==================== block 1
### Placement view, block 1

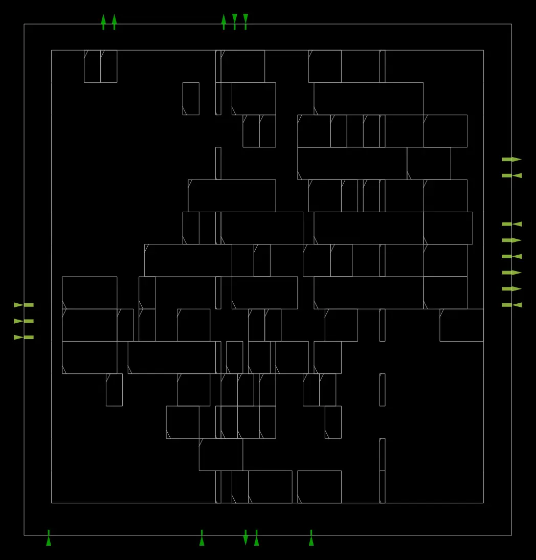

$ cat src/rtl/guess_eval_core.sv
// guess_eval_core: evaluates a one-hot LED guess against the spinner wheel position.
// Define GUESS_EVAL_SCORE_EN to compile in the saturating 4-bit hit score.
module guess_eval_core (
  input  logic       clk_i,
  input  logic       rst_ni,
  input  logic [2:0] pos_i,
  input  logic       running_i,
  input  logic [5:0] guess_i,
  input  logic       score_clr_i,
  output logic       dp_o,
  output logic       hit_o,
  output logic       miss_o,
  output logic       guess_valid_o,
  output logic [3:0] score_o
);

  localparam int unsigned NUM_POS = 6;
  localparam int unsigned POS_W   = 3;
  localparam int unsigned SCORE_W = 4;

  logic       running_q;
  logic       dp_q, dp_d;
  logic       hit_q, hit_d;
  logic       miss_q, miss_d;
  logic       match_c;
  logic       stop_c;
  logic [7:0] guess_ext_c;

  // Zero-extend so invalid positions 6 and 7 index a 0 bit instead of going out of range.
  assign guess_ext_c   = {2'b00, guess_i};
  assign guess_valid_o = $onehot(guess_i);
  assign match_c       = guess_valid_o && (pos_i <= POS_W'(NUM_POS - 1)) && guess_ext_c[pos_i];
  assign stop_c        = running_q && !running_i;

  always_comb begin
    dp_d   = 1'b0;
    hit_d  = 1'b0;
    miss_d = 1'b0;
    dp_d   = !running_i && match_c;
    if (stop_c) begin
      hit_d  = match_c;
      miss_d = !match_c;
    end
  end

  always_ff @(posedge clk_i or negedge rst_ni) begin
    if (!rst_ni) begin
      running_q <= 1'b0;
      dp_q      <= 1'b0;
      hit_q     <= 1'b0;
      miss_q    <= 1'b0;
    end else begin
      running_q <= running_i;
      dp_q      <= dp_d;
      hit_q     <= hit_d;
      miss_q    <= miss_d;
    end
  end

  assign dp_o   = dp_q;
  assign hit_o  = hit_q;
  assign miss_o = miss_q;

`ifdef GUESS_EVAL_SCORE_EN
  localparam logic [SCORE_W-1:0] SCORE_MAX = '1;

  logic [SCORE_W-1:0] score_q, score_d;

  // Count follows the registered hit pulse; clear takes priority.
  always_comb begin
    score_d = score_q;
    if (score_clr_i) begin
      score_d = '0;
    end else if (hit_q && (score_q != SCORE_MAX)) begin
      score_d = score_q + SCORE_W'(1);
    end
  end

  always_ff @(posedge clk_i or negedge rst_ni) begin
    if (!rst_ni) begin
      score_q <= '0;
    end else begin
      score_q <= score_d;
    end
  end

  assign score_o = score_q;
`else
  logic unused_score_clr;

  assign unused_score_clr = score_clr_i;
  assign score_o          = SCORE_W'(0);
`endif

endmodule

$ cat config.mk
export PLATFORM = sky130hd
export DESIGN_NAME = guess_eval_core
export DESIGN_NICKNAME = d
export VERILOG_FILES = /design/src/rtl/guess_eval_core.sv
export SDC_FILE = /design/constraint.sdc
export NUM_CORES = 1
export LEC_CHECK = 0
export ABC_AREA = 1
export CAP_MARGIN = 30
export CORE_AREA = 2 2 39 41
export CTS_CLUSTER_SIZE = 12
export DETAILED_ROUTE_END_ITERATION = 7
export DIE_AREA = 0 0 41 43
export PLACE_DENSITY = 0.63
export SLEW_MARGIN = 20
export SYNTH_ARGS = -nofsm -noshare
export SYNTH_HDL_FRONTEND = slang
export SYNTH_SLANG_ARGS = --single-unit
$ cat constraint.sdc
create_clock -name clk_i -period 5.34 [get_ports clk_i]
set_input_delay 1.335 -clock clk_i [delete_from_list [all_inputs] [get_ports clk_i]]
set_output_delay 1.335 -clock clk_i [all_outputs]
set_load 0.02 [all_outputs]
==================== block 2
## config.mk

```make
export PLATFORM = sky130hd
export DESIGN_NAME = nanov_serial_alu
export DESIGN_NICKNAME = d
export VERILOG_FILES = /design/src/rtl/nanov_serial_alu_pkg.sv /design/src/rtl/nanov_serial_alu.sv
export SDC_FILE = /design/constraint.sdc
export NUM_CORES = 1
export LEC_CHECK = 0
export CAP_MARGIN = 10
export CORE_MARGIN = 3
export CORE_UTILIZATION = 30
export DETAILED_ROUTE_END_ITERATION = 8
export DONT_BUFFER_PORTS = 1
export SYNTH_ARGS = -nofsm -noshare
export SYNTH_HDL_FRONTEND = slang
export SYNTH_SLANG_ARGS = --single-unit
```

## constraint.sdc

```tcl
create_clock -name clk -period 2.35 [get_ports clk]
set_clock_uncertainty 0.1 [all_clocks]
set_input_delay 0.235 -clock clk [delete_from_list [all_inputs] [get_ports clk]]
set_output_delay 0.235 -clock clk [all_outputs]
set_load 0.01 [all_outputs]
```

## src/rtl/nanov_serial_alu_pkg.sv

```systemverilog
// Shared definitions for the nanoV bit-serial ALU: op codes, FSM states and
// small single-bit helper functions used by the datapath.
package nanov_serial_alu_pkg;

  // Operation codes, shared with the instruction decoder.
  localparam logic [2:0] OP_ADD  = 3'd0;
  localparam logic [2:0] OP_SUB  = 3'd1;
  localparam logic [2:0] OP_AND  = 3'd2;
  localparam logic [2:0] OP_OR   = 3'd3;
  localparam logic [2:0] OP_XOR  = 3'd4;
  localparam logic [2:0] OP_SLT  = 3'd5;
  localparam logic [2:0] OP_SLTU = 3'd6;
  localparam logic [2:0] OP_EQ   = 3'd7;

  typedef enum logic [0:0] {
    ST_IDLE = 1'b0,
    ST_RUN  = 1'b1
  } state_e;

  // Ops that run the adder as a subtractor (invert b, carry-in of 1).
  function automatic logic op_is_sub(input logic [2:0] op);
    logic r;
    case (op)
      OP_SUB, OP_SLT, OP_SLTU, OP_EQ: r = 1'b1;
      default:                        r = 1'b0;
    endcase
    return r;
  endfunction

  // Majority of three bits: the carry out of a full adder.
  function automatic logic maj3(input logic x, input logic y, input logic z);
    return (x & y) | (x & z) | (y & z);
  endfunction

endpackage

```

## src/rtl/nanov_serial_alu.sv

```systemverilog
// nanoV bit-serial ALU. Consumes rs1/rs2 bit streams LSB first, one bit per
// cycle for XLEN cycles, and emits the rd bit stream combinationally. Owns the
// bit counter that the register file uses for addressing, and produces a
// registered compare flag for branches and SLT/SLTU.
module nanov_serial_alu
  import nanov_serial_alu_pkg::*;
#(
  parameter int XLEN  = 32,
  parameter int CNT_W = 5
) (
  input  logic             clk,
  input  logic             rstn,
  input  logic             start,
  input  logic [2:0]       op,
  input  logic             a_bit,
  input  logic             b_bit,
  output logic             busy,
  output logic [CNT_W-1:0] counter,
  output logic             d_bit,
  output logic             done,
  output logic             cmp
);

  state_e           state_q;
  logic [2:0]       op_q;
  logic [CNT_W-1:0] cnt_q;
  logic             carry_q;
  logic             eq_q;
  logic             done_q;
  logic             cmp_q;

  logic             run_s;
  logic             sub_s;
  logic             bb_s;
  logic             sum_s;
  logic             cout_s;
  logic             eq_d;
  logic             last_s;
  logic             d_bit_s;
  logic             cmp_d;

  // One full-adder slice; b is inverted and carry preset to 1 for subtraction.
  assign run_s  = (state_q == ST_RUN);
  assign sub_s  = op_is_sub(op_q);
  assign bb_s   = b_bit ^ sub_s;
  assign sum_s  = a_bit ^ bb_s ^ carry_q;
  assign cout_s = maj3(a_bit, bb_s, carry_q);
  assign eq_d   = eq_q & ~(a_bit ^ b_bit);
  assign last_s = (cnt_q == CNT_W'(XLEN - 1));

  // Result bit for the current position; compare-type ops only report via cmp.
  always_comb begin
    d_bit_s = 1'b0;
    if (run_s) begin
      case (op_q)
        OP_ADD, OP_SUB: d_bit_s = sum_s;
        OP_AND:         d_bit_s = a_bit & b_bit;
        OP_OR:          d_bit_s = a_bit | b_bit;
        OP_XOR:         d_bit_s = a_bit ^ b_bit;
        default:        d_bit_s = 1'b0;
      endcase
    end else begin
      d_bit_s = 1'b0;
    end
  end

  // Compare value as it would stand after the current (sign) bit is folded in.
  always_comb begin
    cmp_d = 1'b0;
    case (op_q)
      // Operand signs differ: a is negative iff a < b. Same sign: a-b cannot
      // overflow, so the difference's sign bit decides.
      OP_SLT:  cmp_d = (a_bit ^ b_bit) ? a_bit : sum_s;
      // No carry out of a + ~b + 1 means a borrow, i.e. a < b unsigned.
      OP_SLTU: cmp_d = ~cout_s;
      OP_EQ:   cmp_d = eq_d;
      default: cmp_d = cout_s;
    endcase
  end

  // FSM, bit counter, carry/eq flags and registered status outputs.
  always_ff @(posedge clk or negedge rstn) begin
    if (!rstn) begin
      state_q <= ST_IDLE;
      op_q    <= OP_ADD;
      cnt_q   <= {CNT_W{1'b0}};
      carry_q <= 1'b0;
      eq_q    <= 1'b0;
      done_q  <= 1'b0;
      cmp_q   <= 1'b0;
    end else begin
      case (state_q)
        ST_IDLE: begin
          done_q <= 1'b0;
          cnt_q  <= {CNT_W{1'b0}};
          if (start) begin
            state_q <= ST_RUN;
            op_q    <= op;
            carry_q <= op_is_sub(op);
            eq_q    <= 1'b1;
          end else begin
            state_q <= ST_IDLE;
          end
        end
        ST_RUN: begin
          carry_q <= cout_s;
          eq_q    <= eq_d;
          if (last_s) begin
            state_q <= ST_IDLE;
            cnt_q   <= {CNT_W{1'b0}};
            done_q  <= 1'b1;
            cmp_q   <= cmp_d;
          end else begin
            cnt_q   <= cnt_q + CNT_W'(1);
            done_q  <= 1'b0;
          end
        end
        default: begin
          state_q <= ST_IDLE;
          cnt_q   <= {CNT_W{1'b0}};
          done_q  <= 1'b0;
        end
      endcase
    end
  end

  assign busy    = run_s;
  assign counter = cnt_q;
  assign d_bit   = d_bit_s;
  assign done    = done_q;
  assign cmp     = cmp_q;

endmodule

```

==================== block 3
**config.mk**
```make
export PLATFORM = sky130hd
export DESIGN_NAME = neander_bus_bridge
export DESIGN_NICKNAME = d
export VERILOG_FILES = /design/src/rtl/neander_bus_bridge.sv
export SDC_FILE = /design/constraint.sdc
export NUM_CORES = 1
export LEC_CHECK = 0
export CORE_MARGIN = 1
export CORE_UTILIZATION = 30
export DETAILED_ROUTE_END_ITERATION = 12
export GPL_TIMING_DRIVEN = 0
export SLEW_MARGIN = 20
export SYNTH_ARGS = -nofsm -noshare
export SYNTH_HDL_FRONTEND = slang
export SYNTH_SLANG_ARGS = --single-unit
```
**constraint.sdc**
```tcl
create_clock -name clk -period 3.98 [get_ports clk]
set_input_delay 0.398 -clock clk [delete_from_list [all_inputs] [get_ports clk]]
set_output_delay 0.398 -clock clk [all_outputs]
set_load 0.1 [all_outputs]
```
**src/rtl/neander_bus_bridge.sv**
```systemverilog
// Bridge between the NEANDER-X core strobes, a memory-mapped I/O window and an
// external RAM request/acknowledge port with timeout and core stall.
module neander_bus_bridge #(
  parameter int ADDR_W  = 8,
  parameter int DATA_W  = 8,
  parameter int N_IO    = 2,
  parameter int IO_BASE = 'hF0,
  parameter int TIMEOUT = 15
) (
  input  logic                   clk,
  input  logic                   reset,
  input  logic [ADDR_W-1:0]      cpu_addr,
  input  logic [DATA_W-1:0]      cpu_wdata,
  input  logic                   cpu_read,
  input  logic                   cpu_write,
  output logic [DATA_W-1:0]      cpu_rdata,
  output logic                   cpu_ce,
  output logic                   ram_req,
  output logic                   ram_we,
  output logic [ADDR_W-1:0]      ram_addr,
  output logic [DATA_W-1:0]      ram_wdata,
  input  logic [DATA_W-1:0]      ram_rdata,
  input  logic                   ram_ack,
  input  logic [N_IO*DATA_W-1:0] io_in,
  input  logic [N_IO*DATA_W-1:0] io_status,
  output logic [N_IO*DATA_W-1:0] io_out,
  output logic [N_IO-1:0]        io_wr,
  output logic                   bus_err,
  input  logic                   err_clr,
  output logic [1:0]             fsm_state
);

  localparam int CNT_W = $clog2(TIMEOUT + 1);
  localparam logic [ADDR_W:0] IO_LO = (ADDR_W+1)'(IO_BASE);
  localparam logic [ADDR_W:0] IO_HI = (ADDR_W+1)'(IO_BASE + 2 * N_IO);

  typedef enum logic [1:0] {IDLE = 2'd0, WAIT = 2'd1, DONE = 2'd2} state_t;

  state_t             state, state_n;
  logic [CNT_W-1:0]   cnt;
  logic [DATA_W-1:0]  data_q;
  logic [DATA_W-1:0]  io_sel;
  logic [ADDR_W-1:0]  offset;
  logic [ADDR_W-1:0]  ch_full;
  logic               io_hit;
  logic               access;
  logic               rd_only;
  logic               ram_start;
  logic               io_write;
  logic               cnt_at_limit;
  logic               timeout_hit;

  assign fsm_state = state;

  // Window decode is done one bit wider so the top of the window cannot wrap.
  assign io_hit  = ({1'b0, cpu_addr} >= IO_LO) && ({1'b0, cpu_addr} < IO_HI);
  assign offset  = cpu_addr - ADDR_W'(IO_BASE);
  assign ch_full = offset >> 1;
  assign access  = cpu_read | cpu_write;
  assign rd_only = cpu_read & ~cpu_write;

  assign io_write     = (state == IDLE) && cpu_write && io_hit && !offset[0];
  assign cnt_at_limit = (cnt == CNT_W'(TIMEOUT));
  assign timeout_hit  = (state == WAIT) && !ram_ack && cnt_at_limit;

  always_comb begin
    io_sel = '0;
    for (int i = 0; i < N_IO; i++) begin
      if (ch_full == ADDR_W'(i)) begin
        io_sel = offset[0] ? io_status[i*DATA_W +: DATA_W] : io_in[i*DATA_W +: DATA_W];
      end
    end
  end

  always_comb begin
    state_n   = state;
    cpu_ce    = 1'b1;
    cpu_rdata = '0;
    ram_start = 1'b0;
    case (state)
      IDLE: begin
        if (access) begin
          if (io_hit) begin
            if (rd_only) cpu_rdata = io_sel;
          end else begin
            cpu_ce    = 1'b0;
            ram_start = 1'b1;
            state_n   = WAIT;
          end
        end
      end
      WAIT: begin
        cpu_ce = 1'b0;
        if (ram_ack || cnt_at_limit) state_n = DONE;
      end
      DONE: begin
        // Strobes seen here belong to the access that is completing.
        cpu_rdata = data_q;
        state_n   = IDLE;
      end
      default: state_n = IDLE;
    endcase
    // The core must never be frozen while the bridge itself is held in reset.
    if (!reset) cpu_ce = 1'b1;
  end

  always_ff @(posedge clk or negedge reset) begin
    if (!reset) state <= IDLE;
    else        state <= state_n;
  end

  always_ff @(posedge clk or negedge reset) begin
    if (!reset) begin
      ram_req   <= 1'b0;
      ram_we    <= 1'b0;
      ram_addr  <= '0;
      ram_wdata <= '0;
      io_out    <= '0;
      io_wr     <= '0;
      cnt       <= '0;
      data_q    <= '0;
    end else begin
      io_wr <= '0;
      if (io_write) begin
        for (int i = 0; i < N_IO; i++) begin
          if (ch_full == ADDR_W'(i)) begin
            io_out[i*DATA_W +: DATA_W] <= cpu_wdata;
            io_wr[i]                   <= 1'b1;
          end
        end
      end
      if (ram_start) begin
        ram_req   <= 1'b1;
        ram_we    <= cpu_write;
        ram_addr  <= cpu_addr;
        ram_wdata <= cpu_wdata;
        cnt       <= CNT_W'(1);
      end
      if (state == WAIT) begin
        if (ram_ack) begin
          ram_req <= 1'b0;
          if (!ram_we) data_q <= ram_rdata;
        end else if (cnt_at_limit) begin
          ram_req <= 1'b0;
          data_q  <= '1;
        end else begin
          cnt <= cnt + CNT_W'(1);
        end
      end
    end
  end

  // A timeout in the same cycle as err_clr still leaves the flag set.
  always_ff @(posedge clk or negedge reset) begin
    if (!reset)           bus_err <= 1'b0;
    else if (timeout_hit) bus_err <= 1'b1;
    else if (err_clr)     bus_err <= 1'b0;
  end

endmodule

```

## Gallery

Clock wires, drivers and flops.
picture 1
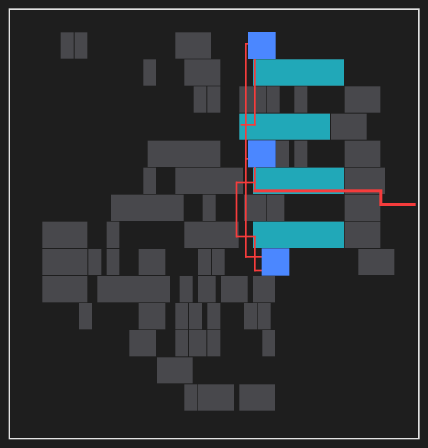
picture 2
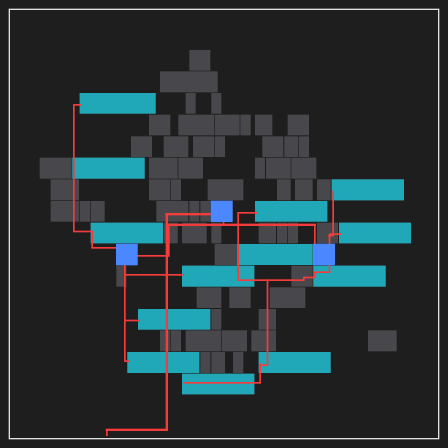
picture 3
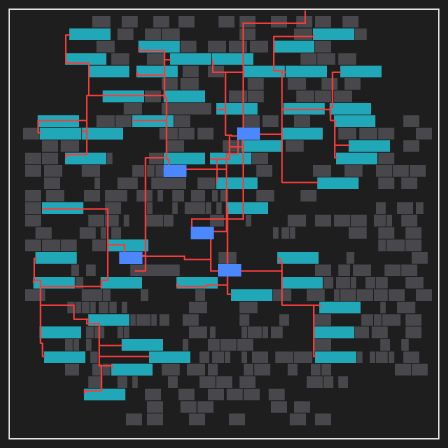
| from | picture |
|---|---|
| block 1 | picture 1 |
| block 2 | picture 2 |
| block 3 | picture 3 |
The one with the most sequential cells is picture 3.

### Drive-strength map, block 2

Scale bar: 20 um.
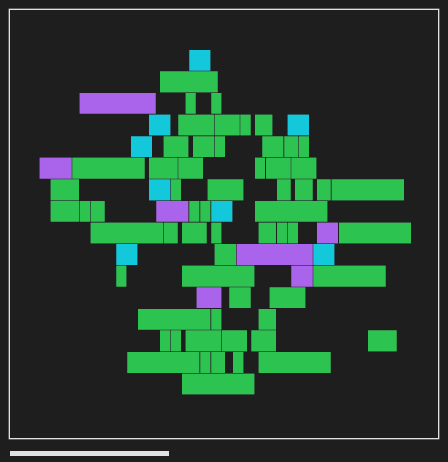
colour	size	cells	share
cyan	_3 and _4 cells	8	11%
purple	_2 cells	7	9.2%
green	_0 and _1 cells	61	80%
area delta synth->final: 16.7%
Setup WS post-layout: -24.2 ps
Non-Clock Buffer Count: 7
Final Instance Area: 805 um^2

==> out/summary.txt, block 2 <==
status = complete, but fails checks
failing checks = setup timing
Core Footprint = 2060 um^2
GR Util All Layers = 11.5%
R2R setup slack = 450 ps
RR Endpoint = cmp
vias = 503
Core Util at FP = 33.4%
seq_cells = 13
critical path class = register to primary output
Setup WS post-layout = -24.2 ps
Chip Footprint = 2910 um^2
GR peak layer = met2
tool warnings = 29
crit-path cells = mux2i_1, xnor2_1, fa_1, nor2_1, a311oi_1, a211oi_1, buf_4
# IOs = 17
non-clock buffer share of cell area = 7.15%
ClkCell Share = 3.27%
met3 Use GR = 5.54%
Setup violations, final = 1
Fin. Hold Viols = 0
Synth flops = 13
Routed WL per cell = 13.7 um
block 2: cell families after synthesis:
kind of cell | synth area share [%]
multiplexers | 6.17
buffers and inverters | 5.08
AND-OR/OR-AND | 15.1
flip-flops | 47.2
XOR/XNOR | 3.81
AND/OR/NAND/NOR | 12.5
adder cells (fa/ha/maj) | 10.2
block 2: flip-flops by register name (all words and copies together) (netlist names):
signal	count
busy	1
carry_q	1
cmp	1
counter	5
done	1
eq_q	1
op_q	3
block 2: report_power, final:
part / switching [mW] / total (mW) / internal [mW]
Clock: 0.0687 / 0.135 / 0.0658
Sequential: 0.0825 / 0.381 / 0.298
Combinational: 0.166 / 0.338 / 0.172
block 2: stage by stage:
step | total power [mW] | hold slack (ps)
2_1_floorplan | 0.602 | -161
3_3_place_gp | 0.674 | -160
3_5_place_dp | 0.686 | -160
4_1_cts | 0.853 | 7.00
5_1_grt | 0.933 | 3.58
6_report | 0.853 | 13.9
block 2: timing repair:
item                                    4_1_cts  5_1_grt
hold endpoints to repair                     14        0
gates resized                                 2        0
pin swaps                                     3        2
endpoints found under the setup margin        1        1
hold buffers                                  2        0
buffers inserted                              2        1
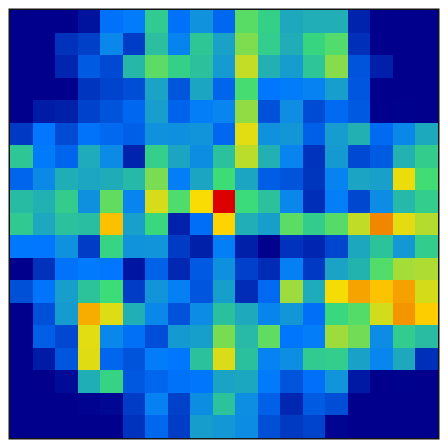
*Signal metal coverage by tile, block 3*
The die is cut into 19 by 19 equal tiles; dark blue is low, red is high, scaled to the fullest tile. Values are wire area over tile area, all layers added.
emptiest ninth of the die	north-west
fullest tile	0.43
densest ninth of the die	east
mean over tiles	0.12
Routed WL per cell: 15.6 um
vias: 2099

==> out/summary.txt, block 3 <==
CTS sink count = 51
RR Endpoint = data_q[5]
tally of unique sky130hd cells used after synthesis = 39
crit path max fanout = 8
path depth of the worst reg2reg path = 5
Synth Seq Share = 50.6%
CP endpoint kind = primary output
unrepaired setup endpoints after global routing = false
asr flop ratio synth = 100%
initial antenna violation count = 0
pre-CTS setup slack = -458 ps
Top cell area share = 50.6%
R2R setup slack = 1790 ps
H-tree Lvls = 2
crit-path cells = clkdlybuf4s50_1, ha_1, or4b_4, nor4_4, o21ai_0, a22oi_1, clkdlybuf4s15_2
status = finished, final reports clean
tool warnings = 26
most used logic cell in the final layout = clkdlybuf4s50_1
Worst Path Arrival = 3370 ps
Adders+Majority by Area = 0.992%
xor/xnor share of the synthesized area = 0.347%
Die Wd = 93.7 um
-- block 3: repair_timing --
item                                    CTS  global route
pin swaps                                 0             0
resized                                  25             4
endpoints found under the setup margin    8             3
hold buffers                              0             0
-- block 3: area by class of cell --
class | count | area, um^2 | share of cell area, %
tap | 105 | 131 | 3.38
buffer | 8 | 37.5 | 0.967
multi-input combinational | 150 | 1200 | 30.8
clock buffer | 5 | 68.8 | 1.77
inverter | 3 | 11.3 | 0.290
clock inverter | 3 | 71.3 | 1.84
sequential | 51 | 1280 | 32.9
timing repair buffer | 109 | 1090 | 28.0
-- block 3: sequential cells by signal, indices dropped and copies added (netlist names) --
name / flops
io_out: 16
bus_err: 1
ram_addr: 8
io_wr: 2
data_q: 8
ram_we: 1
fsm_state: 2
ram_req: 1
ram_wdata: 8
cnt: 4
-- block 3: layer usage --
metal	vias up	GRT usage [%]
li1	1002	-
met3	5	3.24
met2	68	26.3
met1	1024	20.5
met5	-	0
met4	0	3.85
-- block 3: cell families after synthesis --
logic type | after synthesis
DFF | 51
AOI/OAI and AO/OA | 34
xor gates and xnor gates | 1
and+or+nand+nor | 61
muxes | 52
buffers and inverters | 11
adders and majority gates | 2
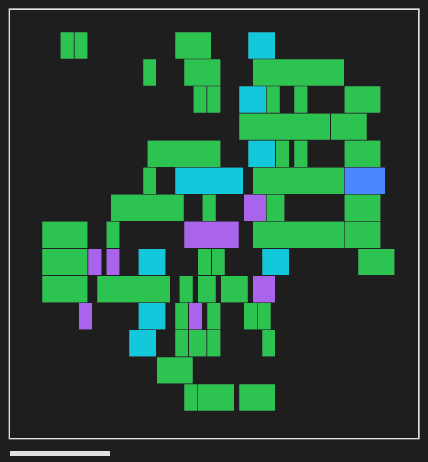
*Drive-strength map, block 1*
Scale bar: 10 um.
colour	size	cells	share	most used
green	_0 and _1 cells	48	75%	clkdlybuf4s50_1
blue	_6 and larger	1	1.6%	buf_6
purple	_2 cells	7	11%	inv_2
cyan	_3 and _4 cells	8	13%	buf_4
Non-Clock Buffer Count: 19
Setup WS post-layout: 422 ps
Final Instance Area: 562 um^2
area delta synth->final: 62.1%

Notes on 'Placement view' of block 1 above:
utilization after layout: 40.6%
flop share of the area: 17.8%
seq_cells: 4

==> out/summary.txt, block 1 <==
status = finished, final reports clean
Routed WL = 586 um
Global Route met1 Usage = 7.54%
Period minus WS final = 4920 ps
Post-CTS Hold Buffers = 0
# port buffers = 15
final worst clock skew = 2.81 ps
fillers = 159
critical path class = primary input to primary output
R2R setup slack = 4760 ps
GR peak layer = met2
Die Wd = 41 um
vias in the first global route = 277
Net count, final = 83
f_max = 0.203 GHz
# rows = 14
Gates resized, CTS repair = 5
largest net degree at the start of global routing = 6
Fin Hold WS = 510 ps
tally of unique sky130hd cells used after synthesis = 14
yosys warning tally = 0
Clock Path Buffers = 2
Inverters excl. clock = 12
Final Cycle Share = 92.1%
first-pass iteration count of the detailed router = 2
Chip Footprint = 1760 um^2
GR Util All Layers = 7.88%
block 1: synthesized netlist by cell type:
| cell | instances | area [um^2] |
|---|---|---|
| inv_1 | 11 | 41.3 |
| nand2_1 | 8 | 30.0 |
| buf_4 | 4 | 30.0 |
| dfrtp_1 | 4 | 100 |
| fa_1 | 3 | 60.1 |
| nor2_1 | 3 | 11.3 |
| nand2_2 | 2 | 12.5 |
| nand3_1 | 2 | 10.0 |
| a21oi_1 | 1 | 5.00 |
| conb_1 | 1 | 3.75 |
| ha_1 | 1 | 12.5 |
| inv_2 | 1 | 3.75 |
| nor3b_4 | 1 | 18.8 |
| o211ai_1 | 1 | 7.51 |
block 1: logic make-up (layout without fill, tap and decap cells):
family | count (synthesis) | in the layout | share of synthesized area, %
simple gates | 16 | 16 | 23.8
fa+ha+maj | 4 | 4 | 20.9
flops | 4 | 4 | 28.9
other cells | 1 | 4 | 1.08
compound gates | 2 | 2 | 3.61
buf+inv | 16 | 34 | 21.7
block 1: report_power, final:
group	total, mW	switching, mW	internal, mW
clock	0.0363	0.0112	0.0251
sequential	0.0324	0.000333	0.0320
combinational	0.0542	0.0255	0.0286

==================== block 4
### Clock wires, drivers and flops, block 4

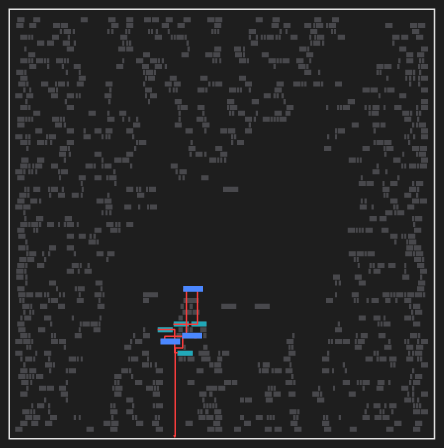

### src/rtl/release_arbiter_if.sv
// Release channel bundle: valid/ready handshake plus the release message fields.
// The arbiter uses master on its output side and slave on its inputs.
interface release_if #(
    parameter int DATA_W = 128
);
    logic              valid;
    logic              ready;
    logic [1:0]        addr_beat;
    logic [25:0]       addr_block;
    logic [1:0]        client_xact_id;
    logic              voluntary;
    logic [2:0]        r_type;
    logic [DATA_W-1:0] data;

    modport master (
        output valid, addr_beat, addr_block, client_xact_id, voluntary, r_type, data,
        input  ready
    );

    modport slave (
        input  valid, addr_beat, addr_block, client_xact_id, voluntary, r_type, data,
        output ready
    );
endinterface

### src/rtl/release_arbiter.sv
// Two-input locking release arbiter: writeback (input 0) beats probe replies (input 1),
// and a granted data-carrying release holds the channel until all its beats have gone.
module release_arbiter #(
    parameter int BEATS  = 4,
    parameter int DATA_W = 128
) (
    input  logic     clk,
    input  logic     reset,
    release_if.slave  io_in_0,
    release_if.slave  io_in_1,
    release_if.master io_out,
    output logic     io_chosen,
    output logic     io_locked
);
    localparam int CNT_W = (BEATS > 1) ? $clog2(BEATS) : 1;
    localparam logic [CNT_W-1:0] LAST_BEAT = CNT_W'(BEATS - 1);

    typedef enum logic {
        UNLOCKED = 1'b0,
        LOCKED   = 1'b1
    } state_t;

    state_t            state_reg, state_next;
    logic              lock_idx_reg, lock_idx_next;
    logic [CNT_W-1:0]  beat_cnt_reg, beat_cnt_next;

    logic              lock_active;
    logic              chosen;
    logic              fire;
    logic [DATA_W-1:0] data_sel;

    // Reset gates the lock immediately so outputs follow plain priority while it is held.
    assign lock_active = (state_reg == LOCKED) && !reset;

    always_comb begin
        chosen = lock_active ? lock_idx_reg : !io_in_0.valid;

        if (lock_active) begin
            io_out.valid = lock_idx_reg ? io_in_1.valid : io_in_0.valid;
        end else begin
            io_out.valid = io_in_0.valid || io_in_1.valid;
        end

        io_in_0.ready = io_out.ready && !chosen;
        io_in_1.ready = io_out.ready && chosen;

        io_out.addr_beat      = chosen ? io_in_1.addr_beat      : io_in_0.addr_beat;
        io_out.addr_block     = chosen ? io_in_1.addr_block     : io_in_0.addr_block;
        io_out.client_xact_id = chosen ? io_in_1.client_xact_id : io_in_0.client_xact_id;
        io_out.voluntary      = chosen ? io_in_1.voluntary      : io_in_0.voluntary;
        io_out.r_type         = chosen ? io_in_1.r_type         : io_in_0.r_type;
        data_sel              = chosen ? io_in_1.data           : io_in_0.data;
        io_out.data           = data_sel;

        io_chosen = chosen;
        io_locked = lock_active;
    end

    assign fire = io_out.valid && io_out.ready;

    always_comb begin
        state_next    = state_reg;
        lock_idx_next = lock_idx_reg;
        beat_cnt_next = beat_cnt_reg;

        if (fire) begin
            case (state_reg)
                UNLOCKED: begin
                    // Only data-carrying types span multiple beats; single-beat builds never lock.
                    if ((BEATS > 1) && (io_out.r_type < 3'd3)) begin
                        state_next    = LOCKED;
                        lock_idx_next = chosen;
                        beat_cnt_next = CNT_W'(1);
                    end
                end
                LOCKED: begin
                    if (beat_cnt_reg == LAST_BEAT) begin
                        state_next    = UNLOCKED;
                        beat_cnt_next = '0;
                    end else begin
                        beat_cnt_next = beat_cnt_reg + CNT_W'(1);
                    end
                end
                default: state_next = UNLOCKED;
            endcase
        end
    end

    always_ff @(posedge clk) begin
        if (reset) begin
            state_reg    <= UNLOCKED;
            lock_idx_reg <= 1'b0;
            beat_cnt_reg <= '0;
        end else begin
            state_reg    <= state_next;
            lock_idx_reg <= lock_idx_next;
            beat_cnt_reg <= beat_cnt_next;
        end
    end
endmodule

### src/flat_wrapper.sv
// flat-port wrapper written by rule: the top's interface ports become plain ports
module release_arbiter_flat 
#(
    parameter int BEATS  = 4,
    parameter int DATA_W = 128
)
  (clk, reset, io_chosen, io_locked, io_in_0_valid, io_in_0_addr_beat, io_in_0_addr_block, io_in_0_client_xact_id, io_in_0_voluntary, io_in_0_r_type, io_in_0_data, io_in_0_ready, io_in_1_valid, io_in_1_addr_beat, io_in_1_addr_block, io_in_1_client_xact_id, io_in_1_voluntary, io_in_1_r_type, io_in_1_data, io_in_1_ready, io_out_valid, io_out_addr_beat, io_out_addr_block, io_out_client_xact_id, io_out_voluntary, io_out_r_type, io_out_data, io_out_ready);
  release_if #(.DATA_W(DATA_W)) io_in_0_i ();
  release_if #(.DATA_W(DATA_W)) io_in_1_i ();
  release_if #(.DATA_W(DATA_W)) io_out_i ();
  input  logic clk;
  input  logic reset;
  output logic io_chosen;
  output logic io_locked;
  input wire logic [$bits(io_in_0_i.valid)-1:0] io_in_0_valid;
  input wire logic [$bits(io_in_0_i.addr_beat)-1:0] io_in_0_addr_beat;
  input wire logic [$bits(io_in_0_i.addr_block)-1:0] io_in_0_addr_block;
  input wire logic [$bits(io_in_0_i.client_xact_id)-1:0] io_in_0_client_xact_id;
  input wire logic [$bits(io_in_0_i.voluntary)-1:0] io_in_0_voluntary;
  input wire logic [$bits(io_in_0_i.r_type)-1:0] io_in_0_r_type;
  input wire logic [$bits(io_in_0_i.data)-1:0] io_in_0_data;
  output wire logic [$bits(io_in_0_i.ready)-1:0] io_in_0_ready;
  input wire logic [$bits(io_in_1_i.valid)-1:0] io_in_1_valid;
  input wire logic [$bits(io_in_1_i.addr_beat)-1:0] io_in_1_addr_beat;
  input wire logic [$bits(io_in_1_i.addr_block)-1:0] io_in_1_addr_block;
  input wire logic [$bits(io_in_1_i.client_xact_id)-1:0] io_in_1_client_xact_id;
  input wire logic [$bits(io_in_1_i.voluntary)-1:0] io_in_1_voluntary;
  input wire logic [$bits(io_in_1_i.r_type)-1:0] io_in_1_r_type;
  input wire logic [$bits(io_in_1_i.data)-1:0] io_in_1_data;
  output wire logic [$bits(io_in_1_i.ready)-1:0] io_in_1_ready;
  output wire logic [$bits(io_out_i.valid)-1:0] io_out_valid;
  output wire logic [$bits(io_out_i.addr_beat)-1:0] io_out_addr_beat;
  output wire logic [$bits(io_out_i.addr_block)-1:0] io_out_addr_block;
  output wire logic [$bits(io_out_i.client_xact_id)-1:0] io_out_client_xact_id;
  output wire logic [$bits(io_out_i.voluntary)-1:0] io_out_voluntary;
  output wire logic [$bits(io_out_i.r_type)-1:0] io_out_r_type;
  output wire logic [$bits(io_out_i.data)-1:0] io_out_data;
  input wire logic [$bits(io_out_i.ready)-1:0] io_out_ready;
  assign io_in_0_i.valid = io_in_0_valid;
  assign io_in_0_i.addr_beat = io_in_0_addr_beat;
  assign io_in_0_i.addr_block = io_in_0_addr_block;
  assign io_in_0_i.client_xact_id = io_in_0_client_xact_id;
  assign io_in_0_i.voluntary = io_in_0_voluntary;
  assign io_in_0_i.r_type = io_in_0_r_type;
  assign io_in_0_i.data = io_in_0_data;
  assign io_in_0_ready = io_in_0_i.ready;
  assign io_in_1_i.valid = io_in_1_valid;
  assign io_in_1_i.addr_beat = io_in_1_addr_beat;
  assign io_in_1_i.addr_block = io_in_1_addr_block;
  assign io_in_1_i.client_xact_id = io_in_1_client_xact_id;
  assign io_in_1_i.voluntary = io_in_1_voluntary;
  assign io_in_1_i.r_type = io_in_1_r_type;
  assign io_in_1_i.data = io_in_1_data;
  assign io_in_1_ready = io_in_1_i.ready;
  assign io_out_valid = io_out_i.valid;
  assign io_out_addr_beat = io_out_i.addr_beat;
  assign io_out_addr_block = io_out_i.addr_block;
  assign io_out_client_xact_id = io_out_i.client_xact_id;
  assign io_out_voluntary = io_out_i.voluntary;
  assign io_out_r_type = io_out_i.r_type;
  assign io_out_data = io_out_i.data;
  assign io_out_i.ready = io_out_ready;
  release_arbiter #(.BEATS(BEATS), .DATA_W(DATA_W)) u_core (.clk(clk), .reset(reset), .io_in_0(io_in_0_i), .io_in_1(io_in_1_i), .io_out(io_out_i), .io_chosen(io_chosen), .io_locked(io_locked));
endmodule
### config.mk
export PLATFORM = sky130hd
export DESIGN_NAME = release_arbiter_flat
export DESIGN_NICKNAME = d
export VERILOG_FILES = /design/src/rtl/release_arbiter_if.sv /design/src/rtl/release_arbiter.sv /design/src/flat_wrapper.sv
export SDC_FILE = /design/constraint.sdc
export NUM_CORES = 1
export LEC_CHECK = 0
export CAP_MARGIN = 20
export CELL_PAD_IN_SITES_DETAIL_PLACEMENT = 0
export CELL_PAD_IN_SITES_GLOBAL_PLACEMENT = 1
export CORE_AREA = 2 2 195 197
export CTS_CLUSTER_SIZE = 40
export DETAILED_ROUTE_END_ITERATION = 6
export DIE_AREA = 0 0 197 199
export PLACE_DENSITY_LB_ADDON = 0.05
export SLEW_MARGIN = 30
export SYNTH_ARGS = -nofsm -noshare
export SYNTH_HDL_FRONTEND = slang
export SYNTH_SLANG_ARGS = --single-unit
### constraint.sdc
create_clock -name clk -period 5.1 [get_ports clk]
set_clock_uncertainty 0.05 [all_clocks]
set_input_delay 1.02 -clock clk [delete_from_list [all_inputs] [get_ports clk]]
set_output_delay 1.02 -clock clk [all_outputs]
set_load 0.005 [all_outputs]
==================== block 5
**config.mk**
```make
export PLATFORM = sky130hd
export DESIGN_NAME = seg_scan_ctrl
export DESIGN_NICKNAME = d
export VERILOG_FILES = /design/src/rtl/seg_scan_pkg.sv /design/src/rtl/seg_dwell_timer.sv /design/src/rtl/seg_scan_ctrl.sv
export SDC_FILE = /design/constraint.sdc
export NUM_CORES = 1
export LEC_CHECK = 0
export ABC_CLOCK_PERIOD_IN_PS = 3960
export CORE_MARGIN = 2
export CORE_UTILIZATION = 58
export CTS_CLUSTER_DIAMETER = 30
export DETAILED_ROUTE_END_ITERATION = 7
export PLACE_DENSITY = 0.86
export SYNTH_ARGS = -nofsm -noshare
export SYNTH_HDL_FRONTEND = slang
export SYNTH_SLANG_ARGS = --single-unit
```
**constraint.sdc**
```tcl
create_clock -name clk -period 3.96 [get_ports clk]
set_input_delay 0.792 -clock clk [delete_from_list [all_inputs] [get_ports clk]]
set_output_delay 0.792 -clock clk [all_outputs]
set_load 0.02 [all_outputs]
```
**src/rtl/seg_scan_pkg.sv**
```systemverilog
// seg_scan_pkg: shared FSM state encodings and default dwell constants for the seven-segment scan controller
package seg_scan_pkg;
  typedef enum logic {S_BLANK = 1'b0, S_DRIVE = 1'b1} state_t;
  localparam int DEF_NUM_DIGITS = 4;
  localparam int DEF_DIGIT_CYCLES = 50000;
  localparam int DEF_BLANK_CYCLES = 2000;
endpackage

```
**src/rtl/seg_dwell_timer.sv**
```systemverilog
// seg_dwell_timer: loadable down-counter (clk, rst, reload value in, tc out when count reaches zero, reloads on tc)
module seg_dwell_timer #(
  parameter int W = 1,
  parameter logic [W-1:0] INIT = '0
) (
  input  logic         clk,
  input  logic         rst,
  input  logic [W-1:0] reload,
  output logic         tc
);
  logic [W-1:0] cnt_q, cnt_d;
  assign tc = cnt_q == '0;
  always_comb cnt_d = tc ? reload : cnt_q - 1'b1;
  always_ff @(posedge clk) begin
    if (rst) cnt_q <= INIT;
    else cnt_q <= cnt_d;
  end
endmodule

```
**src/rtl/seg_scan_ctrl.sv**
```systemverilog
// seg_scan_ctrl: double-buffered 7-seg scan (load_valid/ready/data/dp in; active-low an, digit_code, dp_on, frame_done out)
module seg_scan_ctrl
  import seg_scan_pkg::*;
#(
  parameter int NUM_DIGITS = DEF_NUM_DIGITS,
  parameter int DIGIT_CYCLES = DEF_DIGIT_CYCLES,
  parameter int BLANK_CYCLES = DEF_BLANK_CYCLES
) (
  input  logic                    clk,
  input  logic                    reset,
  input  logic                    load_valid,
  output logic                    load_ready,
  input  logic [4*NUM_DIGITS-1:0] load_data,
  input  logic [NUM_DIGITS-1:0]   load_dp,
  output logic [NUM_DIGITS-1:0]   an,
  output logic [3:0]              digit_code,
  output logic                    dp_on,
  output logic                    frame_done
);
  localparam int MAXC = DIGIT_CYCLES > BLANK_CYCLES ? DIGIT_CYCLES : BLANK_CYCLES;
  localparam int CW = MAXC > 1 ? $clog2(MAXC) : 1;
  localparam int IW = $clog2(NUM_DIGITS);
  localparam int BW = 5 * NUM_DIGITS;
  state_t state_q, state_d;
  logic [IW-1:0] idx_q, idx_d;
  logic [BW-1:0] active_q, active_d, pending_q, pending_d;
  logic pending_valid_q, pending_valid_d;
  logic [NUM_DIGITS-1:0] an_q, an_d;
  logic [3:0] code_q, code_d;
  logic dp_q, dp_d, frame_done_q, frame_done_d;
  logic tc, xfer, frame_end, enter;
  logic [CW-1:0] reload;
  // the timer's reload value is the length of the phase being entered on tc
  seg_dwell_timer #(.W(CW), .INIT(CW'(BLANK_CYCLES - 1))) u_timer (
    .clk(clk), .rst(reset), .reload(reload), .tc(tc)
  );
  always_comb begin
    reload = state_q == S_BLANK ? CW'(DIGIT_CYCLES - 1) : CW'(BLANK_CYCLES - 1);
    xfer = load_valid && !pending_valid_q;
    frame_end = tc && state_q == S_DRIVE && idx_q == IW'(NUM_DIGITS - 1);
    enter = tc && state_q == S_BLANK;
    state_d = tc ? state_t'(!state_q) : state_q;
    idx_d = tc && state_q == S_DRIVE ? (frame_end ? '0 : idx_q + 1'b1) : idx_q;
    pending_d = xfer ? {load_data, load_dp} : pending_q;
    // accept and swap are exclusive: accept needs empty pending, swap needs full
    pending_valid_d = xfer || (pending_valid_q && !frame_end);
    active_d = frame_end && pending_valid_q ? pending_q : active_q;
    an_d = state_d == S_DRIVE ? ~(NUM_DIGITS'(1) << idx_d) : '1;
    code_d = enter ? active_q[NUM_DIGITS + 4 * idx_q +: 4] : code_q;
    dp_d = enter ? active_q[idx_q] : dp_q;
    frame_done_d = frame_end;
  end
  always_ff @(posedge clk) begin
    if (reset) begin
      state_q <= S_BLANK;
      idx_q <= '0;
      active_q <= '0;
      pending_q <= '0;
      pending_valid_q <= 1'b0;
      an_q <= '1;
      code_q <= '0;
      dp_q <= 1'b0;
      frame_done_q <= 1'b0;
    end else begin
      state_q <= state_d;
      idx_q <= idx_d;
      active_q <= active_d;
      pending_q <= pending_d;
      pending_valid_q <= pending_valid_d;
      an_q <= an_d;
      code_q <= code_d;
      dp_q <= dp_d;
      frame_done_q <= frame_done_d;
    end
  end
  assign load_ready = !pending_valid_q;
  assign an = an_q;
  assign digit_code = code_q;
  assign dp_on = dp_q;
  assign frame_done = frame_done_q;
endmodule

```
==================== block 6
### config.mk
export PLATFORM = sky130hd
export DESIGN_NAME = fetch_ctrl
export DESIGN_NICKNAME = d
export VERILOG_FILES = /design/src/rtl/cpu_pkg.sv /design/src/rtl/select_4.sv /design/src/rtl/fetch_ctrl.sv
export SDC_FILE = /design/constraint.sdc
export NUM_CORES = 1
export LEC_CHECK = 0
export CELL_PAD_IN_SITES_DETAIL_PLACEMENT = 1
export CELL_PAD_IN_SITES_GLOBAL_PLACEMENT = 2
export CORE_UTILIZATION = 29
export CTS_BUF_LIST = sky130_fd_sc_hd__clkbuf_4 sky130_fd_sc_hd__clkbuf_8
export DETAILED_ROUTE_END_ITERATION = 12
export PLACE_DENSITY = 0.93
export SETUP_SLACK_MARGIN = 0.3
export SLEW_MARGIN = 20
export SYNTH_ARGS = -nofsm -noshare
export SYNTH_HDL_FRONTEND = slang
export SYNTH_HIERARCHICAL = 1
export SYNTH_SLANG_ARGS = --single-unit
### constraint.sdc
create_clock -name clk -period 3 [get_ports clk]
set_input_delay 0.45 -clock clk [delete_from_list [all_inputs] [get_ports clk]]
set_output_delay 0.45 -clock clk [all_outputs]
set_load 0.01 [all_outputs]
### src/rtl/cpu_pkg.sv
//==============================================================================
// Module  : cpu_pkg
// Brief   : Shared fetch-stage types: redirect select codes, fetch FSM states,
//           default reset PC.
// Rev     : 1.0  initial release
//==============================================================================
`default_nettype none

package cpu_pkg;

  localparam logic [31:0] C_RESET_PC = 32'h0000_0000;

  typedef enum logic [1:0] {
    PC_SEQ    = 2'b00,
    PC_BRANCH = 2'b01,
    PC_JREG   = 2'b10,
    PC_JUMP   = 2'b11
  } pc_sel_e;

  typedef enum logic [1:0] {
    FS_BOOT    = 2'b00,
    FS_FETCH   = 2'b01,
    FS_HOLD    = 2'b10,
    FS_DISCARD = 2'b11
  } fetch_state_e;

  // A request is outstanding in FETCH and while draining a stale one in DISCARD.
  function automatic logic fetch_req(input fetch_state_e s);
    return (s == FS_FETCH) || (s == FS_DISCARD);
  endfunction

endpackage

`default_nettype wire

### src/rtl/select_4.sv
//==============================================================================
// Module  : select_4
// Brief   : Generic 4:1 multiplexer indexed by a 2-bit select.
// Rev     : 1.0  initial release
//==============================================================================
`default_nettype none

module select_4 #(
  parameter int WIDTH = 32
) (
  input  logic [1:0]       i_sel,
  input  logic [WIDTH-1:0] i_d0,
  input  logic [WIDTH-1:0] i_d1,
  input  logic [WIDTH-1:0] i_d2,
  input  logic [WIDTH-1:0] i_d3,
  output logic [WIDTH-1:0] o_y
);

  always_comb begin
    o_y = i_d0;
    case (i_sel)
      2'b00:   o_y = i_d0;
      2'b01:   o_y = i_d1;
      2'b10:   o_y = i_d2;
      default: o_y = i_d3;
    endcase
  end

endmodule

`default_nettype wire

### src/rtl/fetch_ctrl.sv
//==============================================================================
// Module  : fetch_ctrl
// Brief   : Instruction fetch controller with one-entry hold buffer, redirect
//           handling and optional performance counters (macro FETCH_PERF_EN).
// Rev     : 1.0  initial release
//==============================================================================
`default_nettype none

module fetch_ctrl
  import cpu_pkg::*;
#(
  parameter logic [31:0] RESET_PC = C_RESET_PC
) (
  input  logic        clk,
  input  logic        rst,
  input  logic [1:0]  pc_select,
  input  logic [31:0] pc_b,
  input  logic [31:0] pc_r,
  input  logic [31:0] pc_j,
  input  logic        stall,
  output logic        imem_req,
  output logic [31:0] imem_addr,
  input  logic        imem_ready,
  input  logic [31:0] imem_rdata,
  output logic        if_valid,
  output logic [31:0] if_instr,
  output logic [31:0] if_pc,
  output logic [31:0] if_pc_add4,
  output logic [31:0] perf_fetch,
  output logic [31:0] perf_discard
);

  fetch_state_e r_state;
  logic [31:0]  r_pc;
  logic [31:0]  r_tgt;
  logic [31:0]  r_hold_instr;
  logic [31:0]  r_hold_pc;
  logic         r_if_valid;
  logic [31:0]  r_if_instr;
  logic [31:0]  r_if_pc;
  logic [31:0]  r_if_pc_add4;

  logic [31:0]  w_pc_add4;
  logic [31:0]  w_next_pc;
  logic         w_redirect;

  assign w_pc_add4  = r_pc + 32'd4;
  assign w_redirect = (pc_select != PC_SEQ);

  select_4 #(.WIDTH(32)) u_next_pc (
    .i_sel (pc_select),
    .i_d0  (w_pc_add4),
    .i_d1  (pc_b),
    .i_d2  (pc_r),
    .i_d3  (pc_j),
    .o_y   (w_next_pc)
  );

  // In DISCARD r_pc still holds the address of the in-flight request;
  // the redirect target waits in r_tgt until that request drains.
  always_ff @(posedge clk) begin
    if (rst) begin
      r_state      <= FS_BOOT;
      r_pc         <= RESET_PC;
      r_tgt        <= RESET_PC;
      r_hold_instr <= '0;
      r_hold_pc    <= '0;
      r_if_valid   <= 1'b0;
      r_if_instr   <= '0;
      r_if_pc      <= '0;
      r_if_pc_add4 <= '0;
    end else begin
      case (r_state)
        FS_BOOT: begin
          if (w_redirect) begin
            r_pc       <= w_next_pc;
            r_if_valid <= 1'b0;
          end
          r_state <= FS_FETCH;
        end
        FS_FETCH: begin
          if (w_redirect) begin
            r_if_valid <= 1'b0;
            if (imem_ready) begin
              r_pc <= w_next_pc;
            end else begin
              r_tgt   <= w_next_pc;
              r_state <= FS_DISCARD;
            end
          end else if (imem_ready) begin
            r_pc <= w_next_pc;
            if (stall) begin
              r_hold_instr <= imem_rdata;
              r_hold_pc    <= r_pc;
              r_state      <= FS_HOLD;
            end else begin
              r_if_valid   <= 1'b1;
              r_if_instr   <= imem_rdata;
              r_if_pc      <= r_pc;
              r_if_pc_add4 <= w_pc_add4;
            end
          end else if (!stall) begin
            r_if_valid <= 1'b0;
          end
        end
        FS_HOLD: begin
          if (w_redirect) begin
            r_pc       <= w_next_pc;
            r_if_valid <= 1'b0;
            r_state    <= FS_FETCH;
          end else if (!stall) begin
            r_if_valid   <= 1'b1;
            r_if_instr   <= r_hold_instr;
            r_if_pc      <= r_hold_pc;
            r_if_pc_add4 <= r_hold_pc + 32'd4;
            r_state      <= FS_FETCH;
          end
        end
        default: begin
          if (w_redirect) begin
            r_tgt      <= w_next_pc;
            r_if_valid <= 1'b0;
          end
          if (imem_ready) begin
            r_pc    <= w_redirect ? w_next_pc : r_tgt;
            r_state <= FS_FETCH;
          end
        end
      endcase
    end
  end

  assign imem_req   = fetch_req(r_state);
  assign imem_addr  = r_pc;
  assign if_valid   = r_if_valid;
  assign if_instr   = r_if_instr;
  assign if_pc      = r_if_pc;
  assign if_pc_add4 = r_if_pc_add4;

`ifdef FETCH_PERF_EN
  logic        w_deliver;
  logic        w_drop;
  logic [31:0] r_perf_fetch;
  logic [31:0] r_perf_discard;

  assign w_deliver = !w_redirect && !stall &&
                     (((r_state == FS_FETCH) && imem_ready) || (r_state == FS_HOLD));
  assign w_drop    = imem_ready &&
                     (((r_state == FS_FETCH) && w_redirect) || (r_state == FS_DISCARD));

  always_ff @(posedge clk) begin
    if (rst) begin
      r_perf_fetch   <= '0;
      r_perf_discard <= '0;
    end else begin
      if (w_deliver) r_perf_fetch   <= r_perf_fetch + 32'd1;
      if (w_drop)    r_perf_discard <= r_perf_discard + 32'd1;
    end
  end

  assign perf_fetch   = r_perf_fetch;
  assign perf_discard = r_perf_discard;
`else
  assign perf_fetch   = '0;
  assign perf_discard = '0;
`endif

endmodule

`default_nettype wire
### Placement view, block 5

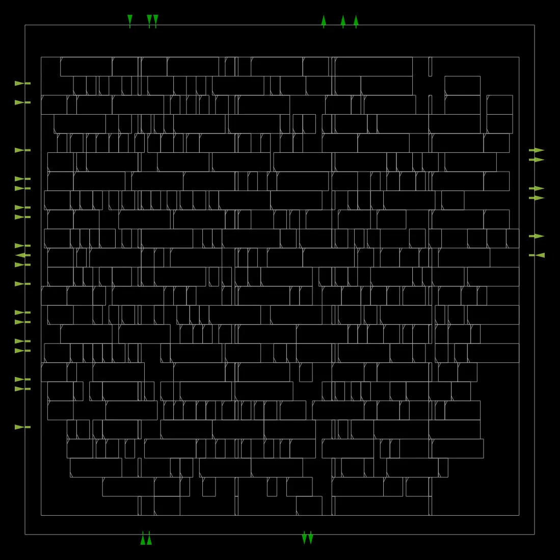
Well Taps: 52
# rows: 24
utilization after layout: 73.7%
seq_cells: 70

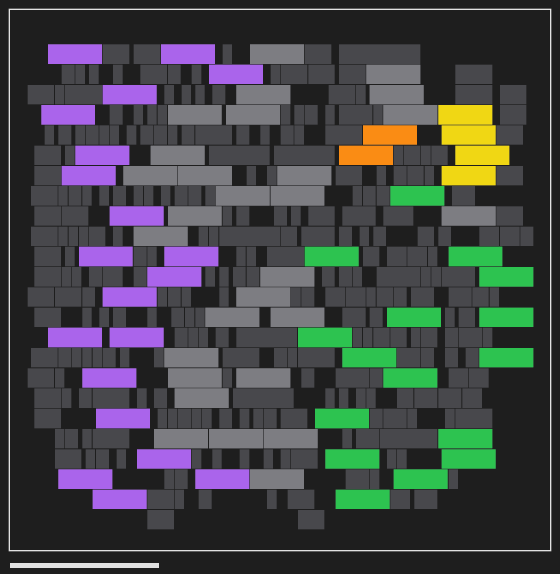
*Where the registers sit, block 5*
Scale bar: 20 um. Other sequential cells in the stronger grey, the rest of the logic in the fainter grey.
colour	netlist name	flops
purple	pending_q	20
green	u_timer.cnt_q	16
yellow	an	4
orange	idx_q	2
not coloured	28
flop share of the area: 42.8%
P_seq: 0.728 mW

==> out/summary.txt, block 5 <==
status = finished, final reports clean
yosys stat cell total = 314
dpl cell area = 3070 um^2
Synth Area per Inst = 8.69 um^2
Core Util at FP = 61.4%
Leak = 1.16 nW
first-pass GRT wire length = 8.95 mm
Residual DRC = 0
Post-Synth AOI/OAI Area = 10.3%
Synth Seq Share = 51.4%
Initial DRC Count = 109
Net count, final = 371
Adders+Majority by Area = 1.83%
R2R setup slack = 1160 ps
routability cong. = 0.823
Post-CTS Hold Buffers = 0
Routed WL = 5.01 mm
Critical path destination = active_q[11]
most used logic cell in the final layout = nand2_1
[block 5: layout make-up]
class,instances,area [um^2]
multi-input cells,220,1240
clock buffers,13,159
well taps,52,65.1
fillers,327,1170
inverters,8,30.0
repair buffers,35,340
clock inverters,3,42.5
flip-flops and latches,70,1400
[block 5: sequential cells by signal, indices dropped and copies added (netlist names)]
register / count
frame_done: 1
an: 4
state_q: 1
pending_q: 20
idx_q: 2
dp_on: 1
pending_valid_q: 1
u_timer.cnt_q: 16
active_q: 20
digit_code: 4
[block 5: power by group]
group / leakage (nW) / total [mW] / switching (mW) / internal, mW
logic: 0.488 / 0.0652 / 0.0327 / 0.0325
registers: 0.568 / 0.728 / 0.00966 / 0.719
clock network: 0.0996 / 0.569 / 0.245 / 0.325
total: 1.16 / 1.36 / 0.287 / 1.08
[block 5: per-layer routing]
metal | routed length [um] | up-vias | track usage (%)
li1 | - | 1106 | -
met1 | 2240 | 995 | 26.6
met2 | 2390 | 56 | 35.6
met3 | 267 | 11 | 8.43
met4 | 113 | 0 | 8.02
met5 | 0 | - | 0
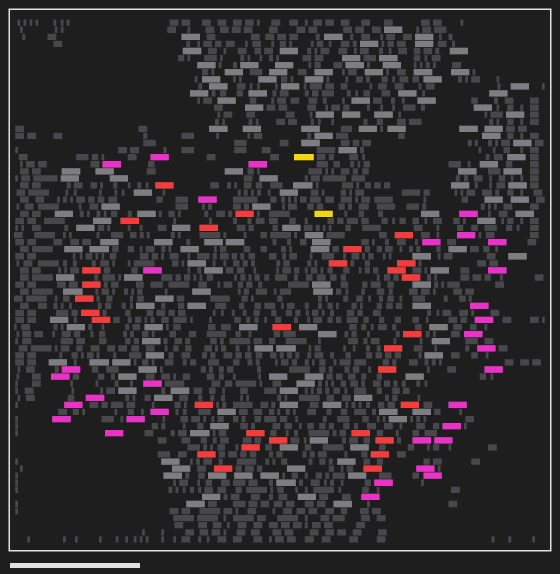
*Where the registers sit, block 6*
Scale bar: 50 um. Other sequential cells in the stronger grey, the rest of the logic in the fainter grey.
colour	netlist name	flops
yellow	r_state	2
magenta	if_pc	32
red	if_pc_add4	30
not coloured	161
flop share of the area: 28.2%
utilization after layout: 38.8%
sequential cell area: 4520 um^2
P_seq: 3.39 mW

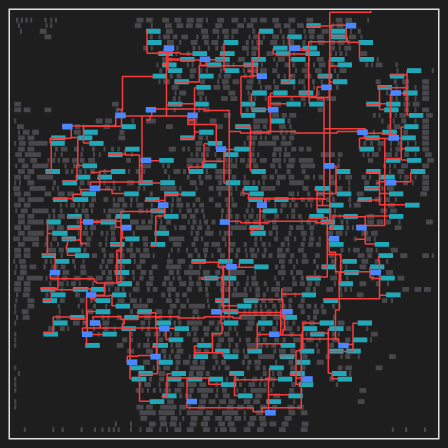
*Clock wires, drivers and flops, block 6*
[blue] clock drivers | count: 42
[cyan] flip-flops | count: 225
[red] clock wires | length: 3790 um
flops lie	spread over the die
routed clock nets	43
power share of the clock group: 36.8%
Clk. pwr: 3.12 mW
final worst clock skew: 38.6 ps

==> out/summary.txt, block 6 <==
status = finished, final reports clean
most used logic cell in the final layout = clkdlybuf4s50_1
largest net degree at the start of global routing = 82
fillers = 4803
Initial DRC Count = 714
routability cong. = 0.841
ANT nets after route = 0
Inverters excl. clock = 16
GRT met2 Usage = 35.4%
CTS buffer count = 42
Routed WL per cell = 20.9 um
Non-Clock Buffer Count = 318
peak supply drop = 0.244 mV
crit-path cells = buf_4, nand4_1, nor4_4, a21boi_0, or2_2, mux4_2, mux2i_1, a211oi_1
seq_cells = 225
Top Layout Cells = clkdlybuf4s50_1 (259), nand2_1 (226), dfxtp_1 (216)
clock latency (worst-skew pair) = 600 ps
# IOs = 328
R2R setup slack = 370 ps
crit path max fanout = 7
Buf/Inv on CP = 1
Hold Path End = r_state[0]
critical path class = register to register
CP startpoint = imem_addr[2]
Reg clk slew, reported paths = 60 ps
Yosys chip area = 12200 um^2
Cell area leaders = dfxtp_1 (37%), mux2i_1 (8.5%), nand2_1 (6.9%)
-- block 6: stage by stage --
| step | instances | hold WS [ps] |
|---|---|---|
| after floorplan | 1482 | 436 |
| after global placement | 2128 | 440 |
| after detailed placement | 2128 | 449 |
| after CTS | 2203 | 219 |
| after global routing | 2204 | 265 |
| final | 2204 | 288 |
-- block 6: state kept, by name, summed over array words and instances (netlist names) --
| register | count |
|---|---|
| if_instr | 32 |
| if_pc | 32 |
| if_pc_add4 | 30 |
| if_valid | 1 |
| imem_addr | 32 |
| r_hold_instr | 32 |
| r_hold_pc | 32 |
| r_state | 2 |
| r_tgt | 32 |
-- block 6: cell families (layout without fill, tap and decap cells) --
group | after synthesis | count (layout) | share of synthesized area, %
AOI/OAI and AO/OA | 288 | 288 | 15.2
xor gates and xnor gates | 24 | 24 | 1.72
adders and majority gates | 7 | 7 | 0.715
buffers and inverters | 218 | 407 | 10.3
DFF | 225 | 225 | 36.8
muxes | 136 | 136 | 14.4
other | 1 | 65 | 0.0306
and+or+nand+nor | 520 | 520 | 20.8
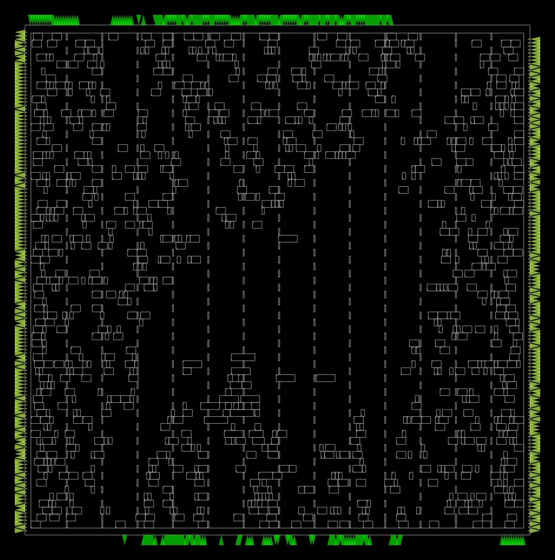
*Placement view, block 4*
non-filler cells, final: 1504
fillers: 4264
Core Footprint: 37100 um^2

## Picture notes: 'Clock wires, drivers and flops' of block 4
[red] clock wires | length: 139 um
[cyan] flip-flops | count: 4
[blue] clock drivers | count: 3
flops lie	south
routed clock nets	4
power share of the clock group: 12.4%
Clk. pwr: 0.122 mW
clock latency (worst-skew pair): 220 ps

==> out/summary.txt, block 4 <==
status = finished, final reports clean
CTS tree = built
# IOs = 496
Adders+Majority by Area = 0.546%
CP startpoint = reset
yosys warning tally = 0
Top Layout Cells = clkdlybuf4s50_1 (495), nand2_1 (486), buf_12 (5)
Simple-Gate Area Share = 83.1%
Synth Seq Share = 3.50%
met3 Use GR = 6.34%
Slew @ Worst Pin = 410 ps
Post-Syn Area = 2290 um^2
Fin. Hold Viols = 0
Max Slew Vio Count = 0
dpl cells = 1497
Period minus WS final = 4450 ps
Synth logic family = simple AND/OR/NAND/NOR gates
Root Driver = clkbuf_16
Final Instance Area = 7890 um^2
Leak = 3.57 nW
xor/xnor share of the synthesized area = 0%
unrepaired setup endpoints after global routing = false
vias = 5085
path depth of the worst reg2reg path = 7
GR peak layer = met2
pre-CTS setup slack = 544 ps
DPL Wire Length = 21.5 mm
floorplan net count = 885
Die Wd = 197 um
hold path startpoint = u_core.beat_cnt_reg[1]
block 4: layout make-up:
type	count	area, um^2
Fill cell	4264	29200
Timing Repair Buffer	504	5080
Multi-Input combinational cell	512	2030
Tap cell	474	593
Sequential cell	4	80.1
Clock buffer	3	75.1
Inverter	3	16.3
Antenna cell	4	10.0
block 4: power by group:
| part | leakage (nW) | switching [mW] | internal [mW] |
|---|---|---|---|
| sequential | 0.0326 | 0.00242 | 0.0335 |
| clock | 0.0370 | 0.0216 | 0.100 |
| combinational | 3.50 | 0.298 | 0.523 |
block 4: synth_stat cells (all sizes together):
| cell type | count |
|---|---|
| nand2 | 486 |
| buf | 21 |
| a21oi | 3 |
| o2111a | 1 |
| mux2 | 1 |
| nor3b | 1 |
| a311oi | 1 |
| a41o | 1 |
| nor2 | 1 |
| o21ai | 1 |
| dfxtp | 4 |
| a21o | 1 |
| mux2i | 1 |
| a31oi | 2 |
| nand3b | 2 |
| clkbuf | 15 |
| nor3 | 2 |
| nand2b | 3 |
| and2 | 2 |
| inv | 3 |
| ha | 1 |
| nand3 | 1 |
| o211a | 1 |

==> gallery <==
Signal metal coverage by tile.
Plate I
The die is cut into 15 by 15 equal tiles; dark blue is low, red is high, scaled to the fullest tile. Values are wire area over tile area, all layers added.
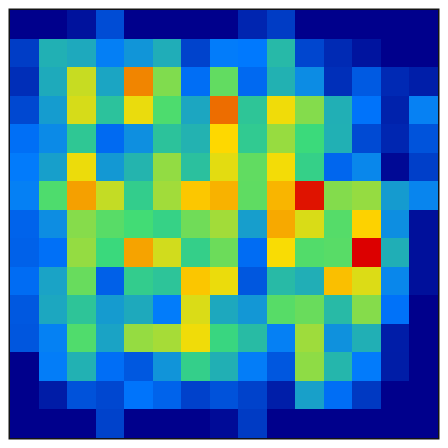
Plate II
The die is cut into 21 by 21 equal tiles; dark blue is low, red is high, scaled to the fullest tile. Values are wire area over tile area, all layers added.
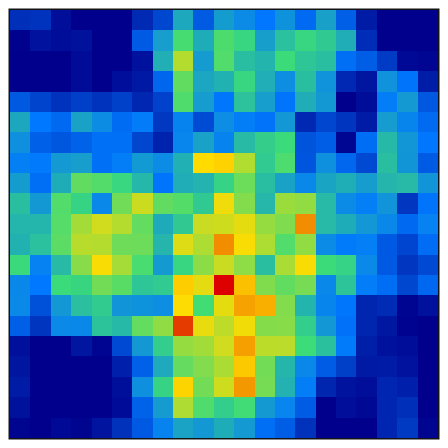
Plate III
The die is cut into 39 by 40 equal tiles; dark blue is low, red is high, scaled to the fullest tile. Values are wire area over tile area, all layers added.
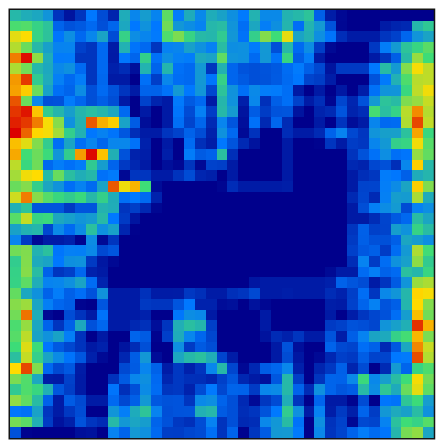
block 5: Plate I
block 4: Plate III
block 6: Plate II

Key to Plate II:
nearly empty tiles	13%
mean over tiles	0.17
emptiest ninth of the die	north-west
fullest tile	0.55
tiles over half the peak	22%


==================== block 7
File: config.mk
export PLATFORM = sky130hd
export DESIGN_NAME = aibcr3_rxdig_deser
export DESIGN_NICKNAME = d
export VERILOG_FILES = /design/src/rtl/aibcr3_rxdig_deser.sv
export SDC_FILE = /design/constraint.sdc
export NUM_CORES = 1
export LEC_CHECK = 0
export ABC_AREA = 1
export CORE_MARGIN = 1
export CORE_UTILIZATION = 50
export CTS_CLUSTER_SIZE = 8
export DETAILED_ROUTE_END_ITERATION = 12
export PLACE_DENSITY = 0.83
export SETUP_SLACK_MARGIN = 0.1
export SLEW_MARGIN = 0
export SYNTH_ARGS = -nofsm -noshare
export SYNTH_HDL_FRONTEND = slang
export SYNTH_SLANG_ARGS = --single-unit
export TNS_END_PERCENT = 20
File: constraint.sdc
create_clock -name iclkin_dist -period 2.4 [get_ports iclkin_dist]
set_input_delay 0.48 -clock iclkin_dist [delete_from_list [all_inputs] [get_ports iclkin_dist]]
set_output_delay 0.48 -clock iclkin_dist [all_outputs]
set_load 0.03 [all_outputs]
File: src/rtl/aibcr3_rxdig_deser.sv
// AIB RX deserializer / word aligner.
// Each lane packs its retimed odat0/odat1 stream into WORD_W-bit words, LSB first.
// It supports DDR and SDR modes and per-lane bit-slip alignment.

module aibcr3_rxdig_deser_lane #(
  parameter int WORD_W = 8
) (
  input  logic              iclkin_dist,
  input  logic              irstb,
  input  logic              clr,
  input  logic              cap,
  input  logic              ddr,
  input  logic              d0,
  input  logic              d1,
  input  logic              slip,
  output logic [WORD_W-1:0] dout,
  output logic              dout_vld
);
  localparam int CW = $clog2(WORD_W) + 1;
  localparam logic [CW-1:0] WCNT = CW'(WORD_W);

  logic [CW-1:0]     cnt;
  logic [CW-1:0]     sum;
  logic [CW-1:0]     nadd;
  logic [1:0]        nb;
  logic [WORD_W-1:0] sr;
  logic [WORD_W:0]   acc;

  // New bits for this cycle, oldest at bit 0; a slip drops odat0
  always_comb begin
    nb   = 2'b00;
    nadd = '0;
    if (ddr) begin
      if (slip) begin
        nb   = {1'b0, d1};
        nadd = CW'(1);
      end else begin
        nb   = {d1, d0};
        nadd = CW'(2);
      end
    end else if (!slip) begin
      nb   = {1'b0, d0};
      nadd = CW'(1);
    end
    sum = cnt + nadd;
    acc = {1'b0, sr} | ({{(WORD_W-1){1'b0}}, nb} << cnt);
  end

  // Accumulate bits; emit a word when WORD_W are held, carrying any overflow bit
  always_ff @(posedge iclkin_dist or negedge irstb) begin
    if (!irstb) begin
      cnt      <= '0;
      sr       <= '0;
      dout     <= '0;
      dout_vld <= 1'b0;
    end else if (clr) begin
      cnt      <= '0;
      sr       <= '0;
      dout     <= '0;
      dout_vld <= 1'b0;
    end else if (cap) begin
      if (sum >= WCNT) begin
        dout     <= acc[WORD_W-1:0];
        sr       <= {{(WORD_W-1){1'b0}}, acc[WORD_W]};
        cnt      <= sum - WCNT;
        dout_vld <= 1'b1;
      end else begin
        sr       <= acc[WORD_W-1:0];
        cnt      <= sum;
        dout_vld <= 1'b0;
      end
    end else begin
      dout_vld <= 1'b0;
    end
  end
endmodule

module aibcr3_rxdig_deser #(
  parameter int NLANE = 4,
  parameter int RATIO = 4
) (
  input  logic                      iclkin_dist,
  input  logic                      irstb,
  input  logic [2:0]                irxen,
  input  logic [NLANE-1:0]          odat0,
  input  logic [NLANE-1:0]          odat1,
  input  logic [NLANE-1:0]          bitslip,
  output logic [NLANE*2*RATIO-1:0]  dout,
  output logic [NLANE-1:0]          dout_vld,
  output logic                      mode_ddr,
  output logic                      mode_sdr,
  output logic                      mode_off
);
  localparam int WORD_W = 2 * RATIO;
  localparam logic [2:0] M_DDR = 3'b001;
  localparam logic [2:0] M_SDR = 3'b100;
  localparam logic [2:0] M_OFF = 3'b010;

  logic [2:0] mode_q;
  logic       cap;
  logic       clr;
  logic [NLANE-1:0][WORD_W-1:0] dout_l;

  // Mode register follows irxen every cycle; a mismatch marks a change cycle
  always_ff @(posedge iclkin_dist or negedge irstb) begin
    if (!irstb) mode_q <= M_OFF;
    else        mode_q <= irxen;
  end

  assign mode_ddr = (mode_q == M_DDR);
  assign mode_sdr = (mode_q == M_SDR);
  assign mode_off = !(mode_ddr || mode_sdr);

  // Capture only in a settled active mode; change cycles and off mode clear the lanes
  assign cap = !mode_off && (irxen == mode_q);
  assign clr = !cap;

  for (genvar i = 0; i < NLANE; i++) begin : g_lane
    aibcr3_rxdig_deser_lane #(.WORD_W(WORD_W)) u_lane (
      .iclkin_dist (iclkin_dist),
      .irstb       (irstb),
      .clr         (clr),
      .cap         (cap),
      .ddr         (mode_ddr),
      .d0          (odat0[i]),
      .d1          (odat1[i]),
      .slip        (bitslip[i]),
      .dout        (dout_l[i]),
      .dout_vld    (dout_vld[i])
    );
  end

  assign dout = dout_l;
endmodule

==================== block 8
===== config.mk =====
export PLATFORM = sky130hd
export DESIGN_NAME = usart_tx_engine
export DESIGN_NICKNAME = d
export VERILOG_FILES = /design/src/rtl/usart_tx_engine.sv
export SDC_FILE = /design/constraint.sdc
export NUM_CORES = 1
export LEC_CHECK = 0
export CAP_MARGIN = 15
export CORE_MARGIN = 2
export CORE_UTILIZATION = 58
export DETAILED_ROUTE_END_ITERATION = 10
export PLACE_DENSITY = 0.91
export SKIP_CTS_REPAIR_TIMING = 1
export SYNTH_ARGS = -nofsm -noshare
export SYNTH_HDL_FRONTEND = slang
export SYNTH_SLANG_ARGS = --single-unit

===== constraint.sdc =====
create_clock -name clk -period 2.9 [get_ports clk]
set_input_delay 0.29 -clock clk [delete_from_list [all_inputs] [get_ports clk]]
set_output_delay 0.29 -clock clk [all_outputs]
set_load 0.02 [all_outputs]

===== src/rtl/usart_tx_engine.sv =====
// USART transmit engine: UDR holding buffer plus shift register
// serialising start, 5-9 data bits, optional parity and 1/2 stops.
module usart_tx_engine #(
  parameter int OVS_NORM = 16,
  parameter int OVS_U2X  = 8
) (
  input  logic       clk,
  input  logic       rst,
  input  logic       tx_clk_en,
  input  logic       txen,
  input  logic       u2x,
  input  logic [2:0] chsz,
  input  logic [1:0] upm,
  input  logic       usbs,
  input  logic       udr_wr,
  input  logic [7:0] udr_wdata,
  input  logic       txb8,
  input  logic       txc_clr,
  output logic       udre,
  output logic       txc,
  output logic       tx_busy,
  output logic       clr_tx_cnt,
  output logic       txd
);

  typedef enum logic [2:0] {
    IDLE, START, DATA, PARITY, STOP1, STOP2
  } state_t;

  state_t     state, state_n;
  logic [3:0] sample_cnt;
  logic [3:0] bit_cnt;
  logic [8:0] buf_q;
  logic [8:0] shreg;
  logic [3:0] nb_last_q;
  logic       par_en_q;
  logic       par_q;
  logic       usbs_q;
  logic       u2x_q;

  logic [3:0] ovs_last;
  logic       bit_end;
  logic       wr_ok;
  logic       load;
  logic       finish;
  logic       set_txc;
  logic       txd_n;
  logic [3:0] nb_last_in;
  logic [8:0] mask_in;
  logic       par_in;

  assign ovs_last = u2x_q ? 4'(OVS_U2X - 1) : 4'(OVS_NORM - 1);
  assign bit_end  = tx_clk_en && (sample_cnt == ovs_last);
  assign wr_ok    = udr_wr && udre && txen;
  assign tx_busy  = (state != IDLE);

  always_comb begin
    nb_last_in = 4'd7;
    mask_in    = 9'h0ff;
    unique case (chsz)
      3'b000:  begin nb_last_in = 4'd4; mask_in = 9'h01f; end
      3'b001:  begin nb_last_in = 4'd5; mask_in = 9'h03f; end
      3'b010:  begin nb_last_in = 4'd6; mask_in = 9'h07f; end
      3'b111:  begin nb_last_in = 4'd8; mask_in = 9'h1ff; end
      default: begin nb_last_in = 4'd7; mask_in = 9'h0ff; end
    endcase
    par_in = (^(buf_q & mask_in)) ^ upm[0];
  end

  always_comb begin
    state_n = state;
    txd_n   = txd;
    load    = 1'b0;
    finish  = 1'b0;
    set_txc = 1'b0;
    if (!txen) begin
      state_n = IDLE;
      txd_n   = 1'b1;
    end else begin
      unique case (state)
        IDLE: begin
          txd_n = 1'b1;
          if (!udre) load = 1'b1;
        end
        START: if (bit_end) begin
          state_n = DATA;
          txd_n   = shreg[0];
        end
        DATA: if (bit_end) begin
          if (bit_cnt == nb_last_q) begin
            state_n = par_en_q ? PARITY : STOP1;
            txd_n   = par_en_q ? par_q : 1'b1;
          end else begin
            txd_n = shreg[0];
          end
        end
        PARITY: if (bit_end) begin
          state_n = STOP1;
          txd_n   = 1'b1;
        end
        STOP1: if (bit_end) begin
          if (usbs_q) begin
            state_n = STOP2;
            txd_n   = 1'b1;
          end else begin
            finish = 1'b1;
          end
        end
        STOP2: if (bit_end) finish = 1'b1;
        default: state_n = IDLE;
      endcase
      // a full buffer at frame end chains straight into the next start bit
      if (finish) begin
        if (!udre) begin
          load = 1'b1;
        end else begin
          state_n = IDLE;
          txd_n   = 1'b1;
          set_txc = 1'b1;
        end
      end
      if (load) begin
        state_n = START;
        txd_n   = 1'b0;
      end
    end
  end

  always_ff @(posedge clk) begin
    if (rst) begin
      state      <= IDLE;
      txd        <= 1'b1;
      udre       <= 1'b1;
      txc        <= 1'b0;
      clr_tx_cnt <= 1'b0;
      sample_cnt <= '0;
      bit_cnt    <= '0;
      buf_q      <= '0;
      shreg      <= '0;
      nb_last_q  <= 4'd7;
      par_en_q   <= 1'b0;
      par_q      <= 1'b0;
      usbs_q     <= 1'b0;
      u2x_q      <= 1'b0;
    end else begin
      state      <= state_n;
      txd        <= txd_n;
      clr_tx_cnt <= load;
      if (load || !txen) sample_cnt <= '0;
      else if (tx_clk_en) sample_cnt <= bit_end ? '0 : sample_cnt + 4'd1;
      if (state == START && bit_end) bit_cnt <= '0;
      else if (state == DATA && bit_end) bit_cnt <= bit_cnt + 4'd1;
      if (load) begin
        shreg     <= buf_q;
        nb_last_q <= nb_last_in;
        par_en_q  <= upm[1];
        par_q     <= par_in;
        usbs_q    <= usbs;
        u2x_q     <= u2x;
      end else if (txen && bit_end && (state == START || state == DATA)) begin
        shreg <= {1'b0, shreg[8:1]};
      end
      if (!txen || load) begin
        udre <= 1'b1;
      end else if (wr_ok) begin
        buf_q <= {txb8, udr_wdata};
        udre  <= 1'b0;
      end
      if (set_txc) txc <= 1'b1;
      else if (txc_clr) txc <= 1'b0;
    end
  end

endmodule


==================== block 9
===== config.mk =====
export PLATFORM = sky130hd
export DESIGN_NAME = alu_arbiter
export DESIGN_NICKNAME = d
export VERILOG_FILES = /design/src/rtl/alu_arbiter.sv
export SDC_FILE = /design/constraint.sdc
export NUM_CORES = 1
export LEC_CHECK = 0
export CAP_MARGIN = 20
export CORE_ASPECT_RATIO = 1.2
export CORE_UTILIZATION = 52
export CTS_CLUSTER_SIZE = 14
export DETAILED_ROUTE_END_ITERATION = 6
export MAX_ROUTING_LAYER = met4
export PLACE_DENSITY = 0.8
export SYNTH_ARGS = -nofsm -noshare
export SYNTH_HDL_FRONTEND = slang
export SYNTH_SLANG_ARGS = --single-unit

===== constraint.sdc =====
create_clock -name clk -period 3.74 [get_ports clk]
set_clock_uncertainty 0.1 [all_clocks]
set_input_delay 0.374 -clock clk [delete_from_list [all_inputs] [get_ports clk]]
set_output_delay 0.374 -clock clk [all_outputs]
set_load 0.02 [all_outputs]

===== src/rtl/alu_arbiter.sv =====
`default_nettype none
// ============================================================================
// Module      : alu_arbiter
// Description : Shares one 8-bit ALU between two requesters. Arbitrates with
//               a valid/ready handshake, latches the winner's operands, runs
//               the ALU from those latched copies, and returns the registered
//               result and flags on a single backpressured response channel.
//               Keeps a saturating accept counter per requester.
// Revision    : 1.0 - initial release
// ============================================================================
module alu_arbiter #(
    parameter int RR_EN = 1,
    parameter int CNT_W = 16
) (
    input  logic             clk,
    input  logic             rst_n,
    input  logic             rq0_valid,
    output logic             rq0_ready,
    input  logic [7:0]       rq0_a,
    input  logic [7:0]       rq0_b,
    input  logic [2:0]       rq0_op,
    input  logic             rq1_valid,
    output logic             rq1_ready,
    input  logic [7:0]       rq1_a,
    input  logic [7:0]       rq1_b,
    input  logic [2:0]       rq1_op,
    output logic             rsp_valid,
    input  logic             rsp_ready,
    output logic [7:0]       rsp_data,
    output logic             rsp_cout,
    output logic             rsp_ov,
    output logic             rsp_neg,
    output logic             rsp_zero,
    output logic             rsp_id,
    output logic [CNT_W-1:0] cnt0,
    output logic [CNT_W-1:0] cnt1,
    output logic             busy
);

    typedef enum logic [1:0] {
        ST_IDLE = 2'd0,
        ST_EXEC = 2'd1,
        ST_RESP = 2'd2
    } state_t;

    localparam logic [CNT_W-1:0] C_CNT_MAX = {CNT_W{1'b1}};
    localparam logic [CNT_W-1:0] C_CNT_ONE = {{(CNT_W-1){1'b0}}, 1'b1};

    state_t           r_state;
    state_t           w_state_nxt;
    logic             r_last_grant;
    logic [7:0]       r_a;
    logic [7:0]       r_b;
    logic [2:0]       r_op;
    logic             r_id;
    logic             r_rsp_valid;
    logic [7:0]       r_rsp_data;
    logic             r_rsp_cout;
    logic             r_rsp_ov;
    logic             r_rsp_neg;
    logic             r_rsp_zero;
    logic             r_rsp_id;
    logic [CNT_W-1:0] r_cnt0;
    logic [CNT_W-1:0] r_cnt1;

    logic             w_idle;
    logic             w_both_pick;
    logic             w_grant;
    logic             w_accept;
    logic [8:0]       w_sum;
    logic [7:0]       w_alu_out;
    logic             w_alu_cout;
    logic             w_alu_ov;
    logic             w_alu_neg;
    logic             w_alu_zero;

    assign w_idle = (r_state == ST_IDLE);

    // Winner when both requesters contend: alternate, or always requester 0.
    generate
        if (RR_EN != 0) begin : g_round_robin
            assign w_both_pick = ~r_last_grant;
        end else begin : g_fixed_priority
            assign w_both_pick = 1'b0;
        end
    endgenerate

    // Combinational grant; a lone requester always wins.
    always_comb begin
        w_grant = 1'b0;
        if (rq0_valid && rq1_valid) begin
            w_grant = w_both_pick;
        end else if (rq1_valid) begin
            w_grant = 1'b1;
        end
    end

    assign rq0_ready = w_idle & ~w_grant & rq0_valid;
    assign rq1_ready = w_idle &  w_grant & rq1_valid;
    assign w_accept  = rq0_ready | rq1_ready;

    // Next-state logic for the IDLE -> EXEC -> RESP sequence.
    always_comb begin
        w_state_nxt = r_state;
        case (r_state)
            ST_IDLE: if (w_accept) w_state_nxt = ST_EXEC;
            ST_EXEC: w_state_nxt = ST_RESP;
            ST_RESP: if (r_rsp_valid && rsp_ready) w_state_nxt = ST_IDLE;
            default: w_state_nxt = ST_IDLE;
        endcase
    end

    // State register.
    always_ff @(posedge clk or negedge rst_n) begin
        if (!rst_n) begin
            r_state <= ST_IDLE;
        end else begin
            r_state <= w_state_nxt;
        end
    end

    // Shared ALU, fed only from the latched operands so late changes on the
    // request inputs cannot disturb an in-flight operation.
    always_comb begin
        w_sum      = 9'd0;
        w_alu_out  = 8'd0;
        w_alu_cout = 1'b0;
        w_alu_ov   = 1'b0;
        case (r_op)
            3'b000: begin
                w_sum      = {1'b0, r_a} + {1'b0, r_b};
                w_alu_out  = w_sum[7:0];
                w_alu_cout = w_sum[8];
                w_alu_ov   = (r_a[7] == r_b[7]) && (w_alu_out[7] != r_a[7]);
            end
            3'b001: begin
                // Two's-complement subtract: carry-out high means no borrow.
                w_sum      = {1'b0, r_a} + {1'b0, ~r_b} + 9'd1;
                w_alu_out  = w_sum[7:0];
                w_alu_cout = w_sum[8];
                w_alu_ov   = (r_a[7] != r_b[7]) && (w_alu_out[7] != r_a[7]);
            end
            3'b010: begin
                w_sum      = {1'b0, r_a} + 9'd1;
                w_alu_out  = w_sum[7:0];
                w_alu_cout = w_sum[8];
                w_alu_ov   = (r_a == 8'h7F);
            end
            3'b011:  w_alu_out = r_a;
            3'b100:  w_alu_out = r_a & r_b;
            3'b101:  w_alu_out = r_a | r_b;
            3'b110:  w_alu_out = r_a ^ r_b;
            default: w_alu_out = ~r_a;
        endcase
        w_alu_neg  = w_alu_out[7];
        w_alu_zero = (w_alu_out == 8'd0);
    end

    // Operand capture, response registers and grant counters.
    always_ff @(posedge clk or negedge rst_n) begin
        if (!rst_n) begin
            r_last_grant <= 1'b1;
            r_a          <= 8'd0;
            r_b          <= 8'd0;
            r_op         <= 3'd0;
            r_id         <= 1'b0;
            r_rsp_valid  <= 1'b0;
            r_rsp_data   <= 8'd0;
            r_rsp_cout   <= 1'b0;
            r_rsp_ov     <= 1'b0;
            r_rsp_neg    <= 1'b0;
            r_rsp_zero   <= 1'b0;
            r_rsp_id     <= 1'b0;
            r_cnt0       <= '0;
            r_cnt1       <= '0;
        end else begin
            case (r_state)
                ST_IDLE: begin
                    if (w_accept) begin
                        r_a          <= w_grant ? rq1_a  : rq0_a;
                        r_b          <= w_grant ? rq1_b  : rq0_b;
                        r_op         <= w_grant ? rq1_op : rq0_op;
                        r_id         <= w_grant;
                        r_last_grant <= w_grant;
                        if (!w_grant && (r_cnt0 != C_CNT_MAX)) r_cnt0 <= r_cnt0 + C_CNT_ONE;
                        if (w_grant && (r_cnt1 != C_CNT_MAX))  r_cnt1 <= r_cnt1 + C_CNT_ONE;
                    end
                end
                ST_EXEC: begin
                    r_rsp_valid <= 1'b1;
                    r_rsp_data  <= w_alu_out;
                    r_rsp_cout  <= w_alu_cout;
                    r_rsp_ov    <= w_alu_ov;
                    r_rsp_neg   <= w_alu_neg;
                    r_rsp_zero  <= w_alu_zero;
                    r_rsp_id    <= r_id;
                end
                ST_RESP: begin
                    // Data and flags are left untouched after the handshake.
                    if (r_rsp_valid && rsp_ready) r_rsp_valid <= 1'b0;
                end
                default: r_rsp_valid <= 1'b0;
            endcase
        end
    end

    assign rsp_valid = r_rsp_valid;
    assign rsp_data  = r_rsp_data;
    assign rsp_cout  = r_rsp_cout;
    assign rsp_ov    = r_rsp_ov;
    assign rsp_neg   = r_rsp_neg;
    assign rsp_zero  = r_rsp_zero;
    assign rsp_id    = r_rsp_id;
    assign cnt0      = r_cnt0;
    assign cnt1      = r_cnt1;
    assign busy      = ~w_idle;

endmodule
`default_nettype wire


### Where the registers sit, block 8

Scale bar: 20 um. Other sequential cells in the stronger grey, the rest of the logic in the fainter grey.
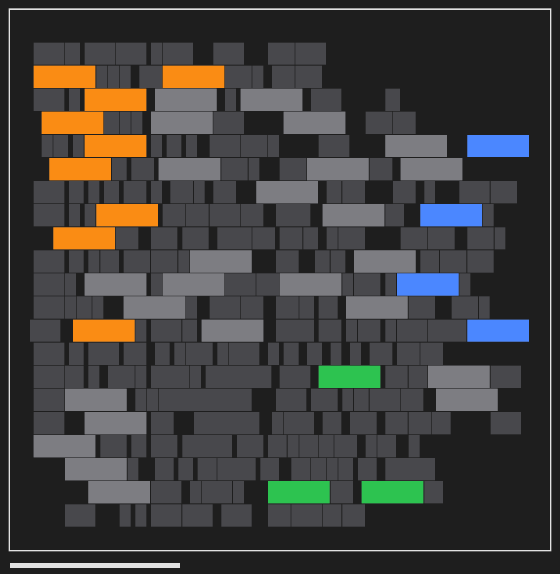
colour	netlist name	flops
orange	buf_q	9
green	state	3
blue	bit_cnt	4
utilization after layout: 72.8%
P_seq: 0.588 mW

==> out/summary.txt, block 8 <==
Reg clk slew, reported paths = 140 ps
floorplan net count = 255
total design power = 1.08 mW
Core Util at FP = 61.3%
yosys stat cell total = 231
status = finished, final reports clean
# IOs = 27
RR Endpoint = par_q
CTS sink count = 41
Worst Setup Start Kind = register
peak supply drop = 0.464 mV
crit-path cells = nor3_4, inv_1, clkdlybuf4s50_1
CTS buffer count = 5
top post-synthesis cells by count = dfxtp_1 (41), nor2_1 (27), nand2_1 (25), a21oi_1 (15), mux2i_1 (13)
number of cells on the critical path = 3
hold depth = 3
Synth logic family = simple AND/OR/NAND/NOR gates
crit path max-delay cell type = clkdlybuf4s50_1
Slew @ Worst Pin = 529 ps
-- block 8: power breakdown --
| group | internal, mW | switching, mW | leakage (nW) |
|---|---|---|---|
| Combinational | 0.0565 | 0.0530 | 0.527 |
| Clock | 0.182 | 0.203 | 0.0414 |
| Sequential | 0.576 | 0.0127 | 0.332 |
| Total | 0.815 | 0.269 | 0.900 |
-- block 8: area by class of cell --
type	count	area, um^2
sequential	41	821
inverter	7	26.3
clock inverter	3	46.3
clock buffer	5	37.5
fill	278	915
multi-input combinational	173	1160
tap	46	57.6
timing repair buffer	31	298
-- block 8: layout by cell type (no fill, tap or decap), types with 3 or more instances in the layout --
cell type        count
clkbuf_4             5
a211oi_1            11
o211ai_1             3
clkdlybuf4s50_1     26
nand3b_1             5
nor2_1              27
xor2_1              10
nor2b_1              3
dfxtp_1             41
nand2b_1             5
o21ai_0              6
a21oi_1             15
buf_4                5
nand2_1             25
mux2i_1             13
xnor2_1              8
nand3_1              3
inv_1                7
-- block 8: stage by stage --
step                      setup slack (ps)  std cells  hold slack (ps)
after floorplan                       1060        231              426
after global placement                 657        298              463
after detailed placement               562        298              476
after CTS                              720        306              445
after global routing                   618        306              456
final                                  701        306              443
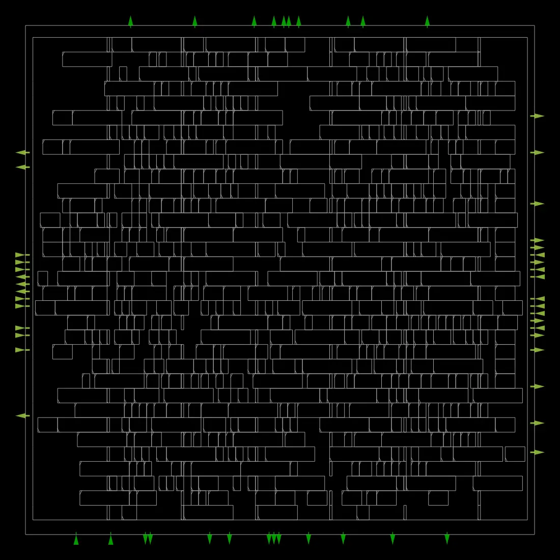
*Placement view, block 7*
flop share of the area: 37.9%
seq_cells: 87
Core Footprint: 8260 um^2

==> out/summary.txt, block 7 <==
Clk. pwr = 1.00 mW
max_cap viols = 0
routability cong. = 0.911
asr flop ratio synth = 100%
yosys warning tally = 0
Crit path required time = 2670 ps
grt ovf = 0
vias = 3767
top post-synthesis cells by count = nand2_1 (172), dfrtp_1 (86), inv_1 (72), nor2_1 (32)
power share of the clock group = 36.6%
Initial DRC Count = 235
CTS buffer count = 9
Routed WL = 10.8 mm
Comb area share = 35.4%
status = finished, final reports clean
critical path's largest stage delay = 550 ps
# IOs = 56
Inverters excl. clock = 82
H-tree Lvls = 3
block 7: cell families (layout without fill, tap and decap cells):
logic type / after synthesis / in the layout
DFF: 87 / 87
other: 1 / 4
adders and majority gates: 16 / 16
xor gates and xnor gates: 10 / 10
and+or+nand+nor: 265 / 268
AOI/OAI and AO/OA: 47 / 47
buffers and inverters: 86 / 188
block 7: repair_timing:
item,in CTS,in global routing
endpoints found under the setup margin,58,71
buffers inserted,18,7
resized,38,30
cloned,4,1
pin swaps,36,17
block 7: layout by cell type, fill, tap and decap left out, drive strengths merged, types with 3 or more instances in the layout:
cell	n
nand2	178
clkbuf	12
a21oi	29
a21o	3
ha	12
clkdlybuf4s50	51
fa	4
xor2	10
dfrtp	86
o21bai	3
nor2	37
buf	36
inv	83
conb	4
nand4	29
o21ai	11
clkinvlp	4
nand3	23
block 7: flip-flops by register name, indices dropped and copies added (netlist names):
name,cells
g_lane.u_lane.dout_vld,4
mode_q,3
g_lane.u_lane.dout,32
g_lane.u_lane.cnt,16
g_lane.u_lane.sr,32
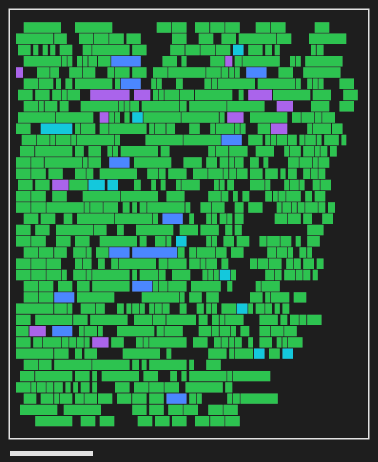
*Drive-strength map, block 9*
Scale bar: 20 um.
colour	size	cells	share	most used
purple	_2 cells	12	2.0%	mux2_2
cyan	_3 and _4 cells	10	1.7%	buf_4
blue	_6 and larger	12	2.0%	clkbuf_8
green	_0 and _1 cells	552	94%	clkdlybuf4s50_1
Setup WS post-layout: 803 ps
Final Instance Area: 5680 um^2
area delta synth->final: 27.2%
Non-Clock Buffer Count: 101

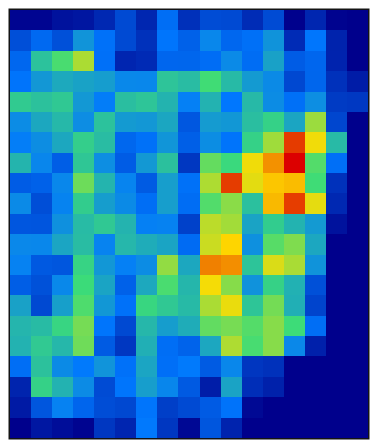
*Signal metal coverage by tile, block 9*
The die is cut into 17 by 21 equal tiles; dark blue is low, red is high, scaled to the fullest tile. Values are wire area over tile area, all layers added.
emptiest ninth of the die	south-east
densest ninth of the die	centre
nearly empty tiles	13%
fullest tile	0.68
tiles over half the peak	15%
GR Util All Layers: 27.2%
Routed WL: 10.9 mm
vias: 3946

==> out/summary.txt, block 9 <==
non-clock buffer share of cell area = 17.5%
Critical path destination = rsp_zero
Final Cycle Share = 78.5%
Synth Seq Share = 38.1%
power share of the clock group = 41.7%
clock latency (worst-skew pair) = 340 ps
grt ovf = 0
vias per cell = 5.64
CTS tree = built
most used logic cell in the final layout = clkdlybuf4s50_1
seq_cells = 68
Slew @ Worst Pin = 708 ps
routability cong. = 0.929
Yosys chip area = 4460 um^2
CP startpoint = r_a[3]
first-pass GRT wire length = 18.7 mm
sequential share of power = 52.1%
status = finished, final reports clean
sequential cell area = 1700 um^2
Net count, final = 653
net load switching power = 0.297 mW
power per cell area = 249 nW/um^2
Post-CTS Hold Buffers = 0
launch point of the worst reg-to-reg path = r_a[3]
Synth flops = 68
block 9: registers in the layout (all words and copies together) (netlist names):
signal,cells
r_b,8
rsp_data,8
rsp_valid,1
rsp_id,1
r_state,2
r_last_grant,1
rsp_zero,1
rsp_ov,1
r_op,3
cnt1,16
r_id,1
r_a,8
cnt0,16
rsp_cout,1
block 9: routing by layer:
layer  GRT usage, %  up-vias  wire (um)
li1               -     1912          -
met1           35.5     1844       4780
met2           40.4      154       5150
met3           5.74       36        563
met4           12.4        0        398
met5              -        -          0
block 9: critical path, cell delays in order (launching register included):
cell and delay, ps:
dfrtp_1 550, inv_1 90, ha_1 460, nand3_1 140
o2111a_1 260, nor3_1 400, o22ai_1 130, a22oi_1 200
a22oi_1 140, o41ai_2 350
block 9: kinds of logic after synthesis:
kind of cell	synth area share (%)
compound gates	15.9
buf+inv	5.13
xor+xnor	7.65
mux	6.87
flops	38.1
fa+ha+maj	8.46
simple gates	17.8
block 9: power groups by stage:
stage               Sequential [mW]  Clock [mW]  Combinational, mW
finish                        0.737       0.589             0.0877
global route                  0.736       0.633             0.0960
CTS                           0.737       0.603             0.0861
detailed placement            0.751           0             0.0861
global placement              0.751           0             0.0843
floorplan                     0.751           0             0.0208

## Gallery

Clock wires, drivers and flops.
panel A
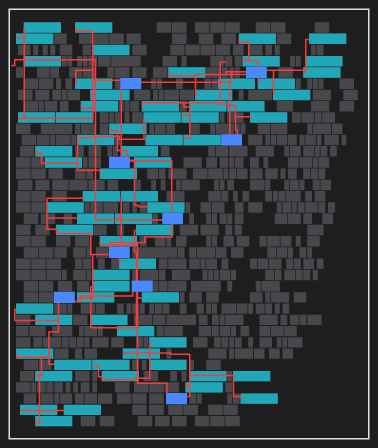
panel B
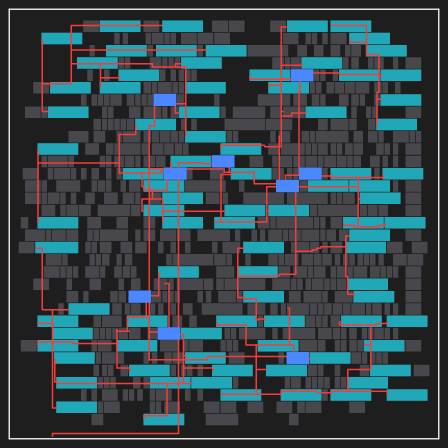
panel C
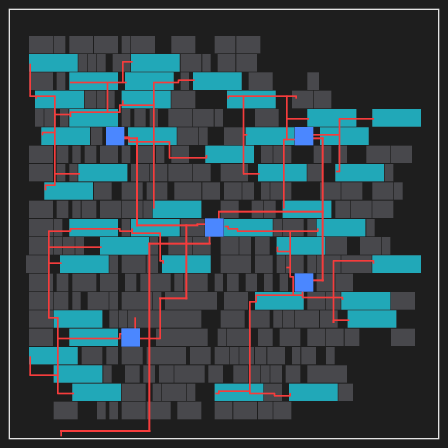
block 7 -> panel B
block 8 -> panel C
block 9 -> panel A
- most sequential cells: panel B


==================== block 10
## src/rtl/ttl_video_pkg.sv

```systemverilog
// Shared types and default 640x480@60 timing for the TTL video transmitter
// and any video_driver users that need the same geometry.
package ttl_video_pkg;

    typedef enum logic [1:0] {
        ST_IDLE  = 2'd0,
        ST_RUN   = 2'd1,
        ST_DRAIN = 2'd2
    } tx_state_e;

    localparam int DEF_WIDTH  = 640;
    localparam int DEF_HEIGHT = 480;
    localparam int DEF_HFP    = 16;
    localparam int DEF_HSW    = 96;
    localparam int DEF_HBP    = 48;
    localparam int DEF_VFP    = 10;
    localparam int DEF_VSW    = 2;
    localparam int DEF_VBP    = 33;

    // Counter widths sized for an 800 x 525 total raster.
    localparam int HC_W = 10;
    localparam int VC_W = 10;
    localparam int Y_W  = 9;

    // Colour-bar palette: white, yellow, cyan, green, magenta, red, blue, black.
    function automatic logic [23:0] bar_rgb(input logic [2:0] idx);
        logic [2:0] code;
        case (idx)
            3'd0:    code = 3'b111;
            3'd1:    code = 3'b110;
            3'd2:    code = 3'b011;
            3'd3:    code = 3'b010;
            3'd4:    code = 3'b101;
            3'd5:    code = 3'b100;
            3'd6:    code = 3'b001;
            default: code = 3'b000;
        endcase
        return {{8{code[2]}}, {8{code[1]}}, {8{code[0]}}};
    endfunction

endpackage

```

## src/rtl/ttl_timing_gen.sv

```systemverilog
// Raster counters and raw (undelayed, ungated) sync / active-area decode.
module ttl_timing_gen
    import ttl_video_pkg::*;
#(
    parameter int WIDTH  = DEF_WIDTH,
    parameter int HEIGHT = DEF_HEIGHT,
    parameter int HFP    = DEF_HFP,
    parameter int HSW    = DEF_HSW,
    parameter int HBP    = DEF_HBP,
    parameter int VFP    = DEF_VFP,
    parameter int VSW    = DEF_VSW,
    parameter int VBP    = DEF_VBP
) (
    input  logic            clk,
    input  logic            rst_n,
    input  logic            advance,
    output logic [HC_W-1:0] hc,
    output logic [Y_W-1:0]  vc_lo,
    output logic            in_active,
    output logic            hsync_n,
    output logic            vsync_n,
    output logic            at_origin,
    output logic            frame_last
);

    localparam int H_TOTAL = WIDTH + HFP + HSW + HBP;
    localparam int V_TOTAL = HEIGHT + VFP + VSW + VBP;

    localparam logic [HC_W-1:0] H_MAX    = 10'(H_TOTAL - 1);
    localparam logic [HC_W-1:0] H_ACT    = 10'(WIDTH);
    localparam logic [HC_W-1:0] HS_START = 10'(WIDTH + HFP);
    localparam logic [HC_W-1:0] HS_END   = 10'(WIDTH + HFP + HSW);
    localparam logic [VC_W-1:0] V_MAX    = 10'(V_TOTAL - 1);
    localparam logic [VC_W-1:0] V_ACT    = 10'(HEIGHT);
    localparam logic [VC_W-1:0] VS_START = 10'(HEIGHT + VFP);
    localparam logic [VC_W-1:0] VS_END   = 10'(HEIGHT + VFP + VSW);

    logic [HC_W-1:0] hc_q, hc_d;
    logic [VC_W-1:0] vc_q, vc_d;

    always_comb begin
        hc_d = hc_q;
        vc_d = vc_q;
        if (advance) begin
            if (hc_q == H_MAX) begin
                hc_d = '0;
                vc_d = (vc_q == V_MAX) ? '0 : vc_q + 10'd1;
            end else begin
                hc_d = hc_q + 10'd1;
            end
        end
    end

    always_ff @(posedge clk or negedge rst_n) begin
        if (!rst_n) begin
            hc_q <= '0;
            vc_q <= '0;
        end else begin
            hc_q <= hc_d;
            vc_q <= vc_d;
        end
    end

    assign hc         = hc_q;
    assign vc_lo      = vc_q[Y_W-1:0];
    assign in_active  = (hc_q < H_ACT) && (vc_q < V_ACT);
    assign hsync_n    = !((hc_q >= HS_START) && (hc_q < HS_END));
    assign vsync_n    = !((vc_q >= VS_START) && (vc_q < VS_END));
    assign at_origin  = (hc_q == '0) && (vc_q == '0);
    assign frame_last = (hc_q == H_MAX) && (vc_q == V_MAX);

endmodule

```

## src/rtl/ttl_video_tx.sv

```systemverilog
// TTL parallel video transmitter: run/drain FSM, 2-stage pixel pipeline to pins.
// Optional colour-bar generator enabled by defining TTL_TX_TESTPATTERN_EN.
module ttl_video_tx
    import ttl_video_pkg::*;
#(
    parameter int WIDTH  = DEF_WIDTH,
    parameter int HEIGHT = DEF_HEIGHT,
    parameter int HFP    = DEF_HFP,
    parameter int HSW    = DEF_HSW,
    parameter int HBP    = DEF_HBP,
    parameter int VFP    = DEF_VFP,
    parameter int VSW    = DEF_VSW,
    parameter int VBP    = DEF_VBP
) (
    input  logic       PixelClock,
    input  logic       reset,
    input  logic       enable,
`ifdef TTL_TX_TESTPATTERN_EN
    input  logic       test_mode,
`endif
    input  logic [7:0] r,
    input  logic [7:0] g,
    input  logic [7:0] b,
    output logic       pix_req,
    output logic [9:0] x,
    output logic [8:0] y,
    output logic       frame_start,
    output logic       busy,
    output logic [7:0] ttl_r,
    output logic [7:0] ttl_g,
    output logic [7:0] ttl_b,
    output logic       ttl_hs,
    output logic       ttl_vs,
    output logic       ttl_de,
    output logic       ttl_clk
);

    tx_state_e state_q, state_d;

    logic [HC_W-1:0] hc;
    logic [Y_W-1:0]  vc_lo;
    logic            in_active;
    logic            hsync_n;
    logic            vsync_n;
    logic            at_origin;
    logic            frame_last;
    logic            active;

    logic        de_p1_q, de_p1_d;
    logic        hs_p1_q, hs_p1_d;
    logic        vs_p1_q, vs_p1_d;
    logic        ttl_de_q, ttl_de_d;
    logic        ttl_hs_q, ttl_hs_d;
    logic        ttl_vs_q, ttl_vs_d;
    logic [23:0] ttl_rgb_q, ttl_rgb_d;
    logic [23:0] pixel_in;

    ttl_timing_gen #(
        .WIDTH (WIDTH),
        .HEIGHT(HEIGHT),
        .HFP   (HFP),
        .HSW   (HSW),
        .HBP   (HBP),
        .VFP   (VFP),
        .VSW   (VSW),
        .VBP   (VBP)
    ) u_timing (
        .clk       (PixelClock),
        .rst_n     (reset),
        .advance   (active),
        .hc        (hc),
        .vc_lo     (vc_lo),
        .in_active (in_active),
        .hsync_n   (hsync_n),
        .vsync_n   (vsync_n),
        .at_origin (at_origin),
        .frame_last(frame_last)
    );

    // DRAIN finishes the current frame; re-enabling resumes it seamlessly.
    always_comb begin
        state_d = state_q;
        case (state_q)
            ST_IDLE:  if (enable) state_d = ST_RUN;
            ST_RUN:   if (!enable) state_d = ST_DRAIN;
            ST_DRAIN: begin
                if (enable)          state_d = ST_RUN;
                else if (frame_last) state_d = ST_IDLE;
            end
            default:  state_d = ST_IDLE;
        endcase
    end

    always_ff @(posedge PixelClock or negedge reset) begin
        if (!reset) state_q <= ST_IDLE;
        else        state_q <= state_d;
    end

    assign active      = (state_q != ST_IDLE);
    assign pix_req     = active && in_active;
    assign x           = pix_req ? hc : '0;
    assign y           = pix_req ? vc_lo : '0;
    assign frame_start = active && at_origin;
    assign busy        = active;

`ifdef TTL_TX_TESTPATTERN_EN
    localparam int BAR_W = WIDTH / 8;

    logic [2:0]  bar_idx;
    logic [23:0] pat_p1_q, pat_p1_d;

    // Bar colour is looked up from the request column so it lines up with r/g/b.
    always_comb begin
        bar_idx = 3'd0;
        for (int k = 1; k < 8; k++) begin
            if (hc >= 10'(k * BAR_W)) bar_idx = 3'(k);
        end
        pat_p1_d = bar_rgb(bar_idx);
    end

    always_ff @(posedge PixelClock or negedge reset) begin
        if (!reset) pat_p1_q <= '0;
        else        pat_p1_q <= pat_p1_d;
    end
`endif

    always_comb begin
        de_p1_d  = pix_req;
        hs_p1_d  = !active || hsync_n;
        vs_p1_d  = !active || vsync_n;
        ttl_de_d = de_p1_q;
        ttl_hs_d = hs_p1_q;
        ttl_vs_d = vs_p1_q;
        pixel_in = {r, g, b};
`ifdef TTL_TX_TESTPATTERN_EN
        if (test_mode) pixel_in = pat_p1_q;
`endif
        ttl_rgb_d = de_p1_q ? pixel_in : '0;
    end

    always_ff @(posedge PixelClock or negedge reset) begin
        if (!reset) begin
            de_p1_q   <= 1'b0;
            hs_p1_q   <= 1'b1;
            vs_p1_q   <= 1'b1;
            ttl_de_q  <= 1'b0;
            ttl_hs_q  <= 1'b1;
            ttl_vs_q  <= 1'b1;
            ttl_rgb_q <= '0;
        end else begin
            de_p1_q   <= de_p1_d;
            hs_p1_q   <= hs_p1_d;
            vs_p1_q   <= vs_p1_d;
            ttl_de_q  <= ttl_de_d;
            ttl_hs_q  <= ttl_hs_d;
            ttl_vs_q  <= ttl_vs_d;
            ttl_rgb_q <= ttl_rgb_d;
        end
    end

    assign ttl_r   = ttl_rgb_q[23:16];
    assign ttl_g   = ttl_rgb_q[15:8];
    assign ttl_b   = ttl_rgb_q[7:0];
    assign ttl_de  = ttl_de_q;
    assign ttl_hs  = ttl_hs_q;
    assign ttl_vs  = ttl_vs_q;
    assign ttl_clk = ~PixelClock;

endmodule

```

## config.mk

```make
export PLATFORM = sky130hd
export DESIGN_NAME = ttl_video_tx
export DESIGN_NICKNAME = d
export VERILOG_FILES = /design/src/rtl/ttl_video_pkg.sv /design/src/rtl/ttl_timing_gen.sv /design/src/rtl/ttl_video_tx.sv
export SDC_FILE = /design/constraint.sdc
export NUM_CORES = 1
export LEC_CHECK = 0
export CORE_ASPECT_RATIO = 0.8
export CORE_MARGIN = 10
export CORE_UTILIZATION = 38
export CTS_CLUSTER_DIAMETER = 30
export DETAILED_ROUTE_END_ITERATION = 8
export GPL_TIMING_DRIVEN = 0
export PLACE_DENSITY = 0.71
export SYNTH_ARGS = -nofsm -noshare
export SYNTH_HDL_FRONTEND = slang
export SYNTH_SLANG_ARGS = --single-unit
export TNS_END_PERCENT = 1
```

## constraint.sdc

```tcl
create_clock -name PixelClock -period 2 [get_ports PixelClock]
set_input_delay 0.3 -clock PixelClock [delete_from_list [all_inputs] [get_ports PixelClock]]
set_output_delay 0.3 -clock PixelClock [all_outputs]
set_load 0.03 [all_outputs]
```

==================== block 11
$ cat src/rtl/matmul_tile_sequencer_if.sv
// Handshake and address bus between the tile sequencer and the matmul core.
// The sequencer drives start, addresses and accumulate controls; the core returns done.
interface matmul_tile_sequencer_if #(
   parameter int unsigned AWIDTH = 10
);
   logic              start_mat_mul;
   logic              done_mat_mul;
   logic [AWIDTH-1:0] address_mat_a;
   logic [AWIDTH-1:0] address_mat_b;
   logic [AWIDTH-1:0] address_mat_c;
   logic              save_output_to_accum;
   logic              add_accum_to_output;

   modport master (
      output start_mat_mul,
      output address_mat_a,
      output address_mat_b,
      output address_mat_c,
      output save_output_to_accum,
      output add_accum_to_output,
      input  done_mat_mul
   );

   modport slave (
      input  start_mat_mul,
      input  address_mat_a,
      input  address_mat_b,
      input  address_mat_c,
      input  save_output_to_accum,
      input  add_accum_to_output,
      output done_mat_mul
   );
endinterface

$ cat src/rtl/matmul_tile_sequencer.sv
// Walks M x N x K tiles (k innermost), issuing one core operation per tile with
// incrementally generated A/B/C base addresses, K-accumulation controls and a watchdog.
module matmul_tile_sequencer #(
   parameter int unsigned AWIDTH            = 10,
   parameter int unsigned ADDR_STRIDE_WIDTH = 8,
   parameter int unsigned CNT_WIDTH         = 4,
   parameter int unsigned TIMEOUT_CYCLES    = 1024,
   parameter int unsigned TO_WIDTH          = 11
) (
   input  logic                         clk,
   input  logic                         resetn,
   input  logic                         start_reg,
   input  logic                         clear_done_reg,
   input  logic [AWIDTH-1:0]            addr_a_base,
   input  logic [AWIDTH-1:0]            addr_b_base,
   input  logic [AWIDTH-1:0]            addr_c_base,
   input  logic [ADDR_STRIDE_WIDTH-1:0] a_m_step,
   input  logic [ADDR_STRIDE_WIDTH-1:0] a_k_step,
   input  logic [ADDR_STRIDE_WIDTH-1:0] b_k_step,
   input  logic [ADDR_STRIDE_WIDTH-1:0] b_n_step,
   input  logic [ADDR_STRIDE_WIDTH-1:0] c_m_step,
   input  logic [ADDR_STRIDE_WIDTH-1:0] c_n_step,
   input  logic [CNT_WIDTH-1:0]         num_m_tiles,
   input  logic [CNT_WIDTH-1:0]         num_n_tiles,
   input  logic [CNT_WIDTH-1:0]         num_k_tiles,
   matmul_tile_sequencer_if.master      core,
   output logic                         busy,
   output logic                         done_reg,
   output logic                         cfg_err,
   output logic                         timeout_err,
   output logic [CNT_WIDTH-1:0]         m_idx,
   output logic [CNT_WIDTH-1:0]         n_idx,
   output logic [CNT_WIDTH-1:0]         k_idx
);

   localparam int unsigned AW = AWIDTH;
   localparam int unsigned SW = ADDR_STRIDE_WIDTH;
   localparam int unsigned CW = CNT_WIDTH;
   localparam int unsigned TW = TO_WIDTH;
   localparam logic [TW-1:0] TO_LAST =
      TW'((TIMEOUT_CYCLES == 0) ? 0 : TIMEOUT_CYCLES - 1);

   typedef enum logic [2:0] {
      S_IDLE, S_CHECK, S_ISSUE, S_WAIT, S_GAP, S_ADVANCE, S_DONE
   } state_t;

   state_t state_q, state_d;

   // Configuration captured at start
   logic [AW-1:0] base_a_q, base_a_d, base_b_q, base_b_d, base_c_q, base_c_d;
   logic [SW-1:0] a_m_q, a_m_d, a_k_q, a_k_d, b_k_q, b_k_d;
   logic [SW-1:0] b_n_q, b_n_d, c_m_q, c_m_d, c_n_q, c_n_d;
   logic [CW-1:0] m_cnt_q, m_cnt_d, n_cnt_q, n_cnt_d, k_cnt_q, k_cnt_d;

   // Walk state
   logic [AW-1:0] row_a_q, row_a_d, row_c_q, row_c_d, col_b_q, col_b_d;
   logic [AW-1:0] addr_a_q, addr_a_d, addr_b_q, addr_b_d, addr_c_q, addr_c_d;
   logic [CW-1:0] m_q, m_d, n_q, n_d, k_q, k_d;
   logic [TW-1:0] wd_q, wd_d;
   logic          start_q, start_d, save_q, save_d, add_q, add_d;
   logic          busy_q, busy_d, done_q, done_d, cfg_err_q, cfg_err_d;
   logic          to_err_q, to_err_d;

   logic k_last, n_last, m_last;

   assign k_last = (k_q == k_cnt_q - CW'(1));
   assign n_last = (n_q == n_cnt_q - CW'(1));
   assign m_last = (m_q == m_cnt_q - CW'(1));

   always_ff @(posedge clk or negedge resetn) begin
      if (!resetn) begin
         state_q   <= S_IDLE;
         base_a_q  <= '0; base_b_q <= '0; base_c_q <= '0;
         a_m_q     <= '0; a_k_q    <= '0; b_k_q    <= '0;
         b_n_q     <= '0; c_m_q    <= '0; c_n_q    <= '0;
         m_cnt_q   <= '0; n_cnt_q  <= '0; k_cnt_q  <= '0;
         row_a_q   <= '0; row_c_q  <= '0; col_b_q  <= '0;
         addr_a_q  <= '0; addr_b_q <= '0; addr_c_q <= '0;
         m_q       <= '0; n_q      <= '0; k_q      <= '0;
         wd_q      <= '0;
         start_q   <= 1'b0; save_q <= 1'b0; add_q <= 1'b0;
         busy_q    <= 1'b0; done_q <= 1'b0;
         cfg_err_q <= 1'b0; to_err_q <= 1'b0;
      end else begin
         state_q   <= state_d;
         base_a_q  <= base_a_d; base_b_q <= base_b_d; base_c_q <= base_c_d;
         a_m_q     <= a_m_d;    a_k_q    <= a_k_d;    b_k_q    <= b_k_d;
         b_n_q     <= b_n_d;    c_m_q    <= c_m_d;    c_n_q    <= c_n_d;
         m_cnt_q   <= m_cnt_d;  n_cnt_q  <= n_cnt_d;  k_cnt_q  <= k_cnt_d;
         row_a_q   <= row_a_d;  row_c_q  <= row_c_d;  col_b_q  <= col_b_d;
         addr_a_q  <= addr_a_d; addr_b_q <= addr_b_d; addr_c_q <= addr_c_d;
         m_q       <= m_d;      n_q      <= n_d;      k_q      <= k_d;
         wd_q      <= wd_d;
         start_q   <= start_d;  save_q   <= save_d;   add_q    <= add_d;
         busy_q    <= busy_d;   done_q   <= done_d;
         cfg_err_q <= cfg_err_d; to_err_q <= to_err_d;
      end
   end

   always_comb begin
      state_d   = state_q;
      base_a_d  = base_a_q; base_b_d = base_b_q; base_c_d = base_c_q;
      a_m_d     = a_m_q;    a_k_d    = a_k_q;    b_k_d    = b_k_q;
      b_n_d     = b_n_q;    c_m_d    = c_m_q;    c_n_d    = c_n_q;
      m_cnt_d   = m_cnt_q;  n_cnt_d  = n_cnt_q;  k_cnt_d  = k_cnt_q;
      row_a_d   = row_a_q;  row_c_d  = row_c_q;  col_b_d  = col_b_q;
      addr_a_d  = addr_a_q; addr_b_d = addr_b_q; addr_c_d = addr_c_q;
      m_d       = m_q;      n_d      = n_q;      k_d      = k_q;
      wd_d      = wd_q;
      start_d   = start_q;  save_d   = save_q;   add_d    = add_q;
      done_d    = done_q;   cfg_err_d = cfg_err_q; to_err_d = to_err_q;

      case (state_q)
         S_IDLE: begin
            if (start_reg) begin
               base_a_d = addr_a_base; base_b_d = addr_b_base; base_c_d = addr_c_base;
               a_m_d    = a_m_step;    a_k_d    = a_k_step;    b_k_d    = b_k_step;
               b_n_d    = b_n_step;    c_m_d    = c_m_step;    c_n_d    = c_n_step;
               m_cnt_d  = num_m_tiles; n_cnt_d  = num_n_tiles; k_cnt_d  = num_k_tiles;
               state_d  = S_CHECK;
            end
         end
         S_CHECK: begin
            if (m_cnt_q == '0 || n_cnt_q == '0 || k_cnt_q == '0) begin
               cfg_err_d = 1'b1;
               done_d    = 1'b1;
               state_d   = S_DONE;
            end else begin
               m_d      = '0; n_d = '0; k_d = '0;
               row_a_d  = base_a_q; col_b_d  = base_b_q; row_c_d  = base_c_q;
               addr_a_d = base_a_q; addr_b_d = base_b_q; addr_c_d = base_c_q;
               state_d  = S_ISSUE;
            end
         end
         S_ISSUE: begin
            start_d = 1'b1;
            save_d  = !k_last;
            add_d   = (k_q != '0);
            wd_d    = '0;
            state_d = S_WAIT;
         end
         S_WAIT: begin
            // Core done takes priority over a watchdog expiring in the same cycle
            if (core.done_mat_mul) begin
               start_d = 1'b0;
               state_d = S_GAP;
            end else if (TIMEOUT_CYCLES != 0 && wd_q == TO_LAST) begin
               start_d  = 1'b0;
               to_err_d = 1'b1;
               done_d   = 1'b1;
               state_d  = S_DONE;
            end else if (TIMEOUT_CYCLES != 0) begin
               wd_d = wd_q + TW'(1);
            end
         end
         S_GAP: begin
            if (!core.done_mat_mul) state_d = S_ADVANCE;
         end
         S_ADVANCE: begin
            state_d = S_ISSUE;
            if (!k_last) begin
               k_d      = k_q + CW'(1);
               addr_a_d = addr_a_q + AW'(a_k_q);
               addr_b_d = addr_b_q + AW'(b_k_q);
            end else if (!n_last) begin
               k_d      = '0;
               n_d      = n_q + CW'(1);
               addr_a_d = row_a_q;
               col_b_d  = col_b_q + AW'(b_n_q);
               addr_b_d = col_b_q + AW'(b_n_q);
               addr_c_d = addr_c_q + AW'(c_n_q);
            end else if (!m_last) begin
               k_d      = '0;
               n_d      = '0;
               m_d      = m_q + CW'(1);
               row_a_d  = row_a_q + AW'(a_m_q);
               addr_a_d = row_a_q + AW'(a_m_q);
               col_b_d  = base_b_q;
               addr_b_d = base_b_q;
               row_c_d  = row_c_q + AW'(c_m_q);
               addr_c_d = row_c_q + AW'(c_m_q);
            end else begin
               done_d  = 1'b1;
               state_d = S_DONE;
            end
         end
         S_DONE: begin
            // Clear wins over a simultaneous start; start is re-sampled in IDLE
            if (clear_done_reg) begin
               done_d    = 1'b0;
               cfg_err_d = 1'b0;
               to_err_d  = 1'b0;
               state_d   = S_IDLE;
            end
         end
         default: state_d = S_IDLE;
      endcase

      busy_d = !(state_d == S_IDLE || state_d == S_DONE);
   end

   assign core.start_mat_mul        = start_q;
   assign core.address_mat_a        = addr_a_q;
   assign core.address_mat_b        = addr_b_q;
   assign core.address_mat_c        = addr_c_q;
   assign core.save_output_to_accum = save_q;
   assign core.add_accum_to_output  = add_q;

   assign busy        = busy_q;
   assign done_reg    = done_q;
   assign cfg_err     = cfg_err_q;
   assign timeout_err = to_err_q;
   assign m_idx       = m_q;
   assign n_idx       = n_q;
   assign k_idx       = k_q;

endmodule

$ cat src/flat_wrapper.sv
// flat-port wrapper written by rule: the top's interface ports become plain ports
module matmul_tile_sequencer_flat 
#(
   parameter int unsigned AWIDTH            = 10,
   parameter int unsigned ADDR_STRIDE_WIDTH = 8,
   parameter int unsigned CNT_WIDTH         = 4,
   parameter int unsigned TIMEOUT_CYCLES    = 1024,
   parameter int unsigned TO_WIDTH          = 11
)
  (clk, resetn, start_reg, clear_done_reg, addr_a_base, addr_b_base, addr_c_base, a_m_step, a_k_step, b_k_step, b_n_step, c_m_step, c_n_step, num_m_tiles, num_n_tiles, num_k_tiles, busy, done_reg, cfg_err, timeout_err, m_idx, n_idx, k_idx, core_start_mat_mul, core_address_mat_a, core_address_mat_b, core_address_mat_c, core_save_output_to_accum, core_add_accum_to_output, core_done_mat_mul);
  matmul_tile_sequencer_if #(.AWIDTH(AWIDTH)) core_i ();
  input  logic clk;
  input  logic resetn;
  input  logic start_reg;
  input  logic clear_done_reg;
  input  logic [AWIDTH-1:0] addr_a_base;
  input  logic [AWIDTH-1:0] addr_b_base;
  input  logic [AWIDTH-1:0] addr_c_base;
  input  logic [ADDR_STRIDE_WIDTH-1:0] a_m_step;
  input  logic [ADDR_STRIDE_WIDTH-1:0] a_k_step;
  input  logic [ADDR_STRIDE_WIDTH-1:0] b_k_step;
  input  logic [ADDR_STRIDE_WIDTH-1:0] b_n_step;
  input  logic [ADDR_STRIDE_WIDTH-1:0] c_m_step;
  input  logic [ADDR_STRIDE_WIDTH-1:0] c_n_step;
  input  logic [CNT_WIDTH-1:0] num_m_tiles;
  input  logic [CNT_WIDTH-1:0] num_n_tiles;
  input  logic [CNT_WIDTH-1:0] num_k_tiles;
  output logic busy;
  output logic done_reg;
  output logic cfg_err;
  output logic timeout_err;
  output logic [CNT_WIDTH-1:0] m_idx;
  output logic [CNT_WIDTH-1:0] n_idx;
  output logic [CNT_WIDTH-1:0] k_idx;
  output wire logic [$bits(core_i.start_mat_mul)-1:0] core_start_mat_mul;
  output wire logic [$bits(core_i.address_mat_a)-1:0] core_address_mat_a;
  output wire logic [$bits(core_i.address_mat_b)-1:0] core_address_mat_b;
  output wire logic [$bits(core_i.address_mat_c)-1:0] core_address_mat_c;
  output wire logic [$bits(core_i.save_output_to_accum)-1:0] core_save_output_to_accum;
  output wire logic [$bits(core_i.add_accum_to_output)-1:0] core_add_accum_to_output;
  input wire logic [$bits(core_i.done_mat_mul)-1:0] core_done_mat_mul;
  assign core_start_mat_mul = core_i.start_mat_mul;
  assign core_address_mat_a = core_i.address_mat_a;
  assign core_address_mat_b = core_i.address_mat_b;
  assign core_address_mat_c = core_i.address_mat_c;
  assign core_save_output_to_accum = core_i.save_output_to_accum;
  assign core_add_accum_to_output = core_i.add_accum_to_output;
  assign core_i.done_mat_mul = core_done_mat_mul;
  matmul_tile_sequencer #(.AWIDTH(AWIDTH), .ADDR_STRIDE_WIDTH(ADDR_STRIDE_WIDTH), .CNT_WIDTH(CNT_WIDTH), .TIMEOUT_CYCLES(TIMEOUT_CYCLES), .TO_WIDTH(TO_WIDTH)) u_core (.clk(clk), .resetn(resetn), .start_reg(start_reg), .clear_done_reg(clear_done_reg), .addr_a_base(addr_a_base), .addr_b_base(addr_b_base), .addr_c_base(addr_c_base), .a_m_step(a_m_step), .a_k_step(a_k_step), .b_k_step(b_k_step), .b_n_step(b_n_step), .c_m_step(c_m_step), .c_n_step(c_n_step), .num_m_tiles(num_m_tiles), .num_n_tiles(num_n_tiles), .num_k_tiles(num_k_tiles), .core(core_i), .busy(busy), .done_reg(done_reg), .cfg_err(cfg_err), .timeout_err(timeout_err), .m_idx(m_idx), .n_idx(n_idx), .k_idx(k_idx));
endmodule
$ cat config.mk
export PLATFORM = sky130hd
export DESIGN_NAME = matmul_tile_sequencer_flat
export DESIGN_NICKNAME = d
export VERILOG_FILES = /design/src/rtl/matmul_tile_sequencer_if.sv /design/src/rtl/matmul_tile_sequencer.sv /design/src/flat_wrapper.sv
export SDC_FILE = /design/constraint.sdc
export NUM_CORES = 1
export LEC_CHECK = 0
export CAP_MARGIN = 25
export CORE_MARGIN = 2
export CORE_UTILIZATION = 65
export DETAILED_ROUTE_END_ITERATION = 10
export DONT_BUFFER_PORTS = 1
export PLACE_DENSITY = 0.81
export SYNTH_ARGS = -nofsm -noshare
export SYNTH_HDL_FRONTEND = slang
export SYNTH_SLANG_ARGS = --single-unit
$ cat constraint.sdc
create_clock -name clk -period 3 [get_ports clk]
set_clock_uncertainty 0.15 [all_clocks]
set_input_delay 0.6 -clock clk [delete_from_list [all_inputs] [get_ports clk]]
set_output_delay 0.6 -clock clk [all_outputs]
set_load 0.01 [all_outputs]
### Signal metal coverage by tile, block 11

The die is cut into 26 by 26 equal tiles; dark blue is low, red is high, scaled to the fullest tile. Values are wire area over tile area, all layers added.
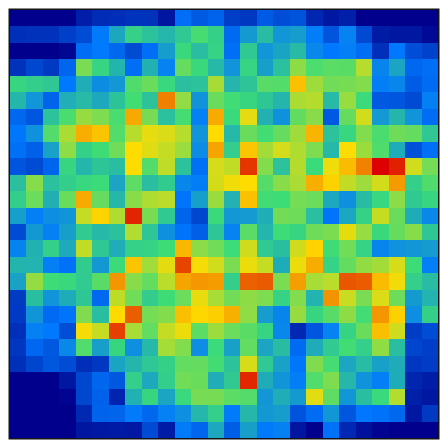
nearly empty tiles	5.0%
mean over tiles	0.24
tiles over half the peak	37%
fullest tile	0.57
emptiest ninth of the die	south-west
vias: 8152
Routed WL per cell: 19.7 um
Routed WL: 25.6 mm
GR Util All Layers: 30.3%

==> out/summary.txt, block 11 <==
Post-Synthesis Cells = 1067
Post-Route Setup TNS = 0 ps
non-filler cells, final = 1299
routability cong. = 0.896
most used logic cell in the final layout = dfrtp_1
RR Endpoint = u_core.core.address_mat_b[8]
Leak = 4.95 nW
status = complete, but fails checks
xor/xnor share of the synthesized area = 5.16%
Post-Synth AOI/OAI Area = 18.0%
Inserted Diodes = 0
clock latency (worst-skew pair) = 440 ps
Clock Path Buffers = 2
CTS tree = built
Fin. Hold Viols = 183
Fin Hold WS = -299 ps
Root Driver = clkbuf_16
failing checks = hold timing
Crit path required time = 3150 ps
Setup Buffers After CTS = 0
area delta synth->final = 8.40%
Gates resized, CTS repair = 0
Top Layout Cells = dfrtp_1 (183), nand2_1 (120), o21ai_0 (84)
## block 11: power breakdown
part | leakage, nW | switching (mW) | internal [mW]
clock | 0.287 | 1.01 | 1.32
sequential | 2.21 | 1.18 | 3.61
combinational | 2.45 | 4.53 | 3.65
total | 4.95 | 6.72 | 8.57
## block 11: layer usage
metal / routed length (um) / vias to the layer above / GRT usage [%]
met4: 469 / 0 / 9.24
met5: 0 / - / 0
met2: 12400 / 306 / 49.4
li1: - / 3843 / -
met3: 1840 / 40 / 8.15
met1: 10900 / 3963 / 39.9
## block 11: metrics by stage
step	utilization [%]	power, mW	setup WS, ps
6_report	72.3	15.3	220
5_1_grt	72.3	16.4	3.28
4_1_cts	72.3	15.2	251
3_5_place_dp	68.5	12.8	277
3_3_place_gp	68.5	12.6	364
2_1_floorplan	-	10.9	526
## block 11: cell type report
class / count / area (um^2)
multi-input cells: 807 / 5710
flip-flops and latches: 183 / 4580
fillers: 1184 / 4420
clock buffers: 18 / 429
well taps: 216 / 270
repair buffers: 28 / 235
clock inverters: 14 / 171
inverters: 33 / 124
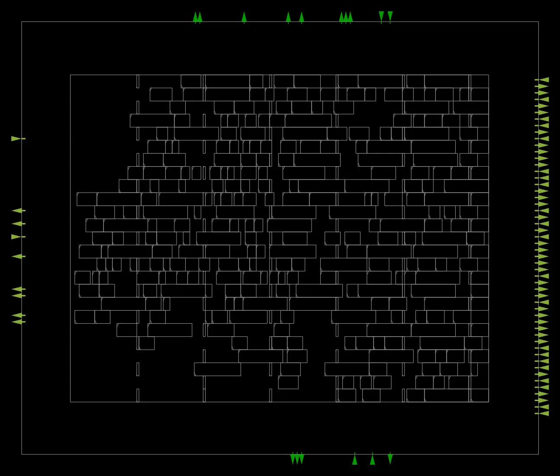
*Placement view, block 10*
Core Footprint: 5910 um^2
fillers: 493
utilization after layout: 59.4%

==> out/summary.txt, block 10 <==
status = complete, but fails checks
failing checks = hold timing, setup timing
Setup violations, final = 27
Fin. Hold Viols = 7
Setup WS post-layout = -281 ps
Max-slew headroom = 55.4%
Die Wd = 107 um
Top cell area share = 51.7%
Post-Synth AOI/OAI Area = 6.89%
WL met3 = 614 um
initial antenna violation count = 0
Adders+Majority by Area = 2.15%
critical path's largest stage delay = 570 ps
yosys stat cell total = 209
first-pass GRT wire length = 10.0 mm
tally of unique sky130hd cells used after synthesis = 45
GR peak layer = met2
Slew @ Worst Pin = 669 ps
Max Used Layer = met4
non-clock buffer share of cell area = 26.0%
Core Util at FP = 39.3%
# rows = 25
Fin Hold WS = -5.71 ps
## block 10: stage by stage
stage	TNS (ps)	utilization (%)	power, mW
2_1_floorplan	0	-	1.78
3_3_place_gp	-54670	53.9	2.14
3_5_place_dp	-11990	54.2	2.16
4_1_cts	-2260	58.9	2.95
5_1_grt	-4890	59.4	3.11
6_report	-2150	59.4	2.97
## block 10: state kept, by name (all words and copies together), names as in the netlist
signal	cells
ttl_vs	1
de_p1_q	1
ttl_hs	1
ttl_rgb_q	24
hs_p1_q	1
state_q	2
u_timing.vc_q	10
ttl_de	1
ttl_vs_d	1
u_timing.hc	10
## block 10: worst paths after layout
kind / start / end / slack, ps / cells after the start
worst max-delay path: u_timing.hc[7] / frame_start / -280 / 4
worst min-delay path: reset / ttl_rgb_q[13] / -6 / 1
worst max register to register: u_timing.hc[3] / u_timing.vc_q[9] / -160 / 6
worst min register to register: ttl_vs_d / ttl_vs / 360 / 0
max in group asynchronous: reset / hs_p1_q / 1380 / 2
min in group PixelClock: ttl_vs_d / ttl_vs / 360 / 0
## block 10: power breakdown
group / internal (mW) / switching [mW] / total, mW
sequential: 1.16 / 0.0832 / 1.24
combinational: 0.463 / 0.491 / 0.955
clock: 0.352 / 0.422 / 0.773

==> gallery <==
Drive-strength map.
shot_01.png
Scale bar: 20 um.
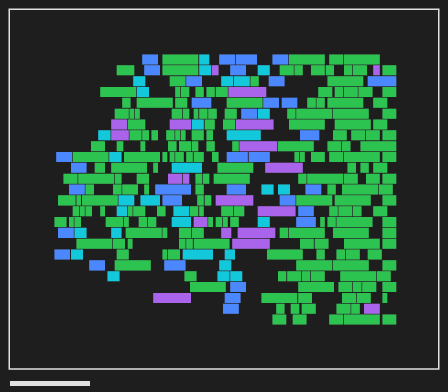
shot_02.png
Scale bar: 50 um.
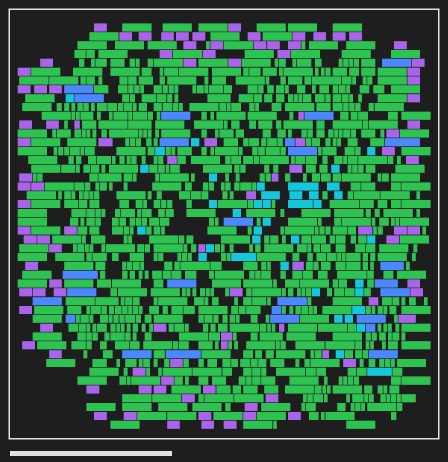
block 10: shot_01.png
block 11: shot_02.png
The one with the most cells is shot_02.png.
The one with the largest die is shot_02.png.


==================== block 12
**src/rtl/risc16_ctrl.sv**
```systemverilog
// risc16_ctrl: multi-cycle FETCH/DECODE/EXEC/MEM/HALT sequencer driving the RiSC-16 datapath.
// Define RISC16_CTRL_PERF_EN to add the retire_cnt / stall_cnt performance counters.
module risc16_ctrl #(
  parameter logic [15:0] HALT_WORD = 16'hE071
) (
  input  logic        clk,
  input  logic        rst_n,
  input  logic [15:0] mem_rdata,
  input  logic        mem_ready,
  output logic        mem_req,
  output logic        mem_we,
  output logic        mem_addr_sel,
  output logic [15:0] ir,
  output logic [2:0]  rf_ra1,
  output logic [2:0]  rf_ra2,
  output logic [2:0]  rf_wa,
  output logic        rf_we,
  output logic [1:0]  rf_wsel,
  output logic        src1_sel,
  output logic        src2_sel,
  output logic        ADD,
  output logic        NAND,
  output logic        PASS1,
  output logic        EQ,
  input  logic        eq_out,
  output logic        pc_we,
  output logic [1:0]  pc_sel,
  output logic        retire,
  output logic        halted
`ifdef RISC16_CTRL_PERF_EN
  ,
  output logic [31:0] retire_cnt,
  output logic [31:0] stall_cnt
`endif
);

  typedef enum logic [2:0] {S_FETCH, S_DECODE, S_EXEC, S_MEM, S_HALT} state_t;

  localparam logic [2:0] OP_ADD  = 3'b000;
  localparam logic [2:0] OP_ADDI = 3'b001;
  localparam logic [2:0] OP_NAND = 3'b010;
  localparam logic [2:0] OP_LUI  = 3'b011;
  localparam logic [2:0] OP_SW   = 3'b100;
  localparam logic [2:0] OP_LW   = 3'b101;
  localparam logic [2:0] OP_BEQ  = 3'b110;
  localparam logic [2:0] OP_JALR = 3'b111;

  // ld_we / mem_pc_we are armed in MEM and only take effect on mem_ready;
  // beq makes pc_sel follow eq_out instead of the registered value.
  typedef struct packed {
    logic       mem_req;
    logic       mem_we;
    logic       mem_addr_sel;
    logic [2:0] ra1;
    logic [2:0] ra2;
    logic [2:0] wa;
    logic       rf_we;
    logic       ld_we;
    logic [1:0] wsel;
    logic       src1_sel;
    logic       src2_sel;
    logic       add;
    logic       nand_op;
    logic       pass1;
    logic       eq;
    logic       pc_we;
    logic       mem_pc_we;
    logic [1:0] pc_sel;
    logic       beq;
    logic       halted;
  } ctl_t;

  state_t      state_q, state_d;
  logic [15:0] ir_q, ir_d;
  ctl_t        ctl_q;

  function automatic ctl_t decode(input state_t s, input logic [15:0] i);
    ctl_t       c;
    logic [2:0] op, ra, rb, rc;
    op = i[15:13];
    ra = i[12:10];
    rb = i[9:7];
    rc = i[2:0];
    c  = '0;
    case (s)
      S_FETCH: c.mem_req = 1'b1;
      S_HALT:  c.halted  = 1'b1;
      default: begin
        case (op)
          OP_ADD, OP_NAND:  begin c.ra1 = rb; c.ra2 = rc; end
          OP_ADDI, OP_JALR: c.ra1 = rb;
          OP_SW, OP_LW:     begin c.ra1 = rb; c.ra2 = ra; end
          OP_BEQ:           begin c.ra1 = ra; c.ra2 = rb; end
          default: ;
        endcase
        c.wa = ra;
        if (s == S_EXEC) begin
          c.add      = op inside {OP_ADD, OP_ADDI, OP_SW, OP_LW};
          c.nand_op  = (op == OP_NAND);
          c.pass1    = op inside {OP_LUI, OP_JALR};
          c.eq       = (op == OP_BEQ);
          c.src1_sel = (op == OP_LUI);
          c.src2_sel = op inside {OP_ADDI, OP_SW, OP_LW};
          if (i != HALT_WORD && !(op inside {OP_SW, OP_LW})) begin
            c.pc_we  = 1'b1;
            c.beq    = (op == OP_BEQ);
            c.pc_sel = (op == OP_JALR) ? 2'b10 : 2'b00;
            c.rf_we  = (op != OP_BEQ) && (ra != 3'd0);
            c.wsel   = (op == OP_JALR) ? 2'b10 : 2'b00;
          end
        end else if (s == S_MEM) begin
          c.add          = 1'b1;
          c.src2_sel     = 1'b1;
          c.mem_req      = 1'b1;
          c.mem_addr_sel = 1'b1;
          c.mem_we       = (op == OP_SW);
          c.mem_pc_we    = 1'b1;
          c.ld_we        = (op == OP_LW) && (ra != 3'd0);
          c.wsel         = (op == OP_LW) ? 2'b01 : 2'b00;
        end
      end
    endcase
    return c;
  endfunction

  // Handshakes are qualified by the registered request so a stray mem_ready is ignored.
  always_comb begin
    state_d = state_q;
    ir_d    = ir_q;
    case (state_q)
      S_FETCH:  if (ctl_q.mem_req && mem_ready) begin
                  ir_d    = mem_rdata;
                  state_d = S_DECODE;
                end
      S_DECODE: state_d = S_EXEC;
      S_EXEC:   if (ir_q == HALT_WORD)                       state_d = S_HALT;
                else if (ir_q[15:13] inside {OP_SW, OP_LW})  state_d = S_MEM;
                else                                         state_d = S_FETCH;
      S_MEM:    if (ctl_q.mem_req && mem_ready) state_d = S_FETCH;
      S_HALT:   state_d = S_HALT;
      default:  state_d = S_FETCH;
    endcase
  end

  always_ff @(posedge clk) begin
    if (!rst_n) begin
      state_q <= S_FETCH;
      ir_q    <= '0;
      ctl_q   <= '0;
    end else begin
      state_q <= state_d;
      ir_q    <= ir_d;
      ctl_q   <= decode(state_d, ir_d);
    end
  end

  assign mem_req      = ctl_q.mem_req;
  assign mem_we       = ctl_q.mem_we;
  assign mem_addr_sel = ctl_q.mem_addr_sel;
  assign ir           = ir_q;
  assign rf_ra1       = ctl_q.ra1;
  assign rf_ra2       = ctl_q.ra2;
  assign rf_wa        = ctl_q.wa;
  assign rf_we        = ctl_q.rf_we | (ctl_q.ld_we & mem_ready);
  assign rf_wsel      = ctl_q.wsel;
  assign src1_sel     = ctl_q.src1_sel;
  assign src2_sel     = ctl_q.src2_sel;
  assign ADD          = ctl_q.add;
  assign NAND         = ctl_q.nand_op;
  assign PASS1        = ctl_q.pass1;
  assign EQ           = ctl_q.eq;
  assign pc_we        = ctl_q.pc_we | (ctl_q.mem_pc_we & mem_ready);
  assign pc_sel       = ctl_q.beq ? {1'b0, eq_out} : ctl_q.pc_sel;
  assign retire       = pc_we;
  assign halted       = ctl_q.halted;

`ifdef RISC16_CTRL_PERF_EN
  logic [31:0] retire_cnt_q, stall_cnt_q;

  always_ff @(posedge clk) begin
    if (!rst_n) begin
      retire_cnt_q <= '0;
      stall_cnt_q  <= '0;
    end else if (state_q != S_HALT) begin
      if (retire)                 retire_cnt_q <= retire_cnt_q + 32'd1;
      if (mem_req && !mem_ready)  stall_cnt_q  <= stall_cnt_q + 32'd1;
    end
  end

  assign retire_cnt = retire_cnt_q;
  assign stall_cnt  = stall_cnt_q;
`endif

endmodule

```
**config.mk**
```make
export PLATFORM = sky130hd
export DESIGN_NAME = risc16_ctrl
export DESIGN_NICKNAME = d
export VERILOG_FILES = /design/src/rtl/risc16_ctrl.sv
export SDC_FILE = /design/constraint.sdc
export NUM_CORES = 1
export LEC_CHECK = 0
export ABC_AREA = 1
export CAP_MARGIN = 25
export CORE_UTILIZATION = 47
export DETAILED_ROUTE_END_ITERATION = 7
export HOLD_SLACK_MARGIN = 0.08
export PLACE_DENSITY = 0.8
export SYNTH_ARGS = -nofsm -noshare
export SYNTH_HDL_FRONTEND = slang
export SYNTH_SLANG_ARGS = --single-unit
```
**constraint.sdc**
```tcl
create_clock -name clk -period 2.1 [get_ports clk]
set_input_delay 0.525 -clock clk [delete_from_list [all_inputs] [get_ports clk]]
set_output_delay 0.525 -clock clk [all_outputs]
set_load 0.005 [all_outputs]
```
==================== block 13
$ cat config.mk
export PLATFORM = sky130hd
export DESIGN_NAME = io_input_cond
export DESIGN_NICKNAME = d
export VERILOG_FILES = /design/src/rtl/io_input_cond.sv
export SDC_FILE = /design/constraint.sdc
export NUM_CORES = 1
export LEC_CHECK = 0
export CORE_MARGIN = 2
export CORE_UTILIZATION = 50
export DETAILED_ROUTE_END_ITERATION = 6
export GPL_ROUTABILITY_DRIVEN = 1
export GPL_TIMING_DRIVEN = 1
export PLACE_DENSITY = 0.7
export SLEW_MARGIN = 25
export SYNTH_ARGS = -nofsm -noshare
export SYNTH_HDL_FRONTEND = slang
export SYNTH_SLANG_ARGS = --single-unit
$ cat constraint.sdc
create_clock -name clock -period 3.7 [get_ports clock]
set_input_delay 0.37 -clock clock [delete_from_list [all_inputs] [get_ports clock]]
set_output_delay 0.37 -clock clock [all_outputs]
set_load 0.02 [all_outputs]
$ cat src/rtl/io_input_cond.sv
// rtl/io_input_cond.sv - synchronizes and debounces board switches/keys, with sticky key-press flags.
// Optional key_evt logic is built only when IO_INPUT_COND_KEY_EVT_EN is defined.
module io_input_cond #(
  parameter int unsigned DB_CYCLES = 16
) (
  input  logic       clock,
  input  logic       resetn,
  input  logic [9:0] sw_raw,
  input  logic [2:0] key_raw,
  input  logic       key_rd,
  output logic [9:0] sw,
  output logic [2:0] key,
  output logic [2:0] key_evt
);
  localparam int CW = $clog2(DB_CYCLES + 1);
  localparam int NB = 13;
  // Keys are active-low, so their synchronizers and debounced levels rest at "released".
  localparam logic [NB-1:0] RST_VAL  = {3'b111, 10'b0};
  localparam logic [CW-1:0] CNT_LAST = CW'(DB_CYCLES - 1);

  logic [NB-1:0] s1_q, s1_d;
  logic [NB-1:0] s2_q, s2_d;
  logic [NB-1:0] db_q, db_d;
  logic [CW-1:0] cnt_q [NB];
  logic [CW-1:0] cnt_d [NB];

  always_comb begin
    s1_d = {key_raw, sw_raw};
    s2_d = s1_q;
    db_d = db_q;
    for (int i = 0; i < NB; i++) begin
      cnt_d[i] = '0;
      // Any cycle where s2 agrees with the debounced level restarts the count.
      if (s2_q[i] != db_q[i]) begin
        if (cnt_q[i] == CNT_LAST) begin
          db_d[i] = s2_q[i];
        end else begin
          cnt_d[i] = cnt_q[i] + CW'(1);
        end
      end
    end
  end

  always_ff @(posedge clock) begin
    if (!resetn) begin
      s1_q <= RST_VAL;
      s2_q <= RST_VAL;
      db_q <= RST_VAL;
      for (int i = 0; i < NB; i++) begin
        cnt_q[i] <= '0;
      end
    end else begin
      s1_q <= s1_d;
      s2_q <= s2_d;
      db_q <= db_d;
      for (int i = 0; i < NB; i++) begin
        cnt_q[i] <= cnt_d[i];
      end
    end
  end

  assign sw  = db_q[9:0];
  assign key = db_q[12:10];

`ifdef IO_INPUT_COND_KEY_EVT_EN
  logic [2:0] evt_q, evt_d;

  // A press (debounced 1->0) beats a simultaneous read-clear.
  always_comb begin
    evt_d = (key_rd ? 3'b000 : evt_q) | (db_q[12:10] & ~db_d[12:10]);
  end

  always_ff @(posedge clock) begin
    if (!resetn) begin
      evt_q <= 3'b000;
    end else begin
      evt_q <= evt_d;
    end
  end

  assign key_evt = evt_q;
`else
  logic unused_key_rd;
  assign unused_key_rd = key_rd;
  assign key_evt       = 3'b000;
`endif

endmodule

==================== block 14
File: config.mk
export PLATFORM = sky130hd
export DESIGN_NAME = code_arbiter
export DESIGN_NICKNAME = d
export VERILOG_FILES = /design/src/rtl/code_arbiter.sv
export SDC_FILE = /design/constraint.sdc
export NUM_CORES = 1
export LEC_CHECK = 0
export CORE_MARGIN = 2
export CORE_UTILIZATION = 42
export DETAILED_ROUTE_END_ITERATION = 12
export HOLD_SLACK_MARGIN = 0.1
export PLACE_DENSITY = 0.73
export SLEW_MARGIN = 20
export SYNTH_ARGS = -nofsm -noshare
export SYNTH_HDL_FRONTEND = slang
export SYNTH_SLANG_ARGS = --single-unit
File: constraint.sdc
create_clock -name i_clk -period 1.45 [get_ports i_clk]
set_input_delay 0.435 -clock i_clk [delete_from_list [all_inputs] [get_ports i_clk]]
set_output_delay 0.435 -clock i_clk [all_outputs]
set_load 0.02 [all_outputs]
File: src/rtl/code_arbiter.sv
// code_arbiter
// Two-requester arbiter and burst sequencer in front of the shared 64-bit
// dual-output code unit. It is the only driver of that unit's Slt/En inputs.
//
// Build option: CODE_ARB_ROUND_ROBIN_EN
//   defined   - a tie goes to the requester that was not served last
//               (last-served resets to 1, so requester 0 wins the first tie)
//   undefined - fixed priority, requester 0 wins every tie
//
// Ports
//   i_clk            rising-edge clock
//   i_rst_n          asynchronous active-low reset
//   i_req0/i_req1    requests; held until o_done, or dropped by the owner to abort
//   i_len0/i_len1    burst length in En cycles, sampled at the grant decision
//   o_gnt0/o_gnt1    ownership flags (never both high)
//   o_slt            select to code unit (0 = requester 0, 1 = requester 1)
//   o_en             enable to code unit, high only in burst cycles
//   o_busy           high in any state other than IDLE
//   o_done           one-cycle completion pulse
//   o_remain         burst cycles still to issue
//
// state | meaning
// IDLE  | no owner, evaluate requests
// GRANT | owner latched, one setup cycle without En
// RUN   | En high, remaining count decrements
// DONE  | one-cycle completion pulse, then back to IDLE
module code_arbiter #(
  parameter int LEN_W = 4
) (
  input  logic             i_clk,
  input  logic             i_rst_n,
  input  logic             i_req0,
  input  logic             i_req1,
  input  logic [LEN_W-1:0] i_len0,
  input  logic [LEN_W-1:0] i_len1,
  output logic             o_gnt0,
  output logic             o_gnt1,
  output logic             o_slt,
  output logic             o_en,
  output logic             o_busy,
  output logic             o_done,
  output logic [LEN_W-1:0] o_remain
);

  localparam logic [LEN_W-1:0] ZERO = '0;
  localparam logic [LEN_W-1:0] ONE  = {{(LEN_W-1){1'b0}}, 1'b1};

  typedef enum logic [1:0] {S_IDLE, S_GRANT, S_RUN, S_DONE} state_t;

  state_t           r_state;
  logic             r_owner;
  logic [LEN_W-1:0] r_remain;
  logic             r_gnt0;
  logic             r_gnt1;
  logic             r_slt;
  logic             r_en;
  logic             r_busy;
  logic             r_done;

  logic w_any;
  logic w_win;
  logic w_owner_req;

  assign w_any       = i_req0 | i_req1;
  assign w_owner_req = r_owner ? i_req1 : i_req0;

`ifdef CODE_ARB_ROUND_ROBIN_EN
  logic r_last;
  // Tie goes to whoever was not served last; a lone request always wins.
  assign w_win = (i_req0 & i_req1) ? ~r_last : i_req1;
`else
  // Only meaningful when w_any is set: requester 0 has fixed priority.
  assign w_win = ~i_req0;
`endif

  always_ff @(posedge i_clk or negedge i_rst_n) begin
    if (!i_rst_n) begin
      r_state  <= S_IDLE;
      r_owner  <= 1'b0;
      r_remain <= ZERO;
      r_gnt0   <= 1'b0;
      r_gnt1   <= 1'b0;
      r_slt    <= 1'b0;
      r_en     <= 1'b0;
      r_busy   <= 1'b0;
      r_done   <= 1'b0;
`ifdef CODE_ARB_ROUND_ROBIN_EN
      r_last   <= 1'b1;
`endif
    end else begin
      case (r_state)
        S_IDLE: begin
          if (w_any) begin
            r_state  <= S_GRANT;
            r_owner  <= w_win;
            r_remain <= w_win ? i_len1 : i_len0;
            r_gnt0   <= ~w_win;
            r_gnt1   <= w_win;
            r_slt    <= w_win;
            r_busy   <= 1'b1;
          end
        end
        S_GRANT: begin
          // A zero-length burst skips RUN and issues no En at all.
          if (r_remain != ZERO) begin
            r_state <= S_RUN;
            r_en    <= 1'b1;
          end else begin
            r_state <= S_DONE;
            r_done  <= 1'b1;
          end
        end
        S_RUN: begin
          // Last cycle and owner abort both end the burst; when they
          // coincide it is a single normal completion.
          if (r_remain == ONE || !w_owner_req) begin
            r_state  <= S_DONE;
            r_en     <= 1'b0;
            r_done   <= 1'b1;
            r_remain <= ZERO;
          end else begin
            r_remain <= r_remain - ONE;
          end
        end
        S_DONE: begin
          r_state  <= S_IDLE;
          r_done   <= 1'b0;
          r_gnt0   <= 1'b0;
          r_gnt1   <= 1'b0;
          r_busy   <= 1'b0;
          r_remain <= ZERO;
`ifdef CODE_ARB_ROUND_ROBIN_EN
          r_last   <= r_owner;
`endif
        end
        default: r_state <= S_IDLE;
      endcase
    end
  end

  // Slt is left untouched in IDLE so the code unit keeps its last selection.
  assign o_gnt0   = r_gnt0;
  assign o_gnt1   = r_gnt1;
  assign o_slt    = r_slt;
  assign o_en     = r_en;
  assign o_busy   = r_busy;
  assign o_done   = r_done;
  assign o_remain = r_remain;

endmodule

==================== block 15
$ cat src/rtl/reorder_retire_pkg.sv
// Shared types for the reorder/retire buffer: entry layout and the retire word
// that feeds the renamer's retirein port.
package rob_pkg;

  localparam int unsigned ROB_DEPTH = 8;
  localparam int unsigned PHYS_W    = 4;

  typedef struct packed {
    logic              valid;
    logic              done;
    logic              haswrite;
    logic [PHYS_W-1:0] oldphys;
  } rob_entry_t;

  // Bit 0 is the free request; layout matches the renamer's retirein.
  typedef struct packed {
    logic [PHYS_W-1:0] phys;
    logic              valid;
  } retire_t;

endpackage

$ cat src/rtl/reorder_retire_if.sv
// Dispatch, completion and retire signals between the pipeline and the
// reorder/retire buffer.
interface reorder_retire_if #(
    parameter int unsigned DEPTH  = 8,
    parameter int unsigned PHYS_W = 4,
    parameter int unsigned TAG_W  = $clog2(DEPTH)
);
    logic              alloc_valid;
    logic              alloc_haswrite;
    logic [PHYS_W-1:0] alloc_oldphys;
    logic              alloc_ready;
    logic [TAG_W-1:0]  alloc_tag;
    logic              done_valid;
    logic [TAG_W-1:0]  done_tag;
    logic [PHYS_W:0]   retire;
    logic              retire_pulse;
    logic [TAG_W:0]    count;

    modport master (
        output alloc_valid, alloc_haswrite, alloc_oldphys, done_valid, done_tag,
        input  alloc_ready, alloc_tag, retire, retire_pulse, count
    );

    modport slave (
        input  alloc_valid, alloc_haswrite, alloc_oldphys, done_valid, done_tag,
        output alloc_ready, alloc_tag, retire, retire_pulse, count
    );
endinterface

$ cat src/rtl/reorder_retire_ptr.sv
// Circular-buffer pointer: TAG_W index bits plus a wrap bit in the MSB.
module rob_ptr #(
    parameter int unsigned TAG_W = 3
) (
    input  logic             clk,
    input  logic             rst,
    input  logic             inc,
    output logic [TAG_W:0]   ptr
);
    logic [TAG_W:0] ptr_q, ptr_d;

    always_comb begin
        ptr_d = ptr_q;
        if (inc) ptr_d = ptr_q + 1'b1;
    end

    always_ff @(posedge clk or negedge rst) begin
        if (!rst) ptr_q <= '0;
        else      ptr_q <= ptr_d;
    end

    assign ptr = ptr_q;
endmodule

$ cat src/rtl/reorder_retire.sv
// In-order retirement buffer: records displaced phys regs, retires in program order.
// Optional ROB_DONE_BYPASS_EN lets a same-cycle completion of the head retire immediately.
module reorder_retire #(
    parameter int unsigned DEPTH  = 8,
    parameter int unsigned PHYS_W = 4,
    parameter int unsigned TAG_W  = $clog2(DEPTH)
) (
    input  logic             clk,
    input  logic             rst,
    input  logic             ena,
    reorder_retire_if.slave  bus
);
    import rob_pkg::*;

    rob_entry_t       entries_q [DEPTH];
    rob_entry_t       head_entry;
    retire_t          retire_d, retire_q;
    logic             retire_pulse_q;
    logic [TAG_W:0]   head_ptr, tail_ptr;
    logic [TAG_W-1:0] head_idx, tail_idx;
    logic             full, do_alloc, done_hit, head_done, do_retire;

    assign head_idx   = head_ptr[TAG_W-1:0];
    assign tail_idx   = tail_ptr[TAG_W-1:0];
    assign head_entry = entries_q[head_idx];

    assign full            = (head_idx == tail_idx) && (head_ptr[TAG_W] != tail_ptr[TAG_W]);
    assign bus.alloc_ready = !full;
    assign bus.alloc_tag   = tail_idx;
    assign bus.count       = tail_ptr - head_ptr;

    assign do_alloc = ena && bus.alloc_valid && !full;
    // Alloc wins over a done aimed at the slot being written this cycle.
    assign done_hit = ena && bus.done_valid && entries_q[bus.done_tag].valid &&
                      !(do_alloc && (bus.done_tag == tail_idx));

`ifdef ROB_DONE_BYPASS_EN
    assign head_done = head_entry.done || (done_hit && (bus.done_tag == head_idx));
`else
    assign head_done = head_entry.done;
`endif

    assign do_retire = ena && head_entry.valid && head_done;

    rob_ptr #(.TAG_W(TAG_W)) u_head (
        .clk (clk),
        .rst (rst),
        .inc (do_retire),
        .ptr (head_ptr)
    );

    rob_ptr #(.TAG_W(TAG_W)) u_tail (
        .clk (clk),
        .rst (rst),
        .inc (do_alloc),
        .ptr (tail_ptr)
    );

    // Head and tail slots coincide only when empty (no retire) or full (no alloc).
    always_ff @(posedge clk or negedge rst) begin
        if (!rst) begin
            for (int unsigned i = 0; i < DEPTH; i++) entries_q[i] <= '0;
        end else begin
            if (done_hit)  entries_q[bus.done_tag].done <= 1'b1;
            if (do_retire) entries_q[head_idx].valid    <= 1'b0;
            if (do_alloc) begin
                entries_q[tail_idx].valid    <= 1'b1;
                entries_q[tail_idx].done     <= 1'b0;
                entries_q[tail_idx].haswrite <= bus.alloc_haswrite;
                entries_q[tail_idx].oldphys  <= bus.alloc_oldphys;
            end
        end
    end

    always_comb begin
        retire_d = '0;
        if (do_retire && head_entry.haswrite) begin
            retire_d.phys  = head_entry.oldphys;
            retire_d.valid = 1'b1;
        end
    end

    always_ff @(posedge clk or negedge rst) begin
        if (!rst) begin
            retire_q       <= '0;
            retire_pulse_q <= 1'b0;
        end else begin
            retire_q       <= retire_d;
            retire_pulse_q <= do_retire;
        end
    end

    assign bus.retire       = retire_q;
    assign bus.retire_pulse = retire_pulse_q;
endmodule

$ cat src/flat_wrapper.sv
// flat-port wrapper written by rule: the top's interface ports become plain ports
module reorder_retire_flat import rob_pkg::*;
#(
    parameter int unsigned DEPTH  = 8,
    parameter int unsigned PHYS_W = 4,
    parameter int unsigned TAG_W  = $clog2(DEPTH)
)
  (clk, rst, ena, bus_alloc_valid, bus_alloc_haswrite, bus_alloc_oldphys, bus_done_valid, bus_done_tag, bus_alloc_ready, bus_alloc_tag, bus_retire, bus_retire_pulse, bus_count);
  reorder_retire_if #(.DEPTH(DEPTH), .PHYS_W(PHYS_W), .TAG_W(TAG_W)) bus_i ();
  input  logic clk;
  input  logic rst;
  input  logic ena;
  input wire logic [$bits(bus_i.alloc_valid)-1:0] bus_alloc_valid;
  input wire logic [$bits(bus_i.alloc_haswrite)-1:0] bus_alloc_haswrite;
  input wire logic [$bits(bus_i.alloc_oldphys)-1:0] bus_alloc_oldphys;
  input wire logic [$bits(bus_i.done_valid)-1:0] bus_done_valid;
  input wire logic [$bits(bus_i.done_tag)-1:0] bus_done_tag;
  output wire logic [$bits(bus_i.alloc_ready)-1:0] bus_alloc_ready;
  output wire logic [$bits(bus_i.alloc_tag)-1:0] bus_alloc_tag;
  output wire logic [$bits(bus_i.retire)-1:0] bus_retire;
  output wire logic [$bits(bus_i.retire_pulse)-1:0] bus_retire_pulse;
  output wire logic [$bits(bus_i.count)-1:0] bus_count;
  assign bus_i.alloc_valid = bus_alloc_valid;
  assign bus_i.alloc_haswrite = bus_alloc_haswrite;
  assign bus_i.alloc_oldphys = bus_alloc_oldphys;
  assign bus_i.done_valid = bus_done_valid;
  assign bus_i.done_tag = bus_done_tag;
  assign bus_alloc_ready = bus_i.alloc_ready;
  assign bus_alloc_tag = bus_i.alloc_tag;
  assign bus_retire = bus_i.retire;
  assign bus_retire_pulse = bus_i.retire_pulse;
  assign bus_count = bus_i.count;
  reorder_retire #(.DEPTH(DEPTH), .PHYS_W(PHYS_W), .TAG_W(TAG_W)) u_core (.clk(clk), .rst(rst), .ena(ena), .bus(bus_i));
endmodule
$ cat config.mk
export PLATFORM = sky130hd
export DESIGN_NAME = reorder_retire_flat
export DESIGN_NICKNAME = d
export VERILOG_FILES = /design/src/rtl/reorder_retire_pkg.sv /design/src/rtl/reorder_retire_if.sv /design/src/rtl/reorder_retire_ptr.sv /design/src/rtl/reorder_retire.sv /design/src/flat_wrapper.sv
export SDC_FILE = /design/constraint.sdc
export NUM_CORES = 1
export LEC_CHECK = 0
export CORE_AREA = 10 10 89 91
export DETAILED_ROUTE_END_ITERATION = 7
export DIE_AREA = 0 0 99 101
export HOLD_SLACK_MARGIN = 0.12
export PLACE_DENSITY = 0.78
export SLEW_MARGIN = 25
export SYNTH_ARGS = -nofsm -noshare
export SYNTH_HDL_FRONTEND = slang
export SYNTH_SLANG_ARGS = --single-unit
$ cat constraint.sdc
create_clock -name clk -period 3 [get_ports clk]
set_input_delay 0.75 -clock clk [delete_from_list [all_inputs] [get_ports clk]]
set_output_delay 0.75 -clock clk [all_outputs]
set_load 0.005 [all_outputs]
### Signal metal coverage by tile, block 14

The die is cut into 10 by 10 equal tiles; dark blue is low, red is high, scaled to the fullest tile. Values are wire area over tile area, all layers added.
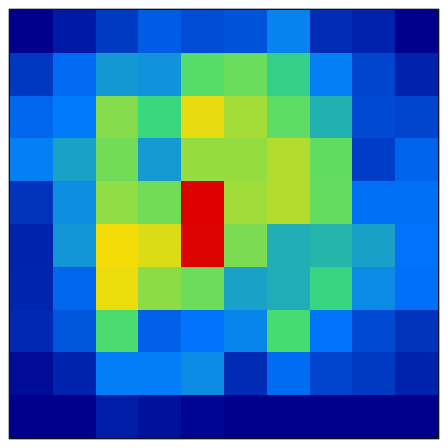
mean over tiles	0.18
fullest tile	0.58
emptiest ninth of the die	south-east
nearly empty tiles	10%
tiles over half the peak	26%
vias: 878
Routed WL: 2.60 mm
Routed WL per cell: 16.2 um
GR Util All Layers: 21.7%

==> out/summary.txt, block 14 <==
status = complete, but fails checks
failing checks = setup timing
CTS buffer count = 3
f_max = 0.649 GHz
first-pass iteration count of the detailed router = 4
Clk. pwr = 0.280 mW
Synth Area per Inst = 10.2 um^2
Clock buffer cells = 4
area delta synth->final = 68.4%
Setup violations, final = 8
Leak = 0.635 nW
EDFF count, synth = 0
number of cells on the critical path = 5
Clock Path Buffers = 2
Setup Buffers After CTS = 6
H-tree Lvls = 1
CTS sink count = 12
Setup WS post-layout = -92.0 ps
# rows = 16
Post-Syn Area = 840 um^2
class of the worst hold path = primary input to asynchronous set/reset pin
multi-input gates = 60
clock latency (worst-skew pair) = 280 ps
seq_cells = 12
Buf/Inv on CP = 2
fillers = 134
Gates resized, CTS repair = 29
peak supply drop = 1.46 mV
tool warnings = 36
## block 14: worst min-delay path by stage
| stage | to | start | slack, ps | cells past startpoint |
|---|---|---|---|---|
| global route | o_remain[2] | i_rst_n | 480 | 2 |
| global placement | o_gnt1 | o_gnt1 | 520 | 1 |
| detailed placement | o_gnt1 | o_gnt1 | 540 | 1 |
| CTS | o_gnt1 | i_rst_n | 460 | 2 |
| finish | o_remain[2] | i_rst_n | 450 | 2 |
| floorplan | o_busy | i_rst_n | 140 | 0 |
## block 14: through the flow
step / util, % / instances
after floorplan: - / 82
after global placement: 63.6 / 146
after detailed placement: 63.6 / 146
after CTS: 70.1 / 157
after global routing: 73.6 / 160
final: 73.6 / 160
## block 14: cell families (layout without fill, tap and decap cells)
family	count (synthesis)	after routing	synth area share [%]
mux	6	6	7.90
fa+ha+maj	9	9	13.4
compound gates	28	29	27.0
buf+inv	11	61	6.71
simple gates	16	16	9.24
flops	12	12	35.8
## block 14: routing by layer
layer | track usage, % | part of all wire (%)
met1 | 25.0 | 41
met2 | 38.1 | 51
met3 | 4.63 | 5.3
met4 | 10.5 | 2.4
met5 | 0 | 0
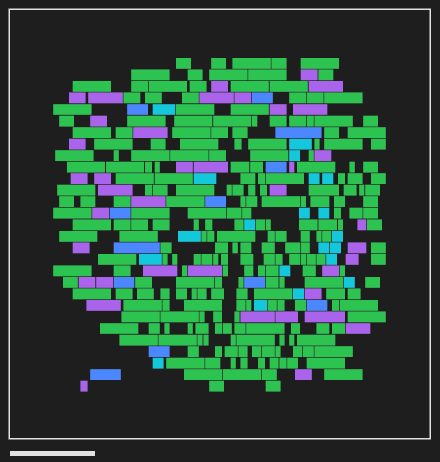
*Drive-strength map, block 15*
Scale bar: 20 um.
colour	size	cells	share	most used
purple	_2 cells	39	12%	mux2_2
blue	_6 and larger	12	3.8%	clkbuf_8
green	_0 and _1 cells	243	77%	dfrtp_1
cyan	_3 and _4 cells	20	6.4%	buf_4
Setup WS post-layout: 107 ps
Final Instance Area: 4080 um^2

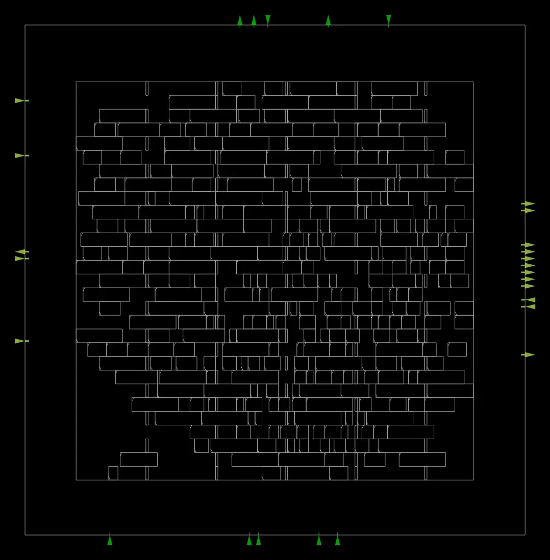
*Placement view, block 15*
fillers: 452
Well Taps: 77
flop share of the area: 42.9%

==> out/summary.txt, block 15 <==
CP startpoint = u_core.u_tail.ptr[1]
Top Layout Cells = dfrtp_1 (69), clkdlybuf4s50_1 (25), nand2_1 (22)
most used logic cell in the final layout = dfrtp_1
grt ovf = 0
total design power = 4.36 mW
status = finished, final reports clean
EDFF count, synth = 0
H-tree Lvls = 3
Synth Seq Share = 49.9%
GR Util All Layers = 15.7%
DPL Wire Length = 5.13 mm
Top cell area share = 49.9%
Synth logic family = multiplexers
launch point of the worst reg-to-reg path = u_core.u_tail.ptr[2]
P_int = 2.88 mW
## block 15: sequential cells by signal (all words and copies together) (netlist names)
| register | flops |
|---|---|
| u_core.entries_q | 56 |
| u_core.bus.retire | 5 |
| u_core.u_head.ptr | 4 |
| u_core.u_tail.ptr | 4 |
| u_core.bus.retire_pulse | 1 |
## block 15: area by class of cell
class	instances	share of cell area, %
well taps	77	2.36
clock buffers	11	3.22
inverters	7	0.644
clock inverters	5	2.05
flip-flops and latches	70	42.9
repair buffers	39	8.95
multi-input cells	182	39.8
## block 15: path summary, 6_finish.rpt
| path | end | slack (ps) | cells after the start |
|---|---|---|---|
| worst max-delay path | bus_count[3] | 110 | 5 |
| worst min-delay path | u_core.entries_q[27] | 420 | 2 |
| worst max register to register | u_core.entries_q[24] | 550 | 5 |
| worst min register to register | u_core.entries_q[2] | 490 | 1 |
| max in group asynchronous | u_core.u_tail.ptr[1] | 2310 | 2 |
| min in group clk | u_core.entries_q[2] | 490 | 1 |
## block 15: repair_timing
item	in CTS	in global routing
setup endpoints to repair	0	2
resized	0	1
buffers inserted	0	3
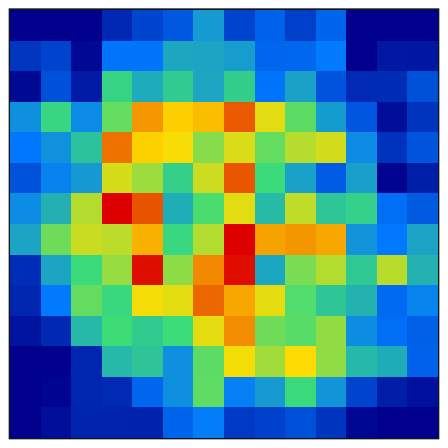
*Signal metal coverage by tile, block 12*
The die is cut into 14 by 14 equal tiles; dark blue is low, red is high, scaled to the fullest tile. Values are wire area over tile area, all layers added.
nearly empty tiles	9.2%
mean over tiles	0.19
tiles over half the peak	32%
densest ninth of the die	centre
Routed WL per cell: 12.4 um
GR Util All Layers: 24.7%
Routed WL: 5.65 mm
vias: 2259

==> out/summary.txt, block 12 <==
Final Cycle Share = 97.1%
first-pass iteration count of the detailed router = 4
Non-Clock Buffer Count = 92
Post-Route Setup TNS = 0 ps
tool warnings = 26
status = finished, final reports clean
Synth top cell by count = nand2_1
crit-path cells = clkdlybuf4s15_1, a21o_1, clkdlybuf4s50_1
Yosys chip area = 2120 um^2
GRT met2 Usage = 42.8%
Largest Pwr Group = registers
Inserted Diodes = 0
Logic power comb = 0.620 mW
Max Slew Vio Count = 0
Die H = 69.2 um
Combinational Power Share = 29.6%
yosys warning tally = 0
RR Endpoint = ctl_q[15]
Comb area share = 31.3%
Synth Seq Share = 41.5%
vias in the first global route = 2054
multi-input gates = 215
EDFF count, synth = 0
Slew @ Worst Pin = 397 ps
P_seq = 0.910 mW
Root Driver = clkbuf_8
[block 12: layout by cell type, fill, tap and decap left out]
cell type / Yosys / routed
nand2_1: 101 / 101
clkdlybuf4s50_1: 0 / 59
nor2_1: 48 / 48
dfxtp_1: 44 / 44
inv_1: 36 / 36
buf_4: 14 / 30
nand3_1: 24 / 24
a21oi_1: 8 / 8
inv_2: 7 / 7
nand2_2: 7 / 7
clkbuf_8: 0 / 6
nor3_1: 5 / 5
nor2_2: 4 / 4
nand4_1: 4 / 4
nor4_1: 3 / 3
a21o_1: 2 / 2
o21ai_0: 2 / 2
o22ai_1: 2 / 2
a31oi_1: 2 / 2
nand2_4: 1 / 1
nor2_4: 1 / 1
nand3_2: 1 / 1
clkinv_1: 1 / 1
clkinvlp_4: 0 / 1
clkbuf_1: 1 / 1
clkdlybuf4s15_1: 0 / 1
dlymetal6s2s_1: 0 / 1
buf_12: 0 / 1
[block 12: state kept, by name, indices dropped and copies added, names as in the netlist, 2 cells and up]
| signal | flops |
|---|---|
| rf_wa | 3 |
| rf_ra1 | 3 |
| rf_ra2 | 3 |
| state_q | 3 |
| rf_wsel | 2 |
| ctl_q | 4 |
| ir | 16 |
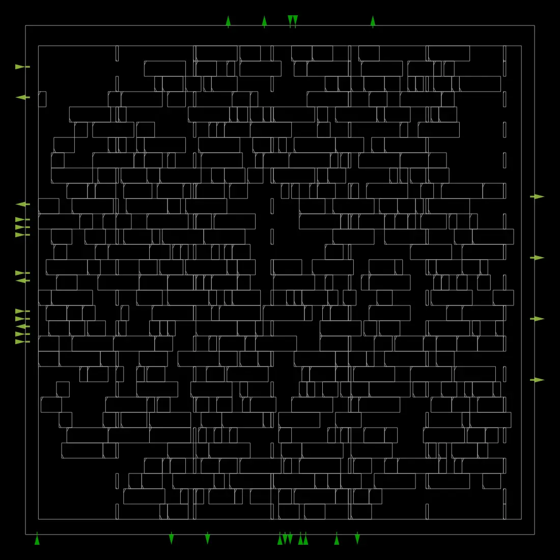
*Placement view, block 13*
non-filler cells, final: 498
Well Taps: 99
seq_cells: 104
fillers: 632

==> out/summary.txt, block 13 <==
GRT met2 Usage = 22.6%
path depth of the worst reg2reg path = 5
pre-CTS setup slack = 2120 ps
peak supply drop = 0.277 mV
net load switching power = 0.381 mW
status = finished, final reports clean
vias per cell = 4.53
R2R setup slack = 2280 ps
Reg clk slew, reported paths = 90 ps
vias in the first global route = 2157
P_int = 1.45 mW
Sw Share = 20.9%
Logic power comb = 0.0506 mW
hold path startpoint = s1_q[12]
first-pass iteration count of the detailed router = 4
CTS sink count = 104
Final Instance Area = 4310 um^2
Chip Footprint = 8220 um^2
Max Slew Vio Count = 0
tool warnings = 27
asr flop ratio synth = 0%
Leak = 1.71 nW
yosys stat cell total = 360
unrepaired setup endpoints after global routing = false
CTS buffer count = 9
initial antenna violation count = 0
-- block 13: Yosys cell counts (3+ instances only) --
| library cell | number | share of area [%] |
|---|---|---|
| inv_1 | 26 | 2.6 |
| xor2_1 | 26 | 6.1 |
| nor2b_1 | 10 | 1.7 |
| clkbuf_1 | 3 | 0.30 |
| nand2b_1 | 6 | 1.0 |
| nand2_1 | 3 | 0.30 |
| xnor2_1 | 13 | 3.0 |
| nand3b_1 | 12 | 2.4 |
| ha_1 | 26 | 8.7 |
| and3_1 | 13 | 2.2 |
| and2_1 | 20 | 3.3 |
| nand3_1 | 13 | 1.7 |
| nor2_1 | 65 | 6.5 |
| mux2i_1 | 13 | 3.5 |
| buf_4 | 4 | 0.80 |
| dfxtp_1 | 104 | 55 |
-- block 13: cell type report --
| class | instances | area, um^2 |
|---|---|---|
| Clock buffer | 12 | 155 |
| Clock inverter | 4 | 28.8 |
| Fill cell | 632 | 2940 |
| Inverter | 26 | 97.6 |
| Multi-Input combinational cell | 224 | 1540 |
| Sequential cell | 104 | 2080 |
| Tap cell | 99 | 124 |
| Timing Repair Buffer | 29 | 285 |
-- block 13: state kept, by name (all words and copies together), names as in the netlist --
register	flops
cnt_q	65
db_q	13
s2_q	13
s1_q	13

==================== block 16
### Drive-strength map, block 16

Scale bar: 20 um.
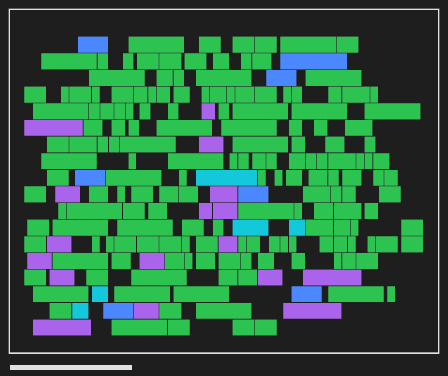

===== src/rtl/seq_det_pkg.sv =====
// Shared constants and helpers for the programmable serial sequence detector.
// Holds the reset-time configuration, the detection-mode encoding and the length-field sizing.
package seq_det_pkg;

  // Configuration loaded while rstn is low: pattern 'b101, length 3, non-overlapping.
  localparam logic [31:0] DEF_PAT = 32'b101;
  localparam int          DEF_LEN = 3;

  typedef enum logic {
    MODE_NOL = 1'b0,
    MODE_OL  = 1'b1
  } mode_e;

  // Width needed to hold a length value in the range 0..max_len inclusive.
  function automatic int len_width(input int max_len);
    return $clog2(max_len + 1);
  endfunction

endpackage


===== src/rtl/sat_counter.sv =====
// Saturating up-counter with synchronous clear; holds at all-ones instead of wrapping.
// clr takes priority over inc on the same edge.
module sat_counter #(
  parameter int W = 8
) (
  input  logic         clk,
  input  logic         rstn,
  input  logic         inc,
  input  logic         clr,
  output logic [W-1:0] cnt
);

  logic [W-1:0] cnt_reg;
  logic [W-1:0] cnt_next;

  always_comb begin
    cnt_next = cnt_reg;
    if (clr) begin
      cnt_next = '0;
    end else if (inc && (cnt_reg != {W{1'b1}})) begin
      cnt_next = cnt_reg + 1'b1;
    end
  end

  always_ff @(posedge clk or negedge rstn) begin
    if (!rstn) begin
      cnt_reg <= '0;
    end else begin
      cnt_reg <= cnt_next;
    end
  end

  assign cnt = cnt_reg;

endmodule


===== src/rtl/seq_det_prog.sv =====
// Programmable serial sequence detector: matches the last len accepted bits against a
// loadable pattern, in overlapping or non-overlapping mode, with a registered detect pulse.
module seq_det_prog
  import seq_det_pkg::*;
#(
  parameter  int MAX_LEN = 8,
  parameter  int CNT_W   = 8,
  localparam int LEN_W   = len_width(MAX_LEN)
) (
  input  logic               clk,
  input  logic               rstn,
  input  logic               in,
  input  logic               in_valid,
  input  logic               cfg_load,
  input  logic [MAX_LEN-1:0] cfg_pat,
  input  logic [LEN_W-1:0]   cfg_len,
  input  logic               cfg_overlap,
  output logic               out,
  output logic [CNT_W-1:0]   match_cnt
);

  localparam logic [LEN_W-1:0]   MAX_LEN_V = LEN_W'(MAX_LEN);
  localparam logic [LEN_W-1:0]   RST_LEN   = LEN_W'((DEF_LEN < MAX_LEN) ? DEF_LEN : MAX_LEN);
  localparam logic [MAX_LEN-1:0] RST_PAT   = DEF_PAT[MAX_LEN-1:0];

  // Only the newest MAX_LEN-1 bits are stored; the incoming bit completes the window.
  logic [MAX_LEN-2:0] hist_reg, hist_next;
  logic [LEN_W-1:0]   fill_reg, fill_next;
  logic [MAX_LEN-1:0] pat_reg,  pat_next;
  logic [LEN_W-1:0]   len_reg,  len_next;
  mode_e              mode_reg, mode_next;
  logic               out_reg,  out_next;

  logic               accept;
  logic [MAX_LEN-1:0] window;
  logic [MAX_LEN-1:0] len_mask;
  logic [MAX_LEN-1:0] bit_ok;
  logic               pat_hit;
  logic [LEN_W:0]     fill_plus;
  logic               enough_bits;
  logic               match;
  logic [LEN_W-1:0]   cfg_len_clamped;

  // A load on the same edge discards the sample.
  assign accept = in_valid & ~cfg_load;
  assign window = {hist_reg, in};

  genvar gi;
  generate
    for (gi = 0; gi < MAX_LEN; gi++) begin : g_cmp
      assign len_mask[gi] = (LEN_W'(gi) < len_reg);
      assign bit_ok[gi]   = ~len_mask[gi] | (window[gi] == pat_reg[gi]);
    end
  endgenerate

  assign pat_hit     = &bit_ok;
  assign fill_plus   = {1'b0, fill_reg} + 1'b1;
  assign enough_bits = (fill_plus >= {1'b0, len_reg});
  assign match       = accept & pat_hit & enough_bits & (len_reg != '0);

  assign cfg_len_clamped = (cfg_len > MAX_LEN_V) ? MAX_LEN_V : cfg_len;

  always_comb begin
    hist_next = hist_reg;
    fill_next = fill_reg;
    pat_next  = pat_reg;
    len_next  = len_reg;
    mode_next = mode_reg;
    out_next  = 1'b0;
    if (cfg_load) begin
      pat_next  = cfg_pat;
      len_next  = cfg_len_clamped;
      mode_next = mode_e'(cfg_overlap);
      hist_next = '0;
      fill_next = '0;
    end else if (in_valid) begin
      hist_next = window[MAX_LEN-2:0];
      out_next  = match;
      // Non-overlapping mode restarts the fill so no bit is shared between matches.
      if (match && (mode_reg == MODE_NOL)) begin
        fill_next = '0;
      end else if (fill_reg != MAX_LEN_V) begin
        fill_next = fill_reg + 1'b1;
      end
    end
  end

  always_ff @(posedge clk or negedge rstn) begin
    if (!rstn) begin
      hist_reg <= '0;
      fill_reg <= '0;
      pat_reg  <= RST_PAT;
      len_reg  <= RST_LEN;
      mode_reg <= MODE_NOL;
      out_reg  <= 1'b0;
    end else begin
      hist_reg <= hist_next;
      fill_reg <= fill_next;
      pat_reg  <= pat_next;
      len_reg  <= len_next;
      mode_reg <= mode_next;
      out_reg  <= out_next;
    end
  end

  sat_counter #(
    .W (CNT_W)
  ) u_match_cnt (
    .clk  (clk),
    .rstn (rstn),
    .inc  (match),
    .clr  (cfg_load),
    .cnt  (match_cnt)
  );

  assign out = out_reg;

endmodule


===== config.mk =====
export PLATFORM = sky130hd
export DESIGN_NAME = seq_det_prog
export DESIGN_NICKNAME = d
export VERILOG_FILES = /design/src/rtl/seq_det_pkg.sv /design/src/rtl/sat_counter.sv /design/src/rtl/seq_det_prog.sv
export SDC_FILE = /design/constraint.sdc
export NUM_CORES = 1
export LEC_CHECK = 0
export CORE_AREA = 2 2 68 54
export CTS_BUF_LIST = sky130_fd_sc_hd__clkbuf_8 sky130_fd_sc_hd__clkbuf_16
export CTS_CLUSTER_DIAMETER = 40
export DETAILED_ROUTE_END_ITERATION = 12
export DIE_AREA = 0 0 70 56
export PLACE_DENSITY = 0.81
export SETUP_SLACK_MARGIN = 0.15
export SYNTH_ARGS = -nofsm -noshare
export SYNTH_HDL_FRONTEND = slang
export SYNTH_SLANG_ARGS = --single-unit

===== constraint.sdc =====
create_clock -name clk -period 5 [get_ports clk]
set_input_delay 0.5 -clock clk [delete_from_list [all_inputs] [get_ports clk]]
set_output_delay 0.5 -clock clk [all_outputs]
set_load 0.02 [all_outputs]

==================== block 17
<file path="src/rtl/nrisc_loader_pkg.sv">
// Shared loader definitions: FSM states and default geometry.
// ST_CHECK exists only when LOADER_CHECKSUM_EN is defined.
package nrisc_loader_pkg;

  localparam int DEPTH_DEFAULT = 64;
  localparam int BYTE_WIDTH    = 8;

  typedef enum logic [2:0] {
    ST_IDLE  = 3'd0,
    ST_LEN   = 3'd1,
    ST_DATA  = 3'd2,
    ST_WRITE = 3'd3,
    ST_DONE  = 3'd4,
    ST_ERROR = 3'd5
`ifdef LOADER_CHECKSUM_EN
    , ST_CHECK = 3'd6
`endif
  } loader_state_t;

endpackage

</file>
<file path="src/rtl/instruction_loader.sv">
// Streams a LEN-prefixed image into instruction memory, one word per 2 cycles; Rx_ready drops while writing.
// Optional LOADER_CHECKSUM_EN adds a trailing checksum byte verified against the mod-2^N byte sum.
module instruction_loader
  import nrisc_loader_pkg::*;
#(
  parameter int ADDR_WIDTH = 8,
  parameter int DEPTH      = DEPTH_DEFAULT,
  parameter int DATA_WIDTH = BYTE_WIDTH
) (
  input  logic                  Clock,
  input  logic                  Reset,
  input  logic                  Start,
  input  logic                  Rx_valid,
  input  logic [DATA_WIDTH-1:0] Rx_data,
  output logic                  Rx_ready,
  output logic [ADDR_WIDTH-1:0] Mem_address,
  output logic [DATA_WIDTH-1:0] Mem_data,
  output logic                  Mem_we,
  output logic                  Cpu_hold,
  output logic                  Done,
  output logic                  Error
);

  localparam int CW = $clog2(DEPTH + 1);

  loader_state_t         state, state_nxt;
  logic [CW-1:0]         count, count_nxt;
  logic [ADDR_WIDTH-1:0] addr_nxt;
  logic [DATA_WIDTH-1:0] data_nxt;
  logic                  xfer;
  logic                  len_bad;
`ifdef LOADER_CHECKSUM_EN
  logic [DATA_WIDTH-1:0] sum, sum_nxt;
`endif

  assign xfer    = Rx_valid & Rx_ready;
  assign len_bad = (Rx_data == '0) || (int'(Rx_data) > DEPTH);

  always_comb begin
    state_nxt = state;
    count_nxt = count;
    addr_nxt  = Mem_address;
    data_nxt  = Mem_data;
`ifdef LOADER_CHECKSUM_EN
    sum_nxt   = sum;
`endif
    case (state)
      ST_IDLE, ST_DONE, ST_ERROR: begin
        if (Start) begin
          state_nxt = ST_LEN;
          addr_nxt  = '0;
`ifdef LOADER_CHECKSUM_EN
          sum_nxt   = '0;
`endif
        end
      end
      ST_LEN: begin
        if (xfer) begin
          if (len_bad) begin
            state_nxt = ST_ERROR;
          end else begin
            count_nxt = CW'(Rx_data);
            state_nxt = ST_DATA;
          end
        end
      end
      ST_DATA: begin
        if (xfer) begin
          data_nxt  = Rx_data;
`ifdef LOADER_CHECKSUM_EN
          sum_nxt   = sum + Rx_data;
`endif
          state_nxt = ST_WRITE;
        end
      end
      ST_WRITE: begin
        count_nxt = count - CW'(1);
        // Address is not advanced past the last word so it never leaves 0..DEPTH-1.
        if (count == CW'(1)) begin
`ifdef LOADER_CHECKSUM_EN
          state_nxt = ST_CHECK;
`else
          state_nxt = ST_DONE;
`endif
        end else begin
          addr_nxt  = Mem_address + ADDR_WIDTH'(1);
          state_nxt = ST_DATA;
        end
      end
`ifdef LOADER_CHECKSUM_EN
      ST_CHECK: begin
        if (xfer) state_nxt = (Rx_data == sum) ? ST_DONE : ST_ERROR;
      end
`endif
      default: state_nxt = ST_IDLE;
    endcase
  end

  // Outputs are registered from the next state so they line up with the state register.
  always_ff @(posedge Clock or posedge Reset) begin
    if (Reset) begin
      state       <= ST_IDLE;
      count       <= '0;
      Mem_address <= '0;
      Mem_data    <= '0;
      Rx_ready    <= 1'b0;
      Mem_we      <= 1'b0;
      Cpu_hold    <= 1'b0;
      Done        <= 1'b0;
      Error       <= 1'b0;
`ifdef LOADER_CHECKSUM_EN
      sum         <= '0;
`endif
    end else begin
      state       <= state_nxt;
      count       <= count_nxt;
      Mem_address <= addr_nxt;
      Mem_data    <= data_nxt;
`ifdef LOADER_CHECKSUM_EN
      Rx_ready    <= (state_nxt == ST_LEN) || (state_nxt == ST_DATA) || (state_nxt == ST_CHECK);
      sum         <= sum_nxt;
`else
      Rx_ready    <= (state_nxt == ST_LEN) || (state_nxt == ST_DATA);
`endif
      Mem_we      <= (state_nxt == ST_WRITE);
      Cpu_hold    <= (state_nxt != ST_IDLE) && (state_nxt != ST_DONE);
      Done        <= (state_nxt == ST_DONE);
      Error       <= (state_nxt == ST_ERROR);
    end
  end

endmodule

</file>
<file path="config.mk">
export PLATFORM = sky130hd
export DESIGN_NAME = instruction_loader
export DESIGN_NICKNAME = d
export VERILOG_FILES = /design/src/rtl/nrisc_loader_pkg.sv /design/src/rtl/instruction_loader.sv
export SDC_FILE = /design/constraint.sdc
export NUM_CORES = 1
export LEC_CHECK = 0
export CORE_MARGIN = 2
export CORE_UTILIZATION = 40
export CTS_CLUSTER_SIZE = 14
export DETAILED_ROUTE_END_ITERATION = 8
export DONT_BUFFER_PORTS = 1
export PLACE_DENSITY = 0.52
export REMOVE_ABC_BUFFERS = 1
export SYNTH_ARGS = -nofsm -noshare
export SYNTH_HDL_FRONTEND = slang
export SYNTH_SLANG_ARGS = --single-unit
</file>
<file path="constraint.sdc">
create_clock -name Clock -period 5.2 [get_ports Clock]
set_input_delay 1.3 -clock Clock [delete_from_list [all_inputs] [get_ports Clock]]
set_output_delay 1.3 -clock Clock [all_outputs]
set_load 0.05 [all_outputs]
</file>

## Gallery

Signal metal coverage by tile.
(a)
The die is cut into 13 by 13 equal tiles; dark blue is low, red is high, scaled to the fullest tile. Values are wire area over tile area, all layers added.
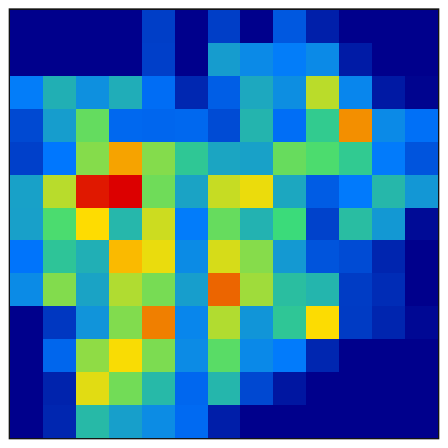
(b)
The die is cut into 14 by 11 equal tiles; dark blue is low, red is high, scaled to the fullest tile. Values are wire area over tile area, all layers added.
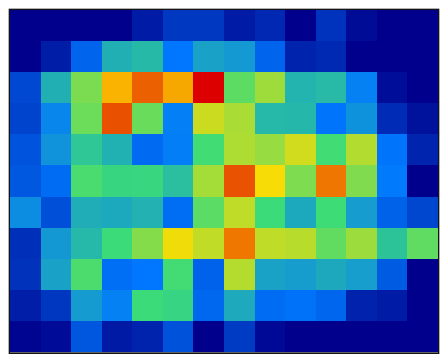
- block 17 = (a)
- block 16 = (b)

Key to (a):
mean over tiles	0.12
emptiest ninth of the die	south-east
fullest tile	0.41
nearly empty tiles	22%
tiles over half the peak	22%

### Clock wires, drivers and flops, block 16

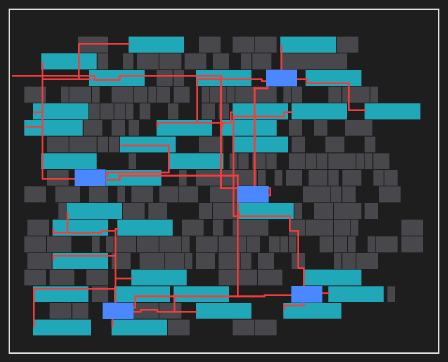
[blue] clock drivers | count: 5
[red] clock wires | length: 449 um
[cyan] flip-flops | count: 33
flops lie	spread over the die
routed clock nets	6
clock latency (worst-skew pair): 290 ps
Clk. pwr: 0.263 mW
power share of the clock group: 41.2%
final worst clock skew: 4.54 ps

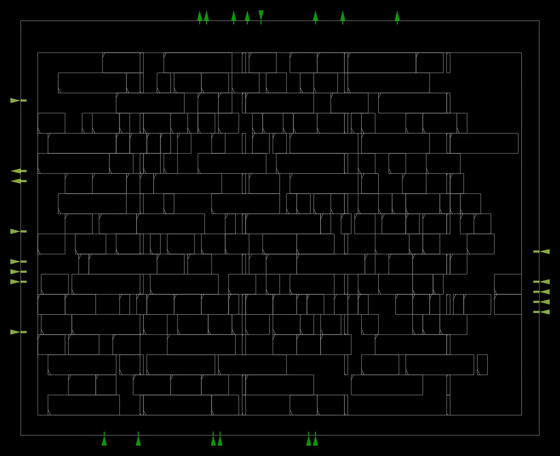
*Placement view, block 16*
utilization after layout: 68.5%
fillers: 245
Well Taps: 40
# rows: 18

## Picture notes: 'Drive-strength map' of block 16
colour	size	cells	share	most used
purple	_2 cells	17	8.6%	mux2_2
green	_0 and _1 cells	168	85%	dfrtp_1
cyan	_3 and _4 cells	5	2.5%	buf_4
blue	_6 and larger	7	3.6%	clkbuf_8
Setup WS post-layout: 2210 ps
Non-Clock Buffer Count: 28
area delta synth->final: 23.2%

==> out/summary.txt, block 16 <==
status = finished, final reports clean
Largest Pwr Group = registers
Sw Share = 24.2%
Clock Path Buffers = 2
Fin. Hold Viols = 0
Period minus WS final = 2790 ps
top_reg_cell synth = dfrtp_1
first-pass GRT wire length = 6.29 mm
Worst Path Arrival = 3010 ps
ANT nets after route = 0
vias = 1327
Gate Area = 880 um^2
# port buffers = 26
Die Wd = 70 um
CTS tree = built
EDFF count, synth = 0
critical path class = primary input to register
tally of unique sky130hd cells used after synthesis = 42
vias in the first global route = 1348
class of the worst hold path = register to register
-- block 16: metrics by stage --
step                worst slack, ps  area, um^2  util [%]
finish                         2210        2190      68.5
CTS                            2230        2190      68.5
detailed placement             1930        2070      64.7
global placement               2070        2070      64.7
floorplan                      2730        1780         -
global route                   2050        2190      68.5
-- block 16: per-layer routing --
layer,track usage (%),routed length [um],up-vias
met3,8.51,183,6
met5,0,0,-
li1,-,-,651
met4,6.87,57,0
met1,25.6,1700,640
met2,33.9,1730,30
-- block 16: placed cells by master, fill, tap and decap left out, types with 4 or more instances in the layout --
master,Yosys,layout
clkbuf_8,0,6
xnor2_1,7,7
inv_1,9,9
nand3_1,7,7
nor2_1,12,12
xor2_1,4,4
nand2_1,9,9
nand2b_1,5,5
mux2_2,9,9
o21ai_0,6,6
ha_1,7,7
a21oi_1,9,9
mux2i_1,8,8
clkdlybuf4s50_1,0,26
dfrtp_1,29,29
dfstp_2,4,4
-- block 16: worst max-delay path, cell delays in order --
cell and delay [ps]:
clkdlybuf4s50_1 910, o2111ai_1 280, a2111oi_4 320, nand4_2 330, or4_1 510, a21oi_1 150
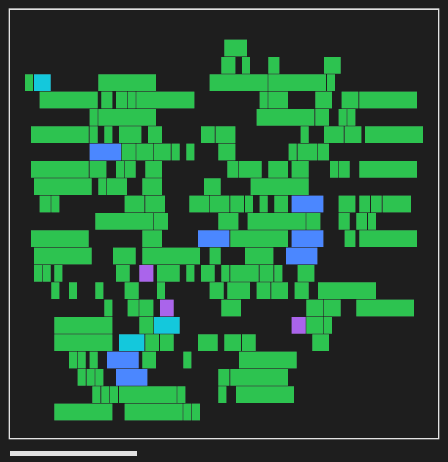
*Drive-strength map, block 17*
Scale bar: 20 um.
colour	size	cells	share
cyan	_3 and _4 cells	3	1.7%
green	_0 and _1 cells	159	92%
purple	_2 cells	3	1.7%
blue	_6 and larger	7	4.1%
area delta synth->final: 9.40%
Non-Clock Buffer Count: 1
Final Instance Area: 1750 um^2
Setup WS post-layout: 2380 ps

==> out/summary.txt, block 17 <==
Top Layout Cells = dfrtp_1 (31), nand2_1 (31), inv_1 (9)
routability cong. = 0.804
Worst Path Arrival = 2990 ps
Synth Seq Share = 48.6%
Slew @ Worst Pin = 912 ps
Simple-Gate Area Share = 27.2%
Inserted Diodes = 0
layout cells sized above 1 = 7.56%
Fin Hold WS = 561 ps
Routed WL = 3.48 mm
ANT nets after route = 0
mux frac, synth = 1.25%
yosys warning tally = 0
status = finished, final reports clean
Comb area share = 44.1%
vias in the first global route = 1325
Cell area leaders = dfrtp_1 (49%), nand2_1 (7.3%), o211ai_1 (2.8%)
vias = 1241
Max-slew headroom = 39.0%
Period minus WS final = 2820 ps
Largest Pwr Group = registers
top post-synthesis cells by count = dfrtp_1 (31), nand2_1 (31), inv_1 (9), nand2b_1 (7)
Top cell area share = 48.6%
Routed WL per cell = 15.8 um
EDFF count, synth = 0
fillers = 386
-- block 17: routing by layer --
metal / up-vias / routed length [um] / GRT usage, %
met3: 6 / 171 / 5.83
li1: 618 / - / -
met5: - / 0 / 0
met1: 591 / 1630 / 23.6
met4: 0 / 53 / 8.67
met2: 26 / 1620 / 28.1
-- block 17: sequential cells by signal, summed over array words and instances, names as in the netlist, 3 cells and up --
signal,count
count,7
Mem_data,8
Mem_address,8
state,3
-- block 17: metrics by stage --
step                setup slack, ps  power [mW]  std cells
finish                         2380       0.994        220
detailed placement             2110       0.793        212
global placement               2200       0.788        212
CTS                            2410        1.00        220
global route                   2300        1.07        220
floorplan                      2310       0.723        163
-- block 17: worst max path at each step --
stage / endpoint / cells after the start / slack [ps] / from
after floorplan: count[2] / 4 / 2310 / Rx_data[0]
after global placement: count[2] / 4 / 2200 / Rx_data[0]
after detailed placement: count[2] / 4 / 2110 / Rx_data[0]
after CTS: count[2] / 4 / 2410 / Rx_data[0]
after global routing: count[2] / 4 / 2300 / Rx_data[0]
final: count[2] / 4 / 2380 / Rx_data[0]


==> layout pictures side by side <==
Signal metal coverage by tile.
image #1
The die is cut into 21 by 18 equal tiles; dark blue is low, red is high, scaled to the fullest tile. Values are wire area over tile area, all layers added.
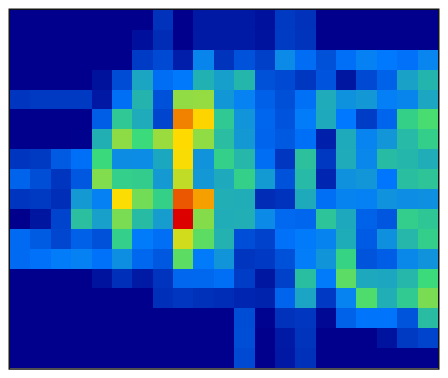
image #2
The die is cut into 19 by 19 equal tiles; dark blue is low, red is high, scaled to the fullest tile. Values are wire area over tile area, all layers added.
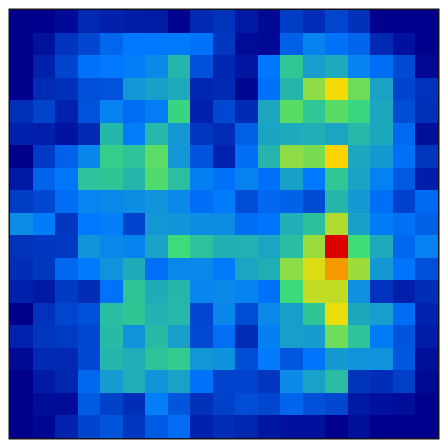
image #3
The die is cut into 20 by 20 equal tiles; dark blue is low, red is high, scaled to the fullest tile. Values are wire area over tile area, all layers added.
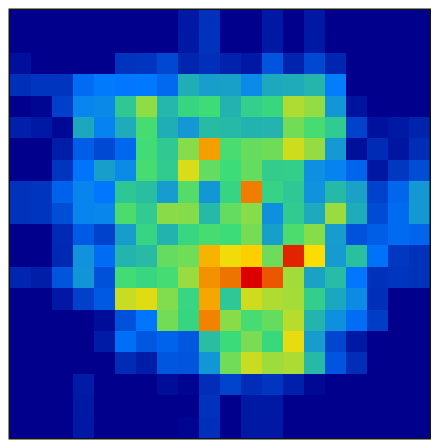
image #4
The die is cut into 18 by 18 equal tiles; dark blue is low, red is high, scaled to the fullest tile. Values are wire area over tile area, all layers added.
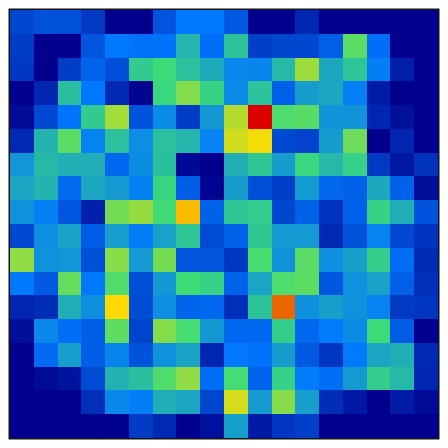
image #5
The die is cut into 13 by 13 equal tiles; dark blue is low, red is high, scaled to the fullest tile. Values are wire area over tile area, all layers added.
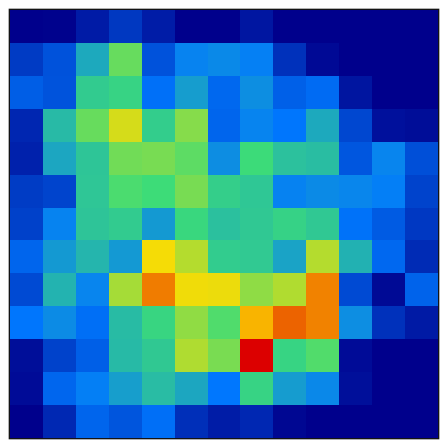
image #6
The die is cut into 8 by 9 equal tiles; dark blue is low, red is high, scaled to the fullest tile. Values are wire area over tile area, all layers added.
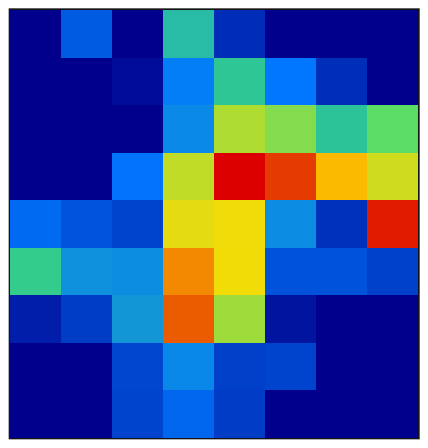
image #6: block 1
image #3: block 15
image #4: block 13
image #1: block 10
image #5: block 8
image #2: block 7


==> layout pictures side by side <==
Clock wires, drivers and flops.
panel A
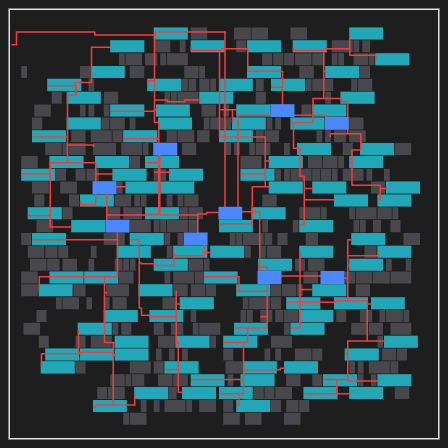
panel B
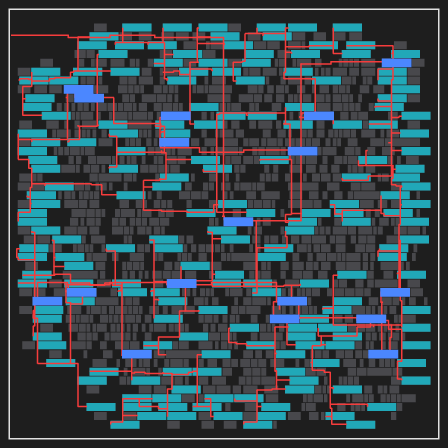
panel C
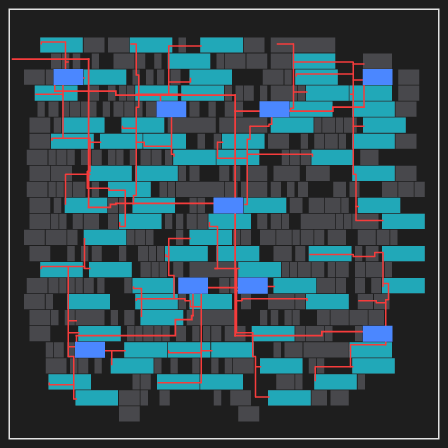
panel D
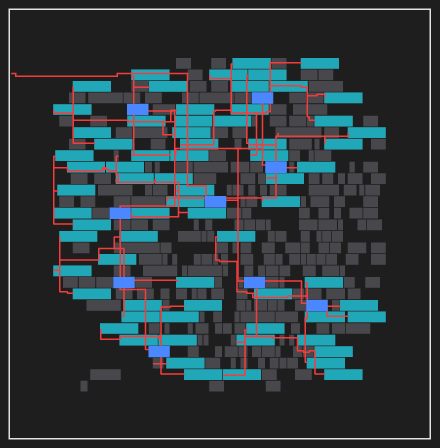
panel E
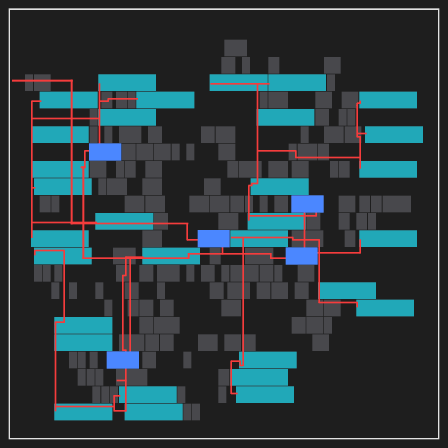
panel F
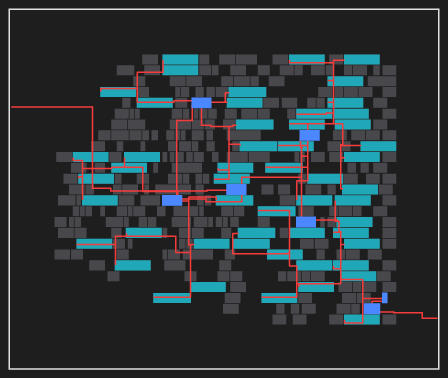
Block 11 is panel B.
Block 13 is panel A.
Block 17 is panel E.
Block 15 is panel D.
Block 5 is panel C.
Block 10 is panel F.

Power figures rest on the tool's default switching activity, not on a simulated workload.
